=== corr_seq128 ===
corr_seq128, metal layers overlaid:
Bar = 100 um.
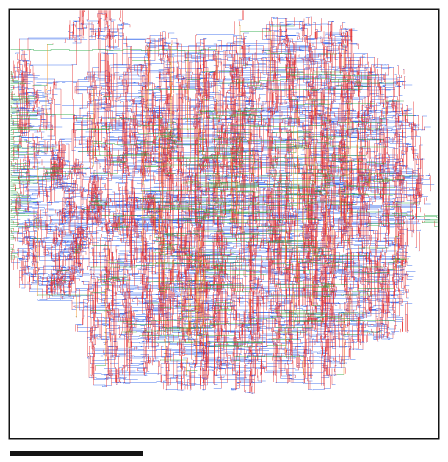

### src/rtl/corr_seq128.sv
// =============================================================================
// Module      : corr_seq128
// Description : Sequencer for a 128-lag RAM-based MAC bank. Captures 8-bit
//               samples into a 128-deep history, drives the bank's clear /
//               multiply-accumulate / read controls so lag k accumulates
//               x[n]*x[n-k] over a programmed integration length, then drains
//               all 128 lag sums to a valid/ready output stream.
//               Optional macro CORR_CROSS_EN adds input s_data_b; the history
//               then holds s_data_b (cross-correlation a[n]*b[n-k]).
// Revision    : 1.0 - initial release
// =============================================================================
`default_nettype none

module corr_seq128 #(
   parameter int AW = 7,
   parameter int NW = 16
) (
   input  logic          clk,
   input  logic          rst_n,
   input  logic          start,
   input  logic [NW-1:0] int_len,
   input  logic          s_valid,
   input  logic [7:0]    s_data,
`ifdef CORR_CROSS_EN
   input  logic [7:0]    s_data_b,
`endif
   output logic          mac_sin,
   output logic          mac_clr,
   output logic          mac_read,
   output logic [7:0]    mac_A,
   output logic [7:0]    mac_B,
   output logic [AW-1:0] mac_rAddr,
   input  logic [31:0]   mac_rData,
   output logic          o_valid,
   input  logic          o_ready,
   output logic [AW-1:0] o_lag,
   output logic [31:0]   o_data,
   output logic          busy,
   output logic          done,
   output logic          overrun
);

   localparam int DEPTH = 2 ** AW;
   // CLR lasts DEPTH+2 cycles: one clear strobe cycle plus DEPTH+1 settle cycles
   localparam logic [AW:0] CLR_LAST = (AW + 1)'(DEPTH + 1);
   localparam logic [AW:0] MAC_LAST = (AW + 1)'(DEPTH - 1);

   typedef enum logic [2:0] {
      S_IDLE = 3'd0,
      S_CLR  = 3'd1,
      S_WAIT = 3'd2,
      S_MAC  = 3'd3,
      S_DUMP = 3'd4,
      S_GAP  = 3'd5
   } state_t;

   state_t        state;
   state_t        state_nx;

   logic [AW:0]   cnt;        // CLR cycle counter / MAC lag counter
   logic [AW-1:0] wp;         // history write pointer (lag 0 position)
   logic [NW-1:0] len_q;      // latched integration length
   logic [NW-1:0] n_cnt;      // samples integrated so far
   logic [1:0]    wcnt;       // read-latency wait counter in DUMP
   logic          to_dump;    // last MAC of the integration finished

   logic [7:0]    hist [DEPTH];
   logic          hist_we;
   logic [7:0]    hist_wdata;
   logic [7:0]    sample_hist;

`ifdef CORR_CROSS_EN
   assign sample_hist = s_data_b;
`else
   assign sample_hist = s_data;
`endif

   assign busy = (state != S_IDLE);

   // State register
   always_ff @(posedge clk or negedge rst_n) begin
      if (!rst_n) begin
         state <= S_IDLE;
      end else begin
         state <= state_nx;
      end
   end

   // Next-state decode
   always_comb begin
      state_nx = state;
      case (state)
         S_IDLE: if (start && int_len != '0) state_nx = S_CLR;
         S_CLR:  if (cnt == CLR_LAST) state_nx = S_WAIT;
         S_WAIT: if (s_valid) state_nx = S_MAC;
         S_MAC:  if (cnt == MAC_LAST) state_nx = S_GAP;
         S_GAP:  state_nx = to_dump ? S_DUMP : S_WAIT;
         S_DUMP: if (o_valid && o_ready && mac_rAddr == '1) state_nx = S_IDLE;
         default: state_nx = S_IDLE;
      endcase
   end

   // History write port: zero-fill during CLR, sample capture in WAIT
   always_comb begin
      hist_we    = 1'b0;
      hist_wdata = '0;
      if (state == S_CLR && !cnt[AW]) begin
         hist_we = 1'b1;
      end else if (state == S_WAIT && s_valid) begin
         hist_we    = 1'b1;
         hist_wdata = sample_hist;
      end
   end

   // History RAM storage (contents need no reset; CLR zero-fills it)
   always_ff @(posedge clk) begin
      if (hist_we) begin
         hist[wp] <= hist_wdata;
      end
   end

   // Datapath: bank controls, counters, output stream and status flags
   always_ff @(posedge clk or negedge rst_n) begin
      if (!rst_n) begin
         mac_sin   <= 1'b0;
         mac_clr   <= 1'b0;
         mac_read  <= 1'b0;
         mac_A     <= '0;
         mac_B     <= '0;
         mac_rAddr <= '0;
         o_valid   <= 1'b0;
         o_lag     <= '0;
         o_data    <= '0;
         done      <= 1'b0;
         overrun   <= 1'b0;
         cnt       <= '0;
         wp        <= '0;
         len_q     <= '0;
         n_cnt     <= '0;
         wcnt      <= '0;
         to_dump   <= 1'b0;
      end else begin
         mac_sin <= 1'b0;
         mac_clr <= 1'b0;
         done    <= 1'b0;
         case (state)
            S_IDLE: begin
               if (start && int_len != '0) begin
                  len_q   <= int_len;
                  n_cnt   <= '0;
                  cnt     <= '0;
                  wp      <= '0;
                  to_dump <= 1'b0;
                  mac_clr <= 1'b1;
                  overrun <= 1'b0;
               end
            end
            S_CLR: begin
               cnt <= cnt + 1'b1;
               // pointer walks 0..DEPTH-1 and wraps back to 0
               if (!cnt[AW]) wp <= wp + 1'b1;
            end
            S_WAIT: begin
               if (s_valid) begin
                  mac_sin <= 1'b1;
                  mac_A   <= s_data;
                  cnt     <= '0;
               end
            end
            S_MAC: begin
               // lag k operand: sample written k samples before the current one
               mac_B <= hist[wp - cnt[AW-1:0]];
               cnt   <= cnt + 1'b1;
               if (cnt == MAC_LAST) begin
                  wp      <= wp + 1'b1;
                  n_cnt   <= n_cnt + 1'b1;
                  to_dump <= ((n_cnt + 1'b1) == len_q);
               end
            end
            S_GAP: begin
               if (to_dump) begin
                  mac_read  <= 1'b1;
                  mac_rAddr <= '0;
                  // first address after mac_read rises needs one extra cycle
                  wcnt      <= 2'd3;
               end
            end
            S_DUMP: begin
               if (!o_valid) begin
                  if (wcnt == 2'd0) begin
                     o_valid <= 1'b1;
                     o_data  <= mac_rData;
                     o_lag   <= mac_rAddr;
                  end else begin
                     wcnt <= wcnt - 1'b1;
                  end
               end else if (o_ready) begin
                  o_valid <= 1'b0;
                  if (mac_rAddr == '1) begin
                     mac_read  <= 1'b0;
                     mac_rAddr <= '0;
                     done      <= 1'b1;
                  end else begin
                     mac_rAddr <= mac_rAddr + 1'b1;
                     wcnt      <= 2'd2;
                  end
               end
            end
            default: ;
         endcase
         // a sample arriving while not waiting for one is lost
         if (s_valid && state != S_WAIT) overrun <= 1'b1;
      end
   end

endmodule

`default_nettype wire

### config.mk
export PLATFORM = sky130hd
export DESIGN_NAME = corr_seq128
export DESIGN_NICKNAME = d
export VERILOG_FILES = /design/src/rtl/corr_seq128.sv
export SDC_FILE = /design/constraint.sdc
export NUM_CORES = 1
export LEC_CHECK = 0
export CAP_MARGIN = 5
export CORE_MARGIN = 2
export CORE_UTILIZATION = 45
export CTS_CLUSTER_DIAMETER = 100
export DETAILED_ROUTE_END_ITERATION = 7
export PLACE_DENSITY = 0.69
export REMOVE_ABC_BUFFERS = 1
export SYNTH_ARGS = -nofsm -noshare
export SYNTH_HDL_FRONTEND = slang
export SYNTH_SLANG_ARGS = --single-unit
export TNS_END_PERCENT = 10
### constraint.sdc
create_clock -name clk -period 4.5 [get_ports clk]
set_input_delay 1.35 -clock clk [delete_from_list [all_inputs] [get_ports clk]]
set_output_delay 1.35 -clock clk [all_outputs]
set_load 0.02 [all_outputs]
=== fsm_sched ===
File: src/rtl/fsm_sched.sv
// fsm_sched: round-robin run scheduler for two requesters.
// A granted requester's bit pattern drives an embedded five-state sequence
// machine for up to PW steps. Each step's state encoding is presented on
// out_val. The run finishes with a one-cycle done pulse tagged with the owner.
// Every output is a flop loaded from the next-state view of the controller.
module fsm_sched #(
    parameter int PW = 8
) (
    input  logic          clk,
    input  logic          reset,
    input  logic          req0,
    input  logic          req1,
    input  logic [PW-1:0] pat0,
    input  logic [PW-1:0] pat1,
    input  logic [3:0]    len0,
    input  logic [3:0]    len1,
    output logic          gnt0,
    output logic          gnt1,
    output logic          busy,
    output logic          out_valid,
    output logic [2:0]    out_val,
    output logic          done,
    output logic          done_id
);

    typedef enum logic [1:0] {
        IDLE = 2'd0,
        RUN  = 2'd1,
        DONE = 2'd2
    } ctl_e;

    // State values double as the out_val encoding, so no decode is needed.
    typedef enum logic [2:0] {
        ZERO   = 3'd2,
        TRES   = 3'd6,
        DOIS   = 3'd5,
        QUATRO = 3'd4,
        CINCO  = 3'd3
    } seq_e;

    // The length inputs are 4 bits wide, so any PW above 15 never clips them.
    localparam int         PW_CAP = (PW > 15) ? 15 : PW;
    localparam logic [3:0] PW_L   = PW_CAP[3:0];

    // Sequence machine transition for one step, driven by pattern bit a.
    function automatic seq_e seq_next(input seq_e s, input logic a);
        case (s)
            ZERO:    seq_next = TRES;
            TRES:    seq_next = a ? CINCO : DOIS;
            DOIS:    seq_next = QUATRO;
            QUATRO:  seq_next = a ? TRES : ZERO;
            CINCO:   seq_next = DOIS;
            default: seq_next = ZERO;
        endcase
    endfunction

    // Clip a requested length to the pattern width.
    function automatic logic [3:0] eff_len(input logic [3:0] len);
        if (len > PW_L) begin
            eff_len = PW_L;
        end else begin
            eff_len = len;
        end
    endfunction

    ctl_e          state_q,     state_d;
    seq_e          seq_q,       seq_d;
    logic [3:0]    step_q,      step_d;
    logic [3:0]    len_q,       len_d;
    logic [PW-1:0] pat_q,       pat_d;
    logic          prio1_q,     prio1_d;
    logic          owner_q,     owner_d;
    logic          gnt0_q,      gnt0_d;
    logic          gnt1_q,      gnt1_d;
    logic          busy_q,      busy_d;
    logic          out_valid_q, out_valid_d;
    logic [2:0]    out_val_q,   out_val_d;
    logic          done_q,      done_d;
    logic          done_id_q,   done_id_d;

    logic          win1_s;
    logic [PW-1:0] pat_shift_s;
    logic          step_bit_s;

    // Arbitration: a lone request wins outright; a tie goes to the prioritised requester.
    always_comb begin
        win1_s = 1'b0;
        if (req0 && req1) begin
            win1_s = prio1_q;
        end else begin
            win1_s = req1;
        end
    end

    // Select the latched pattern bit that belongs to the current step.
    always_comb begin
        pat_shift_s = pat_q >> step_q;
        step_bit_s  = pat_shift_s[0];
    end

    // Controller next state, together with the values the output flops load.
    always_comb begin
        state_d     = state_q;
        seq_d       = seq_q;
        step_d      = step_q;
        len_d       = len_q;
        pat_d       = pat_q;
        prio1_d     = prio1_q;
        owner_d     = owner_q;
        gnt0_d      = 1'b0;
        gnt1_d      = 1'b0;
        out_valid_d = 1'b0;
        out_val_d   = 3'd0;
        done_d      = 1'b0;
        done_id_d   = 1'b0;
        case (state_q)
            IDLE: begin
                if (req0 || req1) begin
                    owner_d = win1_s;
                    prio1_d = ~win1_s;
                    pat_d   = win1_s ? pat1 : pat0;
                    len_d   = eff_len(win1_s ? len1 : len0);
                    seq_d   = ZERO;
                    step_d  = 4'd0;
                    gnt0_d  = ~win1_s;
                    gnt1_d  = win1_s;
                    if (len_d == 4'd0) begin
                        // An empty run completes in the same cycle as its grant.
                        state_d   = DONE;
                        done_d    = 1'b1;
                        done_id_d = win1_s;
                    end else begin
                        state_d     = RUN;
                        out_valid_d = 1'b1;
                        out_val_d   = ZERO;
                    end
                end else begin
                    state_d = IDLE;
                end
            end
            RUN: begin
                seq_d  = seq_next(seq_q, step_bit_s);
                step_d = step_q + 4'd1;
                if (step_d == len_q) begin
                    state_d   = DONE;
                    done_d    = 1'b1;
                    done_id_d = owner_q;
                end else begin
                    state_d     = RUN;
                    out_valid_d = 1'b1;
                    out_val_d   = seq_d;
                end
            end
            DONE: begin
                state_d = IDLE;
            end
            default: begin
                state_d = IDLE;
            end
        endcase
        busy_d = (state_d != IDLE);
    end

    // State and output registers; reset dominates every other update.
    always_ff @(posedge clk) begin
        if (reset) begin
            state_q     <= IDLE;
            seq_q       <= ZERO;
            step_q      <= 4'd0;
            len_q       <= 4'd0;
            pat_q       <= '0;
            prio1_q     <= 1'b0;
            owner_q     <= 1'b0;
            gnt0_q      <= 1'b0;
            gnt1_q      <= 1'b0;
            busy_q      <= 1'b0;
            out_valid_q <= 1'b0;
            out_val_q   <= 3'd0;
            done_q      <= 1'b0;
            done_id_q   <= 1'b0;
        end else begin
            state_q     <= state_d;
            seq_q       <= seq_d;
            step_q      <= step_d;
            len_q       <= len_d;
            pat_q       <= pat_d;
            prio1_q     <= prio1_d;
            owner_q     <= owner_d;
            gnt0_q      <= gnt0_d;
            gnt1_q      <= gnt1_d;
            busy_q      <= busy_d;
            out_valid_q <= out_valid_d;
            out_val_q   <= out_val_d;
            done_q      <= done_d;
            done_id_q   <= done_id_d;
        end
    end

    assign gnt0      = gnt0_q;
    assign gnt1      = gnt1_q;
    assign busy      = busy_q;
    assign out_valid = out_valid_q;
    assign out_val   = out_val_q;
    assign done      = done_q;
    assign done_id   = done_id_q;

endmodule

File: config.mk
export PLATFORM = sky130hd
export DESIGN_NAME = fsm_sched
export DESIGN_NICKNAME = d
export VERILOG_FILES = /design/src/rtl/fsm_sched.sv
export SDC_FILE = /design/constraint.sdc
export NUM_CORES = 1
export LEC_CHECK = 0
export CAP_MARGIN = 20
export CELL_PAD_IN_SITES_DETAIL_PLACEMENT = 1
export CELL_PAD_IN_SITES_GLOBAL_PLACEMENT = 2
export CORE_MARGIN = 5
export CORE_UTILIZATION = 26
export DETAILED_ROUTE_END_ITERATION = 16
export PLACE_DENSITY = 0.82
export SYNTH_ARGS = -nofsm -noshare
export SYNTH_HDL_FRONTEND = slang
export SYNTH_SLANG_ARGS = --single-unit
File: constraint.sdc
create_clock -name clk -period 1.5 [get_ports clk]
set_input_delay 0.225 -clock clk [delete_from_list [all_inputs] [get_ports clk]]
set_output_delay 0.225 -clock clk [all_outputs]
set_load 0.05 [all_outputs]
=== cnt_run_sched_flat ===
<file path="config.mk">
export PLATFORM = sky130hd
export DESIGN_NAME = cnt_run_sched_flat
export DESIGN_NICKNAME = d
export VERILOG_FILES = /design/src/rtl/cnt_run_sched_if.sv /design/src/rtl/cnt_run_sched.sv /design/src/flat_wrapper.sv
export SDC_FILE = /design/constraint.sdc
export NUM_CORES = 1
export LEC_CHECK = 0
export CELL_PAD_IN_SITES_DETAIL_PLACEMENT = 0
export CELL_PAD_IN_SITES_GLOBAL_PLACEMENT = 1
export CORE_MARGIN = 2
export CORE_UTILIZATION = 37
export CTS_CLUSTER_SIZE = 16
export DETAILED_ROUTE_END_ITERATION = 8
export PLACE_DENSITY_LB_ADDON = 0.1
export SYNTH_ARGS = -nofsm -noshare
export SYNTH_HDL_FRONTEND = slang
export SYNTH_SLANG_ARGS = --single-unit
export TNS_END_PERCENT = 1
</file>
<file path="constraint.sdc">
create_clock -name clock -period 3 [get_ports clock]
set_input_delay 0.3 -clock clock [delete_from_list [all_inputs] [get_ports clock]]
set_output_delay 0.3 -clock clock [all_outputs]
set_load 0.02 [all_outputs]
</file>
<file path="src/rtl/cnt_run_sched_if.sv">
// Request/status bundle for the shared-counter run scheduler.
// master drives requests and abort; slave is the scheduler.
interface cnt_run_sched_if #(
  parameter int WIDTH = 4
);
  logic             req0_valid;
  logic [WIDTH-1:0] req0_len;
  logic             req0_ready;
  logic             req1_valid;
  logic [WIDTH-1:0] req1_len;
  logic             req1_ready;
  logic             abort;
  logic [WIDTH-1:0] cnt_value;
  logic             busy;
  logic             owner;
  logic             done;
  logic             aborted;

  modport master (
    output req0_valid, req0_len,
    output req1_valid, req1_len,
    output abort,
    input  req0_ready, req1_ready,
    input  cnt_value, busy, owner,
    input  done, aborted
  );

  modport slave (
    input  req0_valid, req0_len,
    input  req1_valid, req1_len,
    input  abort,
    output req0_ready, req1_ready,
    output cnt_value, busy, owner,
    output done, aborted
  );
endinterface

</file>
<file path="src/rtl/cnt_run_sched.sv">
// Round-robin run scheduler for a shared WIDTH-bit counter.
// Define CNT_SCHED_DOWN_EN to count len-1 down to 0 instead of up.
module cnt_run_sched #(
  parameter int WIDTH = 4
) (
  input  logic            clock,
  input  logic            reset,
  cnt_run_sched_if.slave  bus
);
  typedef enum logic [1:0] {
    IDLE = 2'd0,
    RUN  = 2'd1,
    DONE = 2'd2
  } state_e;

  localparam logic [WIDTH-1:0] ONE =
    {{(WIDTH-1){1'b0}}, 1'b1};

  state_e           state_q, state_d;
  logic [WIDTH-1:0] cnt_q, cnt_d;
  logic [WIDTH-1:0] len_q, len_d;
  logic             owner_q, owner_d;
  logic             last_q, last_d;
  logic             busy_q, done_q;
  logic             aborted_q, aborted_d;
  logic             gnt0, gnt1, take;
  logic [WIDTH-1:0] acc_len;
  logic             term;

  // Ties go to whichever requester did not own the last run.
  always_comb begin
    gnt0 = 1'b0;
    gnt1 = 1'b0;
    if (state_q == IDLE) begin
      gnt0 = bus.req0_valid &
             (~bus.req1_valid | last_q);
      gnt1 = bus.req1_valid &
             (~bus.req0_valid | ~last_q);
    end
  end

  assign take    = gnt0 | gnt1;
  assign acc_len = gnt1 ? bus.req1_len
                        : bus.req0_len;

`ifdef CNT_SCHED_DOWN_EN
  assign term = (cnt_q == '0);
`else
  assign term = (cnt_q == len_q - ONE);
`endif

  always_comb begin
    state_d   = state_q;
    cnt_d     = cnt_q;
    len_d     = len_q;
    owner_d   = owner_q;
    last_d    = last_q;
    aborted_d = 1'b0;
    unique case (state_q)
      IDLE: begin
        if (take) begin
          len_d   = acc_len;
          owner_d = gnt1;
          last_d  = gnt1;
`ifdef CNT_SCHED_DOWN_EN
          cnt_d = (acc_len == '0) ? '0
                                  : acc_len - ONE;
`else
          cnt_d = '0;
`endif
          state_d = (acc_len != '0) ? RUN : DONE;
        end
      end
      RUN: begin
        if (bus.abort) begin
          state_d   = DONE;
          aborted_d = 1'b1;
        end else if (term) begin
          state_d = DONE;
        end else begin
`ifdef CNT_SCHED_DOWN_EN
          cnt_d = cnt_q - ONE;
`else
          cnt_d = cnt_q + ONE;
`endif
        end
      end
      DONE: begin
        state_d = IDLE;
        cnt_d   = '0;
      end
      default: begin
        state_d = IDLE;
        cnt_d   = '0;
      end
    endcase
  end

  always_ff @(posedge clock or posedge reset) begin
    if (reset) begin
      state_q   <= IDLE;
      cnt_q     <= '0;
      len_q     <= '0;
      owner_q   <= 1'b0;
      last_q    <= 1'b1;
      busy_q    <= 1'b0;
      done_q    <= 1'b0;
      aborted_q <= 1'b0;
    end else begin
      state_q   <= state_d;
      cnt_q     <= cnt_d;
      len_q     <= len_d;
      owner_q   <= owner_d;
      last_q    <= last_d;
      busy_q    <= (state_d != IDLE);
      done_q    <= (state_d == DONE);
      aborted_q <= aborted_d;
    end
  end

  assign bus.req0_ready = gnt0;
  assign bus.req1_ready = gnt1;
  assign bus.cnt_value  = cnt_q;
  assign bus.busy       = busy_q;
  assign bus.owner      = owner_q;
  assign bus.done       = done_q;
  assign bus.aborted    = aborted_q;
endmodule

</file>
<file path="src/flat_wrapper.sv">
// flat-port wrapper written by rule: the top's interface ports become plain ports
module cnt_run_sched_flat 
#(
  parameter int WIDTH = 4
)
  (clock, reset, bus_req0_valid, bus_req0_len, bus_req1_valid, bus_req1_len, bus_abort, bus_req0_ready, bus_req1_ready, bus_cnt_value, bus_busy, bus_owner, bus_done, bus_aborted);
  cnt_run_sched_if #(.WIDTH(WIDTH)) bus_i ();
  input  logic clock;
  input  logic reset;
  input wire logic [$bits(bus_i.req0_valid)-1:0] bus_req0_valid;
  input wire logic [$bits(bus_i.req0_len)-1:0] bus_req0_len;
  input wire logic [$bits(bus_i.req1_valid)-1:0] bus_req1_valid;
  input wire logic [$bits(bus_i.req1_len)-1:0] bus_req1_len;
  input wire logic [$bits(bus_i.abort)-1:0] bus_abort;
  output wire logic [$bits(bus_i.req0_ready)-1:0] bus_req0_ready;
  output wire logic [$bits(bus_i.req1_ready)-1:0] bus_req1_ready;
  output wire logic [$bits(bus_i.cnt_value)-1:0] bus_cnt_value;
  output wire logic [$bits(bus_i.busy)-1:0] bus_busy;
  output wire logic [$bits(bus_i.owner)-1:0] bus_owner;
  output wire logic [$bits(bus_i.done)-1:0] bus_done;
  output wire logic [$bits(bus_i.aborted)-1:0] bus_aborted;
  assign bus_i.req0_valid = bus_req0_valid;
  assign bus_i.req0_len = bus_req0_len;
  assign bus_i.req1_valid = bus_req1_valid;
  assign bus_i.req1_len = bus_req1_len;
  assign bus_i.abort = bus_abort;
  assign bus_req0_ready = bus_i.req0_ready;
  assign bus_req1_ready = bus_i.req1_ready;
  assign bus_cnt_value = bus_i.cnt_value;
  assign bus_busy = bus_i.busy;
  assign bus_owner = bus_i.owner;
  assign bus_done = bus_i.done;
  assign bus_aborted = bus_i.aborted;
  cnt_run_sched #(.WIDTH(WIDTH)) u_core (.clock(clock), .reset(reset), .bus(bus_i));
endmodule
</file>
cnt_run_sched_flat, placed standard cells:
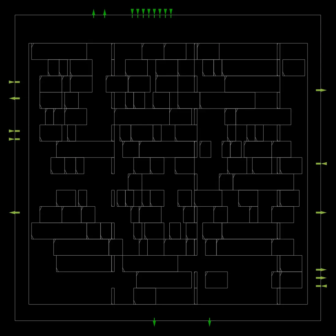
flop count: 15
Fill cells: 198

==> run_results.csv, cnt_run_sched_flat <==
group,metric,value,unit
logic_synthesis,mux_area_share,6.13,%
job,warning_count,26,
pwr,peakVddDrop,0.478,mV
logic_synthesis,synth_area,816,um2
clock_tree,postCtsSetupBuffers,0,
cells_and_area,nets,124,
logic_synthesis,fp_nets,98,
timing,min_period,2320,ps
timing,grt_setup_unrepaired,"false",
pwr,comb_power_share,52.9,%
die,taps,27,
logic_synthesis,synth.logic.top_family,"simple AND/OR/NAND/NOR gates",
worst_setup_path,worstSetupPathType,"reg -> out",
pwr,seq_power,349,uW
cells_and_area,drive_gt1_share,9.26,%
run_status,outcome,"finished clean",
worst_setup_path,crit_arrival,2020,ps
pwr,maxPowerGroup,"combinational cells",
cnt_run_sched_flat: routing by layer:
layer	up-vias	GRT usage (%)	wire (um)
li1	341	-	-
met1	325	19.4	765
met2	15	27.3	858
met3	2	2.63	63
met4	0	4.05	10
met5	-	0	0
cnt_run_sched_flat: cell usage after synthesis, types with 2 or more instances:
cell type / number
xnor2_1: 3
inv_1: 8
ha_1: 2
and3_1: 3
dfrtp_1: 14
mux2i_1: 5
nor2_1: 3
xor2_1: 3
a31o_2: 2
nand3_1: 3
nand2_1: 10
a21oi_1: 3
o21ai_0: 6
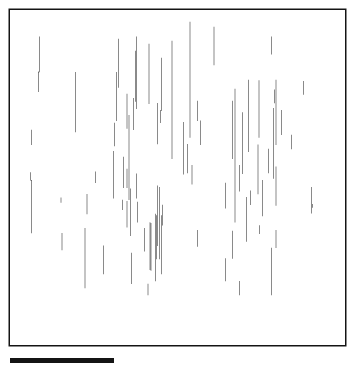
corr_seq128: the metal 4 layer
Bar = 100 um.
nets with wire on the layer: 45
main direction: vertical
share of all routed wire: 2.8%
wire length on this layer: 2950 um
routed wire length: 107000 um
Vias: 24495

corr_seq128, placed cells, one colour a class:
Bar = 100 um. Fill, decap, tap and diode cells in grey.
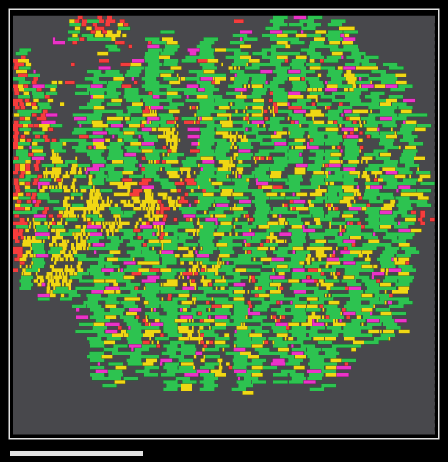
[red] remaining buffers and delay cells | cells: 300 | share of their area: 5.6%
[magenta] clock drivers and dummy loads | cells: 212 | share of their area: 7.0%
[yellow] remaining logic cells | cells: 1186 | share of their area: 22%
[green] sequential cells | cells: 1145 | share of their area: 65%
sequential share of cell area: 63.3%
Core Area: 100000 um2

Notes on 'metal layers overlaid' of corr_seq128 above:
[blue] M1 | wire length: 43.1 mm
[green] M3 | wire length: 8860 um
[orange] M4 | wire length: 2950 um
[red] M2 | wire length: 52.2 mm

==> run_results.csv, corr_seq128 <==
group,metric,value,unit
timing,fin_tns_setup,0,ps
pwr,seq_power,11.6,mW
logic_synthesis,ys.flops,1145,
grt,antenna_found_initial,0,
pwr,switching_share,21.0,%
logic_synthesis,edf_count,1024,
worst_setup_path,max_stage_delay,930,ps
logic_synthesis,mux_area_share,15.0,%
worst_hold_path,hp-start,"o_data[19]",
cells_and_area,comb_share,21.2,%
worst_setup_path,reg2regPathDepth,10,
worst_setup_path,crit_family,"adder cells",
logic_synthesis,synth.most_common_cell,"edfxtp_1",
run_status,outcome,"finished clean",
cells_and_area,lay_top_count,"edfxtp_1",
pwr,p_int,16.9,mW
pwr,clkPwrFrac,42.6,%
grt,met1_usage,29.1,%
clock_tree,postCtsSetupBuffers,0,
clock_tree,htreeDepth,3,
grt,met3_usage,3.17,%
logic_synthesis,netlist.area_leader.share,67.3,%
job,cap_violations,0,
pwr,power_clock,9.13,mW
worst_setup_path,crit_top_cell,"nand4_1",
place,place_congestion,0.833,
logic_synthesis,synth_warnings,0,
corr_seq128: per-stage QoR:
| stage | instances | setup slack (ps) | hold slack (ps) |
|---|---|---|---|
| finish | 4200 | 663 | 503 |
| global route | 4200 | 523 | 524 |
| CTS | 4200 | 652 | 505 |
| detailed placement | 3988 | 566 | 491 |
| global placement | 3988 | 549 | 487 |
| floorplan | 2331 | -5450 | 465 |
corr_seq128: kinds of logic after synthesis:
group           Yosys count
compound gates          151
fa+ha+maj                13
simple gates            616
buf+inv                 144
flops                  1145
xor+xnor                 35
mux                     358
fsm_sched, placed standard cells:
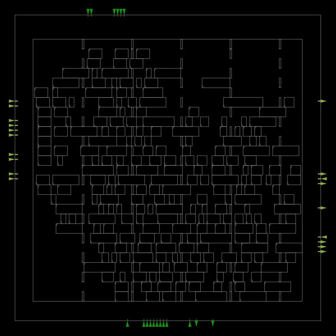
Fill cells: 653
Final Non-Filler Cells: 305
Core Area: 5540 um2

==> run_results.csv, fsm_sched <==
group,metric,value,unit
cells_and_area,drive_gt1_share,35.6,%
clock_tree,cts_sinks,30,
timing,setup_viol,2,
cells_and_area,seq_area_share,25.9,%
worst_hold_path,hold_path_end,"len_q[0]",
place,dp_slack,-561,ps
clock_tree,ctsResizeCount,15,
cells_and_area,logic_gate_count,121,
worst_setup_path,startpoint,"prio1_q",
logic_synthesis,netlist.area_leader.share,40.3,%
worst_setup_path,crit_path_end_kind,"flip-flop",
worst_setup_path,reg2reg_slack,-50,ps
timing,worst_clock_skew,6.63,ps
logic_synthesis,aoi_share,20.3,%
logic_synthesis,yosysChipArea,1490,um2
worst_setup_path,reg2regPathDepth,5,
routing,wl_met3,219,um
timing,setup_ws,-52.8,ps
logic_synthesis,synth.logic.top_family,"simple AND/OR/NAND/NOR gates",
pwr,clkPwrFrac,29.6,%
logic_synthesis,fp_nets,198,
place,place_congestion,0.774,
run_status,outcome,"complete, but fails checks",
worst_setup_path,slowest_stage,"or3_4",
cells_and_area,buffers,69,
worst_setup_path,max_stage_delay,380,ps
logic_synthesis,synth_cell_types,47,
worst_hold_path,hold_class,"reg -> reg",
run_status,violations,"setup timing",
cells_and_area,area_growth,60.8,%
==> fsm_sched: power groups by stage <==
stage / clock [mW] / sequential, mW / combinational (mW)
after detailed placement: 0 / 0.963 / 0.876
final: 0.809 / 0.949 / 0.979
after CTS: 0.833 / 0.948 / 0.925
after floorplan: 0 / 1.04 / 0.405
after global placement: 0 / 0.962 / 0.858
after global routing: 0.877 / 0.959 / 1.06
==> fsm_sched: worst max-delay path: cells and delay by family, from the launching register on <==
kind | cells | cell delay [ps]
flip-flops | 1 | 360
AND-OR/OR-AND | 1 | 120
multiplexers | 1 | 350
AND/OR/NAND/NOR | 3 | 680

=== screen_writer ===
screen_writer, metal layers overlaid:
Bar = 50 um.
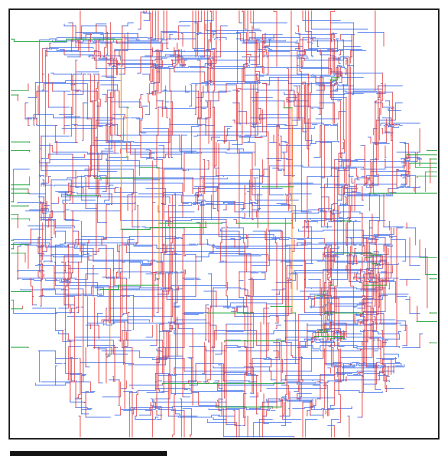

File: config.mk
export PLATFORM = sky130hd
export DESIGN_NAME = screen_writer
export DESIGN_NICKNAME = d
export VERILOG_FILES = /design/src/rtl/screen_writer_pkg.sv /design/src/rtl/screen_writer_fifo.sv /design/src/rtl/screen_writer.sv
export SDC_FILE = /design/constraint.sdc
export NUM_CORES = 1
export LEC_CHECK = 0
export CORE_MARGIN = 2
export CORE_UTILIZATION = 41
export DETAILED_ROUTE_END_ITERATION = 8
export PLACE_DENSITY_LB_ADDON = 0.05
export SLEW_MARGIN = 40
export SYNTH_ARGS = -nofsm -noshare
export SYNTH_HDL_FRONTEND = slang
export SYNTH_SLANG_ARGS = --single-unit
File: constraint.sdc
create_clock -name clk -period 2.4 [get_ports clk]
set_clock_uncertainty 0.1 [all_clocks]
set_input_delay 0.48 -clock clk [delete_from_list [all_inputs] [get_ports clk]]
set_output_delay 0.48 -clock clk [all_outputs]
set_load 0.05 [all_outputs]
File: src/rtl/screen_writer_pkg.sv
`default_nettype none
// ============================================================================
//  Module      : screen_writer_pkg
//  Description : Shared constants for the Hack screen write path: screen map
//                base, frame size, frame buffer address width, queue entry
//                width and the screen_writer FSM state encodings.
//  Revision    : 1.0 - initial release
// ============================================================================
package screen_writer_pkg;

    // Base of the SCREEN map in Hack data memory; bits [14:13] select it.
    localparam logic [14:0] c_SCREEN_BASE  = 15'h4000;
    localparam int          c_SCREEN_WORDS = 8192;
    localparam int          c_ADDR_W       = 13;
    localparam int          c_DATA_W       = 16;
    // One queued CPU write: {word address, data}.
    localparam int          c_ENTRY_W      = c_ADDR_W + c_DATA_W;

    // Write-path FSM encodings.
    localparam logic [1:0]  c_IDLE         = 2'd0;
    localparam logic [1:0]  c_WAIT_EMPTY   = 2'd1;
    localparam logic [1:0]  c_FILL         = 2'd2;

endpackage : screen_writer_pkg
`default_nettype wire

File: src/rtl/screen_writer_fifo.sv
`default_nettype none
// ============================================================================
//  Module      : sync_fifo
//  Description : Single-clock FIFO with first-word-fall-through read (dout
//                always shows the oldest entry). Push and pop in the same
//                cycle are both honoured; a push while full is honoured only
//                when a pop frees a slot in the same cycle.
//  Ports       : clk, reset (sync, active-high)
//                push/din   - write request and data
//                pop/dout   - read request and head-of-queue data
//                full/empty - occupancy flags
//                level      - occupancy 0..DEPTH
//  Revision    : 1.0 - initial release
// ============================================================================
module sync_fifo #(
    parameter int DEPTH = 4,    // power of 2, >= 2
    parameter int WIDTH = 29
) (
    input  logic                         clk,
    input  logic                         reset,
    input  logic                         push,
    input  logic                         pop,
    input  logic [WIDTH-1:0]             din,
    output logic [WIDTH-1:0]             dout,
    output logic                         full,
    output logic                         empty,
    output logic [$clog2(DEPTH+1)-1:0]   level
);

    localparam int                 c_PTR_W    = $clog2(DEPTH);
    localparam int                 c_LVL_W    = $clog2(DEPTH + 1);
    localparam logic [c_LVL_W-1:0] c_FULL_LVL = c_LVL_W'(DEPTH);

    logic [WIDTH-1:0]   r_mem [DEPTH];
    logic [c_PTR_W-1:0] r_wr_ptr;
    logic [c_PTR_W-1:0] r_rd_ptr;
    logic [c_LVL_W-1:0] r_count;

    logic               w_do_push;
    logic               w_do_pop;
    logic [c_LVL_W-1:0] w_count_nxt;

    assign empty = (r_count == '0);
    assign full  = (r_count == c_FULL_LVL);
    assign level = r_count;
    assign dout  = r_mem[r_rd_ptr];

    assign w_do_pop  = pop && !empty;
    // A full queue still accepts a push when the same cycle pops.
    assign w_do_push = push && (!full || w_do_pop);

    always_comb begin
        w_count_nxt = r_count;
        case ({w_do_push, w_do_pop})
            2'b10:   w_count_nxt = r_count + c_LVL_W'(1);
            2'b01:   w_count_nxt = r_count - c_LVL_W'(1);
            default: w_count_nxt = r_count;
        endcase
    end

    // Pointers wrap naturally because DEPTH is a power of 2.
    always_ff @(posedge clk) begin
        if (reset) begin
            r_wr_ptr <= '0;
            r_rd_ptr <= '0;
            r_count  <= '0;
        end else begin
            if (w_do_push) r_wr_ptr <= r_wr_ptr + c_PTR_W'(1);
            if (w_do_pop)  r_rd_ptr <= r_rd_ptr + c_PTR_W'(1);
            r_count <= w_count_nxt;
        end
    end

    // Storage needs no reset: only entries between the pointers are read.
    always_ff @(posedge clk) begin
        if (w_do_push) r_mem[r_wr_ptr] <= din;
    end

endmodule : sync_fifo
`default_nettype wire

File: src/rtl/screen_writer.sv
`default_nettype none
// ============================================================================
//  Module      : screen_writer
//  Description : Write-side front end of the Hack frame buffer. Decodes CPU
//                writes into the SCREEN map, queues them and issues them to
//                the frame buffer write port one word per cycle. A fill
//                engine sweeps every screen word with a single value.
//  Ports       : clk, reset (sync, active-high)
//                cpu_address/cpu_data/cpu_write - Hack data-memory write
//                fill_req/fill_value            - full-screen fill request
//                fill_busy                      - fill accepted, not finished
//                fb_write_address/fb_data_out/fb_load - frame buffer port
//                overflow   - sticky: a decoded write was dropped (queue full)
//                fifo_level - current queue occupancy
//  Revision    : 1.0 - initial release
// ============================================================================
module screen_writer
    import screen_writer_pkg::*;
#(
    parameter int FIFO_DEPTH   = 4,
    parameter int SCREEN_WORDS = c_SCREEN_WORDS,
    parameter int ADDR_W       = c_ADDR_W
) (
    input  logic              clk,
    input  logic              reset,
    input  logic [14:0]       cpu_address,
    input  logic [15:0]       cpu_data,
    input  logic              cpu_write,
    input  logic              fill_req,
    input  logic [15:0]       fill_value,
    output logic              fill_busy,
    output logic [ADDR_W-1:0] fb_write_address,
    output logic [15:0]       fb_data_out,
    output logic              fb_load,
    output logic              overflow,
    output logic [2:0]        fifo_level
);

    localparam int                c_LVL_W     = $clog2(FIFO_DEPTH + 1);
    localparam int                c_QW        = ADDR_W + c_DATA_W;
    // One spare counter bit so the terminal value never aliases to zero.
    localparam logic [ADDR_W:0]   c_LAST_WORD = (ADDR_W + 1)'(SCREEN_WORDS - 1);

    logic [1:0]         r_state;
    logic [ADDR_W:0]    r_fill_cnt;
    logic [15:0]        r_fill_val;
    logic               r_fill_busy;
    logic               r_overflow;
    logic               r_fb_load;
    logic [ADDR_W-1:0]  r_fb_addr;
    logic [15:0]        r_fb_data;

    logic [1:0]         w_state_nxt;
    logic [ADDR_W:0]    w_fill_cnt_nxt;
    logic [15:0]        w_fill_val_nxt;
    logic               w_fill_issue;
    logic [ADDR_W-1:0]  w_fb_addr_nxt;
    logic [15:0]        w_fb_data_nxt;

    logic               w_hit;
    logic               w_push;
    logic               w_pop;
    logic               w_drop;
    logic               w_fifo_full;
    logic               w_fifo_empty;
    logic [c_LVL_W-1:0] w_fifo_level;
    logic [c_QW-1:0]    w_fifo_dout;

    // Screen map is the 8K-word window whose top two address bits are 2'b10.
    assign w_hit  = cpu_write && (cpu_address[14:13] == c_SCREEN_BASE[14:13]);
    // The queue only drains while the fill engine is not driving the port.
    assign w_pop  = !w_fifo_empty && ((r_state == c_IDLE) || (r_state == c_WAIT_EMPTY));
    assign w_push = w_hit && (!w_fifo_full || w_pop);
    assign w_drop = w_hit && w_fifo_full && !w_pop;

    sync_fifo #(
        .DEPTH (FIFO_DEPTH),
        .WIDTH (c_QW)
    ) u_fifo (
        .clk   (clk),
        .reset (reset),
        .push  (w_push),
        .pop   (w_pop),
        .din   ({cpu_address[ADDR_W-1:0], cpu_data}),
        .dout  (w_fifo_dout),
        .full  (w_fifo_full),
        .empty (w_fifo_empty),
        .level (w_fifo_level)
    );

    always_comb begin
        w_state_nxt    = r_state;
        w_fill_cnt_nxt = r_fill_cnt;
        w_fill_val_nxt = r_fill_val;
        w_fill_issue   = 1'b0;
        case (r_state)
            c_IDLE: begin
                if (fill_req) begin
                    w_fill_val_nxt = fill_value;
                    w_fill_cnt_nxt = '0;
                    // Pending CPU writes go out before the sweep starts.
                    w_state_nxt    = w_fifo_empty ? c_FILL : c_WAIT_EMPTY;
                end
            end
            c_WAIT_EMPTY: begin
                if (w_fifo_empty) begin
                    w_state_nxt    = c_FILL;
                    w_fill_cnt_nxt = '0;
                end
            end
            c_FILL: begin
                w_fill_issue = 1'b1;
                if (r_fill_cnt == c_LAST_WORD) begin
                    w_state_nxt    = c_IDLE;
                    w_fill_cnt_nxt = '0;
                end else begin
                    w_fill_cnt_nxt = r_fill_cnt + (ADDR_W + 1)'(1);
                end
            end
            default: w_state_nxt = c_IDLE;
        endcase
    end

    // Fill and queue issue are mutually exclusive; with neither, hold values.
    always_comb begin
        w_fb_addr_nxt = r_fb_addr;
        w_fb_data_nxt = r_fb_data;
        if (w_fill_issue) begin
            w_fb_addr_nxt = r_fill_cnt[ADDR_W-1:0];
            w_fb_data_nxt = r_fill_val;
        end else if (w_pop) begin
            w_fb_addr_nxt = w_fifo_dout[c_QW-1 -: ADDR_W];
            w_fb_data_nxt = w_fifo_dout[c_DATA_W-1:0];
        end
    end

    always_ff @(posedge clk) begin
        if (reset) begin
            r_state     <= c_IDLE;
            r_fill_cnt  <= '0;
            r_fill_val  <= '0;
            r_fill_busy <= 1'b0;
            r_overflow  <= 1'b0;
            r_fb_load   <= 1'b0;
            r_fb_addr   <= '0;
            r_fb_data   <= '0;
        end else begin
            r_state     <= w_state_nxt;
            r_fill_cnt  <= w_fill_cnt_nxt;
            r_fill_val  <= w_fill_val_nxt;
            // Busy drops on the same edge that issues the last fill word.
            r_fill_busy <= (w_state_nxt != c_IDLE);
            r_overflow  <= r_overflow | w_drop;
            r_fb_load   <= w_fill_issue | w_pop;
            r_fb_addr   <= w_fb_addr_nxt;
            r_fb_data   <= w_fb_data_nxt;
        end
    end

    assign fill_busy        = r_fill_busy;
    assign overflow         = r_overflow;
    assign fb_load          = r_fb_load;
    assign fb_write_address = r_fb_addr;
    assign fb_data_out      = r_fb_data;
    assign fifo_level       = 3'(w_fifo_level);

endmodule : screen_writer
`default_nettype wire

=== uart_tx ===
==> config.mk <==
export PLATFORM = sky130hd
export DESIGN_NAME = uart_tx
export DESIGN_NICKNAME = d
export VERILOG_FILES = /design/src/rtl/uart_tx.sv
export SDC_FILE = /design/constraint.sdc
export NUM_CORES = 1
export LEC_CHECK = 0
export ABC_CLOCK_PERIOD_IN_PS = 1700
export CORE_MARGIN = 5
export CORE_UTILIZATION = 40
export DETAILED_ROUTE_END_ITERATION = 7
export SYNTH_ARGS = -nofsm -noshare
export SYNTH_HDL_FRONTEND = slang
export SYNTH_SLANG_ARGS = --single-unit
==> constraint.sdc <==
create_clock -name CLK -period 1.7 [get_ports CLK]
set_input_delay 0.34 -clock CLK [delete_from_list [all_inputs] [get_ports CLK]]
set_output_delay 0.34 -clock CLK [all_outputs]
set_load 0.01 [all_outputs]
==> src/rtl/uart_tx.sv <==
// ============================================================================
//  Module   : uart_tx
//  Purpose  : 8N1 / 8P1 UART transmitter, one bit per clock, registered line.
//             Optional two stop bits when UART_TX_TWO_STOP_EN is defined.
//  Revision : 1.0  initial release
// ============================================================================
`default_nettype none

module uart_tx #(
  parameter int DATA_WIDTH = 8
) (
  input  logic                  CLK,
  input  logic                  RST,
  input  logic                  PAR_TYP,
  input  logic                  PAR_EN,
  input  logic                  Data_Valid,
  input  logic [DATA_WIDTH-1:0] P_DATA,
  output logic                  TX_OUT,
  output logic                  Busy
);

  localparam int                 c_CNT_W = (DATA_WIDTH > 1) ? $clog2(DATA_WIDTH) : 1;
  localparam logic [c_CNT_W-1:0] c_LAST  = c_CNT_W'(DATA_WIDTH - 1);

  localparam logic [2:0] c_IDLE   = 3'd0;
  localparam logic [2:0] c_START  = 3'd1;
  localparam logic [2:0] c_DATA   = 3'd2;
  localparam logic [2:0] c_PARITY = 3'd3;
  localparam logic [2:0] c_STOP   = 3'd4;

  logic [2:0]            r_state;
  logic [2:0]            w_state_next;
  logic [c_CNT_W-1:0]    r_cnt;
  logic [DATA_WIDTH-1:0] r_data;
  logic                  r_par_en;
  logic                  r_par_typ;
  logic                  r_tx;
  logic                  r_busy;
  logic                  w_parity;
  logic                  w_tx_next;
`ifdef UART_TX_TWO_STOP_EN
  logic                  r_stop_cnt;
`endif

  // Odd type is the XNOR-reduce, even type the XOR-reduce of the captured byte.
  always_comb begin
    w_parity = r_par_typ ? (^r_data) : (~^r_data);
  end

  always_comb begin
    w_tx_next = 1'b1;
    case (r_state)
      c_START:  w_tx_next = 1'b0;
      c_DATA:   w_tx_next = r_data[r_cnt];
      c_PARITY: w_tx_next = w_parity;
      default:  w_tx_next = 1'b1;
    endcase
  end

  always_comb begin
    w_state_next = r_state;
    case (r_state)
      c_IDLE:   if (Data_Valid) w_state_next = c_START;
      c_START:  w_state_next = c_DATA;
      c_DATA:   if (r_cnt == c_LAST) w_state_next = r_par_en ? c_PARITY : c_STOP;
      c_PARITY: w_state_next = c_STOP;
`ifdef UART_TX_TWO_STOP_EN
      c_STOP:   if (r_stop_cnt) w_state_next = c_IDLE;
`else
      c_STOP:   w_state_next = c_IDLE;
`endif
      default:  w_state_next = c_IDLE;
    endcase
  end

  always_ff @(posedge CLK or negedge RST) begin
    if (!RST) begin
      r_state   <= c_IDLE;
      r_cnt     <= '0;
      r_data    <= '0;
      r_par_en  <= 1'b0;
      r_par_typ <= 1'b0;
      r_tx      <= 1'b1;
      r_busy    <= 1'b0;
`ifdef UART_TX_TWO_STOP_EN
      r_stop_cnt <= 1'b0;
`endif
    end else begin
      r_state <= w_state_next;
      r_tx    <= w_tx_next;
      // Busy follows the state by one cycle, matching the line register.
      r_busy  <= (r_state != c_IDLE);
      if ((r_state == c_IDLE) && Data_Valid) begin
        r_data    <= P_DATA;
        r_par_en  <= PAR_EN;
        r_par_typ <= PAR_TYP;
      end
      if (r_state == c_DATA)
        r_cnt <= (r_cnt == c_LAST) ? '0 : r_cnt + c_CNT_W'(1);
      else
        r_cnt <= '0;
`ifdef UART_TX_TWO_STOP_EN
      r_stop_cnt <= (r_state == c_STOP) ? ~r_stop_cnt : 1'b0;
`endif
    end
  end

  assign TX_OUT = r_tx;
  assign Busy   = r_busy;

endmodule

`default_nettype wire

uart_tx, sequential cells grouped by signal name:
Bar = 20 um. Other sequential cells in the stronger grey, the rest of the logic in the fainter grey.
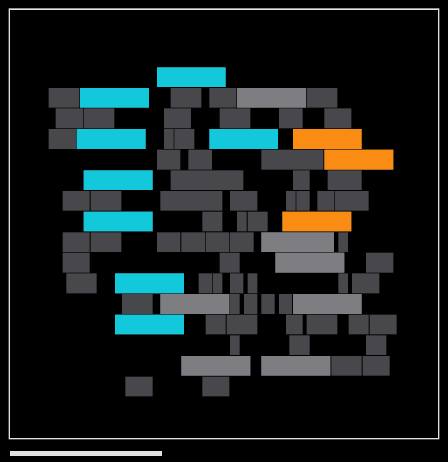
[orange] `r_cnt` | flops: 3
[cyan] `r_data` | flops: 8
not coloured: 7

==> run_results.csv, uart_tx <==
group,metric,value,unit
logic_synthesis,yosysTopAreaCell,"dfrtp_1",
place,place_congestion,0.696,
logic_synthesis,synth-async-reset-ratio,100,%
worst_setup_path,reg2regPathDepth,3,
timing,setup_viol,0,
logic_synthesis,synth-seq-area-share,52.3,%
timing,hold_ws,377,ps
cells_and_area,finalNonFillerCells,110,
grt,grt_pass1_vias,512,
routing,antenna_left,0,
run_status,outcome,"finished clean",
grt,grt_pass1_wl,2360,um
cells_and_area,register_area,452,um2
clock_tree,cts_tree,"done",
clock_tree,ctsResizeCount,0,
routing,wl_per_cell,12.9,um
logic_synthesis,synth_cell_types,27,
pwr,peakVddDrop,0.735,mV
cells_and_area,drive_gt1_share,24.1,%
worst_setup_path,crit_family,"flip-flops",
logic_synthesis,xor_area_share,7.68,%
worst_setup_path,crit_path_cell_trace,"clkdlybuf4s50_1",
cells_and_area,final_area,1070,um2
job,cap_violations,0,
cells_and_area,seq_area_share,42.2,%
cells_and_area,top_regs,"r_data: 8 flops, r_cnt: 3 flops, r_state: 3 flops",
clock_tree,clk_path_buf_depth,2,
timing,worst_clock_skew,9.63,ps
worst_setup_path,worstSetupEndpoint,"TX_OUT",
pwr,p_leak,0.466,nW
timing,grt_setup_unrepaired,"false",
logic_synthesis,ys_sh_simple,8.99,%
cells_and_area,lay_top_count,"dfrtp_1",
logic_synthesis,avgSynthCellArea,13.5,um2
cells_and_area,lay_top_cells,"dfrtp_1 (17), clkdlybuf4s50_1 (14), mux2_2 (10)",
worst_setup_path,r2r_end,"r_data[1]",
uart_tx: routing by layer:
metal	up-vias	track usage, %	share of wire, %
met2	10	13.0	44
li1	264	-	-
met3	2	3.21	4.4
met1	261	14.2	50
met4	0	4.07	0.84
met5	-	0	0
uart_tx: power by group:
part	switching, mW	internal [mW]	leakage (nW)
Combinational	0.328	0.554	0.233
Clock	0.120	0.0909	0.0150
Sequential	0.152	0.629	0.219
Total	0.600	1.27	0.466
screen_writer, the metal 4 layer:
Bar = 50 um.
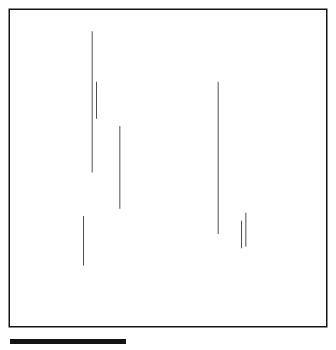
longest straight run: 65.3 um
nets with wire on the layer: 4

## Picture notes: 'metal layers overlaid' of screen_writer
[blue] M1 | wire length: 7620 um
[green] M3 | wire length: 502 um
[red] M2 | wire length: 8070 um
[orange] M4 | wire length: 224 um
GRT Total Usage: 18.9%
Vias: 4513

==> run_results.csv, screen_writer <==
group,metric,value,unit
logic_synthesis,synth-async-reset-ratio,0,%
logic_synthesis,ff_type,"edfxtp_1",
pwr,p_per_area,1090,nW/um2
place,dp_slack,-178,ps
clock_tree,cts_sinks,189,
logic_synthesis,synth-seq-area-share,69.1,%
die,fp.coreArea,17200,um2
worst_setup_path,crit_cells,1,
worst_hold_path,hp-start,"reset",
grt,grt_max_degree,50,
cells_and_area,finalNonFillerCells,857,
worst_hold_path,hold_path_depth,2,
place,placedCellCount,825,
timing,drv_slew,0,
logic_synthesis,xor_area_share,1.47,%
timing,finalCritPeriodShare,92.1,%
timing,hold_viol,0,
pwr,clkPwrFrac,27.1,%
logic_synthesis,synth.most_common_cell,"edfxtp_1",
grt,met1_usage,26.1,%
grt,antenna_found_initial,0,
logic_synthesis,yosysTopAreaCell,"edfxtp_1",
timing,hold_ws,348,ps
logic_synthesis,aoi_share,7.67,%
clock_tree,clk_path_buf_depth,2,
routing,routed_wl,16400,um
clock_tree,clkTransAtPathRegs,70,ps
worst_hold_path,hold_path_end,"r_fill_cnt[1]",
routing,antenna_left,0,
timing,setup_ws,189,ps
pwr,power,9.89,mW
cells_and_area,lay_top_cells,"edfxtp_1 (116), clkdlybuf4s50_1 (84), dfxtp_1 (69)",
logic_synthesis,synth_cell_types,42,
run_status,outcome,"finished clean",
cells_and_area,drive_gt1_share,17.2,%
logic_synthesis,synthTopCellsByCount,"edfxtp_1 (116), dfxtp_1 (73), nand2_1 (57), a21oi_1 (41), nor2_1 (41)",
die,row_count,48,
routing,firstDrtPassIters,5,
cells_and_area,largest-register,"u_fifo.r_mem",
logic_synthesis,mux_area_share,9.26,%
pwr,seq_power,4.01,mW
routing,drc,0,
pwr,p_sw,3.43,mW
-- screen_writer: area by class of cell --
cell class                      count  area, um2  share of cell area (%)
Sequential cell                   189       4960                    54.4
Clock buffer                       18        439                    4.82
Tap cell                          225        282                    3.09
Timing Repair Buffer              119       1200                    13.2
Clock inverter                     14        120                    1.32
Inverter                            8       30.0                   0.330
Multi-Input combinational cell    284       2080                    22.8
-- screen_writer: logic make-up after synthesis --
family / count (synthesis)
buffers and inverters: 36
AND/OR/NAND/NOR: 147
flip-flops: 189
XOR/XNOR: 12
AND-OR/OR-AND: 88
adder cells (fa/ha/maj): 7
multiplexers: 30

==> layout pictures side by side <==
Placed standard cells.
picture 1
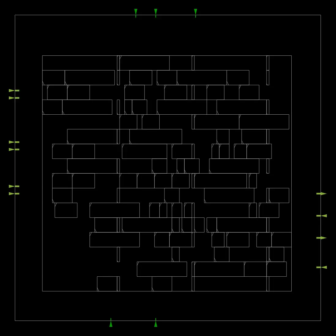
picture 2
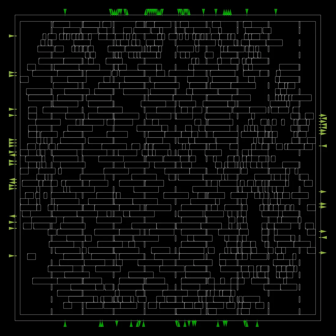
The one with the most cells is picture 2.
picture 2: screen_writer
picture 1: uart_tx


=== halt_mem_dump ===
halt_mem_dump, placed cells, one colour a class:
Bar = 20 um. Fill, decap, tap and diode cells in grey.
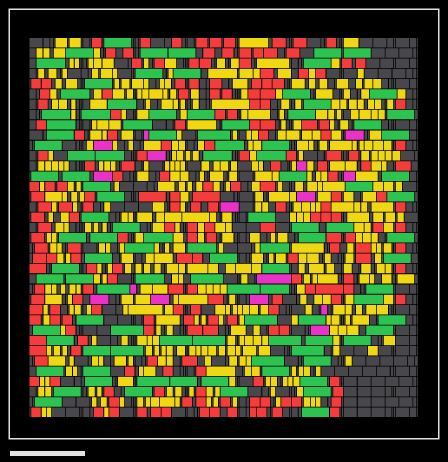

--- src/rtl/halt_mem_dump.sv ---
// halt_mem_dump: on a halt encoding, drain the pipeline, then scan data memory and stream nonzero words over valid/ready
module halt_mem_dump #(
  parameter int ADDR_W = 16,
  parameter int DATA_W = 16,
  parameter int DRAIN_CYCLES = 10,
  parameter bit SKIP_ZERO = 1
) (
  input  logic              clk,
  input  logic              reset,
  input  logic [DATA_W-1:0] instr,
  output logic              halted,
  output logic              mem_rd_en,
  output logic [ADDR_W-1:0] mem_rd_addr,
  input  logic [DATA_W-1:0] mem_rd_data,
  output logic              dump_valid,
  input  logic              dump_ready,
  output logic [ADDR_W-1:0] dump_addr,
  output logic [DATA_W-1:0] dump_data,
  output logic              dump_done,
  output logic [ADDR_W:0]   dump_count
);
  typedef enum logic [2:0] {RUN, DRAIN, RD, CHK, EMIT, DONE} state_t;
  state_t state;
  logic [31:0] drain_cnt;
  logic halt_hit, last, keep;
  always_comb begin
    halt_hit = instr == DATA_W'(16'hE000) || instr == DATA_W'(16'hE7FF);
    last = &mem_rd_addr;
    keep = mem_rd_data != '0 || !SKIP_ZERO;
  end
  always_ff @(posedge clk) begin
    if (reset) begin
      state <= RUN;
      drain_cnt <= '0;
      halted <= 1'b0;
      mem_rd_en <= 1'b0;
      mem_rd_addr <= '0;
      dump_valid <= 1'b0;
      dump_addr <= '0;
      dump_data <= '0;
      dump_done <= 1'b0;
      dump_count <= '0;
    end else begin
      case (state)
        RUN: if (halt_hit) begin
          halted <= 1'b1;
          drain_cnt <= '0;
          mem_rd_addr <= '0;
          mem_rd_en <= DRAIN_CYCLES == 0;
          state <= DRAIN_CYCLES == 0 ? RD : DRAIN;
        end
        DRAIN: if (drain_cnt == 32'(DRAIN_CYCLES - 1)) begin
          mem_rd_en <= 1'b1;
          state <= RD;
        end else drain_cnt <= drain_cnt + 32'd1;
        RD: begin
          mem_rd_en <= 1'b0;
          state <= CHK;
        end
        CHK: if (keep) begin
          dump_addr <= mem_rd_addr;
          dump_data <= mem_rd_data;
          dump_valid <= 1'b1;
          state <= EMIT;
        end else if (last) begin
          dump_done <= 1'b1;
          state <= DONE;
        end else begin
          mem_rd_addr <= mem_rd_addr + 1'b1;
          mem_rd_en <= 1'b1;
          state <= RD;
        end
        EMIT: if (dump_ready) begin
          dump_valid <= 1'b0;
          dump_count <= dump_count + 1'b1;
          if (last) begin
            dump_done <= 1'b1;
            state <= DONE;
          end else begin
            mem_rd_addr <= mem_rd_addr + 1'b1;
            mem_rd_en <= 1'b1;
            state <= RD;
          end
        end
        DONE: ;
        default: state <= RUN;
      endcase
    end
  end
endmodule

--- config.mk ---
export PLATFORM = sky130hd
export DESIGN_NAME = halt_mem_dump
export DESIGN_NICKNAME = d
export VERILOG_FILES = /design/src/rtl/halt_mem_dump.sv
export SDC_FILE = /design/constraint.sdc
export NUM_CORES = 1
export LEC_CHECK = 0
export CORE_MARGIN = 5
export CORE_UTILIZATION = 46
export CTS_CLUSTER_SIZE = 16
export DETAILED_ROUTE_END_ITERATION = 10
export PLACE_DENSITY_LB_ADDON = 0.08
export SLEW_MARGIN = 15
export SYNTH_ARGS = -nofsm -noshare
export SYNTH_HDL_FRONTEND = slang
export SYNTH_SLANG_ARGS = --single-unit
--- constraint.sdc ---
create_clock -name clk -period 2.04 [get_ports clk]
set_input_delay 0.204 -clock clk [delete_from_list [all_inputs] [get_ports clk]]
set_output_delay 0.204 -clock clk [all_outputs]
set_load 0.1 [all_outputs]
=== ram_fifo_controller ===
### config.mk
export PLATFORM = sky130hd
export DESIGN_NAME = ram_fifo_controller
export DESIGN_NICKNAME = d
export VERILOG_FILES = /design/src/rtl/ram_fifo_controller_pkg.sv /design/src/rtl/ram_fifo_controller_pointer.sv /design/src/rtl/ram_fifo_controller.sv
export SDC_FILE = /design/constraint.sdc
export NUM_CORES = 1
export LEC_CHECK = 0
export CORE_ASPECT_RATIO = 0.9
export CORE_UTILIZATION = 40
export DETAILED_ROUTE_END_ITERATION = 8
export GPL_TIMING_DRIVEN = 1
export PLACE_DENSITY = 0.89
export SLEW_MARGIN = 20
export SYNTH_ARGS = -nofsm -noshare
export SYNTH_HDL_FRONTEND = slang
export SYNTH_SLANG_ARGS = --single-unit
### constraint.sdc
create_clock -name clock -period 2.7 [get_ports clock]
set_clock_uncertainty 0.1 [all_clocks]
set_input_delay 0.405 -clock clock [delete_from_list [all_inputs] [get_ports clock]]
set_output_delay 0.405 -clock clock [all_outputs]
set_load 0.005 [all_outputs]
### src/rtl/ram_fifo_controller_pkg.sv
// rtl/ram_fifo_controller_pkg.sv - shared helpers for the RAM-backed FIFO controller
package ram_fifo_controller_pkg;

    function automatic int clog2(input int value);
        int result;
        result = 0;
        for (int i = 0; i < 31; i++) begin
            if ((1 << i) < value) begin
                result = i + 1;
            end
        end
        return result;
    endfunction

endpackage

### src/rtl/ram_fifo_controller_pointer.sv
// rtl/ram_fifo_controller_pointer.sv - wrap-bit FIFO pointer with full or empty compare
module fifo_pointer #(
    parameter int ADDRESS_WIDTH = 4,
    parameter bit DETECT_FULL   = 1'b0
) (
    input  logic                     clock,
    input  logic                     reset,
    input  logic                     advance,
    input  logic [ADDRESS_WIDTH:0]   other_pointer,
    output logic [ADDRESS_WIDTH:0]   pointer,
    output logic                     flag
);

    logic [ADDRESS_WIDTH:0] r_pointer;
    logic                   w_same;
    logic                   w_lapped;

    always_ff @(posedge clock or posedge reset) begin
        if (reset) begin
            r_pointer <= '0;
        end else if (advance) begin
            r_pointer <= r_pointer + 1'b1;
        end
    end

    // Same low bits with differing wrap bits means one pointer is a full lap ahead.
    assign w_same   = (r_pointer == other_pointer);
    assign w_lapped = (r_pointer[ADDRESS_WIDTH-1:0] == other_pointer[ADDRESS_WIDTH-1:0])
                   && (r_pointer[ADDRESS_WIDTH] != other_pointer[ADDRESS_WIDTH]);

    assign pointer = r_pointer;
    assign flag    = DETECT_FULL ? w_lapped : w_same;

endmodule

### src/rtl/ram_fifo_controller.sv
// rtl/ram_fifo_controller.sv - FWFT FIFO pointer/flag controller driving an external dual-port RAM
module ram_fifo_controller
    import ram_fifo_controller_pkg::*;
#(
    parameter int WIDTH                  = 8,
    parameter int DEPTH                  = 16,
    parameter int ADDRESS_WIDTH          = clog2(DEPTH),
    parameter int ALMOST_FULL_THRESHOLD  = DEPTH - 2,
    parameter int ALMOST_EMPTY_THRESHOLD = 2
) (
    input  logic                     clock,
    input  logic                     reset,
    input  logic                     write_enable,
    input  logic [WIDTH-1:0]         write_data,
    output logic                     full,
    output logic                     almost_full,
    input  logic                     read_enable,
    output logic [WIDTH-1:0]         read_data,
    output logic                     empty,
    output logic                     almost_empty,
    output logic [ADDRESS_WIDTH:0]   level,
    output logic                     overflow,
    output logic                     underflow,
    input  logic                     clear_errors,
    output logic                     memory_write_enable,
    output logic [ADDRESS_WIDTH-1:0] memory_write_address,
    output logic [WIDTH-1:0]         memory_write_data,
    output logic                     memory_read_enable,
    output logic [ADDRESS_WIDTH-1:0] memory_read_address,
    input  logic [WIDTH-1:0]         memory_read_data
);

    localparam logic [ADDRESS_WIDTH:0] ALMOST_FULL_LEVEL  = ALMOST_FULL_THRESHOLD[ADDRESS_WIDTH:0];
    localparam logic [ADDRESS_WIDTH:0] ALMOST_EMPTY_LEVEL = ALMOST_EMPTY_THRESHOLD[ADDRESS_WIDTH:0];

    logic [ADDRESS_WIDTH:0] w_write_pointer;
    logic [ADDRESS_WIDTH:0] w_read_pointer;
    logic                   w_push;
    logic                   w_pop;
    logic                   r_overflow;
    logic                   r_underflow;

    assign w_push = write_enable & ~full;
    assign w_pop  = read_enable & ~empty;

    fifo_pointer #(
        .ADDRESS_WIDTH (ADDRESS_WIDTH),
        .DETECT_FULL   (1'b1)
    ) u_write_pointer (
        .clock         (clock),
        .reset         (reset),
        .advance       (w_push),
        .other_pointer (w_read_pointer),
        .pointer       (w_write_pointer),
        .flag          (full)
    );

    fifo_pointer #(
        .ADDRESS_WIDTH (ADDRESS_WIDTH),
        .DETECT_FULL   (1'b0)
    ) u_read_pointer (
        .clock         (clock),
        .reset         (reset),
        .advance       (w_pop),
        .other_pointer (w_write_pointer),
        .pointer       (w_read_pointer),
        .flag          (empty)
    );

    // Modular subtraction of the extended pointers gives 0..DEPTH directly.
    assign level        = w_write_pointer - w_read_pointer;
    assign almost_full  = (level >= ALMOST_FULL_LEVEL);
    assign almost_empty = (level <= ALMOST_EMPTY_LEVEL);

    always_ff @(posedge clock or posedge reset) begin
        if (reset) begin
            r_overflow  <= 1'b0;
            r_underflow <= 1'b0;
        end else if (clear_errors) begin
            r_overflow  <= 1'b0;
            r_underflow <= 1'b0;
        end else begin
            if (write_enable && full) begin
                r_overflow <= 1'b1;
            end
            if (read_enable && empty) begin
                r_underflow <= 1'b1;
            end
        end
    end

    assign overflow  = r_overflow;
    assign underflow = r_underflow;

    assign memory_write_enable  = w_push;
    assign memory_write_address = w_write_pointer[ADDRESS_WIDTH-1:0];
    assign memory_write_data    = write_data;

    assign memory_read_enable  = ~empty;
    assign memory_read_address = w_read_pointer[ADDRESS_WIDTH-1:0];
    assign read_data           = empty ? '0 : memory_read_data;

endmodule
=== sync_fifo_flat ===
==> src/rtl/sync_fifo_if.sv <==
`default_nettype none
// ============================================================================
//  Module      : sync_fifo_if
//  Description : Handshake/bus bundle for sync_fifo. The write driver and the
//                read agent sit on the master side; the FIFO is the slave.
//                Signals:
//                  write_en, data_in            write request and data
//                  read_en                      read request
//                  full, empty                  occupancy extremes
//                  almost_full, almost_empty    threshold flags
//                  count                        occupancy 0..DEPTH
//                  data_out                     registered read data
//                  overflow, underflow          one-cycle error pulses
//  Revision    : 1.0 - initial release
// ============================================================================
interface sync_fifo_if #(
    parameter int DATA_W = 8,
    parameter int DEPTH  = 16
);
    logic                     write_en;
    logic [DATA_W-1:0]        data_in;
    logic                     full;
    logic                     read_en;
    logic [DATA_W-1:0]        data_out;
    logic                     empty;
    logic                     almost_full;
    logic                     almost_empty;
    logic [$clog2(DEPTH):0]   count;
    logic                     overflow;
    logic                     underflow;

    modport master (
        output write_en, data_in, read_en,
        input  full, data_out, empty, almost_full, almost_empty,
               count, overflow, underflow
    );

    modport slave (
        input  write_en, data_in, read_en,
        output full, data_out, empty, almost_full, almost_empty,
               count, overflow, underflow
    );
endinterface
`default_nettype wire

==> src/rtl/sync_fifo.sv <==
`default_nettype none
// ============================================================================
//  Module      : sync_fifo
//  Description : Single-clock FIFO with a registered read port, occupancy
//                count, almost-full/almost-empty thresholds and registered
//                overflow/underflow pulses.
//  Ports       : clk    - clock, all state changes on the rising edge
//                reset  - synchronous active-high reset
//                bus    - sync_fifo_if.slave (write/read handshake, flags)
//  Revision    : 1.0 - initial release
// ============================================================================
module sync_fifo #(
    parameter int DATA_W = 8,
    parameter int DEPTH  = 16,
    parameter int AF_LVL = DEPTH - 2,
    parameter int AE_LVL = 2
) (
    input  wire logic     clk,
    input  wire logic     reset,
    sync_fifo_if.slave    bus
);
    localparam int c_PTR_W = $clog2(DEPTH);
    localparam int c_CNT_W = c_PTR_W + 1;

    logic [DATA_W-1:0]  r_mem [DEPTH];
    logic [c_PTR_W-1:0] r_wr_ptr;
    logic [c_PTR_W-1:0] r_rd_ptr;
    logic [c_CNT_W-1:0] r_count;
    logic [DATA_W-1:0]  r_data_out;
    logic               r_overflow;
    logic               r_underflow;

    logic               w_full;
    logic               w_empty;
    logic               w_wr_ok;
    logic               w_rd_ok;

    // Flags come straight from the registered count, so there is no path
    // from write_en/read_en to any output.
    assign w_full  = (r_count == c_CNT_W'(DEPTH));
    assign w_empty = (r_count == '0);

    // Accept decisions use the current flags only: a full FIFO refuses a
    // write even if a read frees a slot on the same edge, and an empty FIFO
    // never lets a same-cycle write fall through to the read port.
    assign w_wr_ok = bus.write_en & ~w_full;
    assign w_rd_ok = bus.read_en  & ~w_empty;

    always_ff @(posedge clk) begin
        if (reset) begin
            r_wr_ptr    <= '0;
            r_rd_ptr    <= '0;
            r_count     <= '0;
            r_data_out  <= '0;
            r_overflow  <= 1'b0;
            r_underflow <= 1'b0;
        end else begin
            r_overflow  <= bus.write_en & w_full;
            r_underflow <= bus.read_en  & w_empty;

            // DEPTH is a power of two, so pointers wrap by natural overflow.
            if (w_wr_ok) begin
                r_wr_ptr <= r_wr_ptr + 1'b1;
            end
            if (w_rd_ok) begin
                r_rd_ptr   <= r_rd_ptr + 1'b1;
                r_data_out <= r_mem[r_rd_ptr];
            end

            unique case ({w_wr_ok, w_rd_ok})
                2'b10:   r_count <= r_count + 1'b1;
                2'b01:   r_count <= r_count - 1'b1;
                default: r_count <= r_count;
            endcase
        end
    end

    // Storage is not reset; stale entries are unreachable once the pointers
    // and count are cleared. Writes are blocked during reset.
    always_ff @(posedge clk) begin
        if (w_wr_ok && !reset) begin
            r_mem[r_wr_ptr] <= bus.data_in;
        end
    end

    assign bus.full         = w_full;
    assign bus.empty        = w_empty;
    assign bus.almost_full  = (r_count >= c_CNT_W'(AF_LVL));
    assign bus.almost_empty = (r_count <= c_CNT_W'(AE_LVL));
    assign bus.count        = r_count;
    assign bus.data_out     = r_data_out;
    assign bus.overflow     = r_overflow;
    assign bus.underflow    = r_underflow;
endmodule
`default_nettype wire
==> src/flat_wrapper.sv <==
// flat-port wrapper written by rule: the top's interface ports become plain ports
module sync_fifo_flat 
#(
    parameter int DATA_W = 8,
    parameter int DEPTH  = 16,
    parameter int AF_LVL = DEPTH - 2,
    parameter int AE_LVL = 2
)
  (clk, reset, bus_write_en, bus_data_in, bus_read_en, bus_full, bus_data_out, bus_empty, bus_almost_full, bus_almost_empty, bus_count, bus_overflow, bus_underflow);
  sync_fifo_if #(.DATA_W(DATA_W), .DEPTH(DEPTH)) bus_i ();
  input  wire logic clk;
  input  wire logic reset;
  input wire logic [$bits(bus_i.write_en)-1:0] bus_write_en;
  input wire logic [$bits(bus_i.data_in)-1:0] bus_data_in;
  input wire logic [$bits(bus_i.read_en)-1:0] bus_read_en;
  output wire logic [$bits(bus_i.full)-1:0] bus_full;
  output wire logic [$bits(bus_i.data_out)-1:0] bus_data_out;
  output wire logic [$bits(bus_i.empty)-1:0] bus_empty;
  output wire logic [$bits(bus_i.almost_full)-1:0] bus_almost_full;
  output wire logic [$bits(bus_i.almost_empty)-1:0] bus_almost_empty;
  output wire logic [$bits(bus_i.count)-1:0] bus_count;
  output wire logic [$bits(bus_i.overflow)-1:0] bus_overflow;
  output wire logic [$bits(bus_i.underflow)-1:0] bus_underflow;
  assign bus_i.write_en = bus_write_en;
  assign bus_i.data_in = bus_data_in;
  assign bus_i.read_en = bus_read_en;
  assign bus_full = bus_i.full;
  assign bus_data_out = bus_i.data_out;
  assign bus_empty = bus_i.empty;
  assign bus_almost_full = bus_i.almost_full;
  assign bus_almost_empty = bus_i.almost_empty;
  assign bus_count = bus_i.count;
  assign bus_overflow = bus_i.overflow;
  assign bus_underflow = bus_i.underflow;
  sync_fifo #(.DATA_W(DATA_W), .DEPTH(DEPTH), .AF_LVL(AF_LVL), .AE_LVL(AE_LVL)) u_core (.clk(clk), .reset(reset), .bus(bus_i));
endmodule
==> config.mk <==
export PLATFORM = sky130hd
export DESIGN_NAME = sync_fifo_flat
export DESIGN_NICKNAME = d
export VERILOG_FILES = /design/src/rtl/sync_fifo_if.sv /design/src/rtl/sync_fifo.sv /design/src/flat_wrapper.sv
export SDC_FILE = /design/constraint.sdc
export NUM_CORES = 1
export LEC_CHECK = 0
export CORE_MARGIN = 1
export CORE_UTILIZATION = 25
export DETAILED_ROUTE_END_ITERATION = 16
export PLACE_DENSITY_LB_ADDON = 0.12
export SYNTH_ARGS = -nofsm -noshare
export SYNTH_HDL_FRONTEND = slang
export SYNTH_SLANG_ARGS = --single-unit
==> constraint.sdc <==
create_clock -name clk -period 3.4 [get_ports clk]
set_input_delay 0.51 -clock clk [delete_from_list [all_inputs] [get_ports clk]]
set_output_delay 0.51 -clock clk [all_outputs]
set_load 0.05 [all_outputs]
=== id_ex_stage ===
[src/rtl/id_ex_stage.sv]
// id_ex_stage: decodes the RV32I ALU subset (OP, OP-IMM, LUI, AUIPC) into operands and an ALU opcode held in one pipeline slot.
// Latency: one cycle from an accepted input to out_valid. Throughput is one instruction per cycle while out_ready is high.
// Backpressure: in_ready = !out_valid || out_ready. The slot holds steady while out_valid && !out_ready. Define FORWARD_EN to enable execute-stage operand forwarding.
module id_ex_stage #(
   parameter int XLEN = 32
) (
   input  logic            clk,
   input  logic            rst,
   input  logic            flush,
   input  logic            in_valid,
   output logic            in_ready,
   input  logic [XLEN-1:0] pc,
   input  logic [31:0]     instr,
   input  logic [XLEN-1:0] rs1_data,
   input  logic [XLEN-1:0] rs2_data,
   input  logic            fwd_we,
   input  logic [4:0]      fwd_rd,
   input  logic [XLEN-1:0] fwd_data,
   output logic            out_valid,
   input  logic            out_ready,
   output logic [XLEN-1:0] operand_a,
   output logic [XLEN-1:0] operand_b,
   output logic [3:0]      alu_op,
   output logic [4:0]      rd,
   output logic            rd_we,
   output logic            illegal
);

   // ALU opcode map: [3:2] selects the class, [1:0] the operation within it
   localparam logic [3:0] OP_ADD  = 4'b0000;
   localparam logic [3:0] OP_SUB  = 4'b0001;
   localparam logic [3:0] OP_SLT  = 4'b0010;
   localparam logic [3:0] OP_SLTU = 4'b0011;
   localparam logic [3:0] OP_AND  = 4'b0100;
   localparam logic [3:0] OP_OR   = 4'b0101;
   localparam logic [3:0] OP_XOR  = 4'b0110;
   localparam logic [3:0] OP_SLL  = 4'b1000;
   localparam logic [3:0] OP_SRL  = 4'b1001;
   localparam logic [3:0] OP_SRA  = 4'b1010;

   localparam logic [6:0] OPC_OP     = 7'b0110011;
   localparam logic [6:0] OPC_OP_IMM = 7'b0010011;
   localparam logic [6:0] OPC_LUI    = 7'b0110111;
   localparam logic [6:0] OPC_AUIPC  = 7'b0010111;

   localparam logic [6:0] F7_ZERO = 7'b0000000;
   localparam logic [6:0] F7_ALT  = 7'b0100000;

   // instruction fields
   logic [6:0] opcode;
   logic [2:0] f3;
   logic [6:0] f7;
   logic [4:0] rs1_idx;
   logic [4:0] rs2_idx;
   logic [4:0] rd_idx;

   assign opcode  = instr[6:0];
   assign f3      = instr[14:12];
   assign f7      = instr[31:25];
   assign rs1_idx = instr[19:15];
   assign rs2_idx = instr[24:20];
   assign rd_idx  = instr[11:7];

   // register operand sources, optionally bypassed from the execute stage
   logic [XLEN-1:0] src1;
   logic [XLEN-1:0] src2;

`ifdef FORWARD_EN
   // x0 is never forwarded: a write to x0 carries no architectural value
   always_comb begin
      src1 = rs1_data;
      src2 = rs2_data;
      if (fwd_we && (fwd_rd != 5'd0) && (fwd_rd == rs1_idx)) begin
         src1 = fwd_data;
      end
      if (fwd_we && (fwd_rd != 5'd0) && (fwd_rd == rs2_idx)) begin
         src2 = fwd_data;
      end
   end
`else
   // forwarding ports exist for a uniform interface but carry no meaning here
   logic unused_fwd;
   assign unused_fwd = ^{fwd_we, fwd_rd, fwd_data};
   assign src1 = rs1_data;
   assign src2 = rs2_data;
`endif

   // immediates
   logic [XLEN-1:0] imm_i;
   logic [XLEN-1:0] imm_u;
   logic [XLEN-1:0] imm_sh;

   assign imm_i  = {{(XLEN-12){instr[31]}}, instr[31:20]};
   assign imm_u  = {instr[31:12], 12'b0};
   assign imm_sh = {{(XLEN-5){1'b0}}, instr[24:20]};

   // combinational decode of the presented instruction
   logic [XLEN-1:0] dec_a;
   logic [XLEN-1:0] dec_b;
   logic [3:0]      dec_op;
   logic            dec_illegal;

   // decode operands/opcode; anything unsupported collapses to a zero-operand ADD flagged illegal
   always_comb begin
      dec_a       = '0;
      dec_b       = '0;
      dec_op      = OP_ADD;
      dec_illegal = 1'b0;
      unique case (opcode)
         OPC_OP: begin
            dec_a = src1;
            dec_b = src2;
            unique case (f3)
               3'b000: dec_op = (f7 == F7_ALT) ? OP_SUB : OP_ADD;
               3'b001: dec_op = OP_SLL;
               3'b010: dec_op = OP_SLT;
               3'b011: dec_op = OP_SLTU;
               3'b100: dec_op = OP_XOR;
               3'b101: dec_op = (f7 == F7_ALT) ? OP_SRA : OP_SRL;
               3'b110: dec_op = OP_OR;
               default: dec_op = OP_AND;
            endcase
            // the alternate funct7 only selects SUB or SRA
            if (!((f7 == F7_ZERO) ||
                  ((f7 == F7_ALT) && ((f3 == 3'b000) || (f3 == 3'b101))))) begin
               dec_illegal = 1'b1;
            end
         end
         OPC_OP_IMM: begin
            dec_a = src1;
            dec_b = imm_i;
            unique case (f3)
               3'b000: dec_op = OP_ADD;
               3'b001: begin
                  dec_op = OP_SLL;
                  dec_b  = imm_sh;
                  if (f7 != F7_ZERO) begin
                     dec_illegal = 1'b1;
                  end
               end
               3'b010: dec_op = OP_SLT;
               3'b011: dec_op = OP_SLTU;
               3'b100: dec_op = OP_XOR;
               3'b101: begin
                  dec_op = (f7 == F7_ALT) ? OP_SRA : OP_SRL;
                  dec_b  = imm_sh;
                  if ((f7 != F7_ZERO) && (f7 != F7_ALT)) begin
                     dec_illegal = 1'b1;
                  end
               end
               3'b110: dec_op = OP_OR;
               default: dec_op = OP_AND;
            endcase
         end
         OPC_LUI: begin
            dec_a  = '0;
            dec_b  = imm_u;
            dec_op = OP_ADD;
         end
         OPC_AUIPC: begin
            dec_a  = pc;
            dec_b  = imm_u;
            dec_op = OP_ADD;
         end
         default: begin
            dec_illegal = 1'b1;
         end
      endcase
      // illegal slots still travel downstream, but with neutral operands
      if (dec_illegal) begin
         dec_a  = '0;
         dec_b  = '0;
         dec_op = OP_ADD;
      end
   end

   // pipeline slot state
   logic            out_valid_q, out_valid_d;
   logic [XLEN-1:0] operand_a_q, operand_a_d;
   logic [XLEN-1:0] operand_b_q, operand_b_d;
   logic [3:0]      alu_op_q, alu_op_d;
   logic [4:0]      rd_q, rd_d;
   logic            rd_we_q, rd_we_d;
   logic            illegal_q, illegal_d;

   logic load;

   assign in_ready = !out_valid_q || out_ready;
   assign load     = in_valid && in_ready && !flush;

   // next slot contents: flush beats load, load beats drain, otherwise hold
   always_comb begin
      out_valid_d = out_valid_q;
      operand_a_d = operand_a_q;
      operand_b_d = operand_b_q;
      alu_op_d    = alu_op_q;
      rd_d        = rd_q;
      rd_we_d     = rd_we_q;
      illegal_d   = illegal_q;
      if (flush) begin
         out_valid_d = 1'b0;
      end else if (load) begin
         out_valid_d = 1'b1;
         operand_a_d = dec_a;
         operand_b_d = dec_b;
         alu_op_d    = dec_op;
         rd_d        = rd_idx;
         rd_we_d     = !dec_illegal && (rd_idx != 5'd0);
         illegal_d   = dec_illegal;
      end else if (out_ready) begin
         out_valid_d = 1'b0;
      end
   end

   // slot registers with synchronous reset
   always_ff @(posedge clk) begin
      if (rst) begin
         out_valid_q <= 1'b0;
         operand_a_q <= '0;
         operand_b_q <= '0;
         alu_op_q    <= '0;
         rd_q        <= '0;
         rd_we_q     <= 1'b0;
         illegal_q   <= 1'b0;
      end else begin
         out_valid_q <= out_valid_d;
         operand_a_q <= operand_a_d;
         operand_b_q <= operand_b_d;
         alu_op_q    <= alu_op_d;
         rd_q        <= rd_d;
         rd_we_q     <= rd_we_d;
         illegal_q   <= illegal_d;
      end
   end

   assign out_valid = out_valid_q;
   assign operand_a = operand_a_q;
   assign operand_b = operand_b_q;
   assign alu_op    = alu_op_q;
   assign rd        = rd_q;
   assign rd_we     = rd_we_q;
   assign illegal   = illegal_q;

endmodule

[config.mk]
export PLATFORM = sky130hd
export DESIGN_NAME = id_ex_stage
export DESIGN_NICKNAME = d
export VERILOG_FILES = /design/src/rtl/id_ex_stage.sv
export SDC_FILE = /design/constraint.sdc
export NUM_CORES = 1
export LEC_CHECK = 0
export ABC_AREA = 1
export CORE_ASPECT_RATIO = 0.9
export CORE_MARGIN = 5
export CORE_UTILIZATION = 35
export CTS_BUF_LIST = sky130_fd_sc_hd__clkbuf_8 sky130_fd_sc_hd__clkbuf_16
export CTS_CLUSTER_SIZE = 10
export DETAILED_ROUTE_END_ITERATION = 10
export PLACE_DENSITY = 0.72
export SETUP_SLACK_MARGIN = 0.2
export SYNTH_ARGS = -nofsm -noshare
export SYNTH_HDL_FRONTEND = slang
export SYNTH_SLANG_ARGS = --single-unit
[constraint.sdc]
create_clock -name clk -period 3.2 [get_ports clk]
set_clock_uncertainty 0.2 [all_clocks]
set_input_delay 0.8 -clock clk [delete_from_list [all_inputs] [get_ports clk]]
set_output_delay 0.8 -clock clk [all_outputs]
set_load 0.1 [all_outputs]
ram_fifo_controller, metal 1:
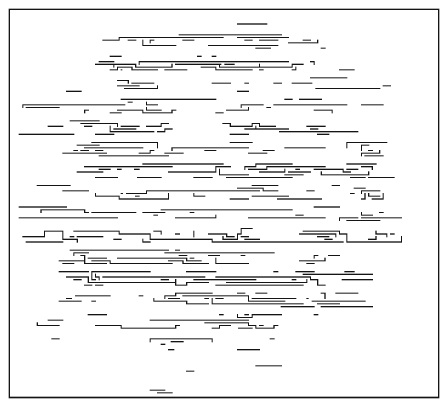
longest straight run: 18.9 um
main direction: horizontal
wire length on this layer: 1100 um
routed wire length: 2580 um
M1 GR Usage: 25.3%
Vias: 846

==> run_results.csv, ram_fifo_controller <==
group,metric,value,unit
worst_setup_path,worstSetupEndpoint,"empty",
worst_setup_path,r2r_end,"u_write_pointer.pointer[1]",
cells_and_area,area_growth,53.7,%
pwr,p_sw,994,uW
die,io_pins,58,
worst_setup_path,worstSetupPathType,"reg -> out",
routing,vias_per_cell,5.10,
die,die-height,48.9,um
logic_synthesis,synth_warnings,0,
pwr,p_int,1.33,mW
timing,min_period,2590,ps
clock_tree,clock_latency,270,ps
cells_and_area,n_antenna_cell,0,
routing,dr_wl_met2,1320,um
die,initCoreUtil,43.5,%
worst_setup_path,path_buffers,3,
routing,drtIter0Drc,6,
logic_synthesis,synth_cell_types,32,
logic_synthesis,synthTopCellsByCount,"buf_4 (16), dfrtp_1 (12), inv_1 (9), nor2b_1 (8), ha_1 (6)",
worst_setup_path,cp_max_fo,6,
timing,setup_ws,111,ps
clock_tree,clkTransAtPathRegs,80,ps
grt,met2_usage,35.0,%
logic_synthesis,synth_cells,101,
routing,wl_met3,135,um
run_status,outcome,"finished clean",
worst_setup_path,startpoint,"u_read_pointer.pointer[2]",
logic_synthesis,ys.flops,12,
-- ram_fifo_controller: flip-flops by register name, indices dropped and copies added, names as in the netlist --
name                     cells
overflow                     1
underflow                    1
u_write_pointer.pointer      5
u_read_pointer.pointer       5
-- ram_fifo_controller: area by class of cell --
cell class,count,area [um2],area share (%)
Sequential cell,12,300,20.0
Clock buffer,4,36.3,2.42
Inverter,9,33.8,2.25
Multi-Input combinational cell,64,622,41.5
Timing Repair Buffer,50,474,31.6
Tap cell,27,33.8,2.25
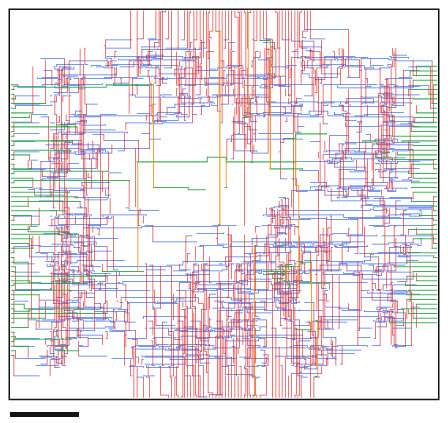
id_ex_stage: metal layers overlaid
Bar = 20 um.
[green] M3 | wire length: 1090 um
[orange] M4 | wire length: 321 um
[red] M2 | wire length: 6410 um
[blue] M1 | wire length: 5600 um

id_ex_stage, placed cells, one colour a class:
Bar = 20 um. Fill, decap, tap and diode cells in grey.
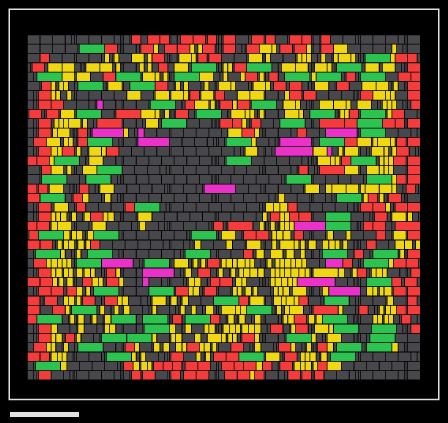
[magenta] clock drivers and dummy loads | cells: 16 | share of their area: 5.0%
[green] sequential cells | cells: 76 | share of their area: 24%
[yellow] remaining logic cells | cells: 432 | share of their area: 38%
[red] remaining buffers and delay cells | cells: 225 | share of their area: 33%

==> run_results.csv, id_ex_stage <==
group,metric,value,unit
worst_setup_path,worstSetupPathType,"in -> reg",
die,fp.coreArea,11500,um2
pwr,p_per_area,412,nW/um2
place,placed_cell_area,6240,um2
pwr,comb_power_share,23.1,%
cells_and_area,utilization,56.9,%
grt,grt_max_degree,61,
cells_and_area,lay_top_count,"nand2_1",
worst_hold_path,hold_path_end,"alu_op[1]",
logic_synthesis,synthTopCellsByCount,"nand2_1 (181), dfxtp_1 (76), nor2_4 (53), nand3_1 (44), nor2_1 (41)",
logic_synthesis,synth_warnings,0,
grt,grt_pass1_wl,22100,um
pwr,power_clock,1.09,mW
logic_synthesis,synth_cells,543,
timing,hold_ws,273,ps
cells_and_area,fillers,1048,
run_status,outcome,"finished clean",
logic_synthesis,fp_nets,714,
pwr,p_comb,622,uW
worst_hold_path,hold_class,"reg -> reg",
grt,met2_usage,31.2,%
routing,routed.top_layer,"met4",
worst_setup_path,crit_family,"buffers and inverters",
logic_synthesis,synth_area,4150,um2
clock_tree,postCtsSetupBuffers,0,
worst_setup_path,crit_cells,12,
timing,drv_slew,0,
routing,antenna_left,0,
timing,setup_viol,0,
place,dp_slack,188,ps
worst_setup_path,reg2regPathDepth,7,
clock_tree,clockRootBuffer,"clkbuf_16",
logic_synthesis,yosysTopAreaCell,"dfxtp_1",
worst_hold_path,hold_path_depth,2,
clock_tree,cts_hold_buf,0,
worst_setup_path,crit_path_cell_trace,"clkdlybuf4s50_1 -> inv_2 -> nand2_1 -> nor2_1 -> o21ai_1 -> nand2_1 -> nand2_2 -> nand3b_2 -> nand2_2 -> nand2_8 -> buf_4 -> nor2_1",
cells_and_area,logic_area,2360,um2
logic_synthesis,ff_type,"dfxtp_1",
clock_tree,cts_sinks,76,
job,warning_count,64,
pwr,p_sw,785,uW
[id_ex_stage: cell type report]
cell class              instances  area share, %
clock buffers                  10           3.65
clock inverters                 6           1.20
inverters                      13          0.744
multi-input cells             419           36.1
flip-flops and latches         76           23.2
well taps                     156           2.98
repair buffers                225           32.1
[id_ex_stage: logic make-up (layout without fill, tap and decap cells)]
| group | count (synthesis) | count (layout) | share of synthesized area [%] |
|---|---|---|---|
| AND-OR/OR-AND | 82 | 82 | 13.8 |
| buffers and inverters | 48 | 254 | 6.91 |
| flip-flops | 76 | 76 | 36.7 |
| AND/OR/NAND/NOR | 337 | 337 | 42.6 |
halt_mem_dump, metal layers overlaid:
Bar = 20 um.
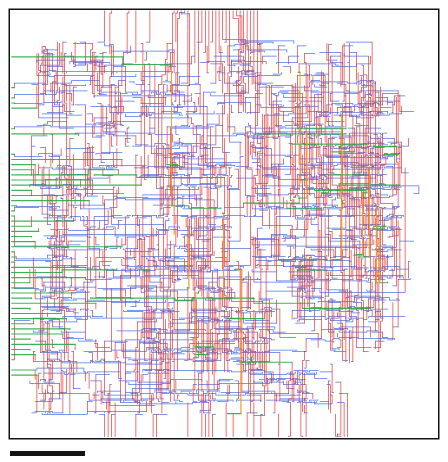
[blue] M1 | wire length: 6170 um
[green] M3 | wire length: 928 um
[red] M2 | wire length: 7760 um
[orange] M4 | wire length: 288 um
routed len/inst: 15.9 um
Vias: 5362
routed wire length: 15100 um

halt_mem_dump, the metal 4 layer:
Bar = 20 um.
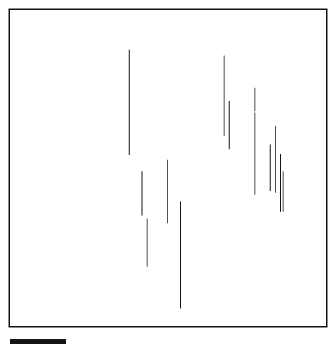
longest straight run: 38.1 um
share of all routed wire: 1.9%

About 'placed cells, one colour a class' of halt_mem_dump:
[green] sequential cells | cells: 104 | share of their area: 30%
[magenta] clock drivers and dummy loads | cells: 16 | share of their area: 2.7%
[red] remaining buffers and delay cells | cells: 208 | share of their area: 24%
[yellow] remaining logic cells | cells: 488 | share of their area: 43%
final core utilization: 70.5%
Rows: 37

==> run_results.csv, halt_mem_dump <==
group,metric,value,unit
run_status,outcome,"complete, but fails checks",
run_status,violations,"setup timing",
worst_setup_path,reg2regPathDepth,10,
die,taps,136,
timing,hold_ws,120,ps
pwr,seqPwrFrac,50.1,%
cells_and_area,register_area,2150,um2
timing,setup_ws,-45.4,ps
worst_setup_path,worstSetupEndpoint,"drain_cnt[18]",
place,dp_slack,-656,ps
logic_synthesis,synth_area,4920,um2
pwr,switching_share,28.8,%
cells_and_area,finalNonFillerCells,952,
clock_tree,clockRootBuffer,"clkbuf_8",
timing,setup_viol,4,
die,die_w,113,um
clock_tree,cts_sinks,104,
cells_and_area,nClkBuffers,12,
pwr,clkPwrFrac,30.5,%
cells_and_area,clk_share,2.63,%
grt,antenna_found_initial,0,
## halt_mem_dump: per-layer routing
metal	part of all wire, %	vias to the layer above	GRT usage [%]
met5	0	-	0
met2	51	144	39.7
met1	41	2545	25.5
met3	6.1	27	7.11
met4	1.9	0	6.49
li1	-	2646	-
## halt_mem_dump: cell families after synthesis
kind of cell    after synthesis  synth area share, %
flops                       104                 42.3
mux                           2                0.407
compound gates              157                 18.4
fa+ha+maj                     4                 1.02
simple gates                298                 31.8
xor+xnor                     12                 2.14
buf+inv                      47                 3.84
sync_fifo_flat, logic cells by family:
Bar = 50 um.
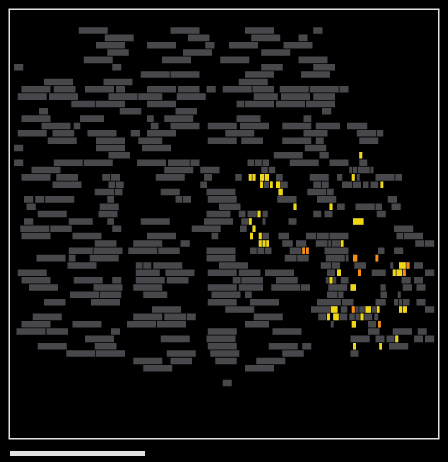
[orange] inv cells | cells: 9 | where: east
[yellow] nor cells | cells: 41
Final Non-Filler Cells: 727
Comb area share: 22.6%
most frequent logic cell in the layout: edfxtp_1

==> run_results.csv, sync_fifo_flat <==
group,metric,value,unit
cells_and_area,area_growth,21.7,%
pwr,power,5.50,mW
cells_and_area,fillers,2300,
grt,grt_overflow,0,
pwr,switching_share,32.8,%
timing,hold_viol,0,
timing,fin_tns_setup,0,ps
cells_and_area,utilization,31.4,%
cells_and_area,n_antenna_cell,0,
logic_synthesis,yosys_cells,346,
run_status,outcome,"finished clean",
grt,antenna_found_initial,0,
timing,clock.fmax,336,MHz
grt,met1_usage,15.0,%
timing,worst_clock_skew,8.56,ps
worst_setup_path,worstSetupPathType,"reg -> reg",
grt,grt_pass1_wl,20500,um
clock_tree,clockRootBuffer,"clkbuf_16",
cells_and_area,lay_top_cells,"edfxtp_1 (128), mux4_2 (32), clkdlybuf4s50_1 (30)",
cells_and_area,buf_share,6.31,%
logic_synthesis,mux_area_share,14.5,%
cells_and_area,drive_gt1_share,24.0,%
grt,grtUsageTotal,11.8,%
logic_synthesis,avgSynthCellArea,17.7,um2
cells_and_area,logic_gate_count,166,
logic_synthesis,synth.most_common_cell,"edfxtp_1",
timing,setup_ws,425,ps
logic_synthesis,aoi_share,2.96,%
die,die_w,159,um
die,taps,319,
grt,top_usage_layer,"met2",
clock_tree,clkTransAtPathRegs,60,ps
routing,vias,3130,
logic_synthesis,fp_nets,366,
clock_tree,clk_path_buf_depth,2,
pwr,seqPwrFrac,40.3,%
pwr,maxPowerGroup,"registers",
logic_synthesis,xor_area_share,1.29,%
routing,m1WireLength,6270,um
cells_and_area,nets,416,
pwr,seq_power,2.21,mW
logic_synthesis,ys_sh_simple,7.06,%
clock_tree,ctsResizeCount,0,
sync_fifo_flat: cells by family after synthesis:
group                    Yosys count
AND-OR/OR-AND                     22
XOR/XNOR                           9
adder cells (fa/ha/maj)            8
buffers and inverters             29
flip-flops                       151
multiplexers                      49
AND/OR/NAND/NOR                   78
sync_fifo_flat: sequential cells by signal (all words and copies together) (netlist names):
name and cells:
u_core.bus.count 5, u_core.bus.data_out 8, u_core.bus.overflow 1, u_core.bus.underflow 1
u_core.r_mem 128, u_core.r_rd_ptr 4, u_core.r_wr_ptr 4

==> notes/layouts.md <==
Pictures saved along the way, in no particular order.

Placed standard cells.
shot_01.png
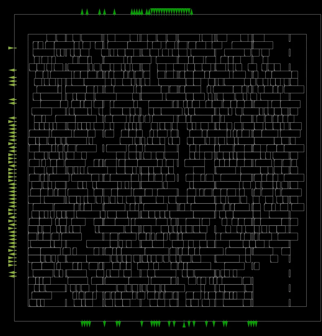
shot_02.png
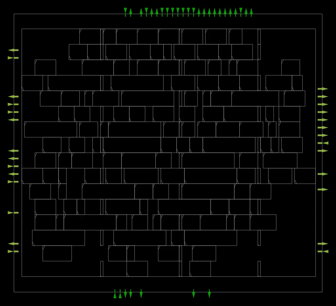
shot_03.png
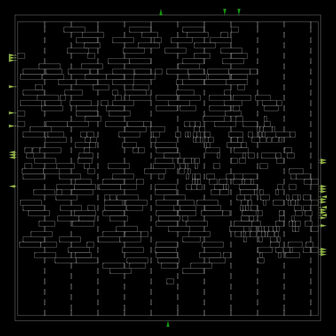
shot_04.png
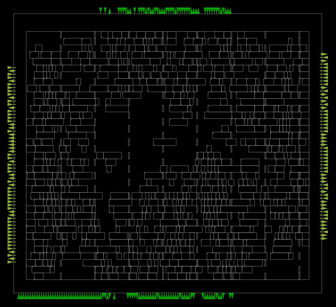
ram_fifo_controller: shot_02.png
sync_fifo_flat: shot_03.png
halt_mem_dump: shot_01.png
id_ex_stage: shot_04.png
The one with the fewest cells is shot_02.png.


=== mult_seq_ctrl ===
**src/rtl/mult_seq_pkg.sv**
```systemverilog
// mult_seq_pkg: state encoding and width helper shared by the multiplier sequencer
package mult_seq_pkg;

    localparam logic [2:0] S_IDLE  = 3'b000;
    localparam logic [2:0] S_CLEAR = 3'b001;
    localparam logic [2:0] S_ACCUM = 3'b010;
    localparam logic [2:0] S_DONE  = 3'b011;
    localparam logic [2:0] S_ERR   = 3'b100;

    typedef enum logic [2:0] {
        ST_IDLE  = S_IDLE,
        ST_CLEAR = S_CLEAR,
        ST_ACCUM = S_ACCUM,
        ST_DONE  = S_DONE,
        ST_ERR   = S_ERR
    } state_t;

    // clog2 clamped to at least one bit so single-nibble operands still get a select port
    function automatic int clog2c(input int n);
        return (n <= 2) ? 1 : $clog2(n);
    endfunction

endpackage

```
**src/rtl/nibble_index_counter.sv**
```systemverilog
// nibble_index_counter: 2-D wrap counter, idx_a inner and idx_b outer
module nibble_index_counter
    import mult_seq_pkg::*;
#(
    parameter int NA = 2,
    parameter int NB = 2,
    localparam int AW = clog2c(NA),
    localparam int BW = clog2c(NB)
) (
    input  logic          clk,
    input  logic          reset_a,
    input  logic          clr,
    input  logic          en,
    output logic [AW-1:0] idx_a,
    output logic [BW-1:0] idx_b,
    output logic          last
);

    localparam logic [AW-1:0] A_MAX = AW'(NA - 1);
    localparam logic [BW-1:0] B_MAX = BW'(NB - 1);

    logic wrap_a;

    assign wrap_a = idx_a == A_MAX;
    assign last   = wrap_a && idx_b == B_MAX;

    always_ff @(posedge clk or negedge reset_a) begin
        if (!reset_a) begin
            idx_a <= '0;
            idx_b <= '0;
        end else if (clr) begin
            idx_a <= '0;
            idx_b <= '0;
        end else if (en) begin
            idx_a <= wrap_a ? '0 : idx_a + 1'b1;
            if (wrap_a)
                idx_b <= (idx_b == B_MAX) ? '0 : idx_b + 1'b1;
        end
    end

endmodule

```
**src/rtl/mult_seq_ctrl.sv**
```systemverilog
// mult_seq_ctrl: sequencer forming a nibble-serial product, one partial product per cycle
module mult_seq_ctrl
    import mult_seq_pkg::*;
#(
    parameter int NIBBLES_A = 2,
    parameter int NIBBLES_B = 2,
    localparam int AW = clog2c(NIBBLES_A),
    localparam int BW = clog2c(NIBBLES_B),
    localparam int SW = clog2c(NIBBLES_A + NIBBLES_B - 1)
) (
    input  logic          clk,
    input  logic          reset_a,
    input  logic          start,
    input  logic          stall,
    output logic [AW-1:0] sel_a,
    output logic [BW-1:0] sel_b,
    output logic [SW-1:0] shift_sel,
    output logic          clk_ena,
    output logic          sclr_n,
    output logic          done,
    output logic          busy,
    output logic          err,
    output logic [2:0]    state_out
);

    state_t        state, state_nxt;
    logic [AW-1:0] idx_a;
    logic [BW-1:0] idx_b;
    logic          last;
    logic          in_accum;

    assign in_accum = state == ST_ACCUM;

    always_ff @(posedge clk or negedge reset_a) begin
        if (!reset_a)
            state <= ST_IDLE;
        else
            state <= state_nxt;
    end

    nibble_index_counter #(
        .NA(NIBBLES_A),
        .NB(NIBBLES_B)
    ) u_cnt (
        .clk    (clk),
        .reset_a(reset_a),
        .clr    (state == ST_CLEAR),
        .en     (in_accum && !stall),
        .idx_a  (idx_a),
        .idx_b  (idx_b),
        .last   (last)
    );

    // A start outside IDLE/ERR is a protocol violation and wins over advancing
    always_comb begin
        state_nxt = ST_IDLE;
        clk_ena   = 1'b0;
        sclr_n    = 1'b1;
        done      = 1'b0;
        busy      = 1'b0;
        err       = 1'b0;
        case (state)
            ST_IDLE:  state_nxt = start ? ST_CLEAR : ST_IDLE;
            ST_CLEAR: begin
                sclr_n    = 1'b0;
                clk_ena   = 1'b1;
                busy      = 1'b1;
                state_nxt = start ? ST_ERR : ST_ACCUM;
            end
            ST_ACCUM: begin
                clk_ena   = !stall;
                busy      = 1'b1;
                state_nxt = start ? ST_ERR : (!stall && last) ? ST_DONE : ST_ACCUM;
            end
            ST_DONE: begin
                done      = 1'b1;
                state_nxt = start ? ST_ERR : ST_IDLE;
            end
            ST_ERR: begin
                err       = 1'b1;
                state_nxt = start ? ST_CLEAR : ST_ERR;
            end
            default:  state_nxt = ST_IDLE;
        endcase
    end

    assign sel_a     = in_accum ? idx_a : '0;
    assign sel_b     = in_accum ? idx_b : '0;
    assign shift_sel = in_accum ? SW'(idx_a) + SW'(idx_b) : '0;
    assign state_out = state;

endmodule

```
**config.mk**
```make
export PLATFORM = sky130hd
export DESIGN_NAME = mult_seq_ctrl
export DESIGN_NICKNAME = d
export VERILOG_FILES = /design/src/rtl/mult_seq_pkg.sv /design/src/rtl/nibble_index_counter.sv /design/src/rtl/mult_seq_ctrl.sv
export SDC_FILE = /design/constraint.sdc
export NUM_CORES = 1
export LEC_CHECK = 0
export CORE_AREA = 2 2 39 41
export DETAILED_ROUTE_END_ITERATION = 10
export DIE_AREA = 0 0 41 43
export GPL_TIMING_DRIVEN = 0
export HOLD_SLACK_MARGIN = 0.02
export PLACE_DENSITY_LB_ADDON = 0.1
export SYNTH_ARGS = -nofsm -noshare
export SYNTH_HDL_FRONTEND = slang
export SYNTH_HIERARCHICAL = 1
export SYNTH_SLANG_ARGS = --single-unit
```
**constraint.sdc**
```tcl
create_clock -name clk -period 2.04 [get_ports clk]
set_input_delay 0.51 -clock clk [delete_from_list [all_inputs] [get_ports clk]]
set_output_delay 0.51 -clock clk [all_outputs]
set_load 0.02 [all_outputs]
```
=== ram_bist_ctrl ===
## src/rtl/ram_bist_ctrl.sv

```systemverilog
// ram_bist_ctrl: built-in self-test sequencer for the dual-port mem macro.
// On start it writes an address-derived pattern to every word, reads every
// word back, compares the returned data after RD_LAT clocks and reports
// pass/fail, a saturating error count and the first failing address.
//
// Ports:
//   clk_i, rst_n_i        clock, synchronous active-low reset
//   start_i               one-cycle start request (honoured only when idle)
//   busy_o, done_o        test in progress / one-cycle completion pulse
//   pass_o                last test had no mismatches (valid from done_o)
//   err_cnt_o             mismatching words in the last test, saturating
//   first_err_addr_o      address of the first mismatch
//   wr_addr_o/wr_data_o/wr_en_o   registered write port to mem
//   rd_addr_o/rd_en_o     registered read port to mem
//   rd_data_i             read data, valid RD_LAT clocks after rd_en_o
//
// Build option: define RAM_BIST_STOP_ON_ERR_EN to end the test at the first
// mismatch; by default the whole array is checked and every mismatch counted.
//
// state | meaning
// IDLE  | waiting for start_i, results held
// FILL  | writing pattern, one address per clock
// CHECK | issuing reads, one address per clock
// DRAIN | waiting RD_LAT clocks for in-flight reads
// DONE  | done_o pulse, pass_o valid
module ram_bist_ctrl #(
  parameter int RAM_ADDR_W = 8,
  parameter int CHUNK_W    = 32,
  parameter int CHUNK_CNT  = 4,
  parameter int RD_LAT     = 2,
  parameter int SEED       = 0,
  parameter int ERR_CNT_W  = 16
) (
  input  logic                          clk_i,
  input  logic                          rst_n_i,
  input  logic                          start_i,
  output logic                          busy_o,
  output logic                          done_o,
  output logic                          pass_o,
  output logic [ERR_CNT_W-1:0]          err_cnt_o,
  output logic [RAM_ADDR_W-1:0]         first_err_addr_o,
  output logic [RAM_ADDR_W-1:0]         wr_addr_o,
  output logic [CHUNK_W*CHUNK_CNT-1:0]  wr_data_o,
  output logic                          wr_en_o,
  output logic [RAM_ADDR_W-1:0]         rd_addr_o,
  output logic                          rd_en_o,
  input  logic [CHUNK_W*CHUNK_CNT-1:0]  rd_data_i
);

  localparam int WORD_W = CHUNK_W * CHUNK_CNT;
  localparam logic [RAM_ADDR_W-1:0] ADDR_MAX = '1;
  localparam logic [ERR_CNT_W-1:0]  ERR_MAX  = '1;

  typedef enum logic [2:0] {IDLE, FILL, CHECK, DRAIN, DONE} state_t;

  state_t                 state;
  logic [2:0]             drain_cnt;
  logic [RD_LAT-1:0]      pipe_vld;
  logic [RAM_ADDR_W-1:0]  pipe_addr [RD_LAT];
  logic                   mismatch;
  logic [ERR_CNT_W-1:0]   err_nxt;

  // Chunk g of word A is (A + SEED + g) mod 2^CHUNK_W.
  function automatic logic [WORD_W-1:0] pattern(input logic [RAM_ADDR_W-1:0] a);
    logic [WORD_W-1:0]  w;
    logic [CHUNK_W-1:0] base;
    base = CHUNK_W'(a) + CHUNK_W'(SEED);
    w = '0;
    for (int g = 0; g < CHUNK_CNT; g++)
      w[g*CHUNK_W +: CHUNK_W] = base + CHUNK_W'(g);
    return w;
  endfunction

  // The oldest pipeline stage lines up with rd_data_i. A whole-word compare
  // is equivalent to "any chunk differs".
  always_comb begin
    mismatch = 1'b0;
    if (pipe_vld[RD_LAT-1] && (state == CHECK || state == DRAIN))
      mismatch = (rd_data_i != pattern(pipe_addr[RD_LAT-1]));
    err_nxt = err_cnt_o;
    if (mismatch && err_cnt_o != ERR_MAX)
      err_nxt = err_cnt_o + 1'b1;
  end

  always_ff @(posedge clk_i) begin
    if (!rst_n_i) begin
      state            <= IDLE;
      drain_cnt        <= '0;
      pipe_vld         <= '0;
      for (int i = 0; i < RD_LAT; i++) pipe_addr[i] <= '0;
      busy_o           <= 1'b0;
      done_o           <= 1'b0;
      pass_o           <= 1'b0;
      err_cnt_o        <= '0;
      first_err_addr_o <= '0;
      wr_addr_o        <= '0;
      wr_data_o        <= '0;
      wr_en_o          <= 1'b0;
      rd_addr_o        <= '0;
      rd_en_o          <= 1'b0;
    end else begin
      pipe_vld[0]  <= rd_en_o;
      pipe_addr[0] <= rd_addr_o;
      for (int i = 1; i < RD_LAT; i++) begin
        pipe_vld[i]  <= pipe_vld[i-1];
        pipe_addr[i] <= pipe_addr[i-1];
      end

      // err_cnt_o is still zero exactly up to the first mismatch of a test
      err_cnt_o <= err_nxt;
      if (mismatch && err_cnt_o == '0)
        first_err_addr_o <= pipe_addr[RD_LAT-1];

      done_o <= 1'b0;

      case (state)
        IDLE: begin
          if (start_i) begin
            state            <= FILL;
            busy_o           <= 1'b1;
            wr_en_o          <= 1'b1;
            wr_addr_o        <= '0;
            wr_data_o        <= pattern('0);
            err_cnt_o        <= '0;
            first_err_addr_o <= '0;
            pass_o           <= 1'b0;
          end
        end
        FILL: begin
          if (wr_addr_o == ADDR_MAX) begin
            wr_en_o   <= 1'b0;
            wr_addr_o <= '0;
            wr_data_o <= '0;
            rd_en_o   <= 1'b1;
            rd_addr_o <= '0;
            state     <= CHECK;
          end else begin
            wr_addr_o <= wr_addr_o + 1'b1;
            wr_data_o <= pattern(wr_addr_o + 1'b1);
          end
        end
        CHECK, DRAIN: begin
`ifdef RAM_BIST_STOP_ON_ERR_EN
          if (mismatch) begin
            // abandon remaining reads; in-flight results are discarded
            state     <= DONE;
            done_o    <= 1'b1;
            pass_o    <= 1'b0;
            rd_en_o   <= 1'b0;
            rd_addr_o <= '0;
            pipe_vld  <= '0;
          end else
`endif
          if (state == CHECK) begin
            if (rd_addr_o == ADDR_MAX) begin
              rd_en_o   <= 1'b0;
              rd_addr_o <= '0;
              drain_cnt <= 3'(RD_LAT - 1);
              state     <= DRAIN;
            end else begin
              rd_addr_o <= rd_addr_o + 1'b1;
            end
          end else if (drain_cnt == '0) begin
            // last compare lands on this edge, so judge on err_nxt
            state  <= DONE;
            done_o <= 1'b1;
            pass_o <= (err_nxt == '0);
          end else begin
            drain_cnt <= drain_cnt - 1'b1;
          end
        end
        DONE: begin
          busy_o <= 1'b0;
          state  <= IDLE;
        end
        default: state <= IDLE;
      endcase
    end
  end

endmodule

```

## config.mk

```make
export PLATFORM = sky130hd
export DESIGN_NAME = ram_bist_ctrl
export DESIGN_NICKNAME = d
export VERILOG_FILES = /design/src/rtl/ram_bist_ctrl.sv
export SDC_FILE = /design/constraint.sdc
export NUM_CORES = 1
export LEC_CHECK = 0
export ABC_AREA = 1
export CORE_UTILIZATION = 39
export CTS_BUF_LIST = sky130_fd_sc_hd__clkbuf_4
export CTS_CLUSTER_SIZE = 8
export DETAILED_ROUTE_END_ITERATION = 12
export MAX_ROUTING_LAYER = met4
export PLACE_DENSITY = 0.9
export SYNTH_ARGS = -nofsm -noshare
export SYNTH_HDL_FRONTEND = slang
export SYNTH_SLANG_ARGS = --single-unit
```

## constraint.sdc

```tcl
create_clock -name clk_i -period 2.4 [get_ports clk_i]
set_clock_uncertainty 0.2 [all_clocks]
set_input_delay 0.24 -clock clk_i [delete_from_list [all_inputs] [get_ports clk_i]]
set_output_delay 0.24 -clock clk_i [all_outputs]
set_load 0.01 [all_outputs]
```

=== hazard_ctrl_flat ===
==> src/rtl/hazard_ctrl_pkg.sv <==
// Shared definitions for the pipeline hazard controller: forwarding selects
// and the long-multiply sequencing states.
package hazard_ctrl_pkg;

    localparam logic [1:0] FWD_RF  = 2'b00;
    localparam logic [1:0] FWD_WB  = 2'b01;
    localparam logic [1:0] FWD_MEM = 2'b10;

    typedef enum logic {
        IDLE,
        LONG_HI
    } hz_state_e;

endpackage

==> src/rtl/hazard_ctrl_if.sv <==
// Datapath <-> hazard controller bundle: register-match and stage-control
// inputs, forwarding/stall/flush outputs and the stall performance count.
interface hazard_ctrl_if #(
    parameter int unsigned CNT_W = 16
);
    logic             Match_1E_M;
    logic             Match_1E_W;
    logic             Match_2E_M;
    logic             Match_2E_W;
    logic             Match_12D_E;
    logic             RegWriteM;
    logic             RegWriteW;
    logic             MemtoRegE;
    logic             LongE;
    logic             BranchTakenE;
    logic             PCWrPendingF;
    logic             PCSrcW;

    logic [1:0]       ForwardAE;
    logic [1:0]       ForwardBE;
    logic             StallF;
    logic             StallD;
    logic             StallE;
    logic             FlushD;
    logic             FlushE;
    logic             LongPhaseE;
    logic [CNT_W-1:0] StallCount;

    // Datapath side
    modport master (
        output Match_1E_M, Match_1E_W, Match_2E_M, Match_2E_W, Match_12D_E,
        output RegWriteM, RegWriteW, MemtoRegE, LongE, BranchTakenE,
        output PCWrPendingF, PCSrcW,
        input  ForwardAE, ForwardBE, StallF, StallD, StallE, FlushD, FlushE,
        input  LongPhaseE, StallCount
    );

    // Hazard controller side
    modport slave (
        input  Match_1E_M, Match_1E_W, Match_2E_M, Match_2E_W, Match_12D_E,
        input  RegWriteM, RegWriteW, MemtoRegE, LongE, BranchTakenE,
        input  PCWrPendingF, PCSrcW,
        output ForwardAE, ForwardBE, StallF, StallD, StallE, FlushD, FlushE,
        output LongPhaseE, StallCount
    );

endinterface

==> src/rtl/hazard_ctrl_sat_counter.sv <==
// Up-counter with synchronous clear that sticks at all-ones instead of wrapping.
module sat_counter #(
    parameter int unsigned WIDTH = 16
) (
    input  logic             clk_i,
    input  logic             clr_i,
    input  logic             inc_i,
    output logic [WIDTH-1:0] count_o
);

    logic [WIDTH-1:0] count_q, count_d;

    always_comb begin
        count_d = count_q;
        if (clr_i) begin
            count_d = '0;
        end else if (inc_i && (count_q != '1)) begin
            count_d = count_q + {{(WIDTH-1){1'b0}}, 1'b1};
        end
    end

    always_ff @(posedge clk_i) begin
        count_q <= count_d;
    end

    assign count_o = count_q;

endmodule

==> src/rtl/hazard_ctrl.sv <==
// Hazard/sequencing controller for the 5-stage ARM pipeline: forwarding selects,
// load-use and long-multiply stalls, branch/PC flushes and a stall-cycle counter.
module hazard_ctrl
    import hazard_ctrl_pkg::*;
#(
    parameter int unsigned CNT_W = 16
) (
    input logic         clk,
    input logic         reset,
    hazard_ctrl_if.slave hz
);

    hz_state_e        state_q, state_d;
    logic             ldrstall;
    logic             longstall;
    logic             stall_d;
    logic [CNT_W-1:0] stall_count;

    always_ff @(posedge clk) begin
        if (reset) begin
            state_q <= IDLE;
        end else begin
            state_q <= state_d;
        end
    end

    // A taken branch squashes the long op, so its hi-word phase never starts.
    always_comb begin
        state_d = state_q;
        unique case (state_q)
            IDLE:    if (hz.LongE && !hz.BranchTakenE) state_d = LONG_HI;
            LONG_HI: state_d = IDLE;
        endcase
    end

    always_comb begin
        ldrstall  = hz.Match_12D_E & hz.MemtoRegE;
        longstall = (state_q == IDLE) & hz.LongE & ~hz.BranchTakenE;

        hz.ForwardAE = FWD_RF;
        if (hz.Match_1E_M && hz.RegWriteM) begin
            hz.ForwardAE = FWD_MEM;
        end else if (hz.Match_1E_W && hz.RegWriteW) begin
            hz.ForwardAE = FWD_WB;
        end

        hz.ForwardBE = FWD_RF;
        if (hz.Match_2E_M && hz.RegWriteM) begin
            hz.ForwardBE = FWD_MEM;
        end else if (hz.Match_2E_W && hz.RegWriteW) begin
            hz.ForwardBE = FWD_WB;
        end

        hz.StallF     = ldrstall | hz.PCWrPendingF | longstall;
        hz.StallD     = ldrstall | longstall;
        hz.StallE     = longstall;
        hz.FlushD     = hz.PCWrPendingF | hz.PCSrcW | hz.BranchTakenE;
        // The held long op must not be cleared while it waits for its hi word.
        hz.FlushE     = (ldrstall | hz.BranchTakenE) & ~longstall;
        hz.LongPhaseE = (state_q == LONG_HI);

        if (reset) begin
            hz.ForwardAE  = FWD_RF;
            hz.ForwardBE  = FWD_RF;
            hz.StallF     = 1'b0;
            hz.StallD     = 1'b0;
            hz.StallE     = 1'b0;
            hz.FlushD     = 1'b1;
            hz.FlushE     = 1'b1;
            hz.LongPhaseE = 1'b0;
        end
    end

    assign stall_d = hz.StallD;

    sat_counter #(
        .WIDTH (CNT_W)
    ) u_stall_cnt (
        .clk_i   (clk),
        .clr_i   (reset),
        .inc_i   (stall_d),
        .count_o (stall_count)
    );

    assign hz.StallCount = stall_count;

endmodule

==> src/flat_wrapper.sv <==
// flat-port wrapper written by rule: the top's interface ports become plain ports
module hazard_ctrl_flat import hazard_ctrl_pkg::*;
#(
    parameter int unsigned CNT_W = 16
)
  (clk, reset, hz_Match_1E_M, hz_Match_1E_W, hz_Match_2E_M, hz_Match_2E_W, hz_Match_12D_E, hz_RegWriteM, hz_RegWriteW, hz_MemtoRegE, hz_LongE, hz_BranchTakenE, hz_PCWrPendingF, hz_PCSrcW, hz_ForwardAE, hz_ForwardBE, hz_StallF, hz_StallD, hz_StallE, hz_FlushD, hz_FlushE, hz_LongPhaseE, hz_StallCount);
  hazard_ctrl_if #(.CNT_W(CNT_W)) hz_i ();
  input logic clk;
  input logic reset;
  input wire logic [$bits(hz_i.Match_1E_M)-1:0] hz_Match_1E_M;
  input wire logic [$bits(hz_i.Match_1E_W)-1:0] hz_Match_1E_W;
  input wire logic [$bits(hz_i.Match_2E_M)-1:0] hz_Match_2E_M;
  input wire logic [$bits(hz_i.Match_2E_W)-1:0] hz_Match_2E_W;
  input wire logic [$bits(hz_i.Match_12D_E)-1:0] hz_Match_12D_E;
  input wire logic [$bits(hz_i.RegWriteM)-1:0] hz_RegWriteM;
  input wire logic [$bits(hz_i.RegWriteW)-1:0] hz_RegWriteW;
  input wire logic [$bits(hz_i.MemtoRegE)-1:0] hz_MemtoRegE;
  input wire logic [$bits(hz_i.LongE)-1:0] hz_LongE;
  input wire logic [$bits(hz_i.BranchTakenE)-1:0] hz_BranchTakenE;
  input wire logic [$bits(hz_i.PCWrPendingF)-1:0] hz_PCWrPendingF;
  input wire logic [$bits(hz_i.PCSrcW)-1:0] hz_PCSrcW;
  output wire logic [$bits(hz_i.ForwardAE)-1:0] hz_ForwardAE;
  output wire logic [$bits(hz_i.ForwardBE)-1:0] hz_ForwardBE;
  output wire logic [$bits(hz_i.StallF)-1:0] hz_StallF;
  output wire logic [$bits(hz_i.StallD)-1:0] hz_StallD;
  output wire logic [$bits(hz_i.StallE)-1:0] hz_StallE;
  output wire logic [$bits(hz_i.FlushD)-1:0] hz_FlushD;
  output wire logic [$bits(hz_i.FlushE)-1:0] hz_FlushE;
  output wire logic [$bits(hz_i.LongPhaseE)-1:0] hz_LongPhaseE;
  output wire logic [$bits(hz_i.StallCount)-1:0] hz_StallCount;
  assign hz_i.Match_1E_M = hz_Match_1E_M;
  assign hz_i.Match_1E_W = hz_Match_1E_W;
  assign hz_i.Match_2E_M = hz_Match_2E_M;
  assign hz_i.Match_2E_W = hz_Match_2E_W;
  assign hz_i.Match_12D_E = hz_Match_12D_E;
  assign hz_i.RegWriteM = hz_RegWriteM;
  assign hz_i.RegWriteW = hz_RegWriteW;
  assign hz_i.MemtoRegE = hz_MemtoRegE;
  assign hz_i.LongE = hz_LongE;
  assign hz_i.BranchTakenE = hz_BranchTakenE;
  assign hz_i.PCWrPendingF = hz_PCWrPendingF;
  assign hz_i.PCSrcW = hz_PCSrcW;
  assign hz_ForwardAE = hz_i.ForwardAE;
  assign hz_ForwardBE = hz_i.ForwardBE;
  assign hz_StallF = hz_i.StallF;
  assign hz_StallD = hz_i.StallD;
  assign hz_StallE = hz_i.StallE;
  assign hz_FlushD = hz_i.FlushD;
  assign hz_FlushE = hz_i.FlushE;
  assign hz_LongPhaseE = hz_i.LongPhaseE;
  assign hz_StallCount = hz_i.StallCount;
  hazard_ctrl #(.CNT_W(CNT_W)) u_core (.clk(clk), .reset(reset), .hz(hz_i));
endmodule
==> config.mk <==
export PLATFORM = sky130hd
export DESIGN_NAME = hazard_ctrl_flat
export DESIGN_NICKNAME = d
export VERILOG_FILES = /design/src/rtl/hazard_ctrl_pkg.sv /design/src/rtl/hazard_ctrl_if.sv /design/src/rtl/hazard_ctrl_sat_counter.sv /design/src/rtl/hazard_ctrl.sv /design/src/flat_wrapper.sv
export SDC_FILE = /design/constraint.sdc
export NUM_CORES = 1
export LEC_CHECK = 0
export CAP_MARGIN = 30
export CORE_MARGIN = 5
export CORE_UTILIZATION = 42
export DETAILED_ROUTE_END_ITERATION = 8
export PLACE_DENSITY = 0.8
export SLEW_MARGIN = 15
export SYNTH_ARGS = -nofsm -noshare
export SYNTH_HDL_FRONTEND = slang
export SYNTH_SLANG_ARGS = --single-unit
==> constraint.sdc <==
create_clock -name clk -period 2.5 [get_ports clk]
set_clock_uncertainty 0.1 [all_clocks]
set_input_delay 0.375 -clock clk [delete_from_list [all_inputs] [get_ports clk]]
set_output_delay 0.375 -clock clk [all_outputs]
set_load 0.05 [all_outputs]
=== router_fifo ===
===== src/rtl/router_pkg.sv =====
// router_pkg: shared definitions for the router output FIFO.
//  - WIDTH        default data byte width
//  - HDR_LEN_LSB  lowest bit of the header length field data[WIDTH-1:2]
//  - HDR_ADDR_*   header destination address field data[1:0]
//  - fifo_entry_t one queued entry: header flag plus data byte
package router_pkg;

  localparam int WIDTH        = 8;
  localparam int HDR_LEN_LSB  = 2;
  localparam int HDR_ADDR_MSB = 1;
  localparam int HDR_ADDR_LSB = 0;

  typedef struct packed {
    logic             hdr;
    logic [WIDTH-1:0] data;
  } fifo_entry_t;

endpackage


===== src/rtl/router_fifo_mem.sv =====
// router_fifo_mem: DEPTH x (WIDTH+1) register array backing the router FIFO.
// Contents are never reset. The read mux is combinational and feeds the
// registered output stage in router_fifo.
// Ports:
//  clock      in   rising-edge clock
//  i_wr_en    in   write strobe
//  i_wr_addr  in   write address
//  i_wr_data  in   {hdr, data} entry to store
//  i_rd_addr  in   read address
//  o_rd_data  out  entry currently at i_rd_addr
module router_fifo_mem #(
  parameter int WIDTH  = 8,
  parameter int DEPTH  = 16,
  localparam int ADDR_W = $clog2(DEPTH)
) (
  input  logic              clock,
  input  logic              i_wr_en,
  input  logic [ADDR_W-1:0] i_wr_addr,
  input  logic [WIDTH:0]    i_wr_data,
  input  logic [ADDR_W-1:0] i_rd_addr,
  output logic [WIDTH:0]    o_rd_data
);

  logic [WIDTH:0] r_mem [DEPTH];

  // Synchronous write port; storage has no reset by design.
  always_ff @(posedge clock) begin
    if (i_wr_en) begin
      r_mem[i_wr_addr] <= i_wr_data;
    end
  end

  assign o_rd_data = r_mem[i_rd_addr];

endmodule


===== src/rtl/router_fifo.sv =====
// router_fifo: per-destination output FIFO downstream of the router register
// stage. Stores {lfd_state, data_in} per entry and tracks packet length on
// the read side so last_byte marks the parity byte of each packet.
// Ports:
//  clock       in   rising-edge clock
//  resetn      in   asynchronous active-low reset
//  soft_reset  in   synchronous clear, overrides reads and writes
//  write_enb   in   write request
//  lfd_state   in   1 = data_in is a header byte
//  data_in     in   byte from the register stage
//  read_enb    in   read request from the destination client
//  data_out    out  registered read data (1-cycle latency)
//  last_byte   out  data_out is the final byte of its packet
//  full        out  combinational full flag
//  empty       out  combinational empty flag
// Optional (macro ROUTER_FIFO_STATUS_EN):
//  count       out  occupancy, 0..DEPTH
//  overflow    out  sticky: write attempted while full
//  underflow   out  sticky: read attempted while empty
module router_fifo
  import router_pkg::*;
#(
  parameter int WIDTH = router_pkg::WIDTH,
  parameter int DEPTH = 16
) (
  input  logic             clock,
  input  logic             resetn,
  input  logic             soft_reset,
  input  logic             write_enb,
  input  logic             lfd_state,
  input  logic [WIDTH-1:0] data_in,
  input  logic             read_enb,
  output logic [WIDTH-1:0] data_out,
  output logic             last_byte,
  output logic             full,
  output logic             empty
`ifdef ROUTER_FIFO_STATUS_EN
  ,
  output logic [$clog2(DEPTH):0] count,
  output logic                   overflow,
  output logic                   underflow
`endif
);

  localparam int ADDR_W = $clog2(DEPTH);
  localparam int LEN_W  = WIDTH - HDR_LEN_LSB;
  localparam int CNT_W  = LEN_W + 1;

  logic [ADDR_W:0]    r_wr_ptr;
  logic [ADDR_W:0]    r_rd_ptr;
  logic [CNT_W-1:0]   r_pkt_cnt;
  logic [WIDTH-1:0]   r_data_out;
  logic               r_last_byte;

  logic               w_full;
  logic               w_empty;
  logic               w_wr_fire;
  logic               w_rd_fire;
  logic [WIDTH:0]     w_rd_entry;
  logic               w_rd_hdr;
  logic [LEN_W-1:0]   w_rd_len;
  logic [CNT_W-1:0]   w_cnt_nxt;
  logic               w_last_nxt;

  // Extra pointer MSB distinguishes full from empty when the indices match.
  assign w_empty   = (r_wr_ptr == r_rd_ptr);
  assign w_full    = (r_wr_ptr[ADDR_W] != r_rd_ptr[ADDR_W]) &&
                     (r_wr_ptr[ADDR_W-1:0] == r_rd_ptr[ADDR_W-1:0]);
  // Flags are pre-edge: a read from a full FIFO does not admit a same-cycle write.
  assign w_wr_fire = write_enb & ~w_full;
  assign w_rd_fire = read_enb & ~w_empty;

  router_fifo_mem #(
    .WIDTH (WIDTH),
    .DEPTH (DEPTH)
  ) u_mem (
    .clock     (clock),
    .i_wr_en   (w_wr_fire & ~soft_reset),
    .i_wr_addr (r_wr_ptr[ADDR_W-1:0]),
    .i_wr_data ({lfd_state, data_in}),
    .i_rd_addr (r_rd_ptr[ADDR_W-1:0]),
    .o_rd_data (w_rd_entry)
  );

  assign w_rd_hdr = w_rd_entry[WIDTH];
  assign w_rd_len = w_rd_entry[WIDTH-1:HDR_LEN_LSB];

  // Packet counter update for the entry being read; header reloads len+1 (payload + parity).
  always_comb begin
    w_cnt_nxt  = r_pkt_cnt;
    w_last_nxt = 1'b0;
    if (w_rd_hdr) begin
      w_cnt_nxt  = {1'b0, w_rd_len} + {{LEN_W{1'b0}}, 1'b1};
      w_last_nxt = 1'b0;
    end else if (r_pkt_cnt != {CNT_W{1'b0}}) begin
      w_cnt_nxt  = r_pkt_cnt - {{LEN_W{1'b0}}, 1'b1};
      w_last_nxt = (r_pkt_cnt == {{LEN_W{1'b0}}, 1'b1});
    end else begin
      // Payload byte with no open packet: deliver it, never flag it as last.
      w_cnt_nxt  = r_pkt_cnt;
      w_last_nxt = 1'b0;
    end
  end

  // Pointers, registered read data and packet tracking.
  always_ff @(posedge clock or negedge resetn) begin
    if (!resetn) begin
      r_wr_ptr    <= {(ADDR_W+1){1'b0}};
      r_rd_ptr    <= {(ADDR_W+1){1'b0}};
      r_pkt_cnt   <= {CNT_W{1'b0}};
      r_data_out  <= {WIDTH{1'b0}};
      r_last_byte <= 1'b0;
    end else if (soft_reset) begin
      r_wr_ptr    <= {(ADDR_W+1){1'b0}};
      r_rd_ptr    <= {(ADDR_W+1){1'b0}};
      r_pkt_cnt   <= {CNT_W{1'b0}};
      r_data_out  <= {WIDTH{1'b0}};
      r_last_byte <= 1'b0;
    end else begin
      if (w_wr_fire) begin
        r_wr_ptr <= r_wr_ptr + {{ADDR_W{1'b0}}, 1'b1};
      end
      if (w_rd_fire) begin
        r_rd_ptr    <= r_rd_ptr + {{ADDR_W{1'b0}}, 1'b1};
        r_data_out  <= w_rd_entry[WIDTH-1:0];
        r_pkt_cnt   <= w_cnt_nxt;
        r_last_byte <= w_last_nxt;
      end
    end
  end

  assign data_out  = r_data_out;
  assign last_byte = r_last_byte;
  assign full      = w_full;
  assign empty     = w_empty;

`ifdef ROUTER_FIFO_STATUS_EN
  logic r_overflow;
  logic r_underflow;

  // Sticky error flags for attempted accesses that were dropped.
  always_ff @(posedge clock or negedge resetn) begin
    if (!resetn) begin
      r_overflow  <= 1'b0;
      r_underflow <= 1'b0;
    end else if (soft_reset) begin
      r_overflow  <= 1'b0;
      r_underflow <= 1'b0;
    end else begin
      if (write_enb & w_full) begin
        r_overflow <= 1'b1;
      end
      if (read_enb & w_empty) begin
        r_underflow <= 1'b1;
      end
    end
  end

  assign count     = r_wr_ptr - r_rd_ptr;
  assign overflow  = r_overflow;
  assign underflow = r_underflow;
`endif

endmodule


===== config.mk =====
export PLATFORM = sky130hd
export DESIGN_NAME = router_fifo
export DESIGN_NICKNAME = d
export VERILOG_FILES = /design/src/rtl/router_pkg.sv /design/src/rtl/router_fifo_mem.sv /design/src/rtl/router_fifo.sv
export SDC_FILE = /design/constraint.sdc
export NUM_CORES = 1
export LEC_CHECK = 0
export CORE_ASPECT_RATIO = 1.25
export CORE_MARGIN = 2
export CORE_UTILIZATION = 25
export CTS_CLUSTER_DIAMETER = 60
export DETAILED_ROUTE_END_ITERATION = 8
export GPL_ROUTABILITY_DRIVEN = 0
export SLEW_MARGIN = 20
export SYNTH_ARGS = -nofsm -noshare
export SYNTH_HDL_FRONTEND = slang
export SYNTH_SLANG_ARGS = --single-unit

===== constraint.sdc =====
create_clock -name clock -period 3.4 [get_ports clock]
set_input_delay 0.51 -clock clock [delete_from_list [all_inputs] [get_ports clock]]
set_output_delay 0.51 -clock clock [all_outputs]
set_load 0.005 [all_outputs]


==> notes/layouts.md <==
Pictures saved along the way, in no particular order.

Placed standard cells.
(a)
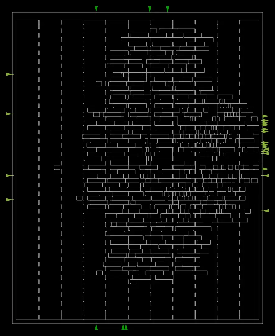
(b)
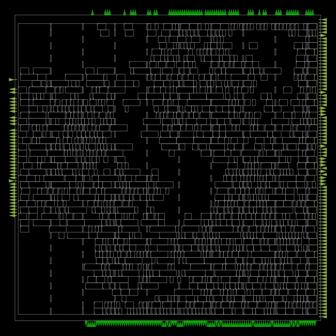
(c)
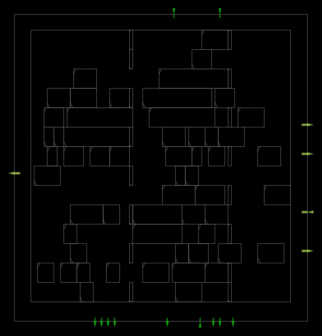
(d)
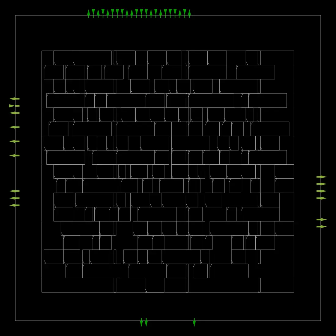
For ram_bist_ctrl, see (b).
For router_fifo, see (a).
For hazard_ctrl_flat, see (d).
For mult_seq_ctrl, see (c).
The one with the most cells is (b).

router_fifo, logic cells by family:
Bar = 50 um.
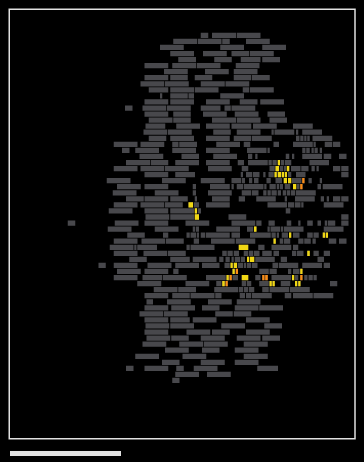
[yellow] nor cells | cells: 34 | where: east
[orange] inv cells | cells: 8
Comb area share: 23.5%
Final Non-Filler Cells: 817

==> run_results.csv, router_fifo <==
group,metric,value,unit
die,io_pins,25,
worst_setup_path,r2r_end,"r_pkt_cnt[4]",
worst_setup_path,crit_path_end_kind,"flip-flop",
logic_synthesis,edf_count,144,
logic_synthesis,synth_cells,411,
logic_synthesis,synthTopCellsByArea,"edfxtp_1 (61%), mux4_2 (13%), dfrtp_1 (9.2%)",
routing,routed_wl,15400,um
die,die-height,192,um
place,portBuffers,24,
clock_tree,cts_hold_buf,0,
pwr,switching_share,25.6,%
logic_synthesis,synth.most_common_cell,"edfxtp_1",
pwr,p_per_area,610,nW/um2
timing,worstMarginPinSlew,832,ps
worst_setup_path,crit_required,3690,ps
pwr,peakVddDrop,0.386,mV
grt,antenna_found_initial,1,
grt,grtUsageTotal,10.7,%
cells_and_area,num-nonclk-inverters,8,
cells_and_area,fillers,2694,
cells_and_area,seq_area_share,59.2,%
grt,grt_pass1_vias,3914,
cells_and_area,area_growth,18.6,%
timing,clock.fmax,359,MHz
run_status,outcome,"finished clean",
cells_and_area,n_antenna_cell,0,
worst_setup_path,slowest_stage,"dfrtp_2",
clock_tree,clock_latency,420,ps
worst_hold_path,hold_path_depth,2,
cells_and_area,clk_share,6.99,%
worst_setup_path,reg2regPathDepth,7,
pwr,p_sw,1.32,mW
-- router_fifo: per-stage QoR --
step	util, %	setup WS [ps]	total power, mW	area [um2]	hold slack, ps
2_1_floorplan	-	797	3.03	7090	214
3_3_place_gp	28.2	602	3.24	7820	507
3_5_place_dp	28.2	526	3.27	7820	503
4_1_cts	30.3	524	5.18	8410	518
5_1_grt	30.3	361	5.34	8410	533
6_report	30.3	614	5.13	8410	514
-- router_fifo: registers in the layout, summed over array words and instances (netlist names) --
register / count
data_out: 8
last_byte: 1
r_pkt_cnt: 7
r_rd_ptr: 5
r_wr_ptr: 5
u_mem.r_mem: 144
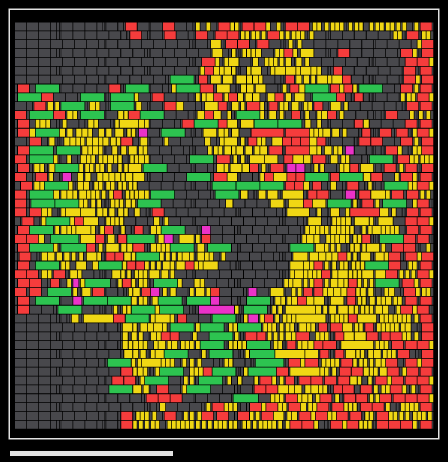
ram_bist_ctrl: placed cells, one colour a class
Bar = 50 um. Fill, decap, tap and diode cells in grey.
[green] sequential cells | cells: 94 | share of their area: 20%
[yellow] remaining logic cells | cells: 907 | share of their area: 47%
[red] remaining buffers and delay cells | cells: 310 | share of their area: 31%
[magenta] clock drivers and dummy loads | cells: 15 | share of their area: 1.4%

ram_bist_ctrl, the metal 4 layer:
Bar = 50 um.
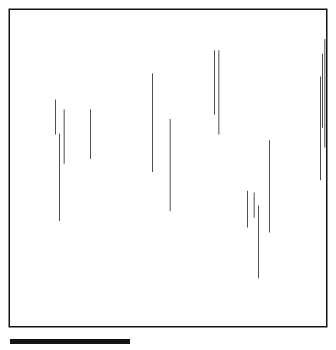
longest straight run: 44.9 um
nets with wire on the layer: 13
wire length on this layer: 445 um
main direction: vertical
share of all routed wire: 2.1%
routed wire length: 20900 um
Vias: 7162

==> run_results.csv, ram_bist_ctrl <==
group,metric,value,unit
run_status,outcome,"complete, but fails checks",
run_status,violations,"setup timing",
routing,wl_per_cell,13.5,um
clock_tree,cts_sinks,94,
logic_synthesis,synth.most_common_cell,"nand2_1",
grt,met1_usage,24.5,%
logic_synthesis,yosysChipArea,6540,um2
die,initCoreUtil,40.6,%
cells_and_area,top_regs,"wr_data_o: 26 flops, err_cnt_o: 16 flops, pipe_addr: 16 flops",
timing,setup_viol,20,
worst_setup_path,worstSetupEndpoint,"pass_o",
place,placed_cell_area,9070,um2
die,row_count,46,
pwr,p_sw,1.47,mW
timing,setup_ws,-343,ps
cells_and_area,drive_gt1_share,16.1,%
routing,firstDrtPassIters,5,
cells_and_area,finalNonFillerCells,1542,
clock_tree,cts_tree,"done",
logic_synthesis,synthTopCellsByArea,"dfxtp_1 (29%), nand2_1 (15%), buf_4 (13%)",
logic_synthesis,aoi_share,8.95,%
logic_synthesis,mux_area_share,0,%
logic_synthesis,synth_area,6540,um2
clock_tree,clkTransAtPathRegs,160,ps
cells_and_area,final_area,9710,um2
clock_tree,cts_hold_buf,0,
place,dp_slack,-434,ps
die,io_pins,304,
worst_hold_path,hold_class,"reg -> reg",
logic_synthesis,synth_cells,1036,
[ram_bist_ctrl: final cells by class]
type | count | area [um2] | share of cell area, %
clock buffers | 10 | 75.1 | 0.773
flip-flops and latches | 94 | 1900 | 19.6
clock inverters | 5 | 60.1 | 0.618
repair buffers | 310 | 2960 | 30.4
inverters | 141 | 532 | 5.48
multi-input cells | 766 | 3920 | 40.3
well taps | 216 | 270 | 2.78
hazard_ctrl_flat, logic cells by family:
Bar = 20 um.
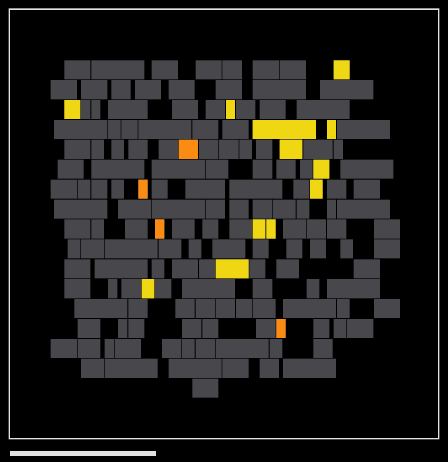
[orange] inv cells | cells: 4
[yellow] nor cells | cells: 12

==> run_results.csv, hazard_ctrl_flat <==
group,metric,value,unit
run_status,outcome,"finished clean",
cells_and_area,largest_class,"combinational gates",
timing,fin_tns_setup,0,ps
routing,drc,0,
routing,wl_met3,126,um
worst_hold_path,hold_class,"reg -> reg",
clock_tree,cts_buffers,3,
clock_tree,postCtsSetupBuffers,0,
job,warning_count,26,
job,cap_violations,0,
worst_setup_path,crit_arrival,1940,ps
cells_and_area,buf_share,32.3,%
die,fp.coreArea,2230,um2
logic_synthesis,synth_area,987,um2
pwr,peakVddDrop,0.265,mV
worst_setup_path,cp_max_fo,4,
grt,grtUsageTotal,18.1,%
grt,grt_max_degree,18,
routing,routed_wl,3060,um
logic_synthesis,netlist.area_leader.share,34.5,%
worst_setup_path,slowest_stage,"clkdlybuf4s50_1",
die,initCoreUtil,44.2,%
place,placedCellCount,182,
logic_synthesis,synth_cells,113,
logic_synthesis,synth-seq-area-share,34.5,%
clock_tree,htreeDepth,1,
timing,clock.fmax,415,MHz
timing,hold_ws,418,ps
routing,wl_per_cell,16.4,um
cells_and_area,logic_gate_count,88,
cells_and_area,nClkBuffers,3,
die,taps,28,
logic_synthesis,ys_sh_simple,32.7,%
logic_synthesis,synthTopCellsByArea,"dfxtp_1 (34%), a21oi_1 (5.6%), or4_1 (4.6%)",
grt,top_usage_layer,"met2",
pwr,power,553,uW
die,io_pins,40,
routing,firstDrtPassIters,4,
clock_tree,clkTransAtPathRegs,110,ps
cells_and_area,clk_share,1.79,%
routing,vias_per_cell,6.13,
timing,drv_slew,0,
clock_tree,cts_tree,"done",
worst_setup_path,crit_path_start_kind,"primary input",
logic_synthesis,yosys.area_share.adder,1.27,%
hazard_ctrl_flat: path summary, 6_finish.rpt:
check / from / to / slack [ps]
worst max-delay path: reset / hz_StallF / 90
worst min-delay path: u_core.u_stall_cnt.count_o[6] / u_core.u_stall_cnt.count_o[6] / 420
worst max register to register: u_core.u_stall_cnt.count_o[1] / u_core.u_stall_cnt.count_o[7] / 550
worst min register to register: u_core.u_stall_cnt.count_o[6] / u_core.u_stall_cnt.count_o[6] / 420
hazard_ctrl_flat: power by group:
group,switching [mW],internal [mW]
registers,0.00340,0.273
clock network,0.0937,0.0595
logic,0.0660,0.0568
mult_seq_ctrl, logic cells by family:
Bar = 10 um.
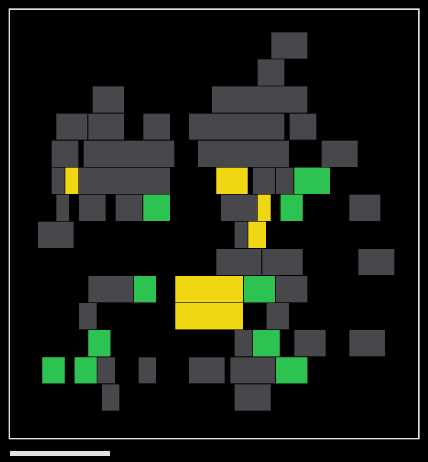
[yellow] nor cells | cells: 6 | where: centre
[green] and/or cells | cells: 10

==> run_results.csv, mult_seq_ctrl <==
group,metric,value,unit
run_status,outcome,"finished clean",
logic_synthesis,yosysTopAreaCell,"dfrtp_1",
logic_synthesis,netlist.area_leader.share,36.2,%
pwr,clkPwrFrac,24.2,%
timing,worst_clock_skew,5.32,ps
cells_and_area,register_area,128,um2
worst_setup_path,crit_cells,3,
pwr,p_int,290,uW
place,dp_hpwl,638,um
logic_synthesis,xor_area_share,2.54,%
worst_setup_path,worstSetupPathType,"reg -> out",
logic_synthesis,ys.flops,5,
cells_and_area,n_antenna_cell,0,
timing,fin_tns_setup,0,ps
place,placed_cell_area,515,um2
cells_and_area,buf_share,26.1,%
job,cap_violations,0,
worst_setup_path,path_buffers,1,
pwr,p_sw,168,uW
pwr,power_clock,111,uW
clock_tree,cts_tree,"done",
grt,grt_max_degree,11,
cells_and_area,largest_reg_flops,3,
grt,grt_overflow,0,
cells_and_area,nClkBuffers,4,
cells_and_area,area_growth,62.7,%
place,placedCellCount,67,
routing,routed_wl,817,um
worst_setup_path,crit_path_end_kind,"primary output",
[mult_seq_ctrl: layer usage]
layer / GRT usage, % / part of all wire [%]
met3: 6.28 / 4.9
met4: 4.00 / 0
met1: 14.8 / 42
met5: 0 / 0
met2: 17.2 / 53
[mult_seq_ctrl: cells in the final DEF, fill, tap and decap left out, drive strengths merged, types with 2 or more instances in the layout]
cell type,instances
clkdlybuf4s50,5
clkdlybuf4s15,2
dlygate4sd2,2
nor2,2
inv,2
dfrtp,5
nor3b,2
and2,6
a21oi,3
clkbuf,9
nand2b,2
buf,2

=== io_responder_flat ===
io_responder_flat, placed standard cells:
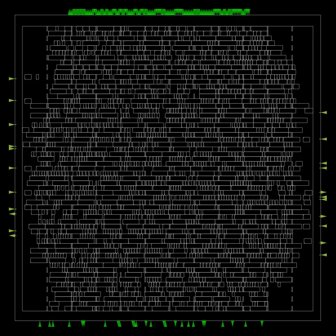

<file path="config.mk">
export PLATFORM = sky130hd
export DESIGN_NAME = io_responder_flat
export DESIGN_NICKNAME = d
export VERILOG_FILES = /design/src/rtl/io_responder_pkg.sv /design/src/rtl/io_responder_if.sv /design/src/rtl/io_responder_in_fifo.sv /design/src/rtl/io_responder.sv /design/src/flat_wrapper.sv
export SDC_FILE = /design/constraint.sdc
export NUM_CORES = 1
export LEC_CHECK = 0
export ABC_AREA = 1
export CORE_MARGIN = 4
export CORE_UTILIZATION = 57
export CTS_BUF_LIST = sky130_fd_sc_hd__clkbuf_16
export DETAILED_ROUTE_END_ITERATION = 6
export GPL_TIMING_DRIVEN = 0
export PLACE_DENSITY = 0.8
export REMOVE_ABC_BUFFERS = 1
export SETUP_SLACK_MARGIN = 0.1
export SLEW_MARGIN = 20
export SYNTH_ARGS = -nofsm -noshare
export SYNTH_HDL_FRONTEND = slang
export SYNTH_SLANG_ARGS = --single-unit
</file>
<file path="constraint.sdc">
create_clock -name clk -period 3.3 [get_ports clk]
set_input_delay 0.99 -clock clk [delete_from_list [all_inputs] [get_ports clk]]
set_output_delay 0.99 -clock clk [all_outputs]
set_load 0.05 [all_outputs]
</file>
<file path="src/rtl/io_responder_pkg.sv">
// Shared register map and bit positions for the IO responder.
// Pulled in by the top with import io_pkg::*.
package io_pkg;

    localparam logic [7:0] IO_LED      = 8'h00;
    localparam logic [7:0] IO_IN_STAT  = 8'h04;
    localparam logic [7:0] IO_IN_DATA  = 8'h08;
    localparam logic [7:0] IO_OUT_STAT = 8'h0C;
    localparam logic [7:0] IO_OUT_DATA = 8'h10;
    localparam logic [7:0] IO_CTRL     = 8'h14;
    localparam logic [7:0] IO_IRQ_MASK = 8'h18;

    localparam int CTRL_CLR_OVF_BIT  = 0;
    localparam int CTRL_CLR_DROP_BIT = 1;
    localparam int CTRL_FLUSH_BIT    = 2;

    localparam int IRQ_FIFO_NE_BIT  = 0;
    localparam int IRQ_OUT_FREE_BIT = 1;

    // Status layout: {16'b0, count, 6'b0, ovf, not_empty}
    function automatic logic [31:0] in_stat_word(input logic [7:0] cnt,
                                                 input logic       ovf,
                                                 input logic       not_empty);
        return {16'h0000, cnt, 6'b000000, ovf, not_empty};
    endfunction

    function automatic logic [31:0] out_stat_word(input logic drop,
                                                  input logic slot_free);
        return {30'h0000_0000, drop, slot_free};
    endfunction

endpackage

</file>
<file path="src/rtl/io_responder_if.sv">
// Core-side IO bus: the core drives address/strobes/store data and
// samples the combinational load data returned by the responder.
interface io_responder_if;
    logic [7:0]  io_addr;
    logic [31:0] io_dout;
    logic        io_we;
    logic        io_rd;
    logic [31:0] io_din;

    modport master (output io_addr, output io_dout, output io_we, output io_rd, input io_din);
    modport slave  (input io_addr, input io_dout, input io_we, input io_rd, output io_din);
endinterface

</file>
<file path="src/rtl/io_responder_in_fifo.sv">
// Input word FIFO for the IO responder: push/pop/flush, head word, count.
// Head reads as zero when empty so stale entries never leak to the core.
module io_in_fifo #(
    parameter int FIFO_DEPTH = 8
) (
    input  logic                          clk,
    input  logic                          rst,
    input  logic                          flush,
    input  logic                          push,
    input  logic                          pop,
    input  logic [31:0]                   push_data,
    output logic [31:0]                   head,
    output logic [$clog2(FIFO_DEPTH):0]   count,
    output logic                          full,
    output logic                          empty
);
    localparam int AW = $clog2(FIFO_DEPTH);

    logic [31:0]   mem_r [FIFO_DEPTH];
    logic [AW-1:0] wr_ptr_r;
    logic [AW-1:0] rd_ptr_r;
    logic [AW:0]   count_r;
    logic          full_s;
    logic          empty_s;
    logic          do_push_s;
    logic          do_pop_s;

    assign full_s    = (count_r == (AW+1)'(FIFO_DEPTH));
    assign empty_s   = (count_r == {(AW+1){1'b0}});
    assign do_pop_s  = pop && !empty_s;
    // A pop in the same cycle frees the slot a full FIFO needs for the push
    assign do_push_s = push && (!full_s || do_pop_s);

    // Storage, pointers and occupancy; flush overrides any push/pop
    always_ff @(posedge clk or negedge rst) begin
        if (!rst) begin
            for (int i = 0; i < FIFO_DEPTH; i++) begin
                mem_r[i] <= 32'h0000_0000;
            end
            wr_ptr_r <= {AW{1'b0}};
            rd_ptr_r <= {AW{1'b0}};
            count_r  <= {(AW+1){1'b0}};
        end else if (flush) begin
            wr_ptr_r <= {AW{1'b0}};
            rd_ptr_r <= {AW{1'b0}};
            count_r  <= {(AW+1){1'b0}};
        end else begin
            if (do_push_s) begin
                mem_r[wr_ptr_r] <= push_data;
                wr_ptr_r        <= wr_ptr_r + AW'(1'b1);
            end
            if (do_pop_s) begin
                rd_ptr_r <= rd_ptr_r + AW'(1'b1);
            end
            case ({do_push_s, do_pop_s})
                2'b10:   count_r <= count_r + (AW+1)'(1'b1);
                2'b01:   count_r <= count_r - (AW+1)'(1'b1);
                default: count_r <= count_r;
            endcase
        end
    end

    // Head word presented to the load mux
    always_comb begin
        head = 32'h0000_0000;
        if (empty_s) begin
            head = 32'h0000_0000;
        end else begin
            head = mem_r[rd_ptr_r];
        end
    end

    assign count = count_r;
    assign full  = full_s;
    assign empty = empty_s;

endmodule

</file>
<file path="src/rtl/io_responder.sv">
// Memory-mapped IO responder: LED register, input FIFO, output valid/ready slot.
// Optional IRQ output and mask register enabled by defining IO_RESPONDER_IRQ_EN.
module io_responder
    import io_pkg::*;
#(
    parameter int FIFO_DEPTH = 8,
    parameter int LED_W      = 16
) (
    input  logic              clk,
    input  logic              rst,
    io_responder_if.slave     bus,
    input  logic [31:0]       in_data,
    input  logic              in_vld,
    output logic [31:0]       out_data,
    output logic              out_vld,
    input  logic              out_rdy,
    output logic [LED_W-1:0]  led
`ifdef IO_RESPONDER_IRQ_EN
    ,
    output logic              irq
`endif
);
    logic [LED_W-1:0]             led_r;
    logic [31:0]                  out_data_r;
    logic                         out_vld_r;
    logic                         ovf_r;
    logic                         drop_r;

    logic                         wr_led_s;
    logic                         wr_out_s;
    logic                         wr_ctrl_s;
    logic                         rd_in_data_s;
    logic                         pop_s;
    logic                         flush_s;
    logic                         ovf_set_s;
    logic                         drop_set_s;
    logic                         slot_accept_s;
    logic [31:0]                  io_din_s;

    logic [31:0]                  fifo_head_s;
    logic [$clog2(FIFO_DEPTH):0]  fifo_count_s;
    logic                         fifo_full_s;
    logic                         fifo_empty_s;
    logic [7:0]                   count8_s;

`ifdef IO_RESPONDER_IRQ_EN
    logic                         wr_mask_s;
    logic [1:0]                   irq_mask_r;
    logic                         irq_r;
`endif

    // Store decode; read-only and unmapped addresses decode to nothing
    always_comb begin
        wr_led_s  = 1'b0;
        wr_out_s  = 1'b0;
        wr_ctrl_s = 1'b0;
`ifdef IO_RESPONDER_IRQ_EN
        wr_mask_s = 1'b0;
`endif
        if (bus.io_we) begin
            case (bus.io_addr)
                IO_LED:      wr_led_s  = 1'b1;
                IO_OUT_DATA: wr_out_s  = 1'b1;
                IO_CTRL:     wr_ctrl_s = 1'b1;
`ifdef IO_RESPONDER_IRQ_EN
                IO_IRQ_MASK: wr_mask_s = 1'b1;
`endif
                default:     wr_led_s  = 1'b0;
            endcase
        end else begin
            wr_led_s = 1'b0;
        end
    end

    assign rd_in_data_s  = bus.io_rd && (bus.io_addr == IO_IN_DATA);
    assign pop_s         = rd_in_data_s && !fifo_empty_s;
    assign flush_s       = wr_ctrl_s && bus.io_dout[CTRL_FLUSH_BIT];
    assign ovf_set_s     = in_vld && fifo_full_s && !pop_s;
    assign slot_accept_s = !out_vld_r || out_rdy;
    assign drop_set_s    = wr_out_s && !slot_accept_s;
    assign count8_s      = 8'(fifo_count_s);

    io_in_fifo #(
        .FIFO_DEPTH (FIFO_DEPTH)
    ) u_in_fifo (
        .clk       (clk),
        .rst       (rst),
        .flush     (flush_s),
        .push      (in_vld),
        .pop       (pop_s),
        .push_data (in_data),
        .head      (fifo_head_s),
        .count     (fifo_count_s),
        .full      (fifo_full_s),
        .empty     (fifo_empty_s)
    );

    // Combinational load mux back to the core
    always_comb begin
        io_din_s = 32'h0000_0000;
        if (bus.io_rd) begin
            case (bus.io_addr)
                IO_LED:      io_din_s = 32'(led_r);
                IO_IN_STAT:  io_din_s = in_stat_word(count8_s, ovf_r, !fifo_empty_s);
                IO_IN_DATA:  io_din_s = fifo_head_s;
                IO_OUT_STAT: io_din_s = out_stat_word(drop_r, !out_vld_r);
`ifdef IO_RESPONDER_IRQ_EN
                IO_IRQ_MASK: io_din_s = {30'h0000_0000, irq_mask_r};
`endif
                default:     io_din_s = 32'h0000_0000;
            endcase
        end else begin
            io_din_s = 32'h0000_0000;
        end
    end

    assign bus.io_din = io_din_s;

    // LED register
    always_ff @(posedge clk or negedge rst) begin
        if (!rst) begin
            led_r <= {LED_W{1'b0}};
        end else if (wr_led_s) begin
            led_r <= bus.io_dout[LED_W-1:0];
        end else begin
            led_r <= led_r;
        end
    end

    // Output slot: a store only lands when the slot is free or draining this cycle
    always_ff @(posedge clk or negedge rst) begin
        if (!rst) begin
            out_data_r <= 32'h0000_0000;
            out_vld_r  <= 1'b0;
        end else if (wr_out_s && slot_accept_s) begin
            out_data_r <= bus.io_dout;
            out_vld_r  <= 1'b1;
        end else if (out_vld_r && out_rdy) begin
            out_vld_r  <= 1'b0;
        end else begin
            out_vld_r  <= out_vld_r;
        end
    end

    // Sticky overflow/drop flags; a same-cycle set beats a CTRL clear
    always_ff @(posedge clk or negedge rst) begin
        if (!rst) begin
            ovf_r  <= 1'b0;
            drop_r <= 1'b0;
        end else begin
            if (ovf_set_s) begin
                ovf_r <= 1'b1;
            end else if (wr_ctrl_s && bus.io_dout[CTRL_CLR_OVF_BIT]) begin
                ovf_r <= 1'b0;
            end else begin
                ovf_r <= ovf_r;
            end
            if (drop_set_s) begin
                drop_r <= 1'b1;
            end else if (wr_ctrl_s && bus.io_dout[CTRL_CLR_DROP_BIT]) begin
                drop_r <= 1'b0;
            end else begin
                drop_r <= drop_r;
            end
        end
    end

`ifdef IO_RESPONDER_IRQ_EN
    // Interrupt mask and registered interrupt, sampled from current state
    always_ff @(posedge clk or negedge rst) begin
        if (!rst) begin
            irq_mask_r <= 2'b00;
            irq_r      <= 1'b0;
        end else begin
            if (wr_mask_s) begin
                irq_mask_r <= bus.io_dout[1:0];
            end else begin
                irq_mask_r <= irq_mask_r;
            end
            irq_r <= (irq_mask_r[IRQ_FIFO_NE_BIT]  && !fifo_empty_s) ||
                     (irq_mask_r[IRQ_OUT_FREE_BIT] && !out_vld_r);
        end
    end

    assign irq = irq_r;
`endif

    assign led      = led_r;
    assign out_data = out_data_r;
    assign out_vld  = out_vld_r;

endmodule

</file>
<file path="src/flat_wrapper.sv">
// flat-port wrapper written by rule: the top's interface ports become plain ports
module io_responder_flat import io_pkg::*;
#(
    parameter int FIFO_DEPTH = 8,
    parameter int LED_W      = 16
)
  (clk, rst, in_data, in_vld, out_data, out_vld, out_rdy, led, bus_io_addr, bus_io_dout, bus_io_we, bus_io_rd, bus_io_din);
  io_responder_if bus_i ();
  input  logic clk;
  input  logic rst;
  input  logic [31:0] in_data;
  input  logic in_vld;
  output logic [31:0] out_data;
  output logic out_vld;
  input  logic out_rdy;
  output logic [LED_W-1:0] led;
  input wire logic [$bits(bus_i.io_addr)-1:0] bus_io_addr;
  input wire logic [$bits(bus_i.io_dout)-1:0] bus_io_dout;
  input wire logic [$bits(bus_i.io_we)-1:0] bus_io_we;
  input wire logic [$bits(bus_i.io_rd)-1:0] bus_io_rd;
  output wire logic [$bits(bus_i.io_din)-1:0] bus_io_din;
  assign bus_i.io_addr = bus_io_addr;
  assign bus_i.io_dout = bus_io_dout;
  assign bus_i.io_we = bus_io_we;
  assign bus_i.io_rd = bus_io_rd;
  assign bus_io_din = bus_i.io_din;
  io_responder #(.FIFO_DEPTH(FIFO_DEPTH), .LED_W(LED_W)) u_core (.clk(clk), .rst(rst), .bus(bus_i), .in_data(in_data), .in_vld(in_vld), .out_data(out_data), .out_vld(out_vld), .out_rdy(out_rdy), .led(led));
endmodule
</file>
=== mac_stream_sender_flat ===
## src/rtl/mac_stream_sender_if.sv

```systemverilog
// MAC input-side link: operand burst towards the MAC, result/done strobes back.
// master = mac_stream_sender, slave = MAC controller.
interface mac_stream_sender_if #(
    parameter int DATA_W = 16
);
    logic              mode;
    logic              valid_in;
    logic              last_in;
    logic [DATA_W-1:0] data_out;
    logic              valid_out;
    logic              done;

    modport master (
        output mode, valid_in, last_in, data_out,
        input  valid_out, done
    );

    modport slave (
        input  mode, valid_in, last_in, data_out,
        output valid_out, done
    );
endinterface

```

## src/rtl/mac_stream_sender.sv

```systemverilog
// Buffers host operands in a FIFO and bursts them into the MAC, then retires the burst.
// Optional build macro WAIT_WATCHDOG_EN bounds the WAIT state to TIMEOUT cycles.
module mac_stream_sender #(
    parameter int DATA_W  = 16,
    parameter int DEPTH   = 16,
    parameter int LEN_W   = 8,
    parameter int TIMEOUT = 255
) (
    input  logic                clk,
    input  logic                reset,
    input  logic                wr_en,
    input  logic [DATA_W-1:0]   wr_data,
    output logic                full,
    output logic                ovf,
    input  logic                start,
    input  logic                start_mode,
    input  logic [LEN_W-1:0]    start_len,
    output logic                busy,
    output logic                burst_done,
    output logic                timeout,
    mac_stream_sender_if.master mac
);
    localparam int AW = $clog2(DEPTH);

    if (DEPTH < 2 || (DEPTH & (DEPTH - 1)) != 0 || TIMEOUT < 1) begin : g_param_check
        $error("mac_stream_sender: DEPTH must be a power of 2 >= 2 and TIMEOUT >= 1");
    end

    typedef enum logic [1:0] {IDLE, SEND, WAIT} state_e;

    state_e            state_q;
    logic [DATA_W-1:0] mem [DEPTH];
    logic [AW-1:0]     wr_ptr_q, rd_ptr_q;
    logic [AW:0]       count_q;
    logic              ovf_q;
    logic              mode_q;
    logic [LEN_W-1:0]  len_q, sent_q, sent_d, res_q;
    logic              valid_q, last_q, done_q;
    logic [DATA_W-1:0] data_q;
    logic              push, pop, empty, last_pop, complete;

    always_comb begin
        full     = (count_q == (AW+1)'(DEPTH));
        empty    = (count_q == '0);
        push     = wr_en && !full;
        pop      = (state_q == SEND) && !empty && (sent_q != len_q);
        sent_d   = sent_q + LEN_W'(1);
        last_pop = pop && (sent_d == len_q);
        complete = (state_q == WAIT) && (mode_q ? mac.done : (res_q == len_q));
    end

    always_ff @(posedge clk) begin
        if (push) mem[wr_ptr_q] <= wr_data;
    end

    // Operand FIFO; a write while full is dropped and latches ovf.
    always_ff @(posedge clk) begin
        if (reset) begin
            wr_ptr_q <= '0;
            rd_ptr_q <= '0;
            count_q  <= '0;
            ovf_q    <= 1'b0;
        end else begin
            if (push) wr_ptr_q <= wr_ptr_q + AW'(1);
            if (pop)  rd_ptr_q <= rd_ptr_q + AW'(1);
            if (push && !pop)      count_q <= count_q + (AW+1)'(1);
            else if (pop && !push) count_q <= count_q - (AW+1)'(1);
            if (wr_en && full) ovf_q <= 1'b1;
        end
    end

`ifdef WAIT_WATCHDOG_EN
    localparam int TW = $clog2(TIMEOUT + 1);
    logic [TW-1:0] wait_q;
    logic          timeout_q;
`endif

    always_ff @(posedge clk) begin
        if (reset) begin
            state_q <= IDLE;
            mode_q  <= 1'b0;
            len_q   <= '0;
            sent_q  <= '0;
            res_q   <= '0;
            valid_q <= 1'b0;
            last_q  <= 1'b0;
            data_q  <= '0;
            done_q  <= 1'b0;
`ifdef WAIT_WATCHDOG_EN
            wait_q    <= '0;
            timeout_q <= 1'b0;
`endif
        end else begin
            valid_q <= pop;
            last_q  <= last_pop;
            done_q  <= 1'b0;
            if (pop) data_q <= mem[rd_ptr_q];
            if (state_q != IDLE && !mode_q && mac.valid_out && res_q != len_q)
                res_q <= res_q + LEN_W'(1);

            case (state_q)
                IDLE: begin
                    if (start && start_len != '0) begin
                        state_q <= SEND;
                        mode_q  <= start_mode;
                        len_q   <= start_len;
                        sent_q  <= '0;
                        res_q   <= '0;
                    end else begin
                        // mode is kept through the burst_done cycle, dropped after it
                        mode_q <= 1'b0;
                    end
                end
                SEND: begin
                    if (pop) begin
                        sent_q <= sent_d;
                        if (last_pop) begin
                            state_q <= WAIT;
`ifdef WAIT_WATCHDOG_EN
                            wait_q  <= '0;
`endif
                        end
                    end
                end
                WAIT: begin
                    if (complete) begin
                        state_q <= IDLE;
                        done_q  <= 1'b1;
                    end
`ifdef WAIT_WATCHDOG_EN
                    else if (wait_q == TW'(TIMEOUT - 1)) begin
                        state_q   <= IDLE;
                        done_q    <= 1'b1;
                        timeout_q <= 1'b1;
                    end else begin
                        wait_q <= wait_q + TW'(1);
                    end
`endif
                end
                default: state_q <= IDLE;
            endcase
        end
    end

    assign ovf          = ovf_q;
    assign busy         = (state_q != IDLE);
    assign burst_done   = done_q;
    assign mac.mode     = mode_q;
    assign mac.valid_in = valid_q;
    assign mac.last_in  = last_q;
    assign mac.data_out = data_q;
`ifdef WAIT_WATCHDOG_EN
    assign timeout = timeout_q;
`else
    assign timeout = 1'b0;
`endif
endmodule
```

## src/flat_wrapper.sv

```systemverilog
// flat-port wrapper written by rule: the top's interface ports become plain ports
module mac_stream_sender_flat 
#(
    parameter int DATA_W  = 16,
    parameter int DEPTH   = 16,
    parameter int LEN_W   = 8,
    parameter int TIMEOUT = 255
)
  (clk, reset, wr_en, wr_data, full, ovf, start, start_mode, start_len, busy, burst_done, timeout, mac_mode, mac_valid_in, mac_last_in, mac_data_out, mac_valid_out, mac_done);
  mac_stream_sender_if #(.DATA_W(DATA_W)) mac_i ();
  input  logic clk;
  input  logic reset;
  input  logic wr_en;
  input  logic [DATA_W-1:0] wr_data;
  output logic full;
  output logic ovf;
  input  logic start;
  input  logic start_mode;
  input  logic [LEN_W-1:0] start_len;
  output logic busy;
  output logic burst_done;
  output logic timeout;
  output wire logic [$bits(mac_i.mode)-1:0] mac_mode;
  output wire logic [$bits(mac_i.valid_in)-1:0] mac_valid_in;
  output wire logic [$bits(mac_i.last_in)-1:0] mac_last_in;
  output wire logic [$bits(mac_i.data_out)-1:0] mac_data_out;
  input wire logic [$bits(mac_i.valid_out)-1:0] mac_valid_out;
  input wire logic [$bits(mac_i.done)-1:0] mac_done;
  assign mac_mode = mac_i.mode;
  assign mac_valid_in = mac_i.valid_in;
  assign mac_last_in = mac_i.last_in;
  assign mac_data_out = mac_i.data_out;
  assign mac_i.valid_out = mac_valid_out;
  assign mac_i.done = mac_done;
  mac_stream_sender #(.DATA_W(DATA_W), .DEPTH(DEPTH), .LEN_W(LEN_W), .TIMEOUT(TIMEOUT)) u_core (.clk(clk), .reset(reset), .wr_en(wr_en), .wr_data(wr_data), .full(full), .ovf(ovf), .start(start), .start_mode(start_mode), .start_len(start_len), .busy(busy), .burst_done(burst_done), .timeout(timeout), .mac(mac_i));
endmodule
```

## config.mk

```make
export PLATFORM = sky130hd
export DESIGN_NAME = mac_stream_sender_flat
export DESIGN_NICKNAME = d
export VERILOG_FILES = /design/src/rtl/mac_stream_sender_if.sv /design/src/rtl/mac_stream_sender.sv /design/src/flat_wrapper.sv
export SDC_FILE = /design/constraint.sdc
export NUM_CORES = 1
export LEC_CHECK = 0
export CORE_MARGIN = 2
export CORE_UTILIZATION = 30
export CTS_CLUSTER_DIAMETER = 100
export DETAILED_ROUTE_END_ITERATION = 10
export RECOVER_POWER = 50
export SLEW_MARGIN = 30
export SYNTH_ARGS = -nofsm -noshare
export SYNTH_HDL_FRONTEND = slang
export SYNTH_SLANG_ARGS = --single-unit
```

## constraint.sdc

```tcl
create_clock -name clk -period 5.67 [get_ports clk]
set_input_delay 1.134 -clock clk [delete_from_list [all_inputs] [get_ports clk]]
set_output_delay 1.134 -clock clk [all_outputs]
set_load 0.01 [all_outputs]
```

=== mem_read_arbiter_flat ===
File: src/rtl/mem_read_arbiter_if.sv
// Bundled request, memory and routed-data signals of the two-requester read arbiter.
// master is the arbiter side (it masters the shared memory channel); slave is everything around it.
interface mem_read_arbiter_if #(
    parameter int ADDR_WIDTH = 26,
    parameter int DATA_WIDTH = 32
);
    logic                  d_arvalid;
    logic                  d_arready;
    logic [ADDR_WIDTH-1:0] d_araddr;
    logic [3:0]            d_arlen;

    logic                  p_arvalid;
    logic                  p_arready;
    logic [ADDR_WIDTH-1:0] p_araddr;
    logic [3:0]            p_arlen;

    logic                  m_arvalid;
    logic                  m_arready;
    logic [ADDR_WIDTH-1:0] m_araddr;
    logic [3:0]            m_arlen;
    logic [3:0]            m_arid;

    logic                  m_rvalid;
    logic [DATA_WIDTH-1:0] m_rdata;
    logic                  m_rready;

    logic                  d_rvalid;
    logic [DATA_WIDTH-1:0] d_rdata;
    logic                  p_rvalid;
    logic [DATA_WIDTH-1:0] p_rdata;

    modport master (
        input  d_arvalid, d_araddr, d_arlen,
        output d_arready,
        input  p_arvalid, p_araddr, p_arlen,
        output p_arready,
        output m_arvalid, m_araddr, m_arlen, m_arid,
        input  m_arready,
        input  m_rvalid, m_rdata,
        output m_rready,
        output d_rvalid, d_rdata, p_rvalid, p_rdata
    );

    modport slave (
        output d_arvalid, d_araddr, d_arlen,
        input  d_arready,
        output p_arvalid, p_araddr, p_arlen,
        input  p_arready,
        input  m_arvalid, m_araddr, m_arlen, m_arid,
        output m_arready,
        output m_rvalid, m_rdata,
        input  m_rready,
        input  d_rvalid, d_rdata, p_rvalid, p_rdata
    );
endinterface

File: src/rtl/mem_read_arbiter.sv
// Arbitrates demand and prefetch read bursts onto one memory read channel, one burst in flight,
// with a starvation guard so prefetch gets through after STARVE_LIMIT consecutive demand wins.
module mem_read_arbiter #(
    parameter int ADDR_WIDTH   = 26,
    parameter int DATA_WIDTH   = 32,
    parameter int STARVE_LIMIT = 4
) (
    input  logic               clk,
    input  logic               rst_n,
    mem_read_arbiter_if.master bus,
    output logic               busy
);
    // state | meaning
    // IDLE  | no burst; grant the winning requester when any arvalid is seen
    // ADDR  | presenting the latched request on m_ar*, waiting for m_arready
    // DATA  | routing m_rvalid beats to the owner until the last beat
    typedef enum logic [1:0] {IDLE, ADDR, DATA} state_t;

    localparam int            SW         = (STARVE_LIMIT < 1) ? 1 : $clog2(STARVE_LIMIT + 1);
    localparam logic [SW-1:0] STARVE_MAX = SW'(STARVE_LIMIT);

    state_t                state;
    logic [ADDR_WIDTH-1:0] addr_q;
    logic [3:0]            len_q;
    logic [3:0]            arid_q;
    logic                  arvalid_q;
    logic [SW-1:0]         starve_cnt;
    logic [3:0]            beat_cnt;

    logic                  pick_p;
    logic                  handshake;
    logic                  owner_p;
    logic                  in_data;
    logic [3:0]            eff_len;
    logic                  last_beat;
    logic [DATA_WIDTH-1:0] rdata;

    assign pick_p    = bus.p_arvalid && (!bus.d_arvalid || starve_cnt == STARVE_MAX);
    assign owner_p   = arid_q[1];
    // arvalid_q is only ever set in ADDR, so m_arready elsewhere has no effect
    assign handshake = arvalid_q && bus.m_arready;
    assign in_data   = (state == DATA);
    assign eff_len   = (len_q == 4'd0) ? 4'd1 : len_q;
    assign last_beat = (beat_cnt == eff_len - 4'd1);
    assign rdata     = bus.m_rdata;

    always_ff @(posedge clk or negedge rst_n) begin
        if (!rst_n) begin
            state      <= IDLE;
            addr_q     <= '0;
            len_q      <= '0;
            arid_q     <= '0;
            arvalid_q  <= 1'b0;
            starve_cnt <= '0;
            beat_cnt   <= '0;
        end else begin
            case (state)
                IDLE: begin
                    if (bus.d_arvalid || bus.p_arvalid) begin
                        addr_q    <= pick_p ? bus.p_araddr : bus.d_araddr;
                        len_q     <= pick_p ? bus.p_arlen  : bus.d_arlen;
                        arid_q    <= pick_p ? 4'd2 : 4'd1;
                        arvalid_q <= 1'b1;
                        beat_cnt  <= '0;
                        state     <= ADDR;
                        if (pick_p || !bus.p_arvalid)
                            starve_cnt <= '0;
                        else if (starve_cnt != STARVE_MAX)
                            starve_cnt <= starve_cnt + 1'b1;
                    end
                end
                ADDR: begin
                    if (bus.m_arready) begin
                        arvalid_q <= 1'b0;
                        state     <= DATA;
                    end
                end
                DATA: begin
                    if (bus.m_rvalid) begin
                        if (last_beat) begin
                            beat_cnt <= '0;
                            state    <= IDLE;
                        end else begin
                            beat_cnt <= beat_cnt + 4'd1;
                        end
                    end
                end
                default: state <= IDLE;
            endcase
        end
    end

    assign bus.m_arvalid = arvalid_q;
    assign bus.m_araddr  = addr_q;
    assign bus.m_arlen   = len_q;
    assign bus.m_arid    = arid_q;
    assign bus.m_rready  = 1'b1;

    assign bus.d_arready = handshake && !owner_p;
    assign bus.p_arready = handshake &&  owner_p;

    // read data is routed with zero latency; only the qualifying rvalid is owner-specific
    assign bus.d_rvalid  = in_data && bus.m_rvalid && !owner_p;
    assign bus.p_rvalid  = in_data && bus.m_rvalid &&  owner_p;
    assign bus.d_rdata   = rdata;
    assign bus.p_rdata   = rdata;

    assign busy = (state != IDLE);
endmodule

File: src/flat_wrapper.sv
// flat-port wrapper written by rule: the top's interface ports become plain ports
module mem_read_arbiter_flat 
#(
    parameter int ADDR_WIDTH   = 26,
    parameter int DATA_WIDTH   = 32,
    parameter int STARVE_LIMIT = 4
)
  (clk, rst_n, busy, bus_d_arvalid, bus_d_araddr, bus_d_arlen, bus_d_arready, bus_p_arvalid, bus_p_araddr, bus_p_arlen, bus_p_arready, bus_m_arvalid, bus_m_araddr, bus_m_arlen, bus_m_arid, bus_m_arready, bus_m_rvalid, bus_m_rdata, bus_m_rready, bus_d_rvalid, bus_d_rdata, bus_p_rvalid, bus_p_rdata);
  mem_read_arbiter_if #(.ADDR_WIDTH(ADDR_WIDTH), .DATA_WIDTH(DATA_WIDTH)) bus_i ();
  input  logic clk;
  input  logic rst_n;
  output logic busy;
  input wire logic [$bits(bus_i.d_arvalid)-1:0] bus_d_arvalid;
  input wire logic [$bits(bus_i.d_araddr)-1:0] bus_d_araddr;
  input wire logic [$bits(bus_i.d_arlen)-1:0] bus_d_arlen;
  output wire logic [$bits(bus_i.d_arready)-1:0] bus_d_arready;
  input wire logic [$bits(bus_i.p_arvalid)-1:0] bus_p_arvalid;
  input wire logic [$bits(bus_i.p_araddr)-1:0] bus_p_araddr;
  input wire logic [$bits(bus_i.p_arlen)-1:0] bus_p_arlen;
  output wire logic [$bits(bus_i.p_arready)-1:0] bus_p_arready;
  output wire logic [$bits(bus_i.m_arvalid)-1:0] bus_m_arvalid;
  output wire logic [$bits(bus_i.m_araddr)-1:0] bus_m_araddr;
  output wire logic [$bits(bus_i.m_arlen)-1:0] bus_m_arlen;
  output wire logic [$bits(bus_i.m_arid)-1:0] bus_m_arid;
  input wire logic [$bits(bus_i.m_arready)-1:0] bus_m_arready;
  input wire logic [$bits(bus_i.m_rvalid)-1:0] bus_m_rvalid;
  input wire logic [$bits(bus_i.m_rdata)-1:0] bus_m_rdata;
  output wire logic [$bits(bus_i.m_rready)-1:0] bus_m_rready;
  output wire logic [$bits(bus_i.d_rvalid)-1:0] bus_d_rvalid;
  output wire logic [$bits(bus_i.d_rdata)-1:0] bus_d_rdata;
  output wire logic [$bits(bus_i.p_rvalid)-1:0] bus_p_rvalid;
  output wire logic [$bits(bus_i.p_rdata)-1:0] bus_p_rdata;
  assign bus_i.d_arvalid = bus_d_arvalid;
  assign bus_i.d_araddr = bus_d_araddr;
  assign bus_i.d_arlen = bus_d_arlen;
  assign bus_d_arready = bus_i.d_arready;
  assign bus_i.p_arvalid = bus_p_arvalid;
  assign bus_i.p_araddr = bus_p_araddr;
  assign bus_i.p_arlen = bus_p_arlen;
  assign bus_p_arready = bus_i.p_arready;
  assign bus_m_arvalid = bus_i.m_arvalid;
  assign bus_m_araddr = bus_i.m_araddr;
  assign bus_m_arlen = bus_i.m_arlen;
  assign bus_m_arid = bus_i.m_arid;
  assign bus_i.m_arready = bus_m_arready;
  assign bus_i.m_rvalid = bus_m_rvalid;
  assign bus_i.m_rdata = bus_m_rdata;
  assign bus_m_rready = bus_i.m_rready;
  assign bus_d_rvalid = bus_i.d_rvalid;
  assign bus_d_rdata = bus_i.d_rdata;
  assign bus_p_rvalid = bus_i.p_rvalid;
  assign bus_p_rdata = bus_i.p_rdata;
  mem_read_arbiter #(.ADDR_WIDTH(ADDR_WIDTH), .DATA_WIDTH(DATA_WIDTH), .STARVE_LIMIT(STARVE_LIMIT)) u_core (.clk(clk), .rst_n(rst_n), .bus(bus_i), .busy(busy));
endmodule
File: config.mk
export PLATFORM = sky130hd
export DESIGN_NAME = mem_read_arbiter_flat
export DESIGN_NICKNAME = d
export VERILOG_FILES = /design/src/rtl/mem_read_arbiter_if.sv /design/src/rtl/mem_read_arbiter.sv /design/src/flat_wrapper.sv
export SDC_FILE = /design/constraint.sdc
export NUM_CORES = 1
export LEC_CHECK = 0
export CAP_MARGIN = 30
export CELL_PAD_IN_SITES_DETAIL_PLACEMENT = 1
export CELL_PAD_IN_SITES_GLOBAL_PLACEMENT = 1
export CORE_ASPECT_RATIO = 0.6
export CORE_MARGIN = 2
export CORE_UTILIZATION = 22
export CTS_CLUSTER_DIAMETER = 80
export DETAILED_ROUTE_END_ITERATION = 7
export MAX_ROUTING_LAYER = met4
export PLACE_DENSITY_LB_ADDON = 0.1
export SLEW_MARGIN = 40
export SYNTH_ARGS = -nofsm -noshare
export SYNTH_HDL_FRONTEND = slang
export SYNTH_SLANG_ARGS = --single-unit
File: constraint.sdc
create_clock -name clk -period 2.5 [get_ports clk]
set_input_delay 0.5 -clock clk [delete_from_list [all_inputs] [get_ports clk]]
set_output_delay 0.5 -clock clk [all_outputs]
set_load 0.01 [all_outputs]
mem_read_arbiter_flat, placed standard cells:
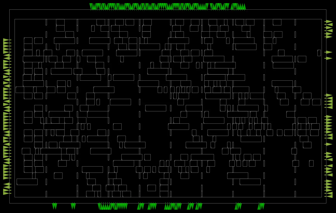
final core utilization: 32.1%
sequential share of cell area: 30.5%
Fill cells: 1205
# Taps: 139
Rows: 29

==> run_results.csv, mem_read_arbiter_flat <==
group,metric,value,unit
cells_and_area,largest_reg_flops,26,
pwr,comb_power_share,50.0,%
clock_tree,clockRootBuffer,"clkbuf_16",
clock_tree,cts_sinks,42,
die,io_pins,203,
worst_setup_path,crit_top_cell,"clkdlybuf4s50_1",
pwr,p_int,2.41,mW
place,dp_hpwl,5590,um
logic_synthesis,ys.flops,42,
logic_synthesis,edf_count,0,
logic_synthesis,avgSynthCellArea,9.72,um2
pwr,power,3.80,mW
routing,drc,0,
worst_setup_path,crit_path_start_kind,"primary input",
logic_synthesis,synth.most_common_cell,"buf_4",
clock_tree,cts_tree,"done",
place,placed_cell_area,3280,um2
grt,antenna_found_initial,0,
logic_synthesis,synthTopCellsByArea,"dfrtp_1 (43%), buf_4 (20%), a222oi_1 (12%)",
die,fp.coreArea,10700,um2
routing,routed_wl,7710,um
cells_and_area,finalNonFillerCells,441,
clock_tree,clkTransAtPathRegs,60,ps
job,warning_count,27,
logic_synthesis,ff_type,"dfrtp_1",
logic_synthesis,yosys.area_share.adder,2.04,%
timing,min_period,2310,ps
run_status,outcome,"finished clean",
cells_and_area,buf_share,33.6,%
pwr,peakVddDrop,0.303,mV
cells_and_area,num-nonclk-inverters,39,
place,place_congestion,0.754,
pwr,switching_share,36.5,%
worst_setup_path,max_stage_delay,540,ps
grt,grt_pass1_vias,2153,
timing,grt_setup_unrepaired,"false",
timing,setup_viol,0,
die,die-height,85.9,um
timing,drv_slew,0,
clock_tree,htreeDepth,2,
## mem_read_arbiter_flat: worst paths after layout
check                                        start                       to  cells past startpoint
setup / recovery                      bus_m_rvalid             bus_d_rvalid                      4
hold / removal                               rst_n       u_core.beat_cnt[3]                      2
setup reg to reg             u_core.bus.m_arlen[1]       u_core.beat_cnt[2]                      8
hold reg to reg            u_core.bus.m_araddr[10]  u_core.bus.m_araddr[10]                      2
max in group asynchronous                    rst_n       u_core.beat_cnt[0]                      2
min in group clk           u_core.bus.m_araddr[10]  u_core.bus.m_araddr[10]                      2
mac_stream_sender_flat, the metal 4 layer:
Bar = 50 um.
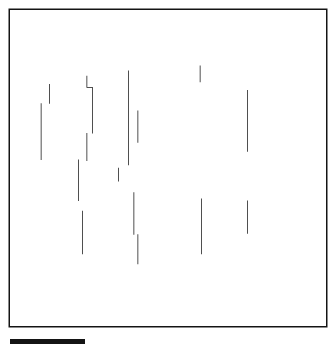
nets with wire on the layer: 3
share of all routed wire: 1.5%
wire length on this layer: 416 um
main direction: vertical

==> run_results.csv, mac_stream_sender_flat <==
group,metric,value,unit
timing,setup_ws,1930,ps
cells_and_area,utilization,35.5,%
routing,dr_wl_met2,12400,um
logic_synthesis,yosys_cells,713,
cells_and_area,lay_top_count,"edfxtp_1",
routing,firstDrtPassIters,4,
worst_setup_path,crit_cells,6,
timing,worst_clock_skew,32.2,ps
timing,hold_ws,475,ps
worst_setup_path,reg2regPathDepth,6,
timing,grt_setup_unrepaired,"false",
run_status,violations,"capacitance limit, slew limit",
job,cap_violations,1,
grt,top_usage_layer,"met2",
place,dp_slack,1980,ps
timing,drv_slew,31,
run_status,outcome,"complete, but fails checks",
logic_synthesis,aoi_share,1.72,%
pwr,maxPowerGroup,"registers",
pwr,clkPwrFrac,36.2,%
die,io_pins,55,
## mac_stream_sender_flat: state kept, by name, summed over array words and instances, names as in the netlist
register	count
u_core.wr_ptr_q	4
u_core.ovf	1
u_core.mem	256
u_core.rd_ptr_q	4
u_core.burst_done	1
u_core.state_q	2
u_core.mac.last_in	1
u_core.len_q	8
u_core.count_q	5
u_core.mac.data_out	16
u_core.sent_q	8
u_core.mac.mode	1
u_core.mac.valid_in	1
u_core.res_q	8
io_responder_flat, logic cells by family:
Bar = 50 um.
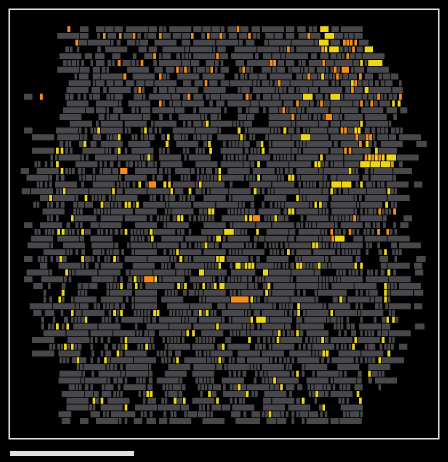
[yellow] nor cells | cells: 210
[orange] inv cells | cells: 81
Final Non-Filler Cells: 2440
most frequent logic cell in the layout: nand2_1
Comb area share: 34.7%

Notes on 'placed standard cells' of io_responder_flat above:
sequential share of cell area: 42.0%
Core Area: 26300 um2
# Taps: 335

==> run_results.csv, io_responder_flat <==
group,metric,value,unit
logic_synthesis,synth-seq-area-share,51.6,%
worst_setup_path,slowest_stage,"nor2_2",
routing,firstDrtPassIters,6,
clock_tree,htreeDepth,2,
grt,met3_usage,6.13,%
timing,setup_ws,-336,ps
job,cap_violations,0,
run_status,violations,"setup timing",
cells_and_area,largest_reg_flops,256,
logic_synthesis,ff_type,"dfrtp_1",
cells_and_area,largest-register,"u_core.u_in_fifo.mem_r",
timing,setup_viol,127,
logic_synthesis,yosysChipArea,15400,um2
routing,dr_wl_met2,24500,um
worst_setup_path,crit_path_start_kind,"primary input",
cells_and_area,lay_top_cells,"nand2_1 (869), dfrtp_1 (314), nor2_1 (185), o21ai_0 (185), clkdlybuf4s50_1 (115)",
logic_synthesis,yosys.area_share.adder,0.407,%
pwr,p_leak,9.51,nW
run_status,outcome,"complete, but fails checks",
logic_synthesis,xor_area_share,0.285,%
io_responder_flat: cell type report:
class,count,area (um2),area share (%)
Clock buffer,37,926,4.90
Tap cell,335,419,2.22
Inverter,79,332,1.75
Sequential cell,317,7940,42.0
Multi-Input combinational cell,1427,6560,34.7
Timing Repair inverter,2,20.0,0.106
Timing Repair Buffer,218,2580,13.6
Clock inverter,25,120,0.636
io_responder_flat: where the power goes:
part	switching [mW]	internal, mW
logic	2.92	1.64
clock network	1.62	2.03
registers	0.884	5.42
total	5.42	9.09

==> layout pictures side by side <==
Metal layers overlaid.
Bar = 50 um.
image #1
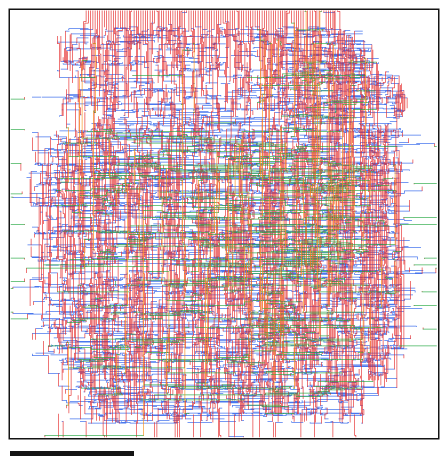
image #2
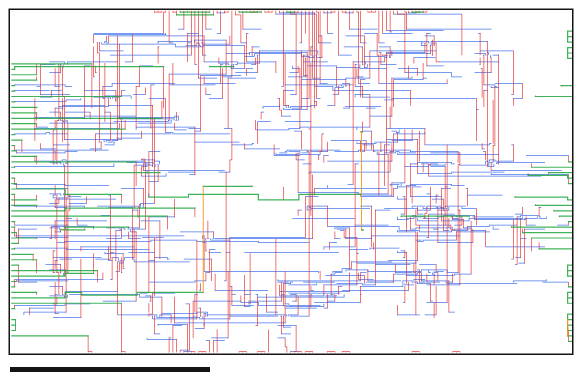
image #3
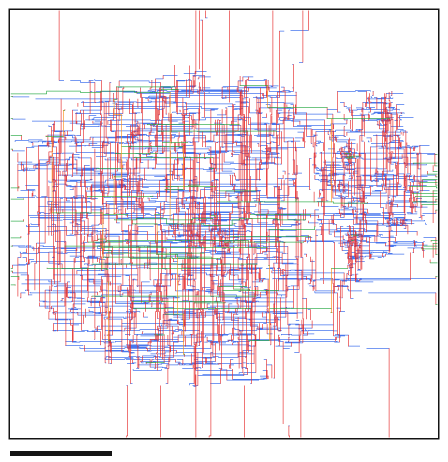
- image #2 = mem_read_arbiter_flat
- image #3 = mac_stream_sender_flat
- image #1 = io_responder_flat
Of these, least wire: image #2
Of these, most wire: image #1

Key to image #3:
[red] M2 | wire length: 12400 um
[orange] M4 | wire length: 416 um
[blue] M1 | wire length: 12400 um
[green] M3 | wire length: 1910 um


=== mem_access_stage ===
mem_access_stage, the metal 4 layer:
Bar = 50 um.
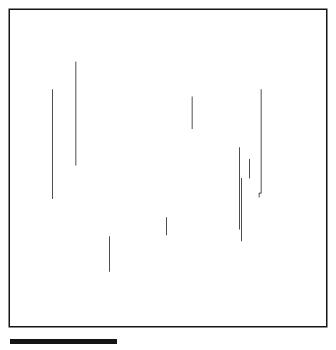

### src/rtl/mips_mem_pkg.sv
`default_nettype none
// ============================================================================
// Module      : mips_mem_pkg
// Description : Shared encodings, FSM state type and lane-steering helpers for
//               the MEM-stage data-memory access unit.
// Revision    : 1.0 - initial release
// ============================================================================
package mips_mem_pkg;

  // mem_size encodings; 2'b11 is treated as a word everywhere
  localparam logic [1:0] SZ_BYTE = 2'b00;
  localparam logic [1:0] SZ_HALF = 2'b01;
  localparam logic [1:0] SZ_WORD = 2'b10;

  localparam int MAX_WAIT_DEFAULT = 255;
  localparam int WAIT_W           = 8;

  typedef enum logic [1:0] {
    IDLE = 2'd0,
    BUSY = 2'd1,
    DONE = 2'd2
  } mem_state_t;

  // A half must sit on an even address, a word on a multiple of four
  function automatic logic is_misaligned(input logic [1:0] size,
                                         input logic [1:0] addr_lo);
    logic bad;
    case (size)
      SZ_BYTE: bad = 1'b0;
      SZ_HALF: bad = addr_lo[0];
      default: bad = (addr_lo != 2'b00);
    endcase
    return bad;
  endfunction

  // Byte enables for a store of the given size at the given lane
  function automatic logic [3:0] store_be(input logic [1:0] size,
                                          input logic [1:0] addr_lo);
    logic [3:0] be;
    case (size)
      SZ_BYTE: begin
        case (addr_lo)
          2'd0:    be = 4'b0001;
          2'd1:    be = 4'b0010;
          2'd2:    be = 4'b0100;
          default: be = 4'b1000;
        endcase
      end
      SZ_HALF: be = addr_lo[1] ? 4'b1100 : 4'b0011;
      default: be = 4'b1111;
    endcase
    return be;
  endfunction

  // Replicate sub-word store data across every lane so the memory can pick
  // whichever lane the byte enables select
  function automatic logic [31:0] store_wdata(input logic [1:0]  size,
                                              input logic [31:0] wd);
    logic [31:0] d;
    case (size)
      SZ_BYTE: d = {4{wd[7:0]}};
      SZ_HALF: d = {2{wd[15:0]}};
      default: d = wd;
    endcase
    return d;
  endfunction

endpackage
`default_nettype wire

### src/rtl/load_align.sv
`default_nettype none
// ============================================================================
// Module      : load_align
// Description : Combinational load lane select with sign/zero extension.
//               Kept standalone so a future data cache can share it.
// Revision    : 1.0 - initial release
// ============================================================================
module load_align
  import mips_mem_pkg::*;
(
  input  logic [31:0] rdata,
  input  logic [1:0]  addr_lo,
  input  logic [1:0]  mem_size,
  input  logic        mem_unsigned,
  output logic [31:0] result
);

  logic [7:0]  w_byte;
  logic [15:0] w_half;

  // Pick the addressed lane, then extend it to a full word
  always_comb begin
    case (addr_lo)
      2'd0:    w_byte = rdata[7:0];
      2'd1:    w_byte = rdata[15:8];
      2'd2:    w_byte = rdata[23:16];
      default: w_byte = rdata[31:24];
    endcase
    w_half = addr_lo[1] ? rdata[31:16] : rdata[15:0];

    case (mem_size)
      SZ_BYTE: result = {{24{w_byte[7]  & ~mem_unsigned}}, w_byte};
      SZ_HALF: result = {{16{w_half[15] & ~mem_unsigned}}, w_half};
      default: result = rdata;
    endcase
  end

endmodule
`default_nettype wire

### src/rtl/mem_access_stage.sv
`default_nettype none
// ============================================================================
// Module      : mem_access_stage
// Description : MEM-stage data-memory access unit. Issues word-wide
//               request/ready transactions with byte-lane steering, extends
//               load data, drops misaligned accesses and stalls the pipeline
//               while an access is outstanding.
// Revision    : 1.0 - initial release
// ============================================================================
module mem_access_stage
  import mips_mem_pkg::*;
#(
  parameter int MAX_WAIT = MAX_WAIT_DEFAULT
) (
  input  logic        clk,
  input  logic        reset,
  input  logic        valid_in,
  input  logic [31:0] alu_result,
  input  logic [31:0] write_data,
  input  logic [4:0]  rd,
  input  logic        RegWrite,
  input  logic        MemToReg,
  input  logic        MemRead,
  input  logic        MemWrite,
  input  logic [1:0]  mem_size,
  input  logic        mem_unsigned,
  output logic        dmem_req,
  output logic        dmem_we,
  output logic [31:0] dmem_addr,
  output logic [3:0]  dmem_be,
  output logic [31:0] dmem_wdata,
  input  logic        dmem_ready,
  input  logic [31:0] dmem_rdata,
  output logic [31:0] alu_result_out,
  output logic [31:0] memoryread,
  output logic [4:0]  rd_out,
  output logic        RegWrite_out,
  output logic        MemToReg_out,
  output logic        stall,
  output logic        misalign_exc,
  output logic        bus_err
);

  // Last BUSY cycle index before the access is abandoned
  localparam logic [WAIT_W-1:0] c_WAIT_LAST = WAIT_W'(MAX_WAIT - 1);

  mem_state_t        r_state;
  mem_state_t        w_next;
  logic [WAIT_W-1:0] r_wait;
  logic [31:0]       r_data;
  logic              r_err;

  // Request fields captured at issue so BUSY drives a stable request
  logic              r_we;
  logic [31:0]       r_addr;
  logic [3:0]        r_be;
  logic [31:0]       r_wdata;
  logic              r_is_load;
  logic [1:0]        r_addr_lo;
  logic [1:0]        r_size;
  logic              r_unsigned;

  logic              w_mem_op;
  logic              w_misaligned;
  logic              w_issue;
  logic              w_timeout;
  logic [31:0]       w_word_addr;
  logic [3:0]        w_be;
  logic [31:0]       w_wdata;
  logic [31:0]       w_load_data;

  // A memory op is only recognised while out of reset
  assign w_mem_op     = reset & valid_in & (MemRead | MemWrite);
  assign w_misaligned = is_misaligned(mem_size, alu_result[1:0]);
  assign w_issue      = (r_state == IDLE) & w_mem_op & ~w_misaligned;
  assign w_timeout    = (r_state == BUSY) & ~dmem_ready & (r_wait == c_WAIT_LAST);
  assign w_word_addr  = {alu_result[31:2], 2'b00};
  assign w_be         = MemWrite ? store_be(mem_size, alu_result[1:0]) : 4'b0000;
  assign w_wdata      = MemWrite ? store_wdata(mem_size, write_data) : 32'h0;

  load_align u_load_align (
    .rdata        (dmem_rdata),
    .addr_lo      (r_addr_lo),
    .mem_size     (r_size),
    .mem_unsigned (r_unsigned),
    .result       (w_load_data)
  );

  // State register
  always_ff @(posedge clk) begin
    if (!reset) r_state <= IDLE;
    else        r_state <= w_next;
  end

  // Next-state: IDLE issues, BUSY waits for ready or timeout, DONE retires
  always_comb begin
    w_next = r_state;
    case (r_state)
      IDLE:    if (w_issue) w_next = BUSY;
      BUSY:    if (dmem_ready || w_timeout) w_next = DONE;
      DONE:    w_next = IDLE;
      default: w_next = IDLE;
    endcase
  end

  // Request capture, wait counter, read-data latch and bus-error flag
  always_ff @(posedge clk) begin
    if (!reset) begin
      r_wait     <= '0;
      r_data     <= '0;
      r_err      <= 1'b0;
      r_we       <= 1'b0;
      r_addr     <= '0;
      r_be       <= '0;
      r_wdata    <= '0;
      r_is_load  <= 1'b0;
      r_addr_lo  <= '0;
      r_size     <= '0;
      r_unsigned <= 1'b0;
    end else begin
      case (r_state)
        IDLE: begin
          r_wait <= '0;
          r_err  <= 1'b0;
          if (w_issue) begin
            r_we       <= MemWrite;
            r_addr     <= w_word_addr;
            r_be       <= w_be;
            r_wdata    <= w_wdata;
            r_is_load  <= MemRead & ~MemWrite;
            r_addr_lo  <= alu_result[1:0];
            r_size     <= mem_size;
            r_unsigned <= mem_unsigned;
          end
        end
        BUSY: begin
          if (dmem_ready) begin
            // Stores return no write-back data
            r_data <= r_is_load ? w_load_data : 32'h0;
          end else if (w_timeout) begin
            r_data <= 32'h0;
            r_err  <= 1'b1;
          end else begin
            r_wait <= r_wait + 1'b1;
          end
        end
        DONE: begin
          r_wait <= '0;
          r_err  <= 1'b0;
        end
        default: begin
          r_wait <= '0;
          r_err  <= 1'b0;
        end
      endcase
    end
  end

  // Outputs: pass-through by default, bubbles while stalled or dropped
  always_comb begin
    dmem_req       = 1'b0;
    dmem_we        = 1'b0;
    dmem_addr      = w_word_addr;
    dmem_be        = 4'b0000;
    dmem_wdata     = 32'h0;
    alu_result_out = alu_result;
    rd_out         = rd;
    MemToReg_out   = MemToReg;
    RegWrite_out   = RegWrite;
    memoryread     = 32'h0;
    stall          = 1'b0;
    misalign_exc   = 1'b0;
    bus_err        = 1'b0;
    case (r_state)
      IDLE: begin
        if (w_mem_op && w_misaligned) begin
          misalign_exc = 1'b1;
          RegWrite_out = 1'b0;
        end else if (w_issue) begin
          dmem_req     = 1'b1;
          dmem_we      = MemWrite;
          dmem_be      = w_be;
          dmem_wdata   = w_wdata;
          stall        = 1'b1;
          RegWrite_out = 1'b0;
        end
      end
      BUSY: begin
        dmem_req     = 1'b1;
        dmem_we      = r_we;
        dmem_addr    = r_addr;
        dmem_be      = r_be;
        dmem_wdata   = r_wdata;
        stall        = 1'b1;
        RegWrite_out = 1'b0;
      end
      DONE: begin
        memoryread   = r_data;
        RegWrite_out = RegWrite & ~r_err;
        bus_err      = r_err;
      end
      default: begin
        RegWrite_out = 1'b0;
      end
    endcase
  end

endmodule
`default_nettype wire

### config.mk
export PLATFORM = sky130hd
export DESIGN_NAME = mem_access_stage
export DESIGN_NICKNAME = d
export VERILOG_FILES = /design/src/rtl/mips_mem_pkg.sv /design/src/rtl/load_align.sv /design/src/rtl/mem_access_stage.sv
export SDC_FILE = /design/constraint.sdc
export NUM_CORES = 1
export LEC_CHECK = 0
export CAP_MARGIN = 0
export CORE_UTILIZATION = 30
export CTS_BUF_LIST = sky130_fd_sc_hd__clkbuf_8 sky130_fd_sc_hd__clkbuf_16
export CTS_CLUSTER_SIZE = 16
export DETAILED_ROUTE_END_ITERATION = 10
export GPL_TIMING_DRIVEN = 0
export HOLD_SLACK_MARGIN = 0.05
export PLACE_DENSITY = 0.66
export SYNTH_ARGS = -nofsm -noshare
export SYNTH_HDL_FRONTEND = slang
export SYNTH_SLANG_ARGS = --single-unit
### constraint.sdc
create_clock -name clk -period 5.41 [get_ports clk]
set_input_delay 1.082 -clock clk [delete_from_list [all_inputs] [get_ports clk]]
set_output_delay 1.082 -clock clk [all_outputs]
set_load 0.1 [all_outputs]
=== eq2_match_tracker_flat ===
### src/rtl/eq2_defs.sv
// Shared definitions for the eq2 match tracker: state encodings and defaults.
package eq2_defs;
  localparam int ST_W = 2;
  typedef logic [ST_W-1:0] state_t;

  localparam state_t ST_SEARCH = 2'd0;
  localparam state_t ST_LOCKED = 2'd1;
  localparam state_t ST_HOLD   = 2'd2;

  localparam int DEF_LOCK_RUN = 4;
  localparam int DEF_MISS_MAX = 2;
  localparam int DEF_CNT_W    = 8;
endpackage

### src/rtl/eq2_match_tracker_if.sv
// Sample/status bundle between a sample source and the match tracker.
interface eq2_match_tracker_if
  import eq2_defs::*;
#(
  parameter int CNT_W = DEF_CNT_W
);
  logic             clear;
  logic             in_valid;
  logic [1:0]       a;
  logic [1:0]       b;
  logic             match_q;
  logic             locked;
  logic [CNT_W-1:0] run_len;
  logic [CNT_W-1:0] match_total;
  logic             lock_pulse;
  logic             unlock_pulse;

  modport master (
    output clear, in_valid, a, b,
    input  match_q, locked, run_len, match_total, lock_pulse, unlock_pulse
  );

  modport slave (
    input  clear, in_valid, a, b,
    output match_q, locked, run_len, match_total, lock_pulse, unlock_pulse
  );
endinterface

### src/rtl/eq2.sv
// 2-bit equality comparator: aeqb is high when a and b are bitwise equal.
module eq2 (
  input  logic [1:0] a,
  input  logic [1:0] b,
  output logic       aeqb
);
  assign aeqb = (a[1] ~^ b[1]) & (a[0] ~^ b[0]);
endmodule

### src/rtl/eq2_match_tracker.sv
// Registers eq2 results, counts match runs, and tracks lock/unlock with
// a mismatch tolerance while locked.
module eq2_match_tracker
  import eq2_defs::*;
#(
  parameter int LOCK_RUN = DEF_LOCK_RUN,
  parameter int MISS_MAX = DEF_MISS_MAX,
  parameter int CNT_W    = DEF_CNT_W
)(
  input  logic clk,
  input  logic reset_n,
  eq2_match_tracker_if.slave bus
);
  localparam int MW = $clog2(MISS_MAX + 1);
  localparam logic [CNT_W-1:0] CNT_MAX = '1;

  logic             m;
  state_t           state, state_n;
  logic [MW-1:0]    miss_cnt, miss_n, miss_inc;
  logic [CNT_W:0]   run_inc;
  logic             run_hit;
  logic             lp_n, up_n;
  logic             match_q, locked, lock_pulse, unlock_pulse;
  logic [CNT_W-1:0] run_len, match_total;

  eq2 u_eq2 (.a(bus.a), .b(bus.b), .aeqb(m));

  // One extra bit so the lock threshold compare is exact even at saturation.
  assign run_inc  = {1'b0, run_len} + (CNT_W+1)'(1);
  assign run_hit  = run_inc >= (CNT_W+1)'(LOCK_RUN);
  assign miss_inc = miss_cnt + MW'(1);

  // Next-state, miss counter and event pulses.
  always_comb begin
    state_n = state;
    miss_n  = miss_cnt;
    lp_n    = 1'b0;
    up_n    = 1'b0;
    case (state)
      ST_SEARCH: begin
        miss_n = '0;
        if (bus.in_valid && m && run_hit) begin
          state_n = ST_LOCKED;
          lp_n    = 1'b1;
        end
      end
      ST_LOCKED: begin
        if (bus.in_valid && !m) begin
          if (MISS_MAX == 1) begin
            state_n = ST_SEARCH;
            miss_n  = '0;
            up_n    = 1'b1;
          end else begin
            state_n = ST_HOLD;
            miss_n  = MW'(1);
          end
        end
      end
      ST_HOLD: begin
        if (bus.in_valid) begin
          if (m) begin
            state_n = ST_LOCKED;
            miss_n  = '0;
          end else if (miss_inc == MW'(MISS_MAX)) begin
            state_n = ST_SEARCH;
            miss_n  = '0;
            up_n    = 1'b1;
          end else begin
            miss_n = miss_inc;
          end
        end
      end
      default: begin
        state_n = ST_SEARCH;
        miss_n  = '0;
      end
    endcase
  end

  // State, counters and registered outputs; clear beats in_valid.
  always_ff @(posedge clk or negedge reset_n) begin
    if (!reset_n) begin
      state        <= ST_SEARCH;
      miss_cnt     <= '0;
      match_q      <= 1'b0;
      locked       <= 1'b0;
      run_len      <= '0;
      match_total  <= '0;
      lock_pulse   <= 1'b0;
      unlock_pulse <= 1'b0;
    end else if (bus.clear) begin
      state        <= ST_SEARCH;
      miss_cnt     <= '0;
      match_q      <= 1'b0;
      locked       <= 1'b0;
      run_len      <= '0;
      match_total  <= '0;
      lock_pulse   <= 1'b0;
      unlock_pulse <= 1'b0;
    end else begin
      state        <= state_n;
      miss_cnt     <= miss_n;
      lock_pulse   <= lp_n;
      unlock_pulse <= up_n;
      locked       <= (state_n == ST_LOCKED) || (state_n == ST_HOLD);
      if (bus.in_valid) begin
        match_q <= m;
        if (!m)                    run_len <= '0;
        else if (run_len != CNT_MAX) run_len <= run_inc[CNT_W-1:0];
        if (m && (match_total != CNT_MAX))
          match_total <= match_total + CNT_W'(1);
      end
    end
  end

  assign bus.match_q      = match_q;
  assign bus.locked       = locked;
  assign bus.run_len      = run_len;
  assign bus.match_total  = match_total;
  assign bus.lock_pulse   = lock_pulse;
  assign bus.unlock_pulse = unlock_pulse;
endmodule

### src/flat_wrapper.sv
// flat-port wrapper written by rule: the top's interface ports become plain ports
module eq2_match_tracker_flat import eq2_defs::*;
#(
  parameter int LOCK_RUN = DEF_LOCK_RUN,
  parameter int MISS_MAX = DEF_MISS_MAX,
  parameter int CNT_W    = DEF_CNT_W
)
  (clk, reset_n, bus_clear, bus_in_valid, bus_a, bus_b, bus_match_q, bus_locked, bus_run_len, bus_match_total, bus_lock_pulse, bus_unlock_pulse);
  eq2_match_tracker_if #(.CNT_W(CNT_W)) bus_i ();
  input  logic clk;
  input  logic reset_n;
  input wire logic [$bits(bus_i.clear)-1:0] bus_clear;
  input wire logic [$bits(bus_i.in_valid)-1:0] bus_in_valid;
  input wire logic [$bits(bus_i.a)-1:0] bus_a;
  input wire logic [$bits(bus_i.b)-1:0] bus_b;
  output wire logic [$bits(bus_i.match_q)-1:0] bus_match_q;
  output wire logic [$bits(bus_i.locked)-1:0] bus_locked;
  output wire logic [$bits(bus_i.run_len)-1:0] bus_run_len;
  output wire logic [$bits(bus_i.match_total)-1:0] bus_match_total;
  output wire logic [$bits(bus_i.lock_pulse)-1:0] bus_lock_pulse;
  output wire logic [$bits(bus_i.unlock_pulse)-1:0] bus_unlock_pulse;
  assign bus_i.clear = bus_clear;
  assign bus_i.in_valid = bus_in_valid;
  assign bus_i.a = bus_a;
  assign bus_i.b = bus_b;
  assign bus_match_q = bus_i.match_q;
  assign bus_locked = bus_i.locked;
  assign bus_run_len = bus_i.run_len;
  assign bus_match_total = bus_i.match_total;
  assign bus_lock_pulse = bus_i.lock_pulse;
  assign bus_unlock_pulse = bus_i.unlock_pulse;
  eq2_match_tracker #(.LOCK_RUN(LOCK_RUN), .MISS_MAX(MISS_MAX), .CNT_W(CNT_W)) u_core (.clk(clk), .reset_n(reset_n), .bus(bus_i));
endmodule
### config.mk
export PLATFORM = sky130hd
export DESIGN_NAME = eq2_match_tracker_flat
export DESIGN_NICKNAME = d
export VERILOG_FILES = /design/src/rtl/eq2_defs.sv /design/src/rtl/eq2_match_tracker_if.sv /design/src/rtl/eq2.sv /design/src/rtl/eq2_match_tracker.sv /design/src/flat_wrapper.sv
export SDC_FILE = /design/constraint.sdc
export NUM_CORES = 1
export LEC_CHECK = 0
export CELL_PAD_IN_SITES_DETAIL_PLACEMENT = 0
export CELL_PAD_IN_SITES_GLOBAL_PLACEMENT = 1
export CORE_MARGIN = 1.5
export CORE_UTILIZATION = 38
export CTS_CLUSTER_DIAMETER = 100
export DETAILED_ROUTE_END_ITERATION = 7
export PLACE_DENSITY = 0.88
export SLEW_MARGIN = 15
export SYNTH_ARGS = -nofsm -noshare
export SYNTH_HDL_FRONTEND = slang
export SYNTH_SLANG_ARGS = --single-unit
### constraint.sdc
create_clock -name clk -period 2.8 [get_ports clk]
set_input_delay 0.56 -clock clk [delete_from_list [all_inputs] [get_ports clk]]
set_output_delay 0.56 -clock clk [all_outputs]
set_load 0.02 [all_outputs]
=== drv_ps2_keyboard_evt_flat ===
## src/rtl/drv_ps2_keyboard_evt_if.sv

```systemverilog
// Byte-stream input and key-event output bundle for the PS/2 keyboard event decoder.
interface drv_ps2_keyboard_evt_if #(
   parameter int unsigned DEPTH = 8
);
   logic [7:0]              i_dat;
   logic                    i_emp;
   logic                    i_ready;
   logic                    o_valid;
   logic [15:0]             o_key;
   logic                    o_release;
   logic [$clog2(DEPTH):0]  o_count;
   logic                    o_ovf;
   logic                    o_err;

   // Byte producer / event consumer side
   modport master (
      output i_dat, i_emp, i_ready,
      input  o_valid, o_key, o_release, o_count, o_ovf, o_err
   );

   // Decoder side
   modport slave (
      input  i_dat, i_emp, i_ready,
      output o_valid, o_key, o_release, o_count, o_ovf, o_err
   );
endinterface

```

## src/rtl/drv_ps2_keyboard_evt.sv

```systemverilog
// PS/2 set-2 scan-code decoder: turns a received byte stream into make/break
// key events, filters typematic repeats and queues events in a small FIFO.
module drv_ps2_keyboard_evt #(
   parameter int unsigned DEPTH         = 8,
   parameter int unsigned TIMEOUT       = 1_000_000,
   parameter bit          REPEAT_FILTER = 1'b1
) (
   input logic                   i_clk,
   input logic                   i_rst,
   drv_ps2_keyboard_evt_if.slave bus
);
   localparam int unsigned   AW       = $clog2(DEPTH);
   localparam logic [AW:0]   FULL_CNT = (AW+1)'(DEPTH);
   localparam logic [23:0]   TMO_LAST = 24'(TIMEOUT - 1);

   typedef enum logic [2:0] {IDLE, EXT, BRK, EXT_BRK, PAUSE} state_t;

   state_t        state_q;
   logic [2:0]    skip_q;
   logic [23:0]   tmo_q;
   logic          lm_vld_q;
   logic [15:0]   lm_key_q;
   logic          ev_vld_q;
   logic [15:0]   ev_key_q;
   logic          ev_rel_q;
   logic          err_q;

   logic [16:0]   mem_q [DEPTH];
   logic [AW-1:0] wr_ptr_q;
   logic [AW-1:0] rd_ptr_q;
   logic [AW:0]   count_q;
   logic          ovf_q;

   logic [7:0]    dat;
   logic          acc;
   logic          is_err;
   logic          is_pfx;
   logic          is_ctl;
   logic          cand_vld;
   logic          emit_d;
   logic [15:0]   ev_key_d;
   logic          ev_rel_d;
   logic          valid;
   logic          pop;
   logic          wr_ok;

   assign dat    = bus.i_dat;
   assign acc    = ~bus.i_emp;
   assign is_err = (dat == 8'h00) || (dat == 8'hFF) || (dat == 8'hFC) || (dat == 8'hFD);
   assign is_pfx = (dat == 8'hE0) || (dat == 8'hF0) || (dat == 8'hE1);
   assign is_ctl = (dat == 8'hFA) || (dat == 8'hAA) || (dat == 8'hEE);

   // Candidate event for the byte being accepted, then the repeat filter
   always_comb begin
      cand_vld = 1'b0;
      ev_key_d = '0;
      ev_rel_d = 1'b0;
      case (state_q)
         IDLE: begin
            cand_vld = !is_pfx && !is_ctl;
            ev_key_d = {8'h00, dat};
         end
         EXT: begin
            cand_vld = (dat != 8'hF0);
            ev_key_d = {8'hE0, dat};
         end
         BRK: begin
            cand_vld = 1'b1;
            ev_key_d = {8'h00, dat};
            ev_rel_d = 1'b1;
         end
         EXT_BRK: begin
            cand_vld = 1'b1;
            ev_key_d = {8'hE0, dat};
            ev_rel_d = 1'b1;
         end
         PAUSE: begin
            cand_vld = (skip_q == 3'd1);
            ev_key_d = 16'hE177;
         end
         default: cand_vld = 1'b0;
      endcase
      if (!acc || is_err)
         cand_vld = 1'b0;
      emit_d = cand_vld &&
               !(REPEAT_FILTER && !ev_rel_d && lm_vld_q && (lm_key_q == ev_key_d));
   end

   // Decoder state machine, inter-byte timeout, last-make tracking and event register
   always_ff @(posedge i_clk) begin
      if (!i_rst) begin
         state_q  <= IDLE;
         skip_q   <= '0;
         tmo_q    <= '0;
         lm_vld_q <= 1'b0;
         lm_key_q <= '0;
         ev_vld_q <= 1'b0;
         ev_key_q <= '0;
         ev_rel_q <= 1'b0;
         err_q    <= 1'b0;
      end else begin
         ev_vld_q <= emit_d;
         ev_key_q <= ev_key_d;
         ev_rel_q <= ev_rel_d;
         err_q    <= 1'b0;
         if (emit_d) begin
            if (ev_rel_d) begin
               lm_vld_q <= 1'b0;
            end else begin
               lm_vld_q <= 1'b1;
               lm_key_q <= ev_key_d;
            end
         end
         if (acc) begin
            tmo_q <= '0;
            if (is_err) begin
               err_q   <= 1'b1;
               state_q <= IDLE;
            end else begin
               case (state_q)
                  IDLE: begin
                     if (dat == 8'hE0) state_q <= EXT;
                     else if (dat == 8'hF0) state_q <= BRK;
                     else if (dat == 8'hE1) begin
                        state_q <= PAUSE;
                        skip_q  <= 3'd7;
                     end
                  end
                  EXT:          state_q <= (dat == 8'hF0) ? EXT_BRK : IDLE;
                  BRK, EXT_BRK: state_q <= IDLE;
                  PAUSE: begin
                     if (skip_q == 3'd1) state_q <= IDLE;
                     else skip_q <= skip_q - 3'd1;
                  end
                  default:      state_q <= IDLE;
               endcase
            end
         end else if (state_q != IDLE) begin
            if (tmo_q >= TMO_LAST) begin
               err_q   <= 1'b1;
               state_q <= IDLE;
               tmo_q   <= '0;
            end else begin
               tmo_q <= tmo_q + 24'd1;
            end
         end
      end
   end

   assign valid = (count_q != '0);
   assign pop   = valid && bus.i_ready;
   // A pop in the same cycle frees the slot, so a full FIFO still accepts the write
   assign wr_ok = ev_vld_q && ((count_q != FULL_CNT) || pop);

   // Event storage; entries are only observed through the occupancy-gated head
   always_ff @(posedge i_clk) begin
      if (wr_ok)
         mem_q[wr_ptr_q] <= {ev_rel_q, ev_key_q};
   end

   // FIFO pointers, occupancy and sticky overflow flag
   always_ff @(posedge i_clk) begin
      if (!i_rst) begin
         wr_ptr_q <= '0;
         rd_ptr_q <= '0;
         count_q  <= '0;
         ovf_q    <= 1'b0;
      end else begin
         if (wr_ok) wr_ptr_q <= wr_ptr_q + 1'b1;
         if (pop)   rd_ptr_q <= rd_ptr_q + 1'b1;
         if (ev_vld_q && !wr_ok) ovf_q <= 1'b1;
         case ({wr_ok, pop})
            2'b10:   count_q <= count_q + 1'b1;
            2'b01:   count_q <= count_q - 1'b1;
            default: count_q <= count_q;
         endcase
      end
   end

   assign bus.o_valid   = valid;
   assign bus.o_key     = valid ? mem_q[rd_ptr_q][15:0] : '0;
   assign bus.o_release = valid ? mem_q[rd_ptr_q][16] : 1'b0;
   assign bus.o_count   = count_q;
   assign bus.o_ovf     = ovf_q;
   assign bus.o_err     = err_q;
endmodule
```

## src/flat_wrapper.sv

```systemverilog
// flat-port wrapper written by rule: the top's interface ports become plain ports
module drv_ps2_keyboard_evt_flat 
#(
   parameter int unsigned DEPTH         = 8,
   parameter int unsigned TIMEOUT       = 1_000_000,
   parameter bit          REPEAT_FILTER = 1'b1
)
  (i_clk, i_rst, bus_i_dat, bus_i_emp, bus_i_ready, bus_o_valid, bus_o_key, bus_o_release, bus_o_count, bus_o_ovf, bus_o_err);
  drv_ps2_keyboard_evt_if #(.DEPTH(DEPTH)) bus_i ();
  input logic i_clk;
  input logic i_rst;
  input wire logic [$bits(bus_i.i_dat)-1:0] bus_i_dat;
  input wire logic [$bits(bus_i.i_emp)-1:0] bus_i_emp;
  input wire logic [$bits(bus_i.i_ready)-1:0] bus_i_ready;
  output wire logic [$bits(bus_i.o_valid)-1:0] bus_o_valid;
  output wire logic [$bits(bus_i.o_key)-1:0] bus_o_key;
  output wire logic [$bits(bus_i.o_release)-1:0] bus_o_release;
  output wire logic [$bits(bus_i.o_count)-1:0] bus_o_count;
  output wire logic [$bits(bus_i.o_ovf)-1:0] bus_o_ovf;
  output wire logic [$bits(bus_i.o_err)-1:0] bus_o_err;
  assign bus_i.i_dat = bus_i_dat;
  assign bus_i.i_emp = bus_i_emp;
  assign bus_i.i_ready = bus_i_ready;
  assign bus_o_valid = bus_i.o_valid;
  assign bus_o_key = bus_i.o_key;
  assign bus_o_release = bus_i.o_release;
  assign bus_o_count = bus_i.o_count;
  assign bus_o_ovf = bus_i.o_ovf;
  assign bus_o_err = bus_i.o_err;
  drv_ps2_keyboard_evt #(.DEPTH(DEPTH), .TIMEOUT(TIMEOUT), .REPEAT_FILTER(REPEAT_FILTER)) u_core (.i_clk(i_clk), .i_rst(i_rst), .bus(bus_i));
endmodule
```

## config.mk

```make
export PLATFORM = sky130hd
export DESIGN_NAME = drv_ps2_keyboard_evt_flat
export DESIGN_NICKNAME = d
export VERILOG_FILES = /design/src/rtl/drv_ps2_keyboard_evt_if.sv /design/src/rtl/drv_ps2_keyboard_evt.sv /design/src/flat_wrapper.sv
export SDC_FILE = /design/constraint.sdc
export NUM_CORES = 1
export LEC_CHECK = 0
export ABC_AREA = 1
export CORE_ASPECT_RATIO = 1.4
export CORE_UTILIZATION = 55
export DETAILED_ROUTE_END_ITERATION = 7
export GPL_ROUTABILITY_DRIVEN = 0
export GPL_TIMING_DRIVEN = 1
export PLACE_DENSITY = 0.74
export SLEW_MARGIN = 20
export SYNTH_ARGS = -nofsm -noshare
export SYNTH_HDL_FRONTEND = slang
export SYNTH_SLANG_ARGS = --single-unit
```

## constraint.sdc

```tcl
create_clock -name i_clk -period 2.85 [get_ports i_clk]
set_input_delay 0.57 -clock i_clk [delete_from_list [all_inputs] [get_ports i_clk]]
set_output_delay 0.57 -clock i_clk [all_outputs]
set_load 0.01 [all_outputs]
```

=== usb_rx_ctrl ===
===== config.mk =====
export PLATFORM = sky130hd
export DESIGN_NAME = usb_rx_ctrl
export DESIGN_NICKNAME = d
export VERILOG_FILES = /design/src/rtl/usb_rx_ctrl.sv
export SDC_FILE = /design/constraint.sdc
export NUM_CORES = 1
export LEC_CHECK = 0
export ABC_AREA = 1
export CORE_MARGIN = 3
export CORE_UTILIZATION = 25
export CTS_BUF_LIST = sky130_fd_sc_hd__clkbuf_8
export DETAILED_ROUTE_END_ITERATION = 7
export PLACE_DENSITY = 0.42
export SETUP_SLACK_MARGIN = 0.2
export SYNTH_ARGS = -nofsm -noshare
export SYNTH_HDL_FRONTEND = slang
export SYNTH_SLANG_ARGS = --single-unit

===== constraint.sdc =====
create_clock -name clk -period 1.81 [get_ports clk]
set_input_delay 0.543 -clock clk [delete_from_list [all_inputs] [get_ports clk]]
set_output_delay 0.543 -clock clk [all_outputs]
set_load 0.005 [all_outputs]

===== src/rtl/usb_rx_ctrl.sv =====
// USB full-speed receive control: frames packets from bit-timer, edge and EOP events.
// Optional PID complement check is enabled by defining USB_RX_PID_CHECK_EN.
module usb_rx_ctrl #(
  parameter int          MAX_BYTES = 64,
  parameter logic [7:0]  SYNC_BYTE = 8'h80
) (
  input  logic       clk,
  input  logic       n_rst,
  input  logic       d_edge,
  input  logic       eop,
  input  logic       shift_enable,
  input  logic       byte_received,
  input  logic [7:0] rcv_data,
  output logic       rcving,
  output logic       w_enable,
  output logic       r_error,
  output logic       rx_done,
  output logic [3:0] rx_pid,
  output logic [6:0] byte_cnt
);

  typedef enum logic [3:0] {
    IDLE, RCV_SYNC, CHK_SYNC, RCV_PID, CHK_PID, RCV_DATA,
    STORE, EOP_WAIT, ERR_WAIT, ERR_EOP, ERR_IDLE
  } state_t;

  localparam logic [6:0] MAX_CNT = 7'(MAX_BYTES);

  state_t     state, state_n;
  logic       byte_rcv_q;
  logic [2:0] bit_cnt;
  logic       byte_pe, eop_se;
  logic       rcving_n, w_enable_n, r_error_n, rx_done_n;
  logic [3:0] rx_pid_n;
  logic [6:0] byte_cnt_n;

  // byte_received is a level; only its rising edge marks a new byte.
  assign byte_pe = byte_received & ~byte_rcv_q & rcving;
  assign eop_se  = eop & shift_enable;

  // NOTE: sequential state uses non-blocking assignments so every register
  // samples pre-edge values regardless of statement order.
  always_ff @(posedge clk or negedge n_rst) begin
    if (!n_rst) begin
      state      <= IDLE;
      byte_rcv_q <= 1'b0;
      bit_cnt    <= '0;
      rcving     <= 1'b0;
      w_enable   <= 1'b0;
      r_error    <= 1'b0;
      rx_done    <= 1'b0;
      rx_pid     <= '0;
      byte_cnt   <= '0;
    end else begin
      state      <= state_n;
      byte_rcv_q <= byte_received;
      if (!rcving || byte_pe) bit_cnt <= '0;
      else if (shift_enable)  bit_cnt <= bit_cnt + 3'd1;
      rcving     <= rcving_n;
      w_enable   <= w_enable_n;
      r_error    <= r_error_n;
      rx_done    <= rx_done_n;
      rx_pid     <= rx_pid_n;
      byte_cnt   <= byte_cnt_n;
    end
  end

  // NOTE: every signal written here gets a default first, so no path can
  // leave one unassigned and infer a latch.
  always_comb begin
    state_n    = state;
    w_enable_n = 1'b0;
    rx_done_n  = 1'b0;
    rx_pid_n   = rx_pid;
    byte_cnt_n = byte_cnt;

    unique case (state)
      IDLE: if (d_edge) begin
        state_n    = RCV_SYNC;
        byte_cnt_n = '0;
      end
      RCV_SYNC: begin
        if (eop_se)       state_n = ERR_EOP;
        else if (byte_pe) state_n = CHK_SYNC;
      end
      CHK_SYNC: state_n = (rcv_data == SYNC_BYTE) ? RCV_PID : ERR_WAIT;
      RCV_PID: begin
        if (eop_se)       state_n = ERR_EOP;
        else if (byte_pe) state_n = CHK_PID;
      end
      CHK_PID: begin
        rx_pid_n = rcv_data[3:0];
`ifdef USB_RX_PID_CHECK_EN
        state_n  = (rcv_data[7:4] == ~rcv_data[3:0]) ? RCV_DATA : ERR_WAIT;
`else
        state_n  = RCV_DATA;
`endif
      end
      RCV_DATA: begin
        // EOP at a sample point takes priority over a coincident byte edge.
        if (eop_se) begin
          state_n = (bit_cnt == 3'd0) ? EOP_WAIT : ERR_EOP;
        end else if (byte_pe) begin
          if (byte_cnt >= MAX_CNT) begin
            state_n = ERR_WAIT;
          end else begin
            state_n    = STORE;
            w_enable_n = 1'b1;
            byte_cnt_n = byte_cnt + 7'd1;
          end
        end
      end
      STORE:    state_n = RCV_DATA;
      EOP_WAIT: if (d_edge) begin
        state_n   = IDLE;
        rx_done_n = 1'b1;
      end
      ERR_WAIT: if (eop_se) state_n = ERR_EOP;
      ERR_EOP:  if (d_edge) state_n = ERR_IDLE;
      ERR_IDLE: if (d_edge) begin
        state_n    = RCV_SYNC;
        byte_cnt_n = '0;
      end
      default:  state_n = IDLE;
    endcase

    // Level outputs follow the state being entered so they are registered.
    rcving_n  = !(state_n inside {IDLE, ERR_IDLE});
    r_error_n = state_n inside {ERR_WAIT, ERR_EOP, ERR_IDLE};
  end

endmodule


drv_ps2_keyboard_evt_flat, placed standard cells:
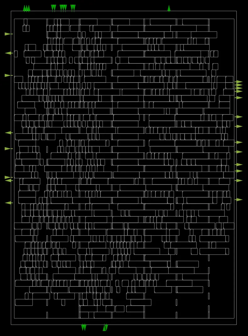
Core Area: 12000 um2
final core utilization: 65.9%
Rows: 47
flop count: 156
sequential share of cell area: 50.7%

==> run_results.csv, drv_ps2_keyboard_evt_flat <==
group,metric,value,unit
pwr,power_clock,2.06,mW
logic_synthesis,synth_cell_types,39,
worst_setup_path,crit_cells,7,
run_status,outcome,"finished clean",
grt,met3_usage,5.39,%
grt,met2_usage,43.9,%
worst_setup_path,worstSetupPathType,"reg -> out",
logic_synthesis,yosysTopAreaCell,"edfxtp_1",
pwr,p_leak,3.16,nW
timing,min_period,2750,ps
timing,setup_ws,103,ps
worst_hold_path,hold_path_end,"u_core.tmo_q[20]",
die,io_pins,36,
timing,clock.fmax,364,MHz
routing,drc,0,
pwr,seqPwrFrac,41.2,%
grt,grt_pass1_vias,5043,
worst_setup_path,slowest_stage,"clkdlybuf4s50_1",
routing,m1WireLength,5710,um
job,warning_count,27,
-- drv_ps2_keyboard_evt_flat: final cells by class --
class / instances / area [um2]
Timing Repair Buffer: 50 / 485
Tap cell: 147 / 184
Inverter: 75 / 282
Sequential cell: 156 / 4010
Fill cell: 972 / 4090
Clock buffer: 21 / 440
Clock inverter: 11 / 97.6
Multi-Input combinational cell: 498 / 2410
usb_rx_ctrl, sequential cells grouped by signal name:
Bar = 20 um. Other sequential cells in the stronger grey, the rest of the logic in the fainter grey.
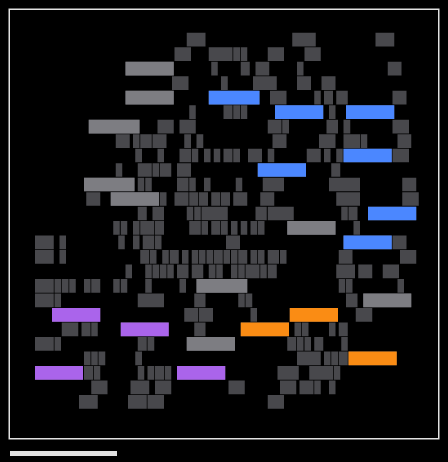
[blue] `byte_cnt` | flops: 7
[purple] `rx_pid` | flops: 4 | where: south-west
[orange] `bit_cnt` | flops: 3
sequential standard cell area: 581 um2
seq pwr: 795 uW

==> run_results.csv, usb_rx_ctrl <==
group,metric,value,unit
run_status,outcome,"finished clean",
cells_and_area,finalNonFillerCells,318,
cells_and_area,buffers,54,
worst_setup_path,path_buffers,2,
die,die_w,80.4,um
job,warning_count,31,
timing,hold_ws,494,ps
logic_synthesis,yosysChipArea,1380,um2
cells_and_area,clk_share,2.34,%
worst_setup_path,worstSetupEndpoint,"rcving",
logic_synthesis,yosys_cells,192,
worst_hold_path,hp-start,"rx_pid[3]",
timing,relSlewSlack,79.4,%
cells_and_area,num-nonclk-inverters,32,
logic_synthesis,mux_area_share,0,%
pwr,p_per_area,1220,nW/um2
worst_setup_path,crit_path_cell_trace,"clkdlybuf4s50_1 -> inv_1 -> nand2_1 -> nor2_1 -> nand3_1 -> nand2_1 -> nor2_1 -> nand2_1 -> nor2_1 -> a21oi_1",
grt,met3_usage,3.14,%
cells_and_area,largest_class,"combinational gates",
logic_synthesis,synth_warnings,0,
clock_tree,clk_path_buf_depth,2,
clock_tree,clkTransAtPathRegs,90,ps
cells_and_area,flop-count,23,
grt,grtUsageTotal,12.0,%
worst_hold_path,hold_path_end,"rx_pid[3]",
timing,setup_ws,211,ps
logic_synthesis,synth.most_common_cell,"nand2_1",
clock_tree,ctsResizeCount,25,
logic_synthesis,synthTopCellsByCount,"nand2_1 (58), inv_1 (29), nor2_1 (24), dfrtp_1 (23), nand3_1 (12)",
clock_tree,cts_hold_buf,0,
-- usb_rx_ctrl: flip-flops by register name (all words and copies together), names as in the netlist --
name and flops:
bit_cnt 3, byte_cnt 7, byte_rcv_q 1, r_error 1, rcving 1, rx_done 1
rx_pid 4, state 4, w_enable 1
-- usb_rx_ctrl: cells in the final DEF, fill, tap and decap left out, drive strengths merged, types with 9 or more instances in the layout --
| cell | count |
|---|---|
| nor2 | 26 |
| clkdlybuf4s50 | 10 |
| dlygate4sd2 | 17 |
| inv | 32 |
| buf | 26 |
| nand3 | 12 |
| o21ai | 9 |
| dfrtp | 23 |
| nand2 | 63 |
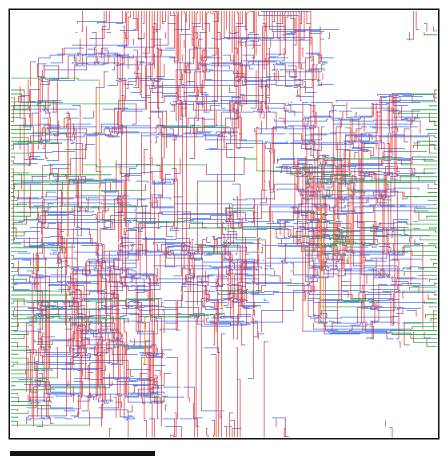
mem_access_stage: metal layers overlaid
Bar = 50 um.
[blue] M1 | wire length: 9470 um
[red] M2 | wire length: 10200 um
[green] M3 | wire length: 1920 um
[orange] M4 | wire length: 266 um

mem_access_stage, placed cells, one colour a class:
Bar = 50 um. Fill, decap, tap and diode cells in grey.
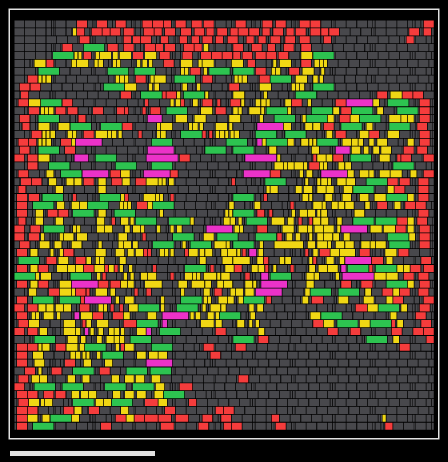
[magenta] clock drivers and dummy loads | cells: 31 | share of their area: 6.4%
[yellow] remaining logic cells | cells: 522 | share of their area: 37%
[green] sequential cells | cells: 116 | share of their area: 25%
[red] remaining buffers and delay cells | cells: 343 | share of their area: 32%

## Picture notes: 'the metal 4 layer' of mem_access_stage
wire length on this layer: 266 um
longest straight run: 51.0 um
share of all routed wire: 1.2%
main direction: vertical
nets with wire on the layer: 6

==> run_results.csv, mem_access_stage <==
group,metric,value,unit
run_status,outcome,"finished clean",
logic_synthesis,avgSynthCellArea,8.65,um2
grt,met3_usage,6.02,%
job,warning_count,27,
cells_and_area,buffers,343,
grt,grt_pass1_wl,33700,um
grt,met2_usage,32.6,%
die,fp.coreArea,20500,um2
logic_synthesis,yosys_cells,735,
logic_synthesis,synth.most_common_cell,"dfxtp_1",
clock_tree,cts_hold_buf,0,
cells_and_area,n_antenna_cell,0,
cells_and_area,seq_area_share,23.8,%
worst_setup_path,crit_top_cell,"clkdlybuf4s50_1",
place,place_congestion,0.885,
worst_setup_path,crit_path_end_kind,"primary output",
worst_hold_path,hold_path_depth,2,
pwr,power,2.78,mW
place,dp_slack,86.4,ps
clock_tree,clockRootBuffer,"clkbuf_16",
logic_synthesis,yosysChipArea,6360,um2
clock_tree,postCtsSetupBuffers,0,
worst_setup_path,crit_required,4330,ps
-- mem_access_stage: worst max-delay path: cells and delay by family --
kind            cells  cell delay, ps
simple gates        3             970
compound gates      1             150
buf+inv             3            1990
-- mem_access_stage: per-stage QoR --
| step | util [%] | instances |
|---|---|---|
| 2_1_floorplan | - | 736 |
| 3_3_place_gp | 44.7 | 1251 |
| 3_5_place_dp | 44.7 | 1251 |
| 4_1_cts | 47.6 | 1282 |
| 5_1_grt | 47.7 | 1282 |
| 6_report | 47.7 | 1282 |
eq2_match_tracker_flat, placed cells, one colour a class:
Bar = 20 um. Fill, decap, tap and diode cells in grey.
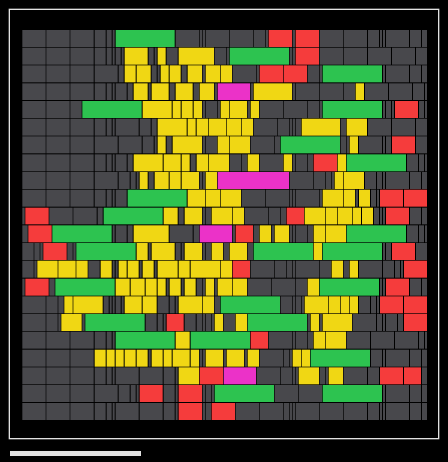
[magenta] clock drivers and dummy loads | cells: 4 | share of their area: 3.8%
[red] remaining buffers and delay cells | cells: 33 | share of their area: 17%
[yellow] remaining logic cells | cells: 135 | share of their area: 47%
[green] sequential cells | cells: 24 | share of their area: 32%

==> run_results.csv, eq2_match_tracker_flat <==
group,metric,value,unit
worst_setup_path,crit_path_end_kind,"flip-flop",
timing,hold_ws,539,ps
worst_hold_path,hp-start,"u_core.miss_cnt[1]",
cells_and_area,nClkBuffers,3,
logic_synthesis,synth.logic.top_family,"AND-OR/OR-AND gates",
run_status,outcome,"finished clean",
cells_and_area,area_growth,28.8,%
pwr,seq_power,354,uW
worst_setup_path,r2r_end,"u_core.state[1]",
worst_hold_path,hold_class,"reg -> reg",
cells_and_area,finalNonFillerCells,244,
routing,vias_per_cell,5.75,
timing,clock.fmax,442,MHz
routing,antenna_left,0,
clock_tree,postCtsSetupBuffers,0,
pwr,peakVddDrop,0.163,mV
clock_tree,cts_tree,"done",
pwr,power_clock,316,uW
pwr,p_int,575,uW
clock_tree,htreeDepth,1,
logic_synthesis,ff_type,"dfrtp_1",
-- eq2_match_tracker_flat: per-layer routing --
metal | share of wire, % | wire length (um) | global-route usage, % | vias to the layer above
met3 | 4.3 | 157 | 2.23 | 5
met1 | 43 | 1570 | 24.0 | 694
met2 | 50 | 1820 | 32.0 | 38
met4 | 1.8 | 65 | 7.81 | 0
met5 | 0 | 0 | 0 | -
li1 | - | - | - | 666
-- eq2_match_tracker_flat: cell families after synthesis --
family,Yosys count
xor+xnor,8
fa+ha+maj,6
buf+inv,12
flops,24
compound gates,48
mux,2
simple gates,64


==> notes/layouts.md <==
Pictures saved along the way, in no particular order.

Sequential cells grouped by signal name.
Plate I
Bar = 20 um. Other sequential cells in the stronger grey, the rest of the logic in the fainter grey.
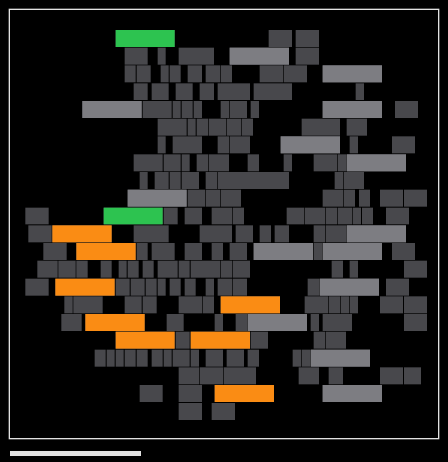
Plate II
Bar = 50 um. Other sequential cells in the stronger grey, the rest of the logic in the fainter grey.
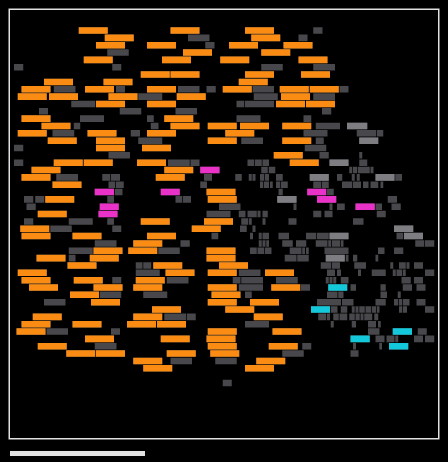
Plate III
Bar = 50 um. Other sequential cells in the stronger grey, the rest of the logic in the fainter grey.
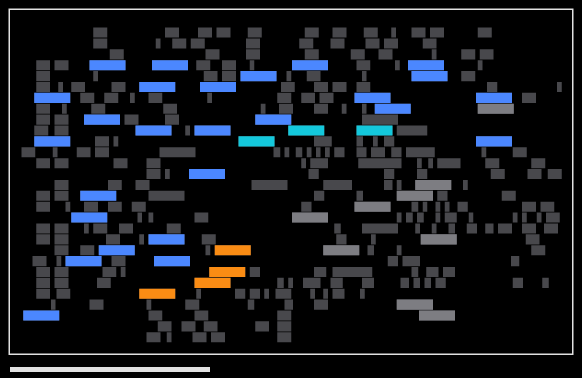
Plate IV
Bar = 20 um. Other sequential cells in the stronger grey, the rest of the logic in the fainter grey.
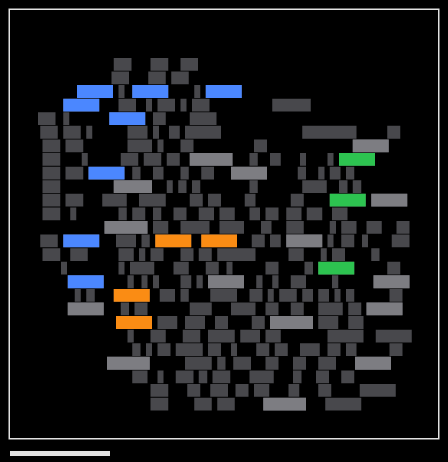
Plate V
Bar = 20 um. Other sequential cells in the stronger grey, the rest of the logic in the fainter grey.
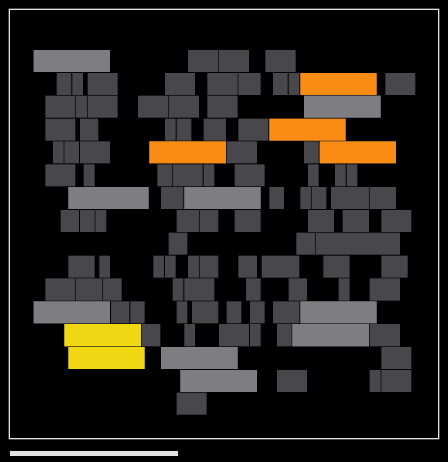
The one with the most cells is Plate II.
The one with the largest die is Plate II.
eq2_match_tracker_flat -> Plate I
fsm_sched -> Plate IV
cnt_run_sched_flat -> Plate V
sync_fifo_flat -> Plate II
mem_read_arbiter_flat -> Plate III


==> layout pictures side by side <==
Metal layers overlaid.
panel A
Bar = 20 um.
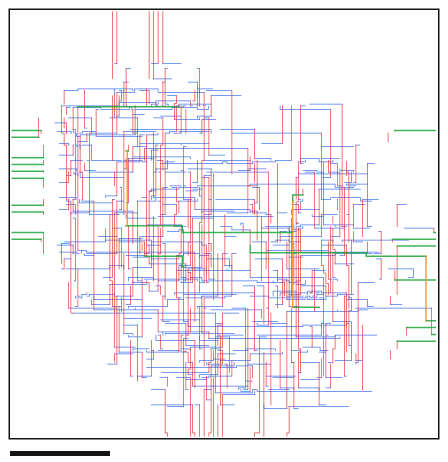
panel B
Bar = 50 um.
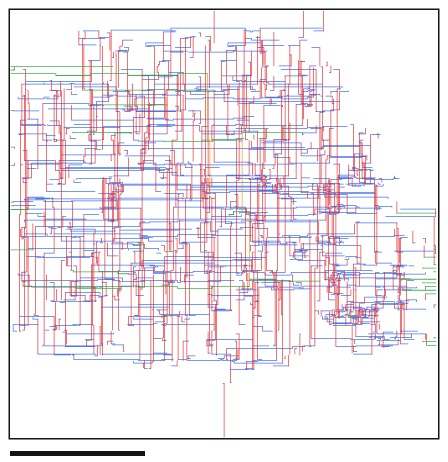
panel C
Bar = 20 um.
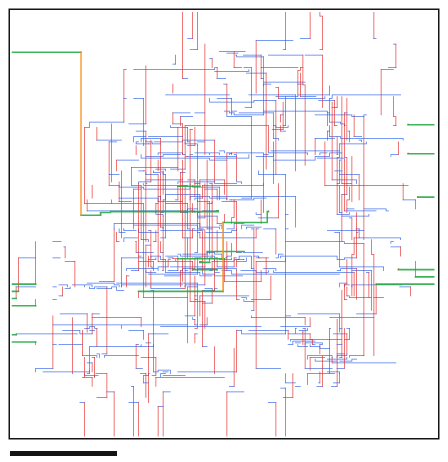
panel D
Bar = 20 um.
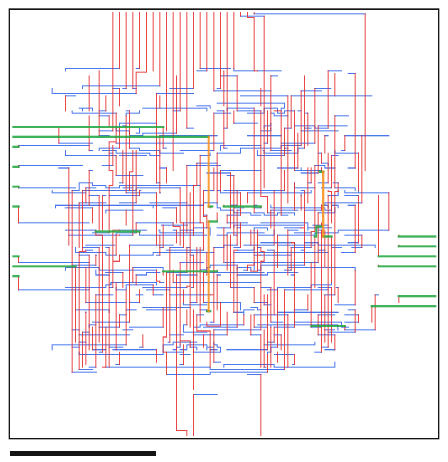
panel E
Bar = 20 um.
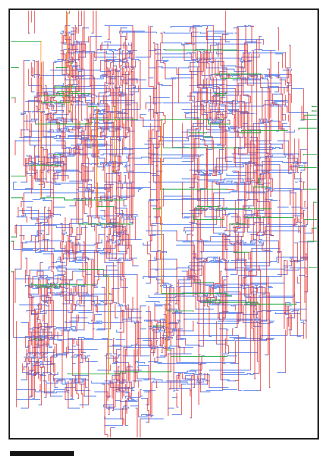
panel F
Bar = 20 um.
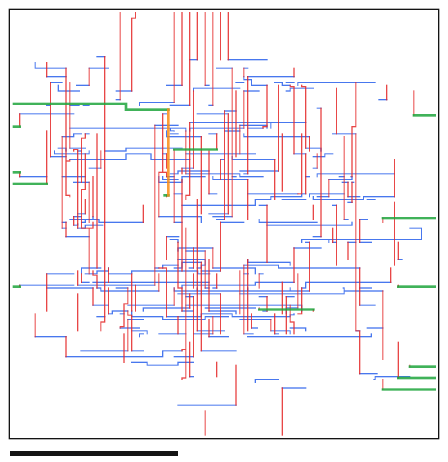
Of these, least wire: panel F
Of these, smallest die: panel F
- sync_fifo_flat = panel B
- usb_rx_ctrl = panel C
- fsm_sched = panel A
- drv_ps2_keyboard_evt_flat = panel E
- hazard_ctrl_flat = panel D
- cnt_run_sched_flat = panel F

Power and IR drop assume default switching activity.
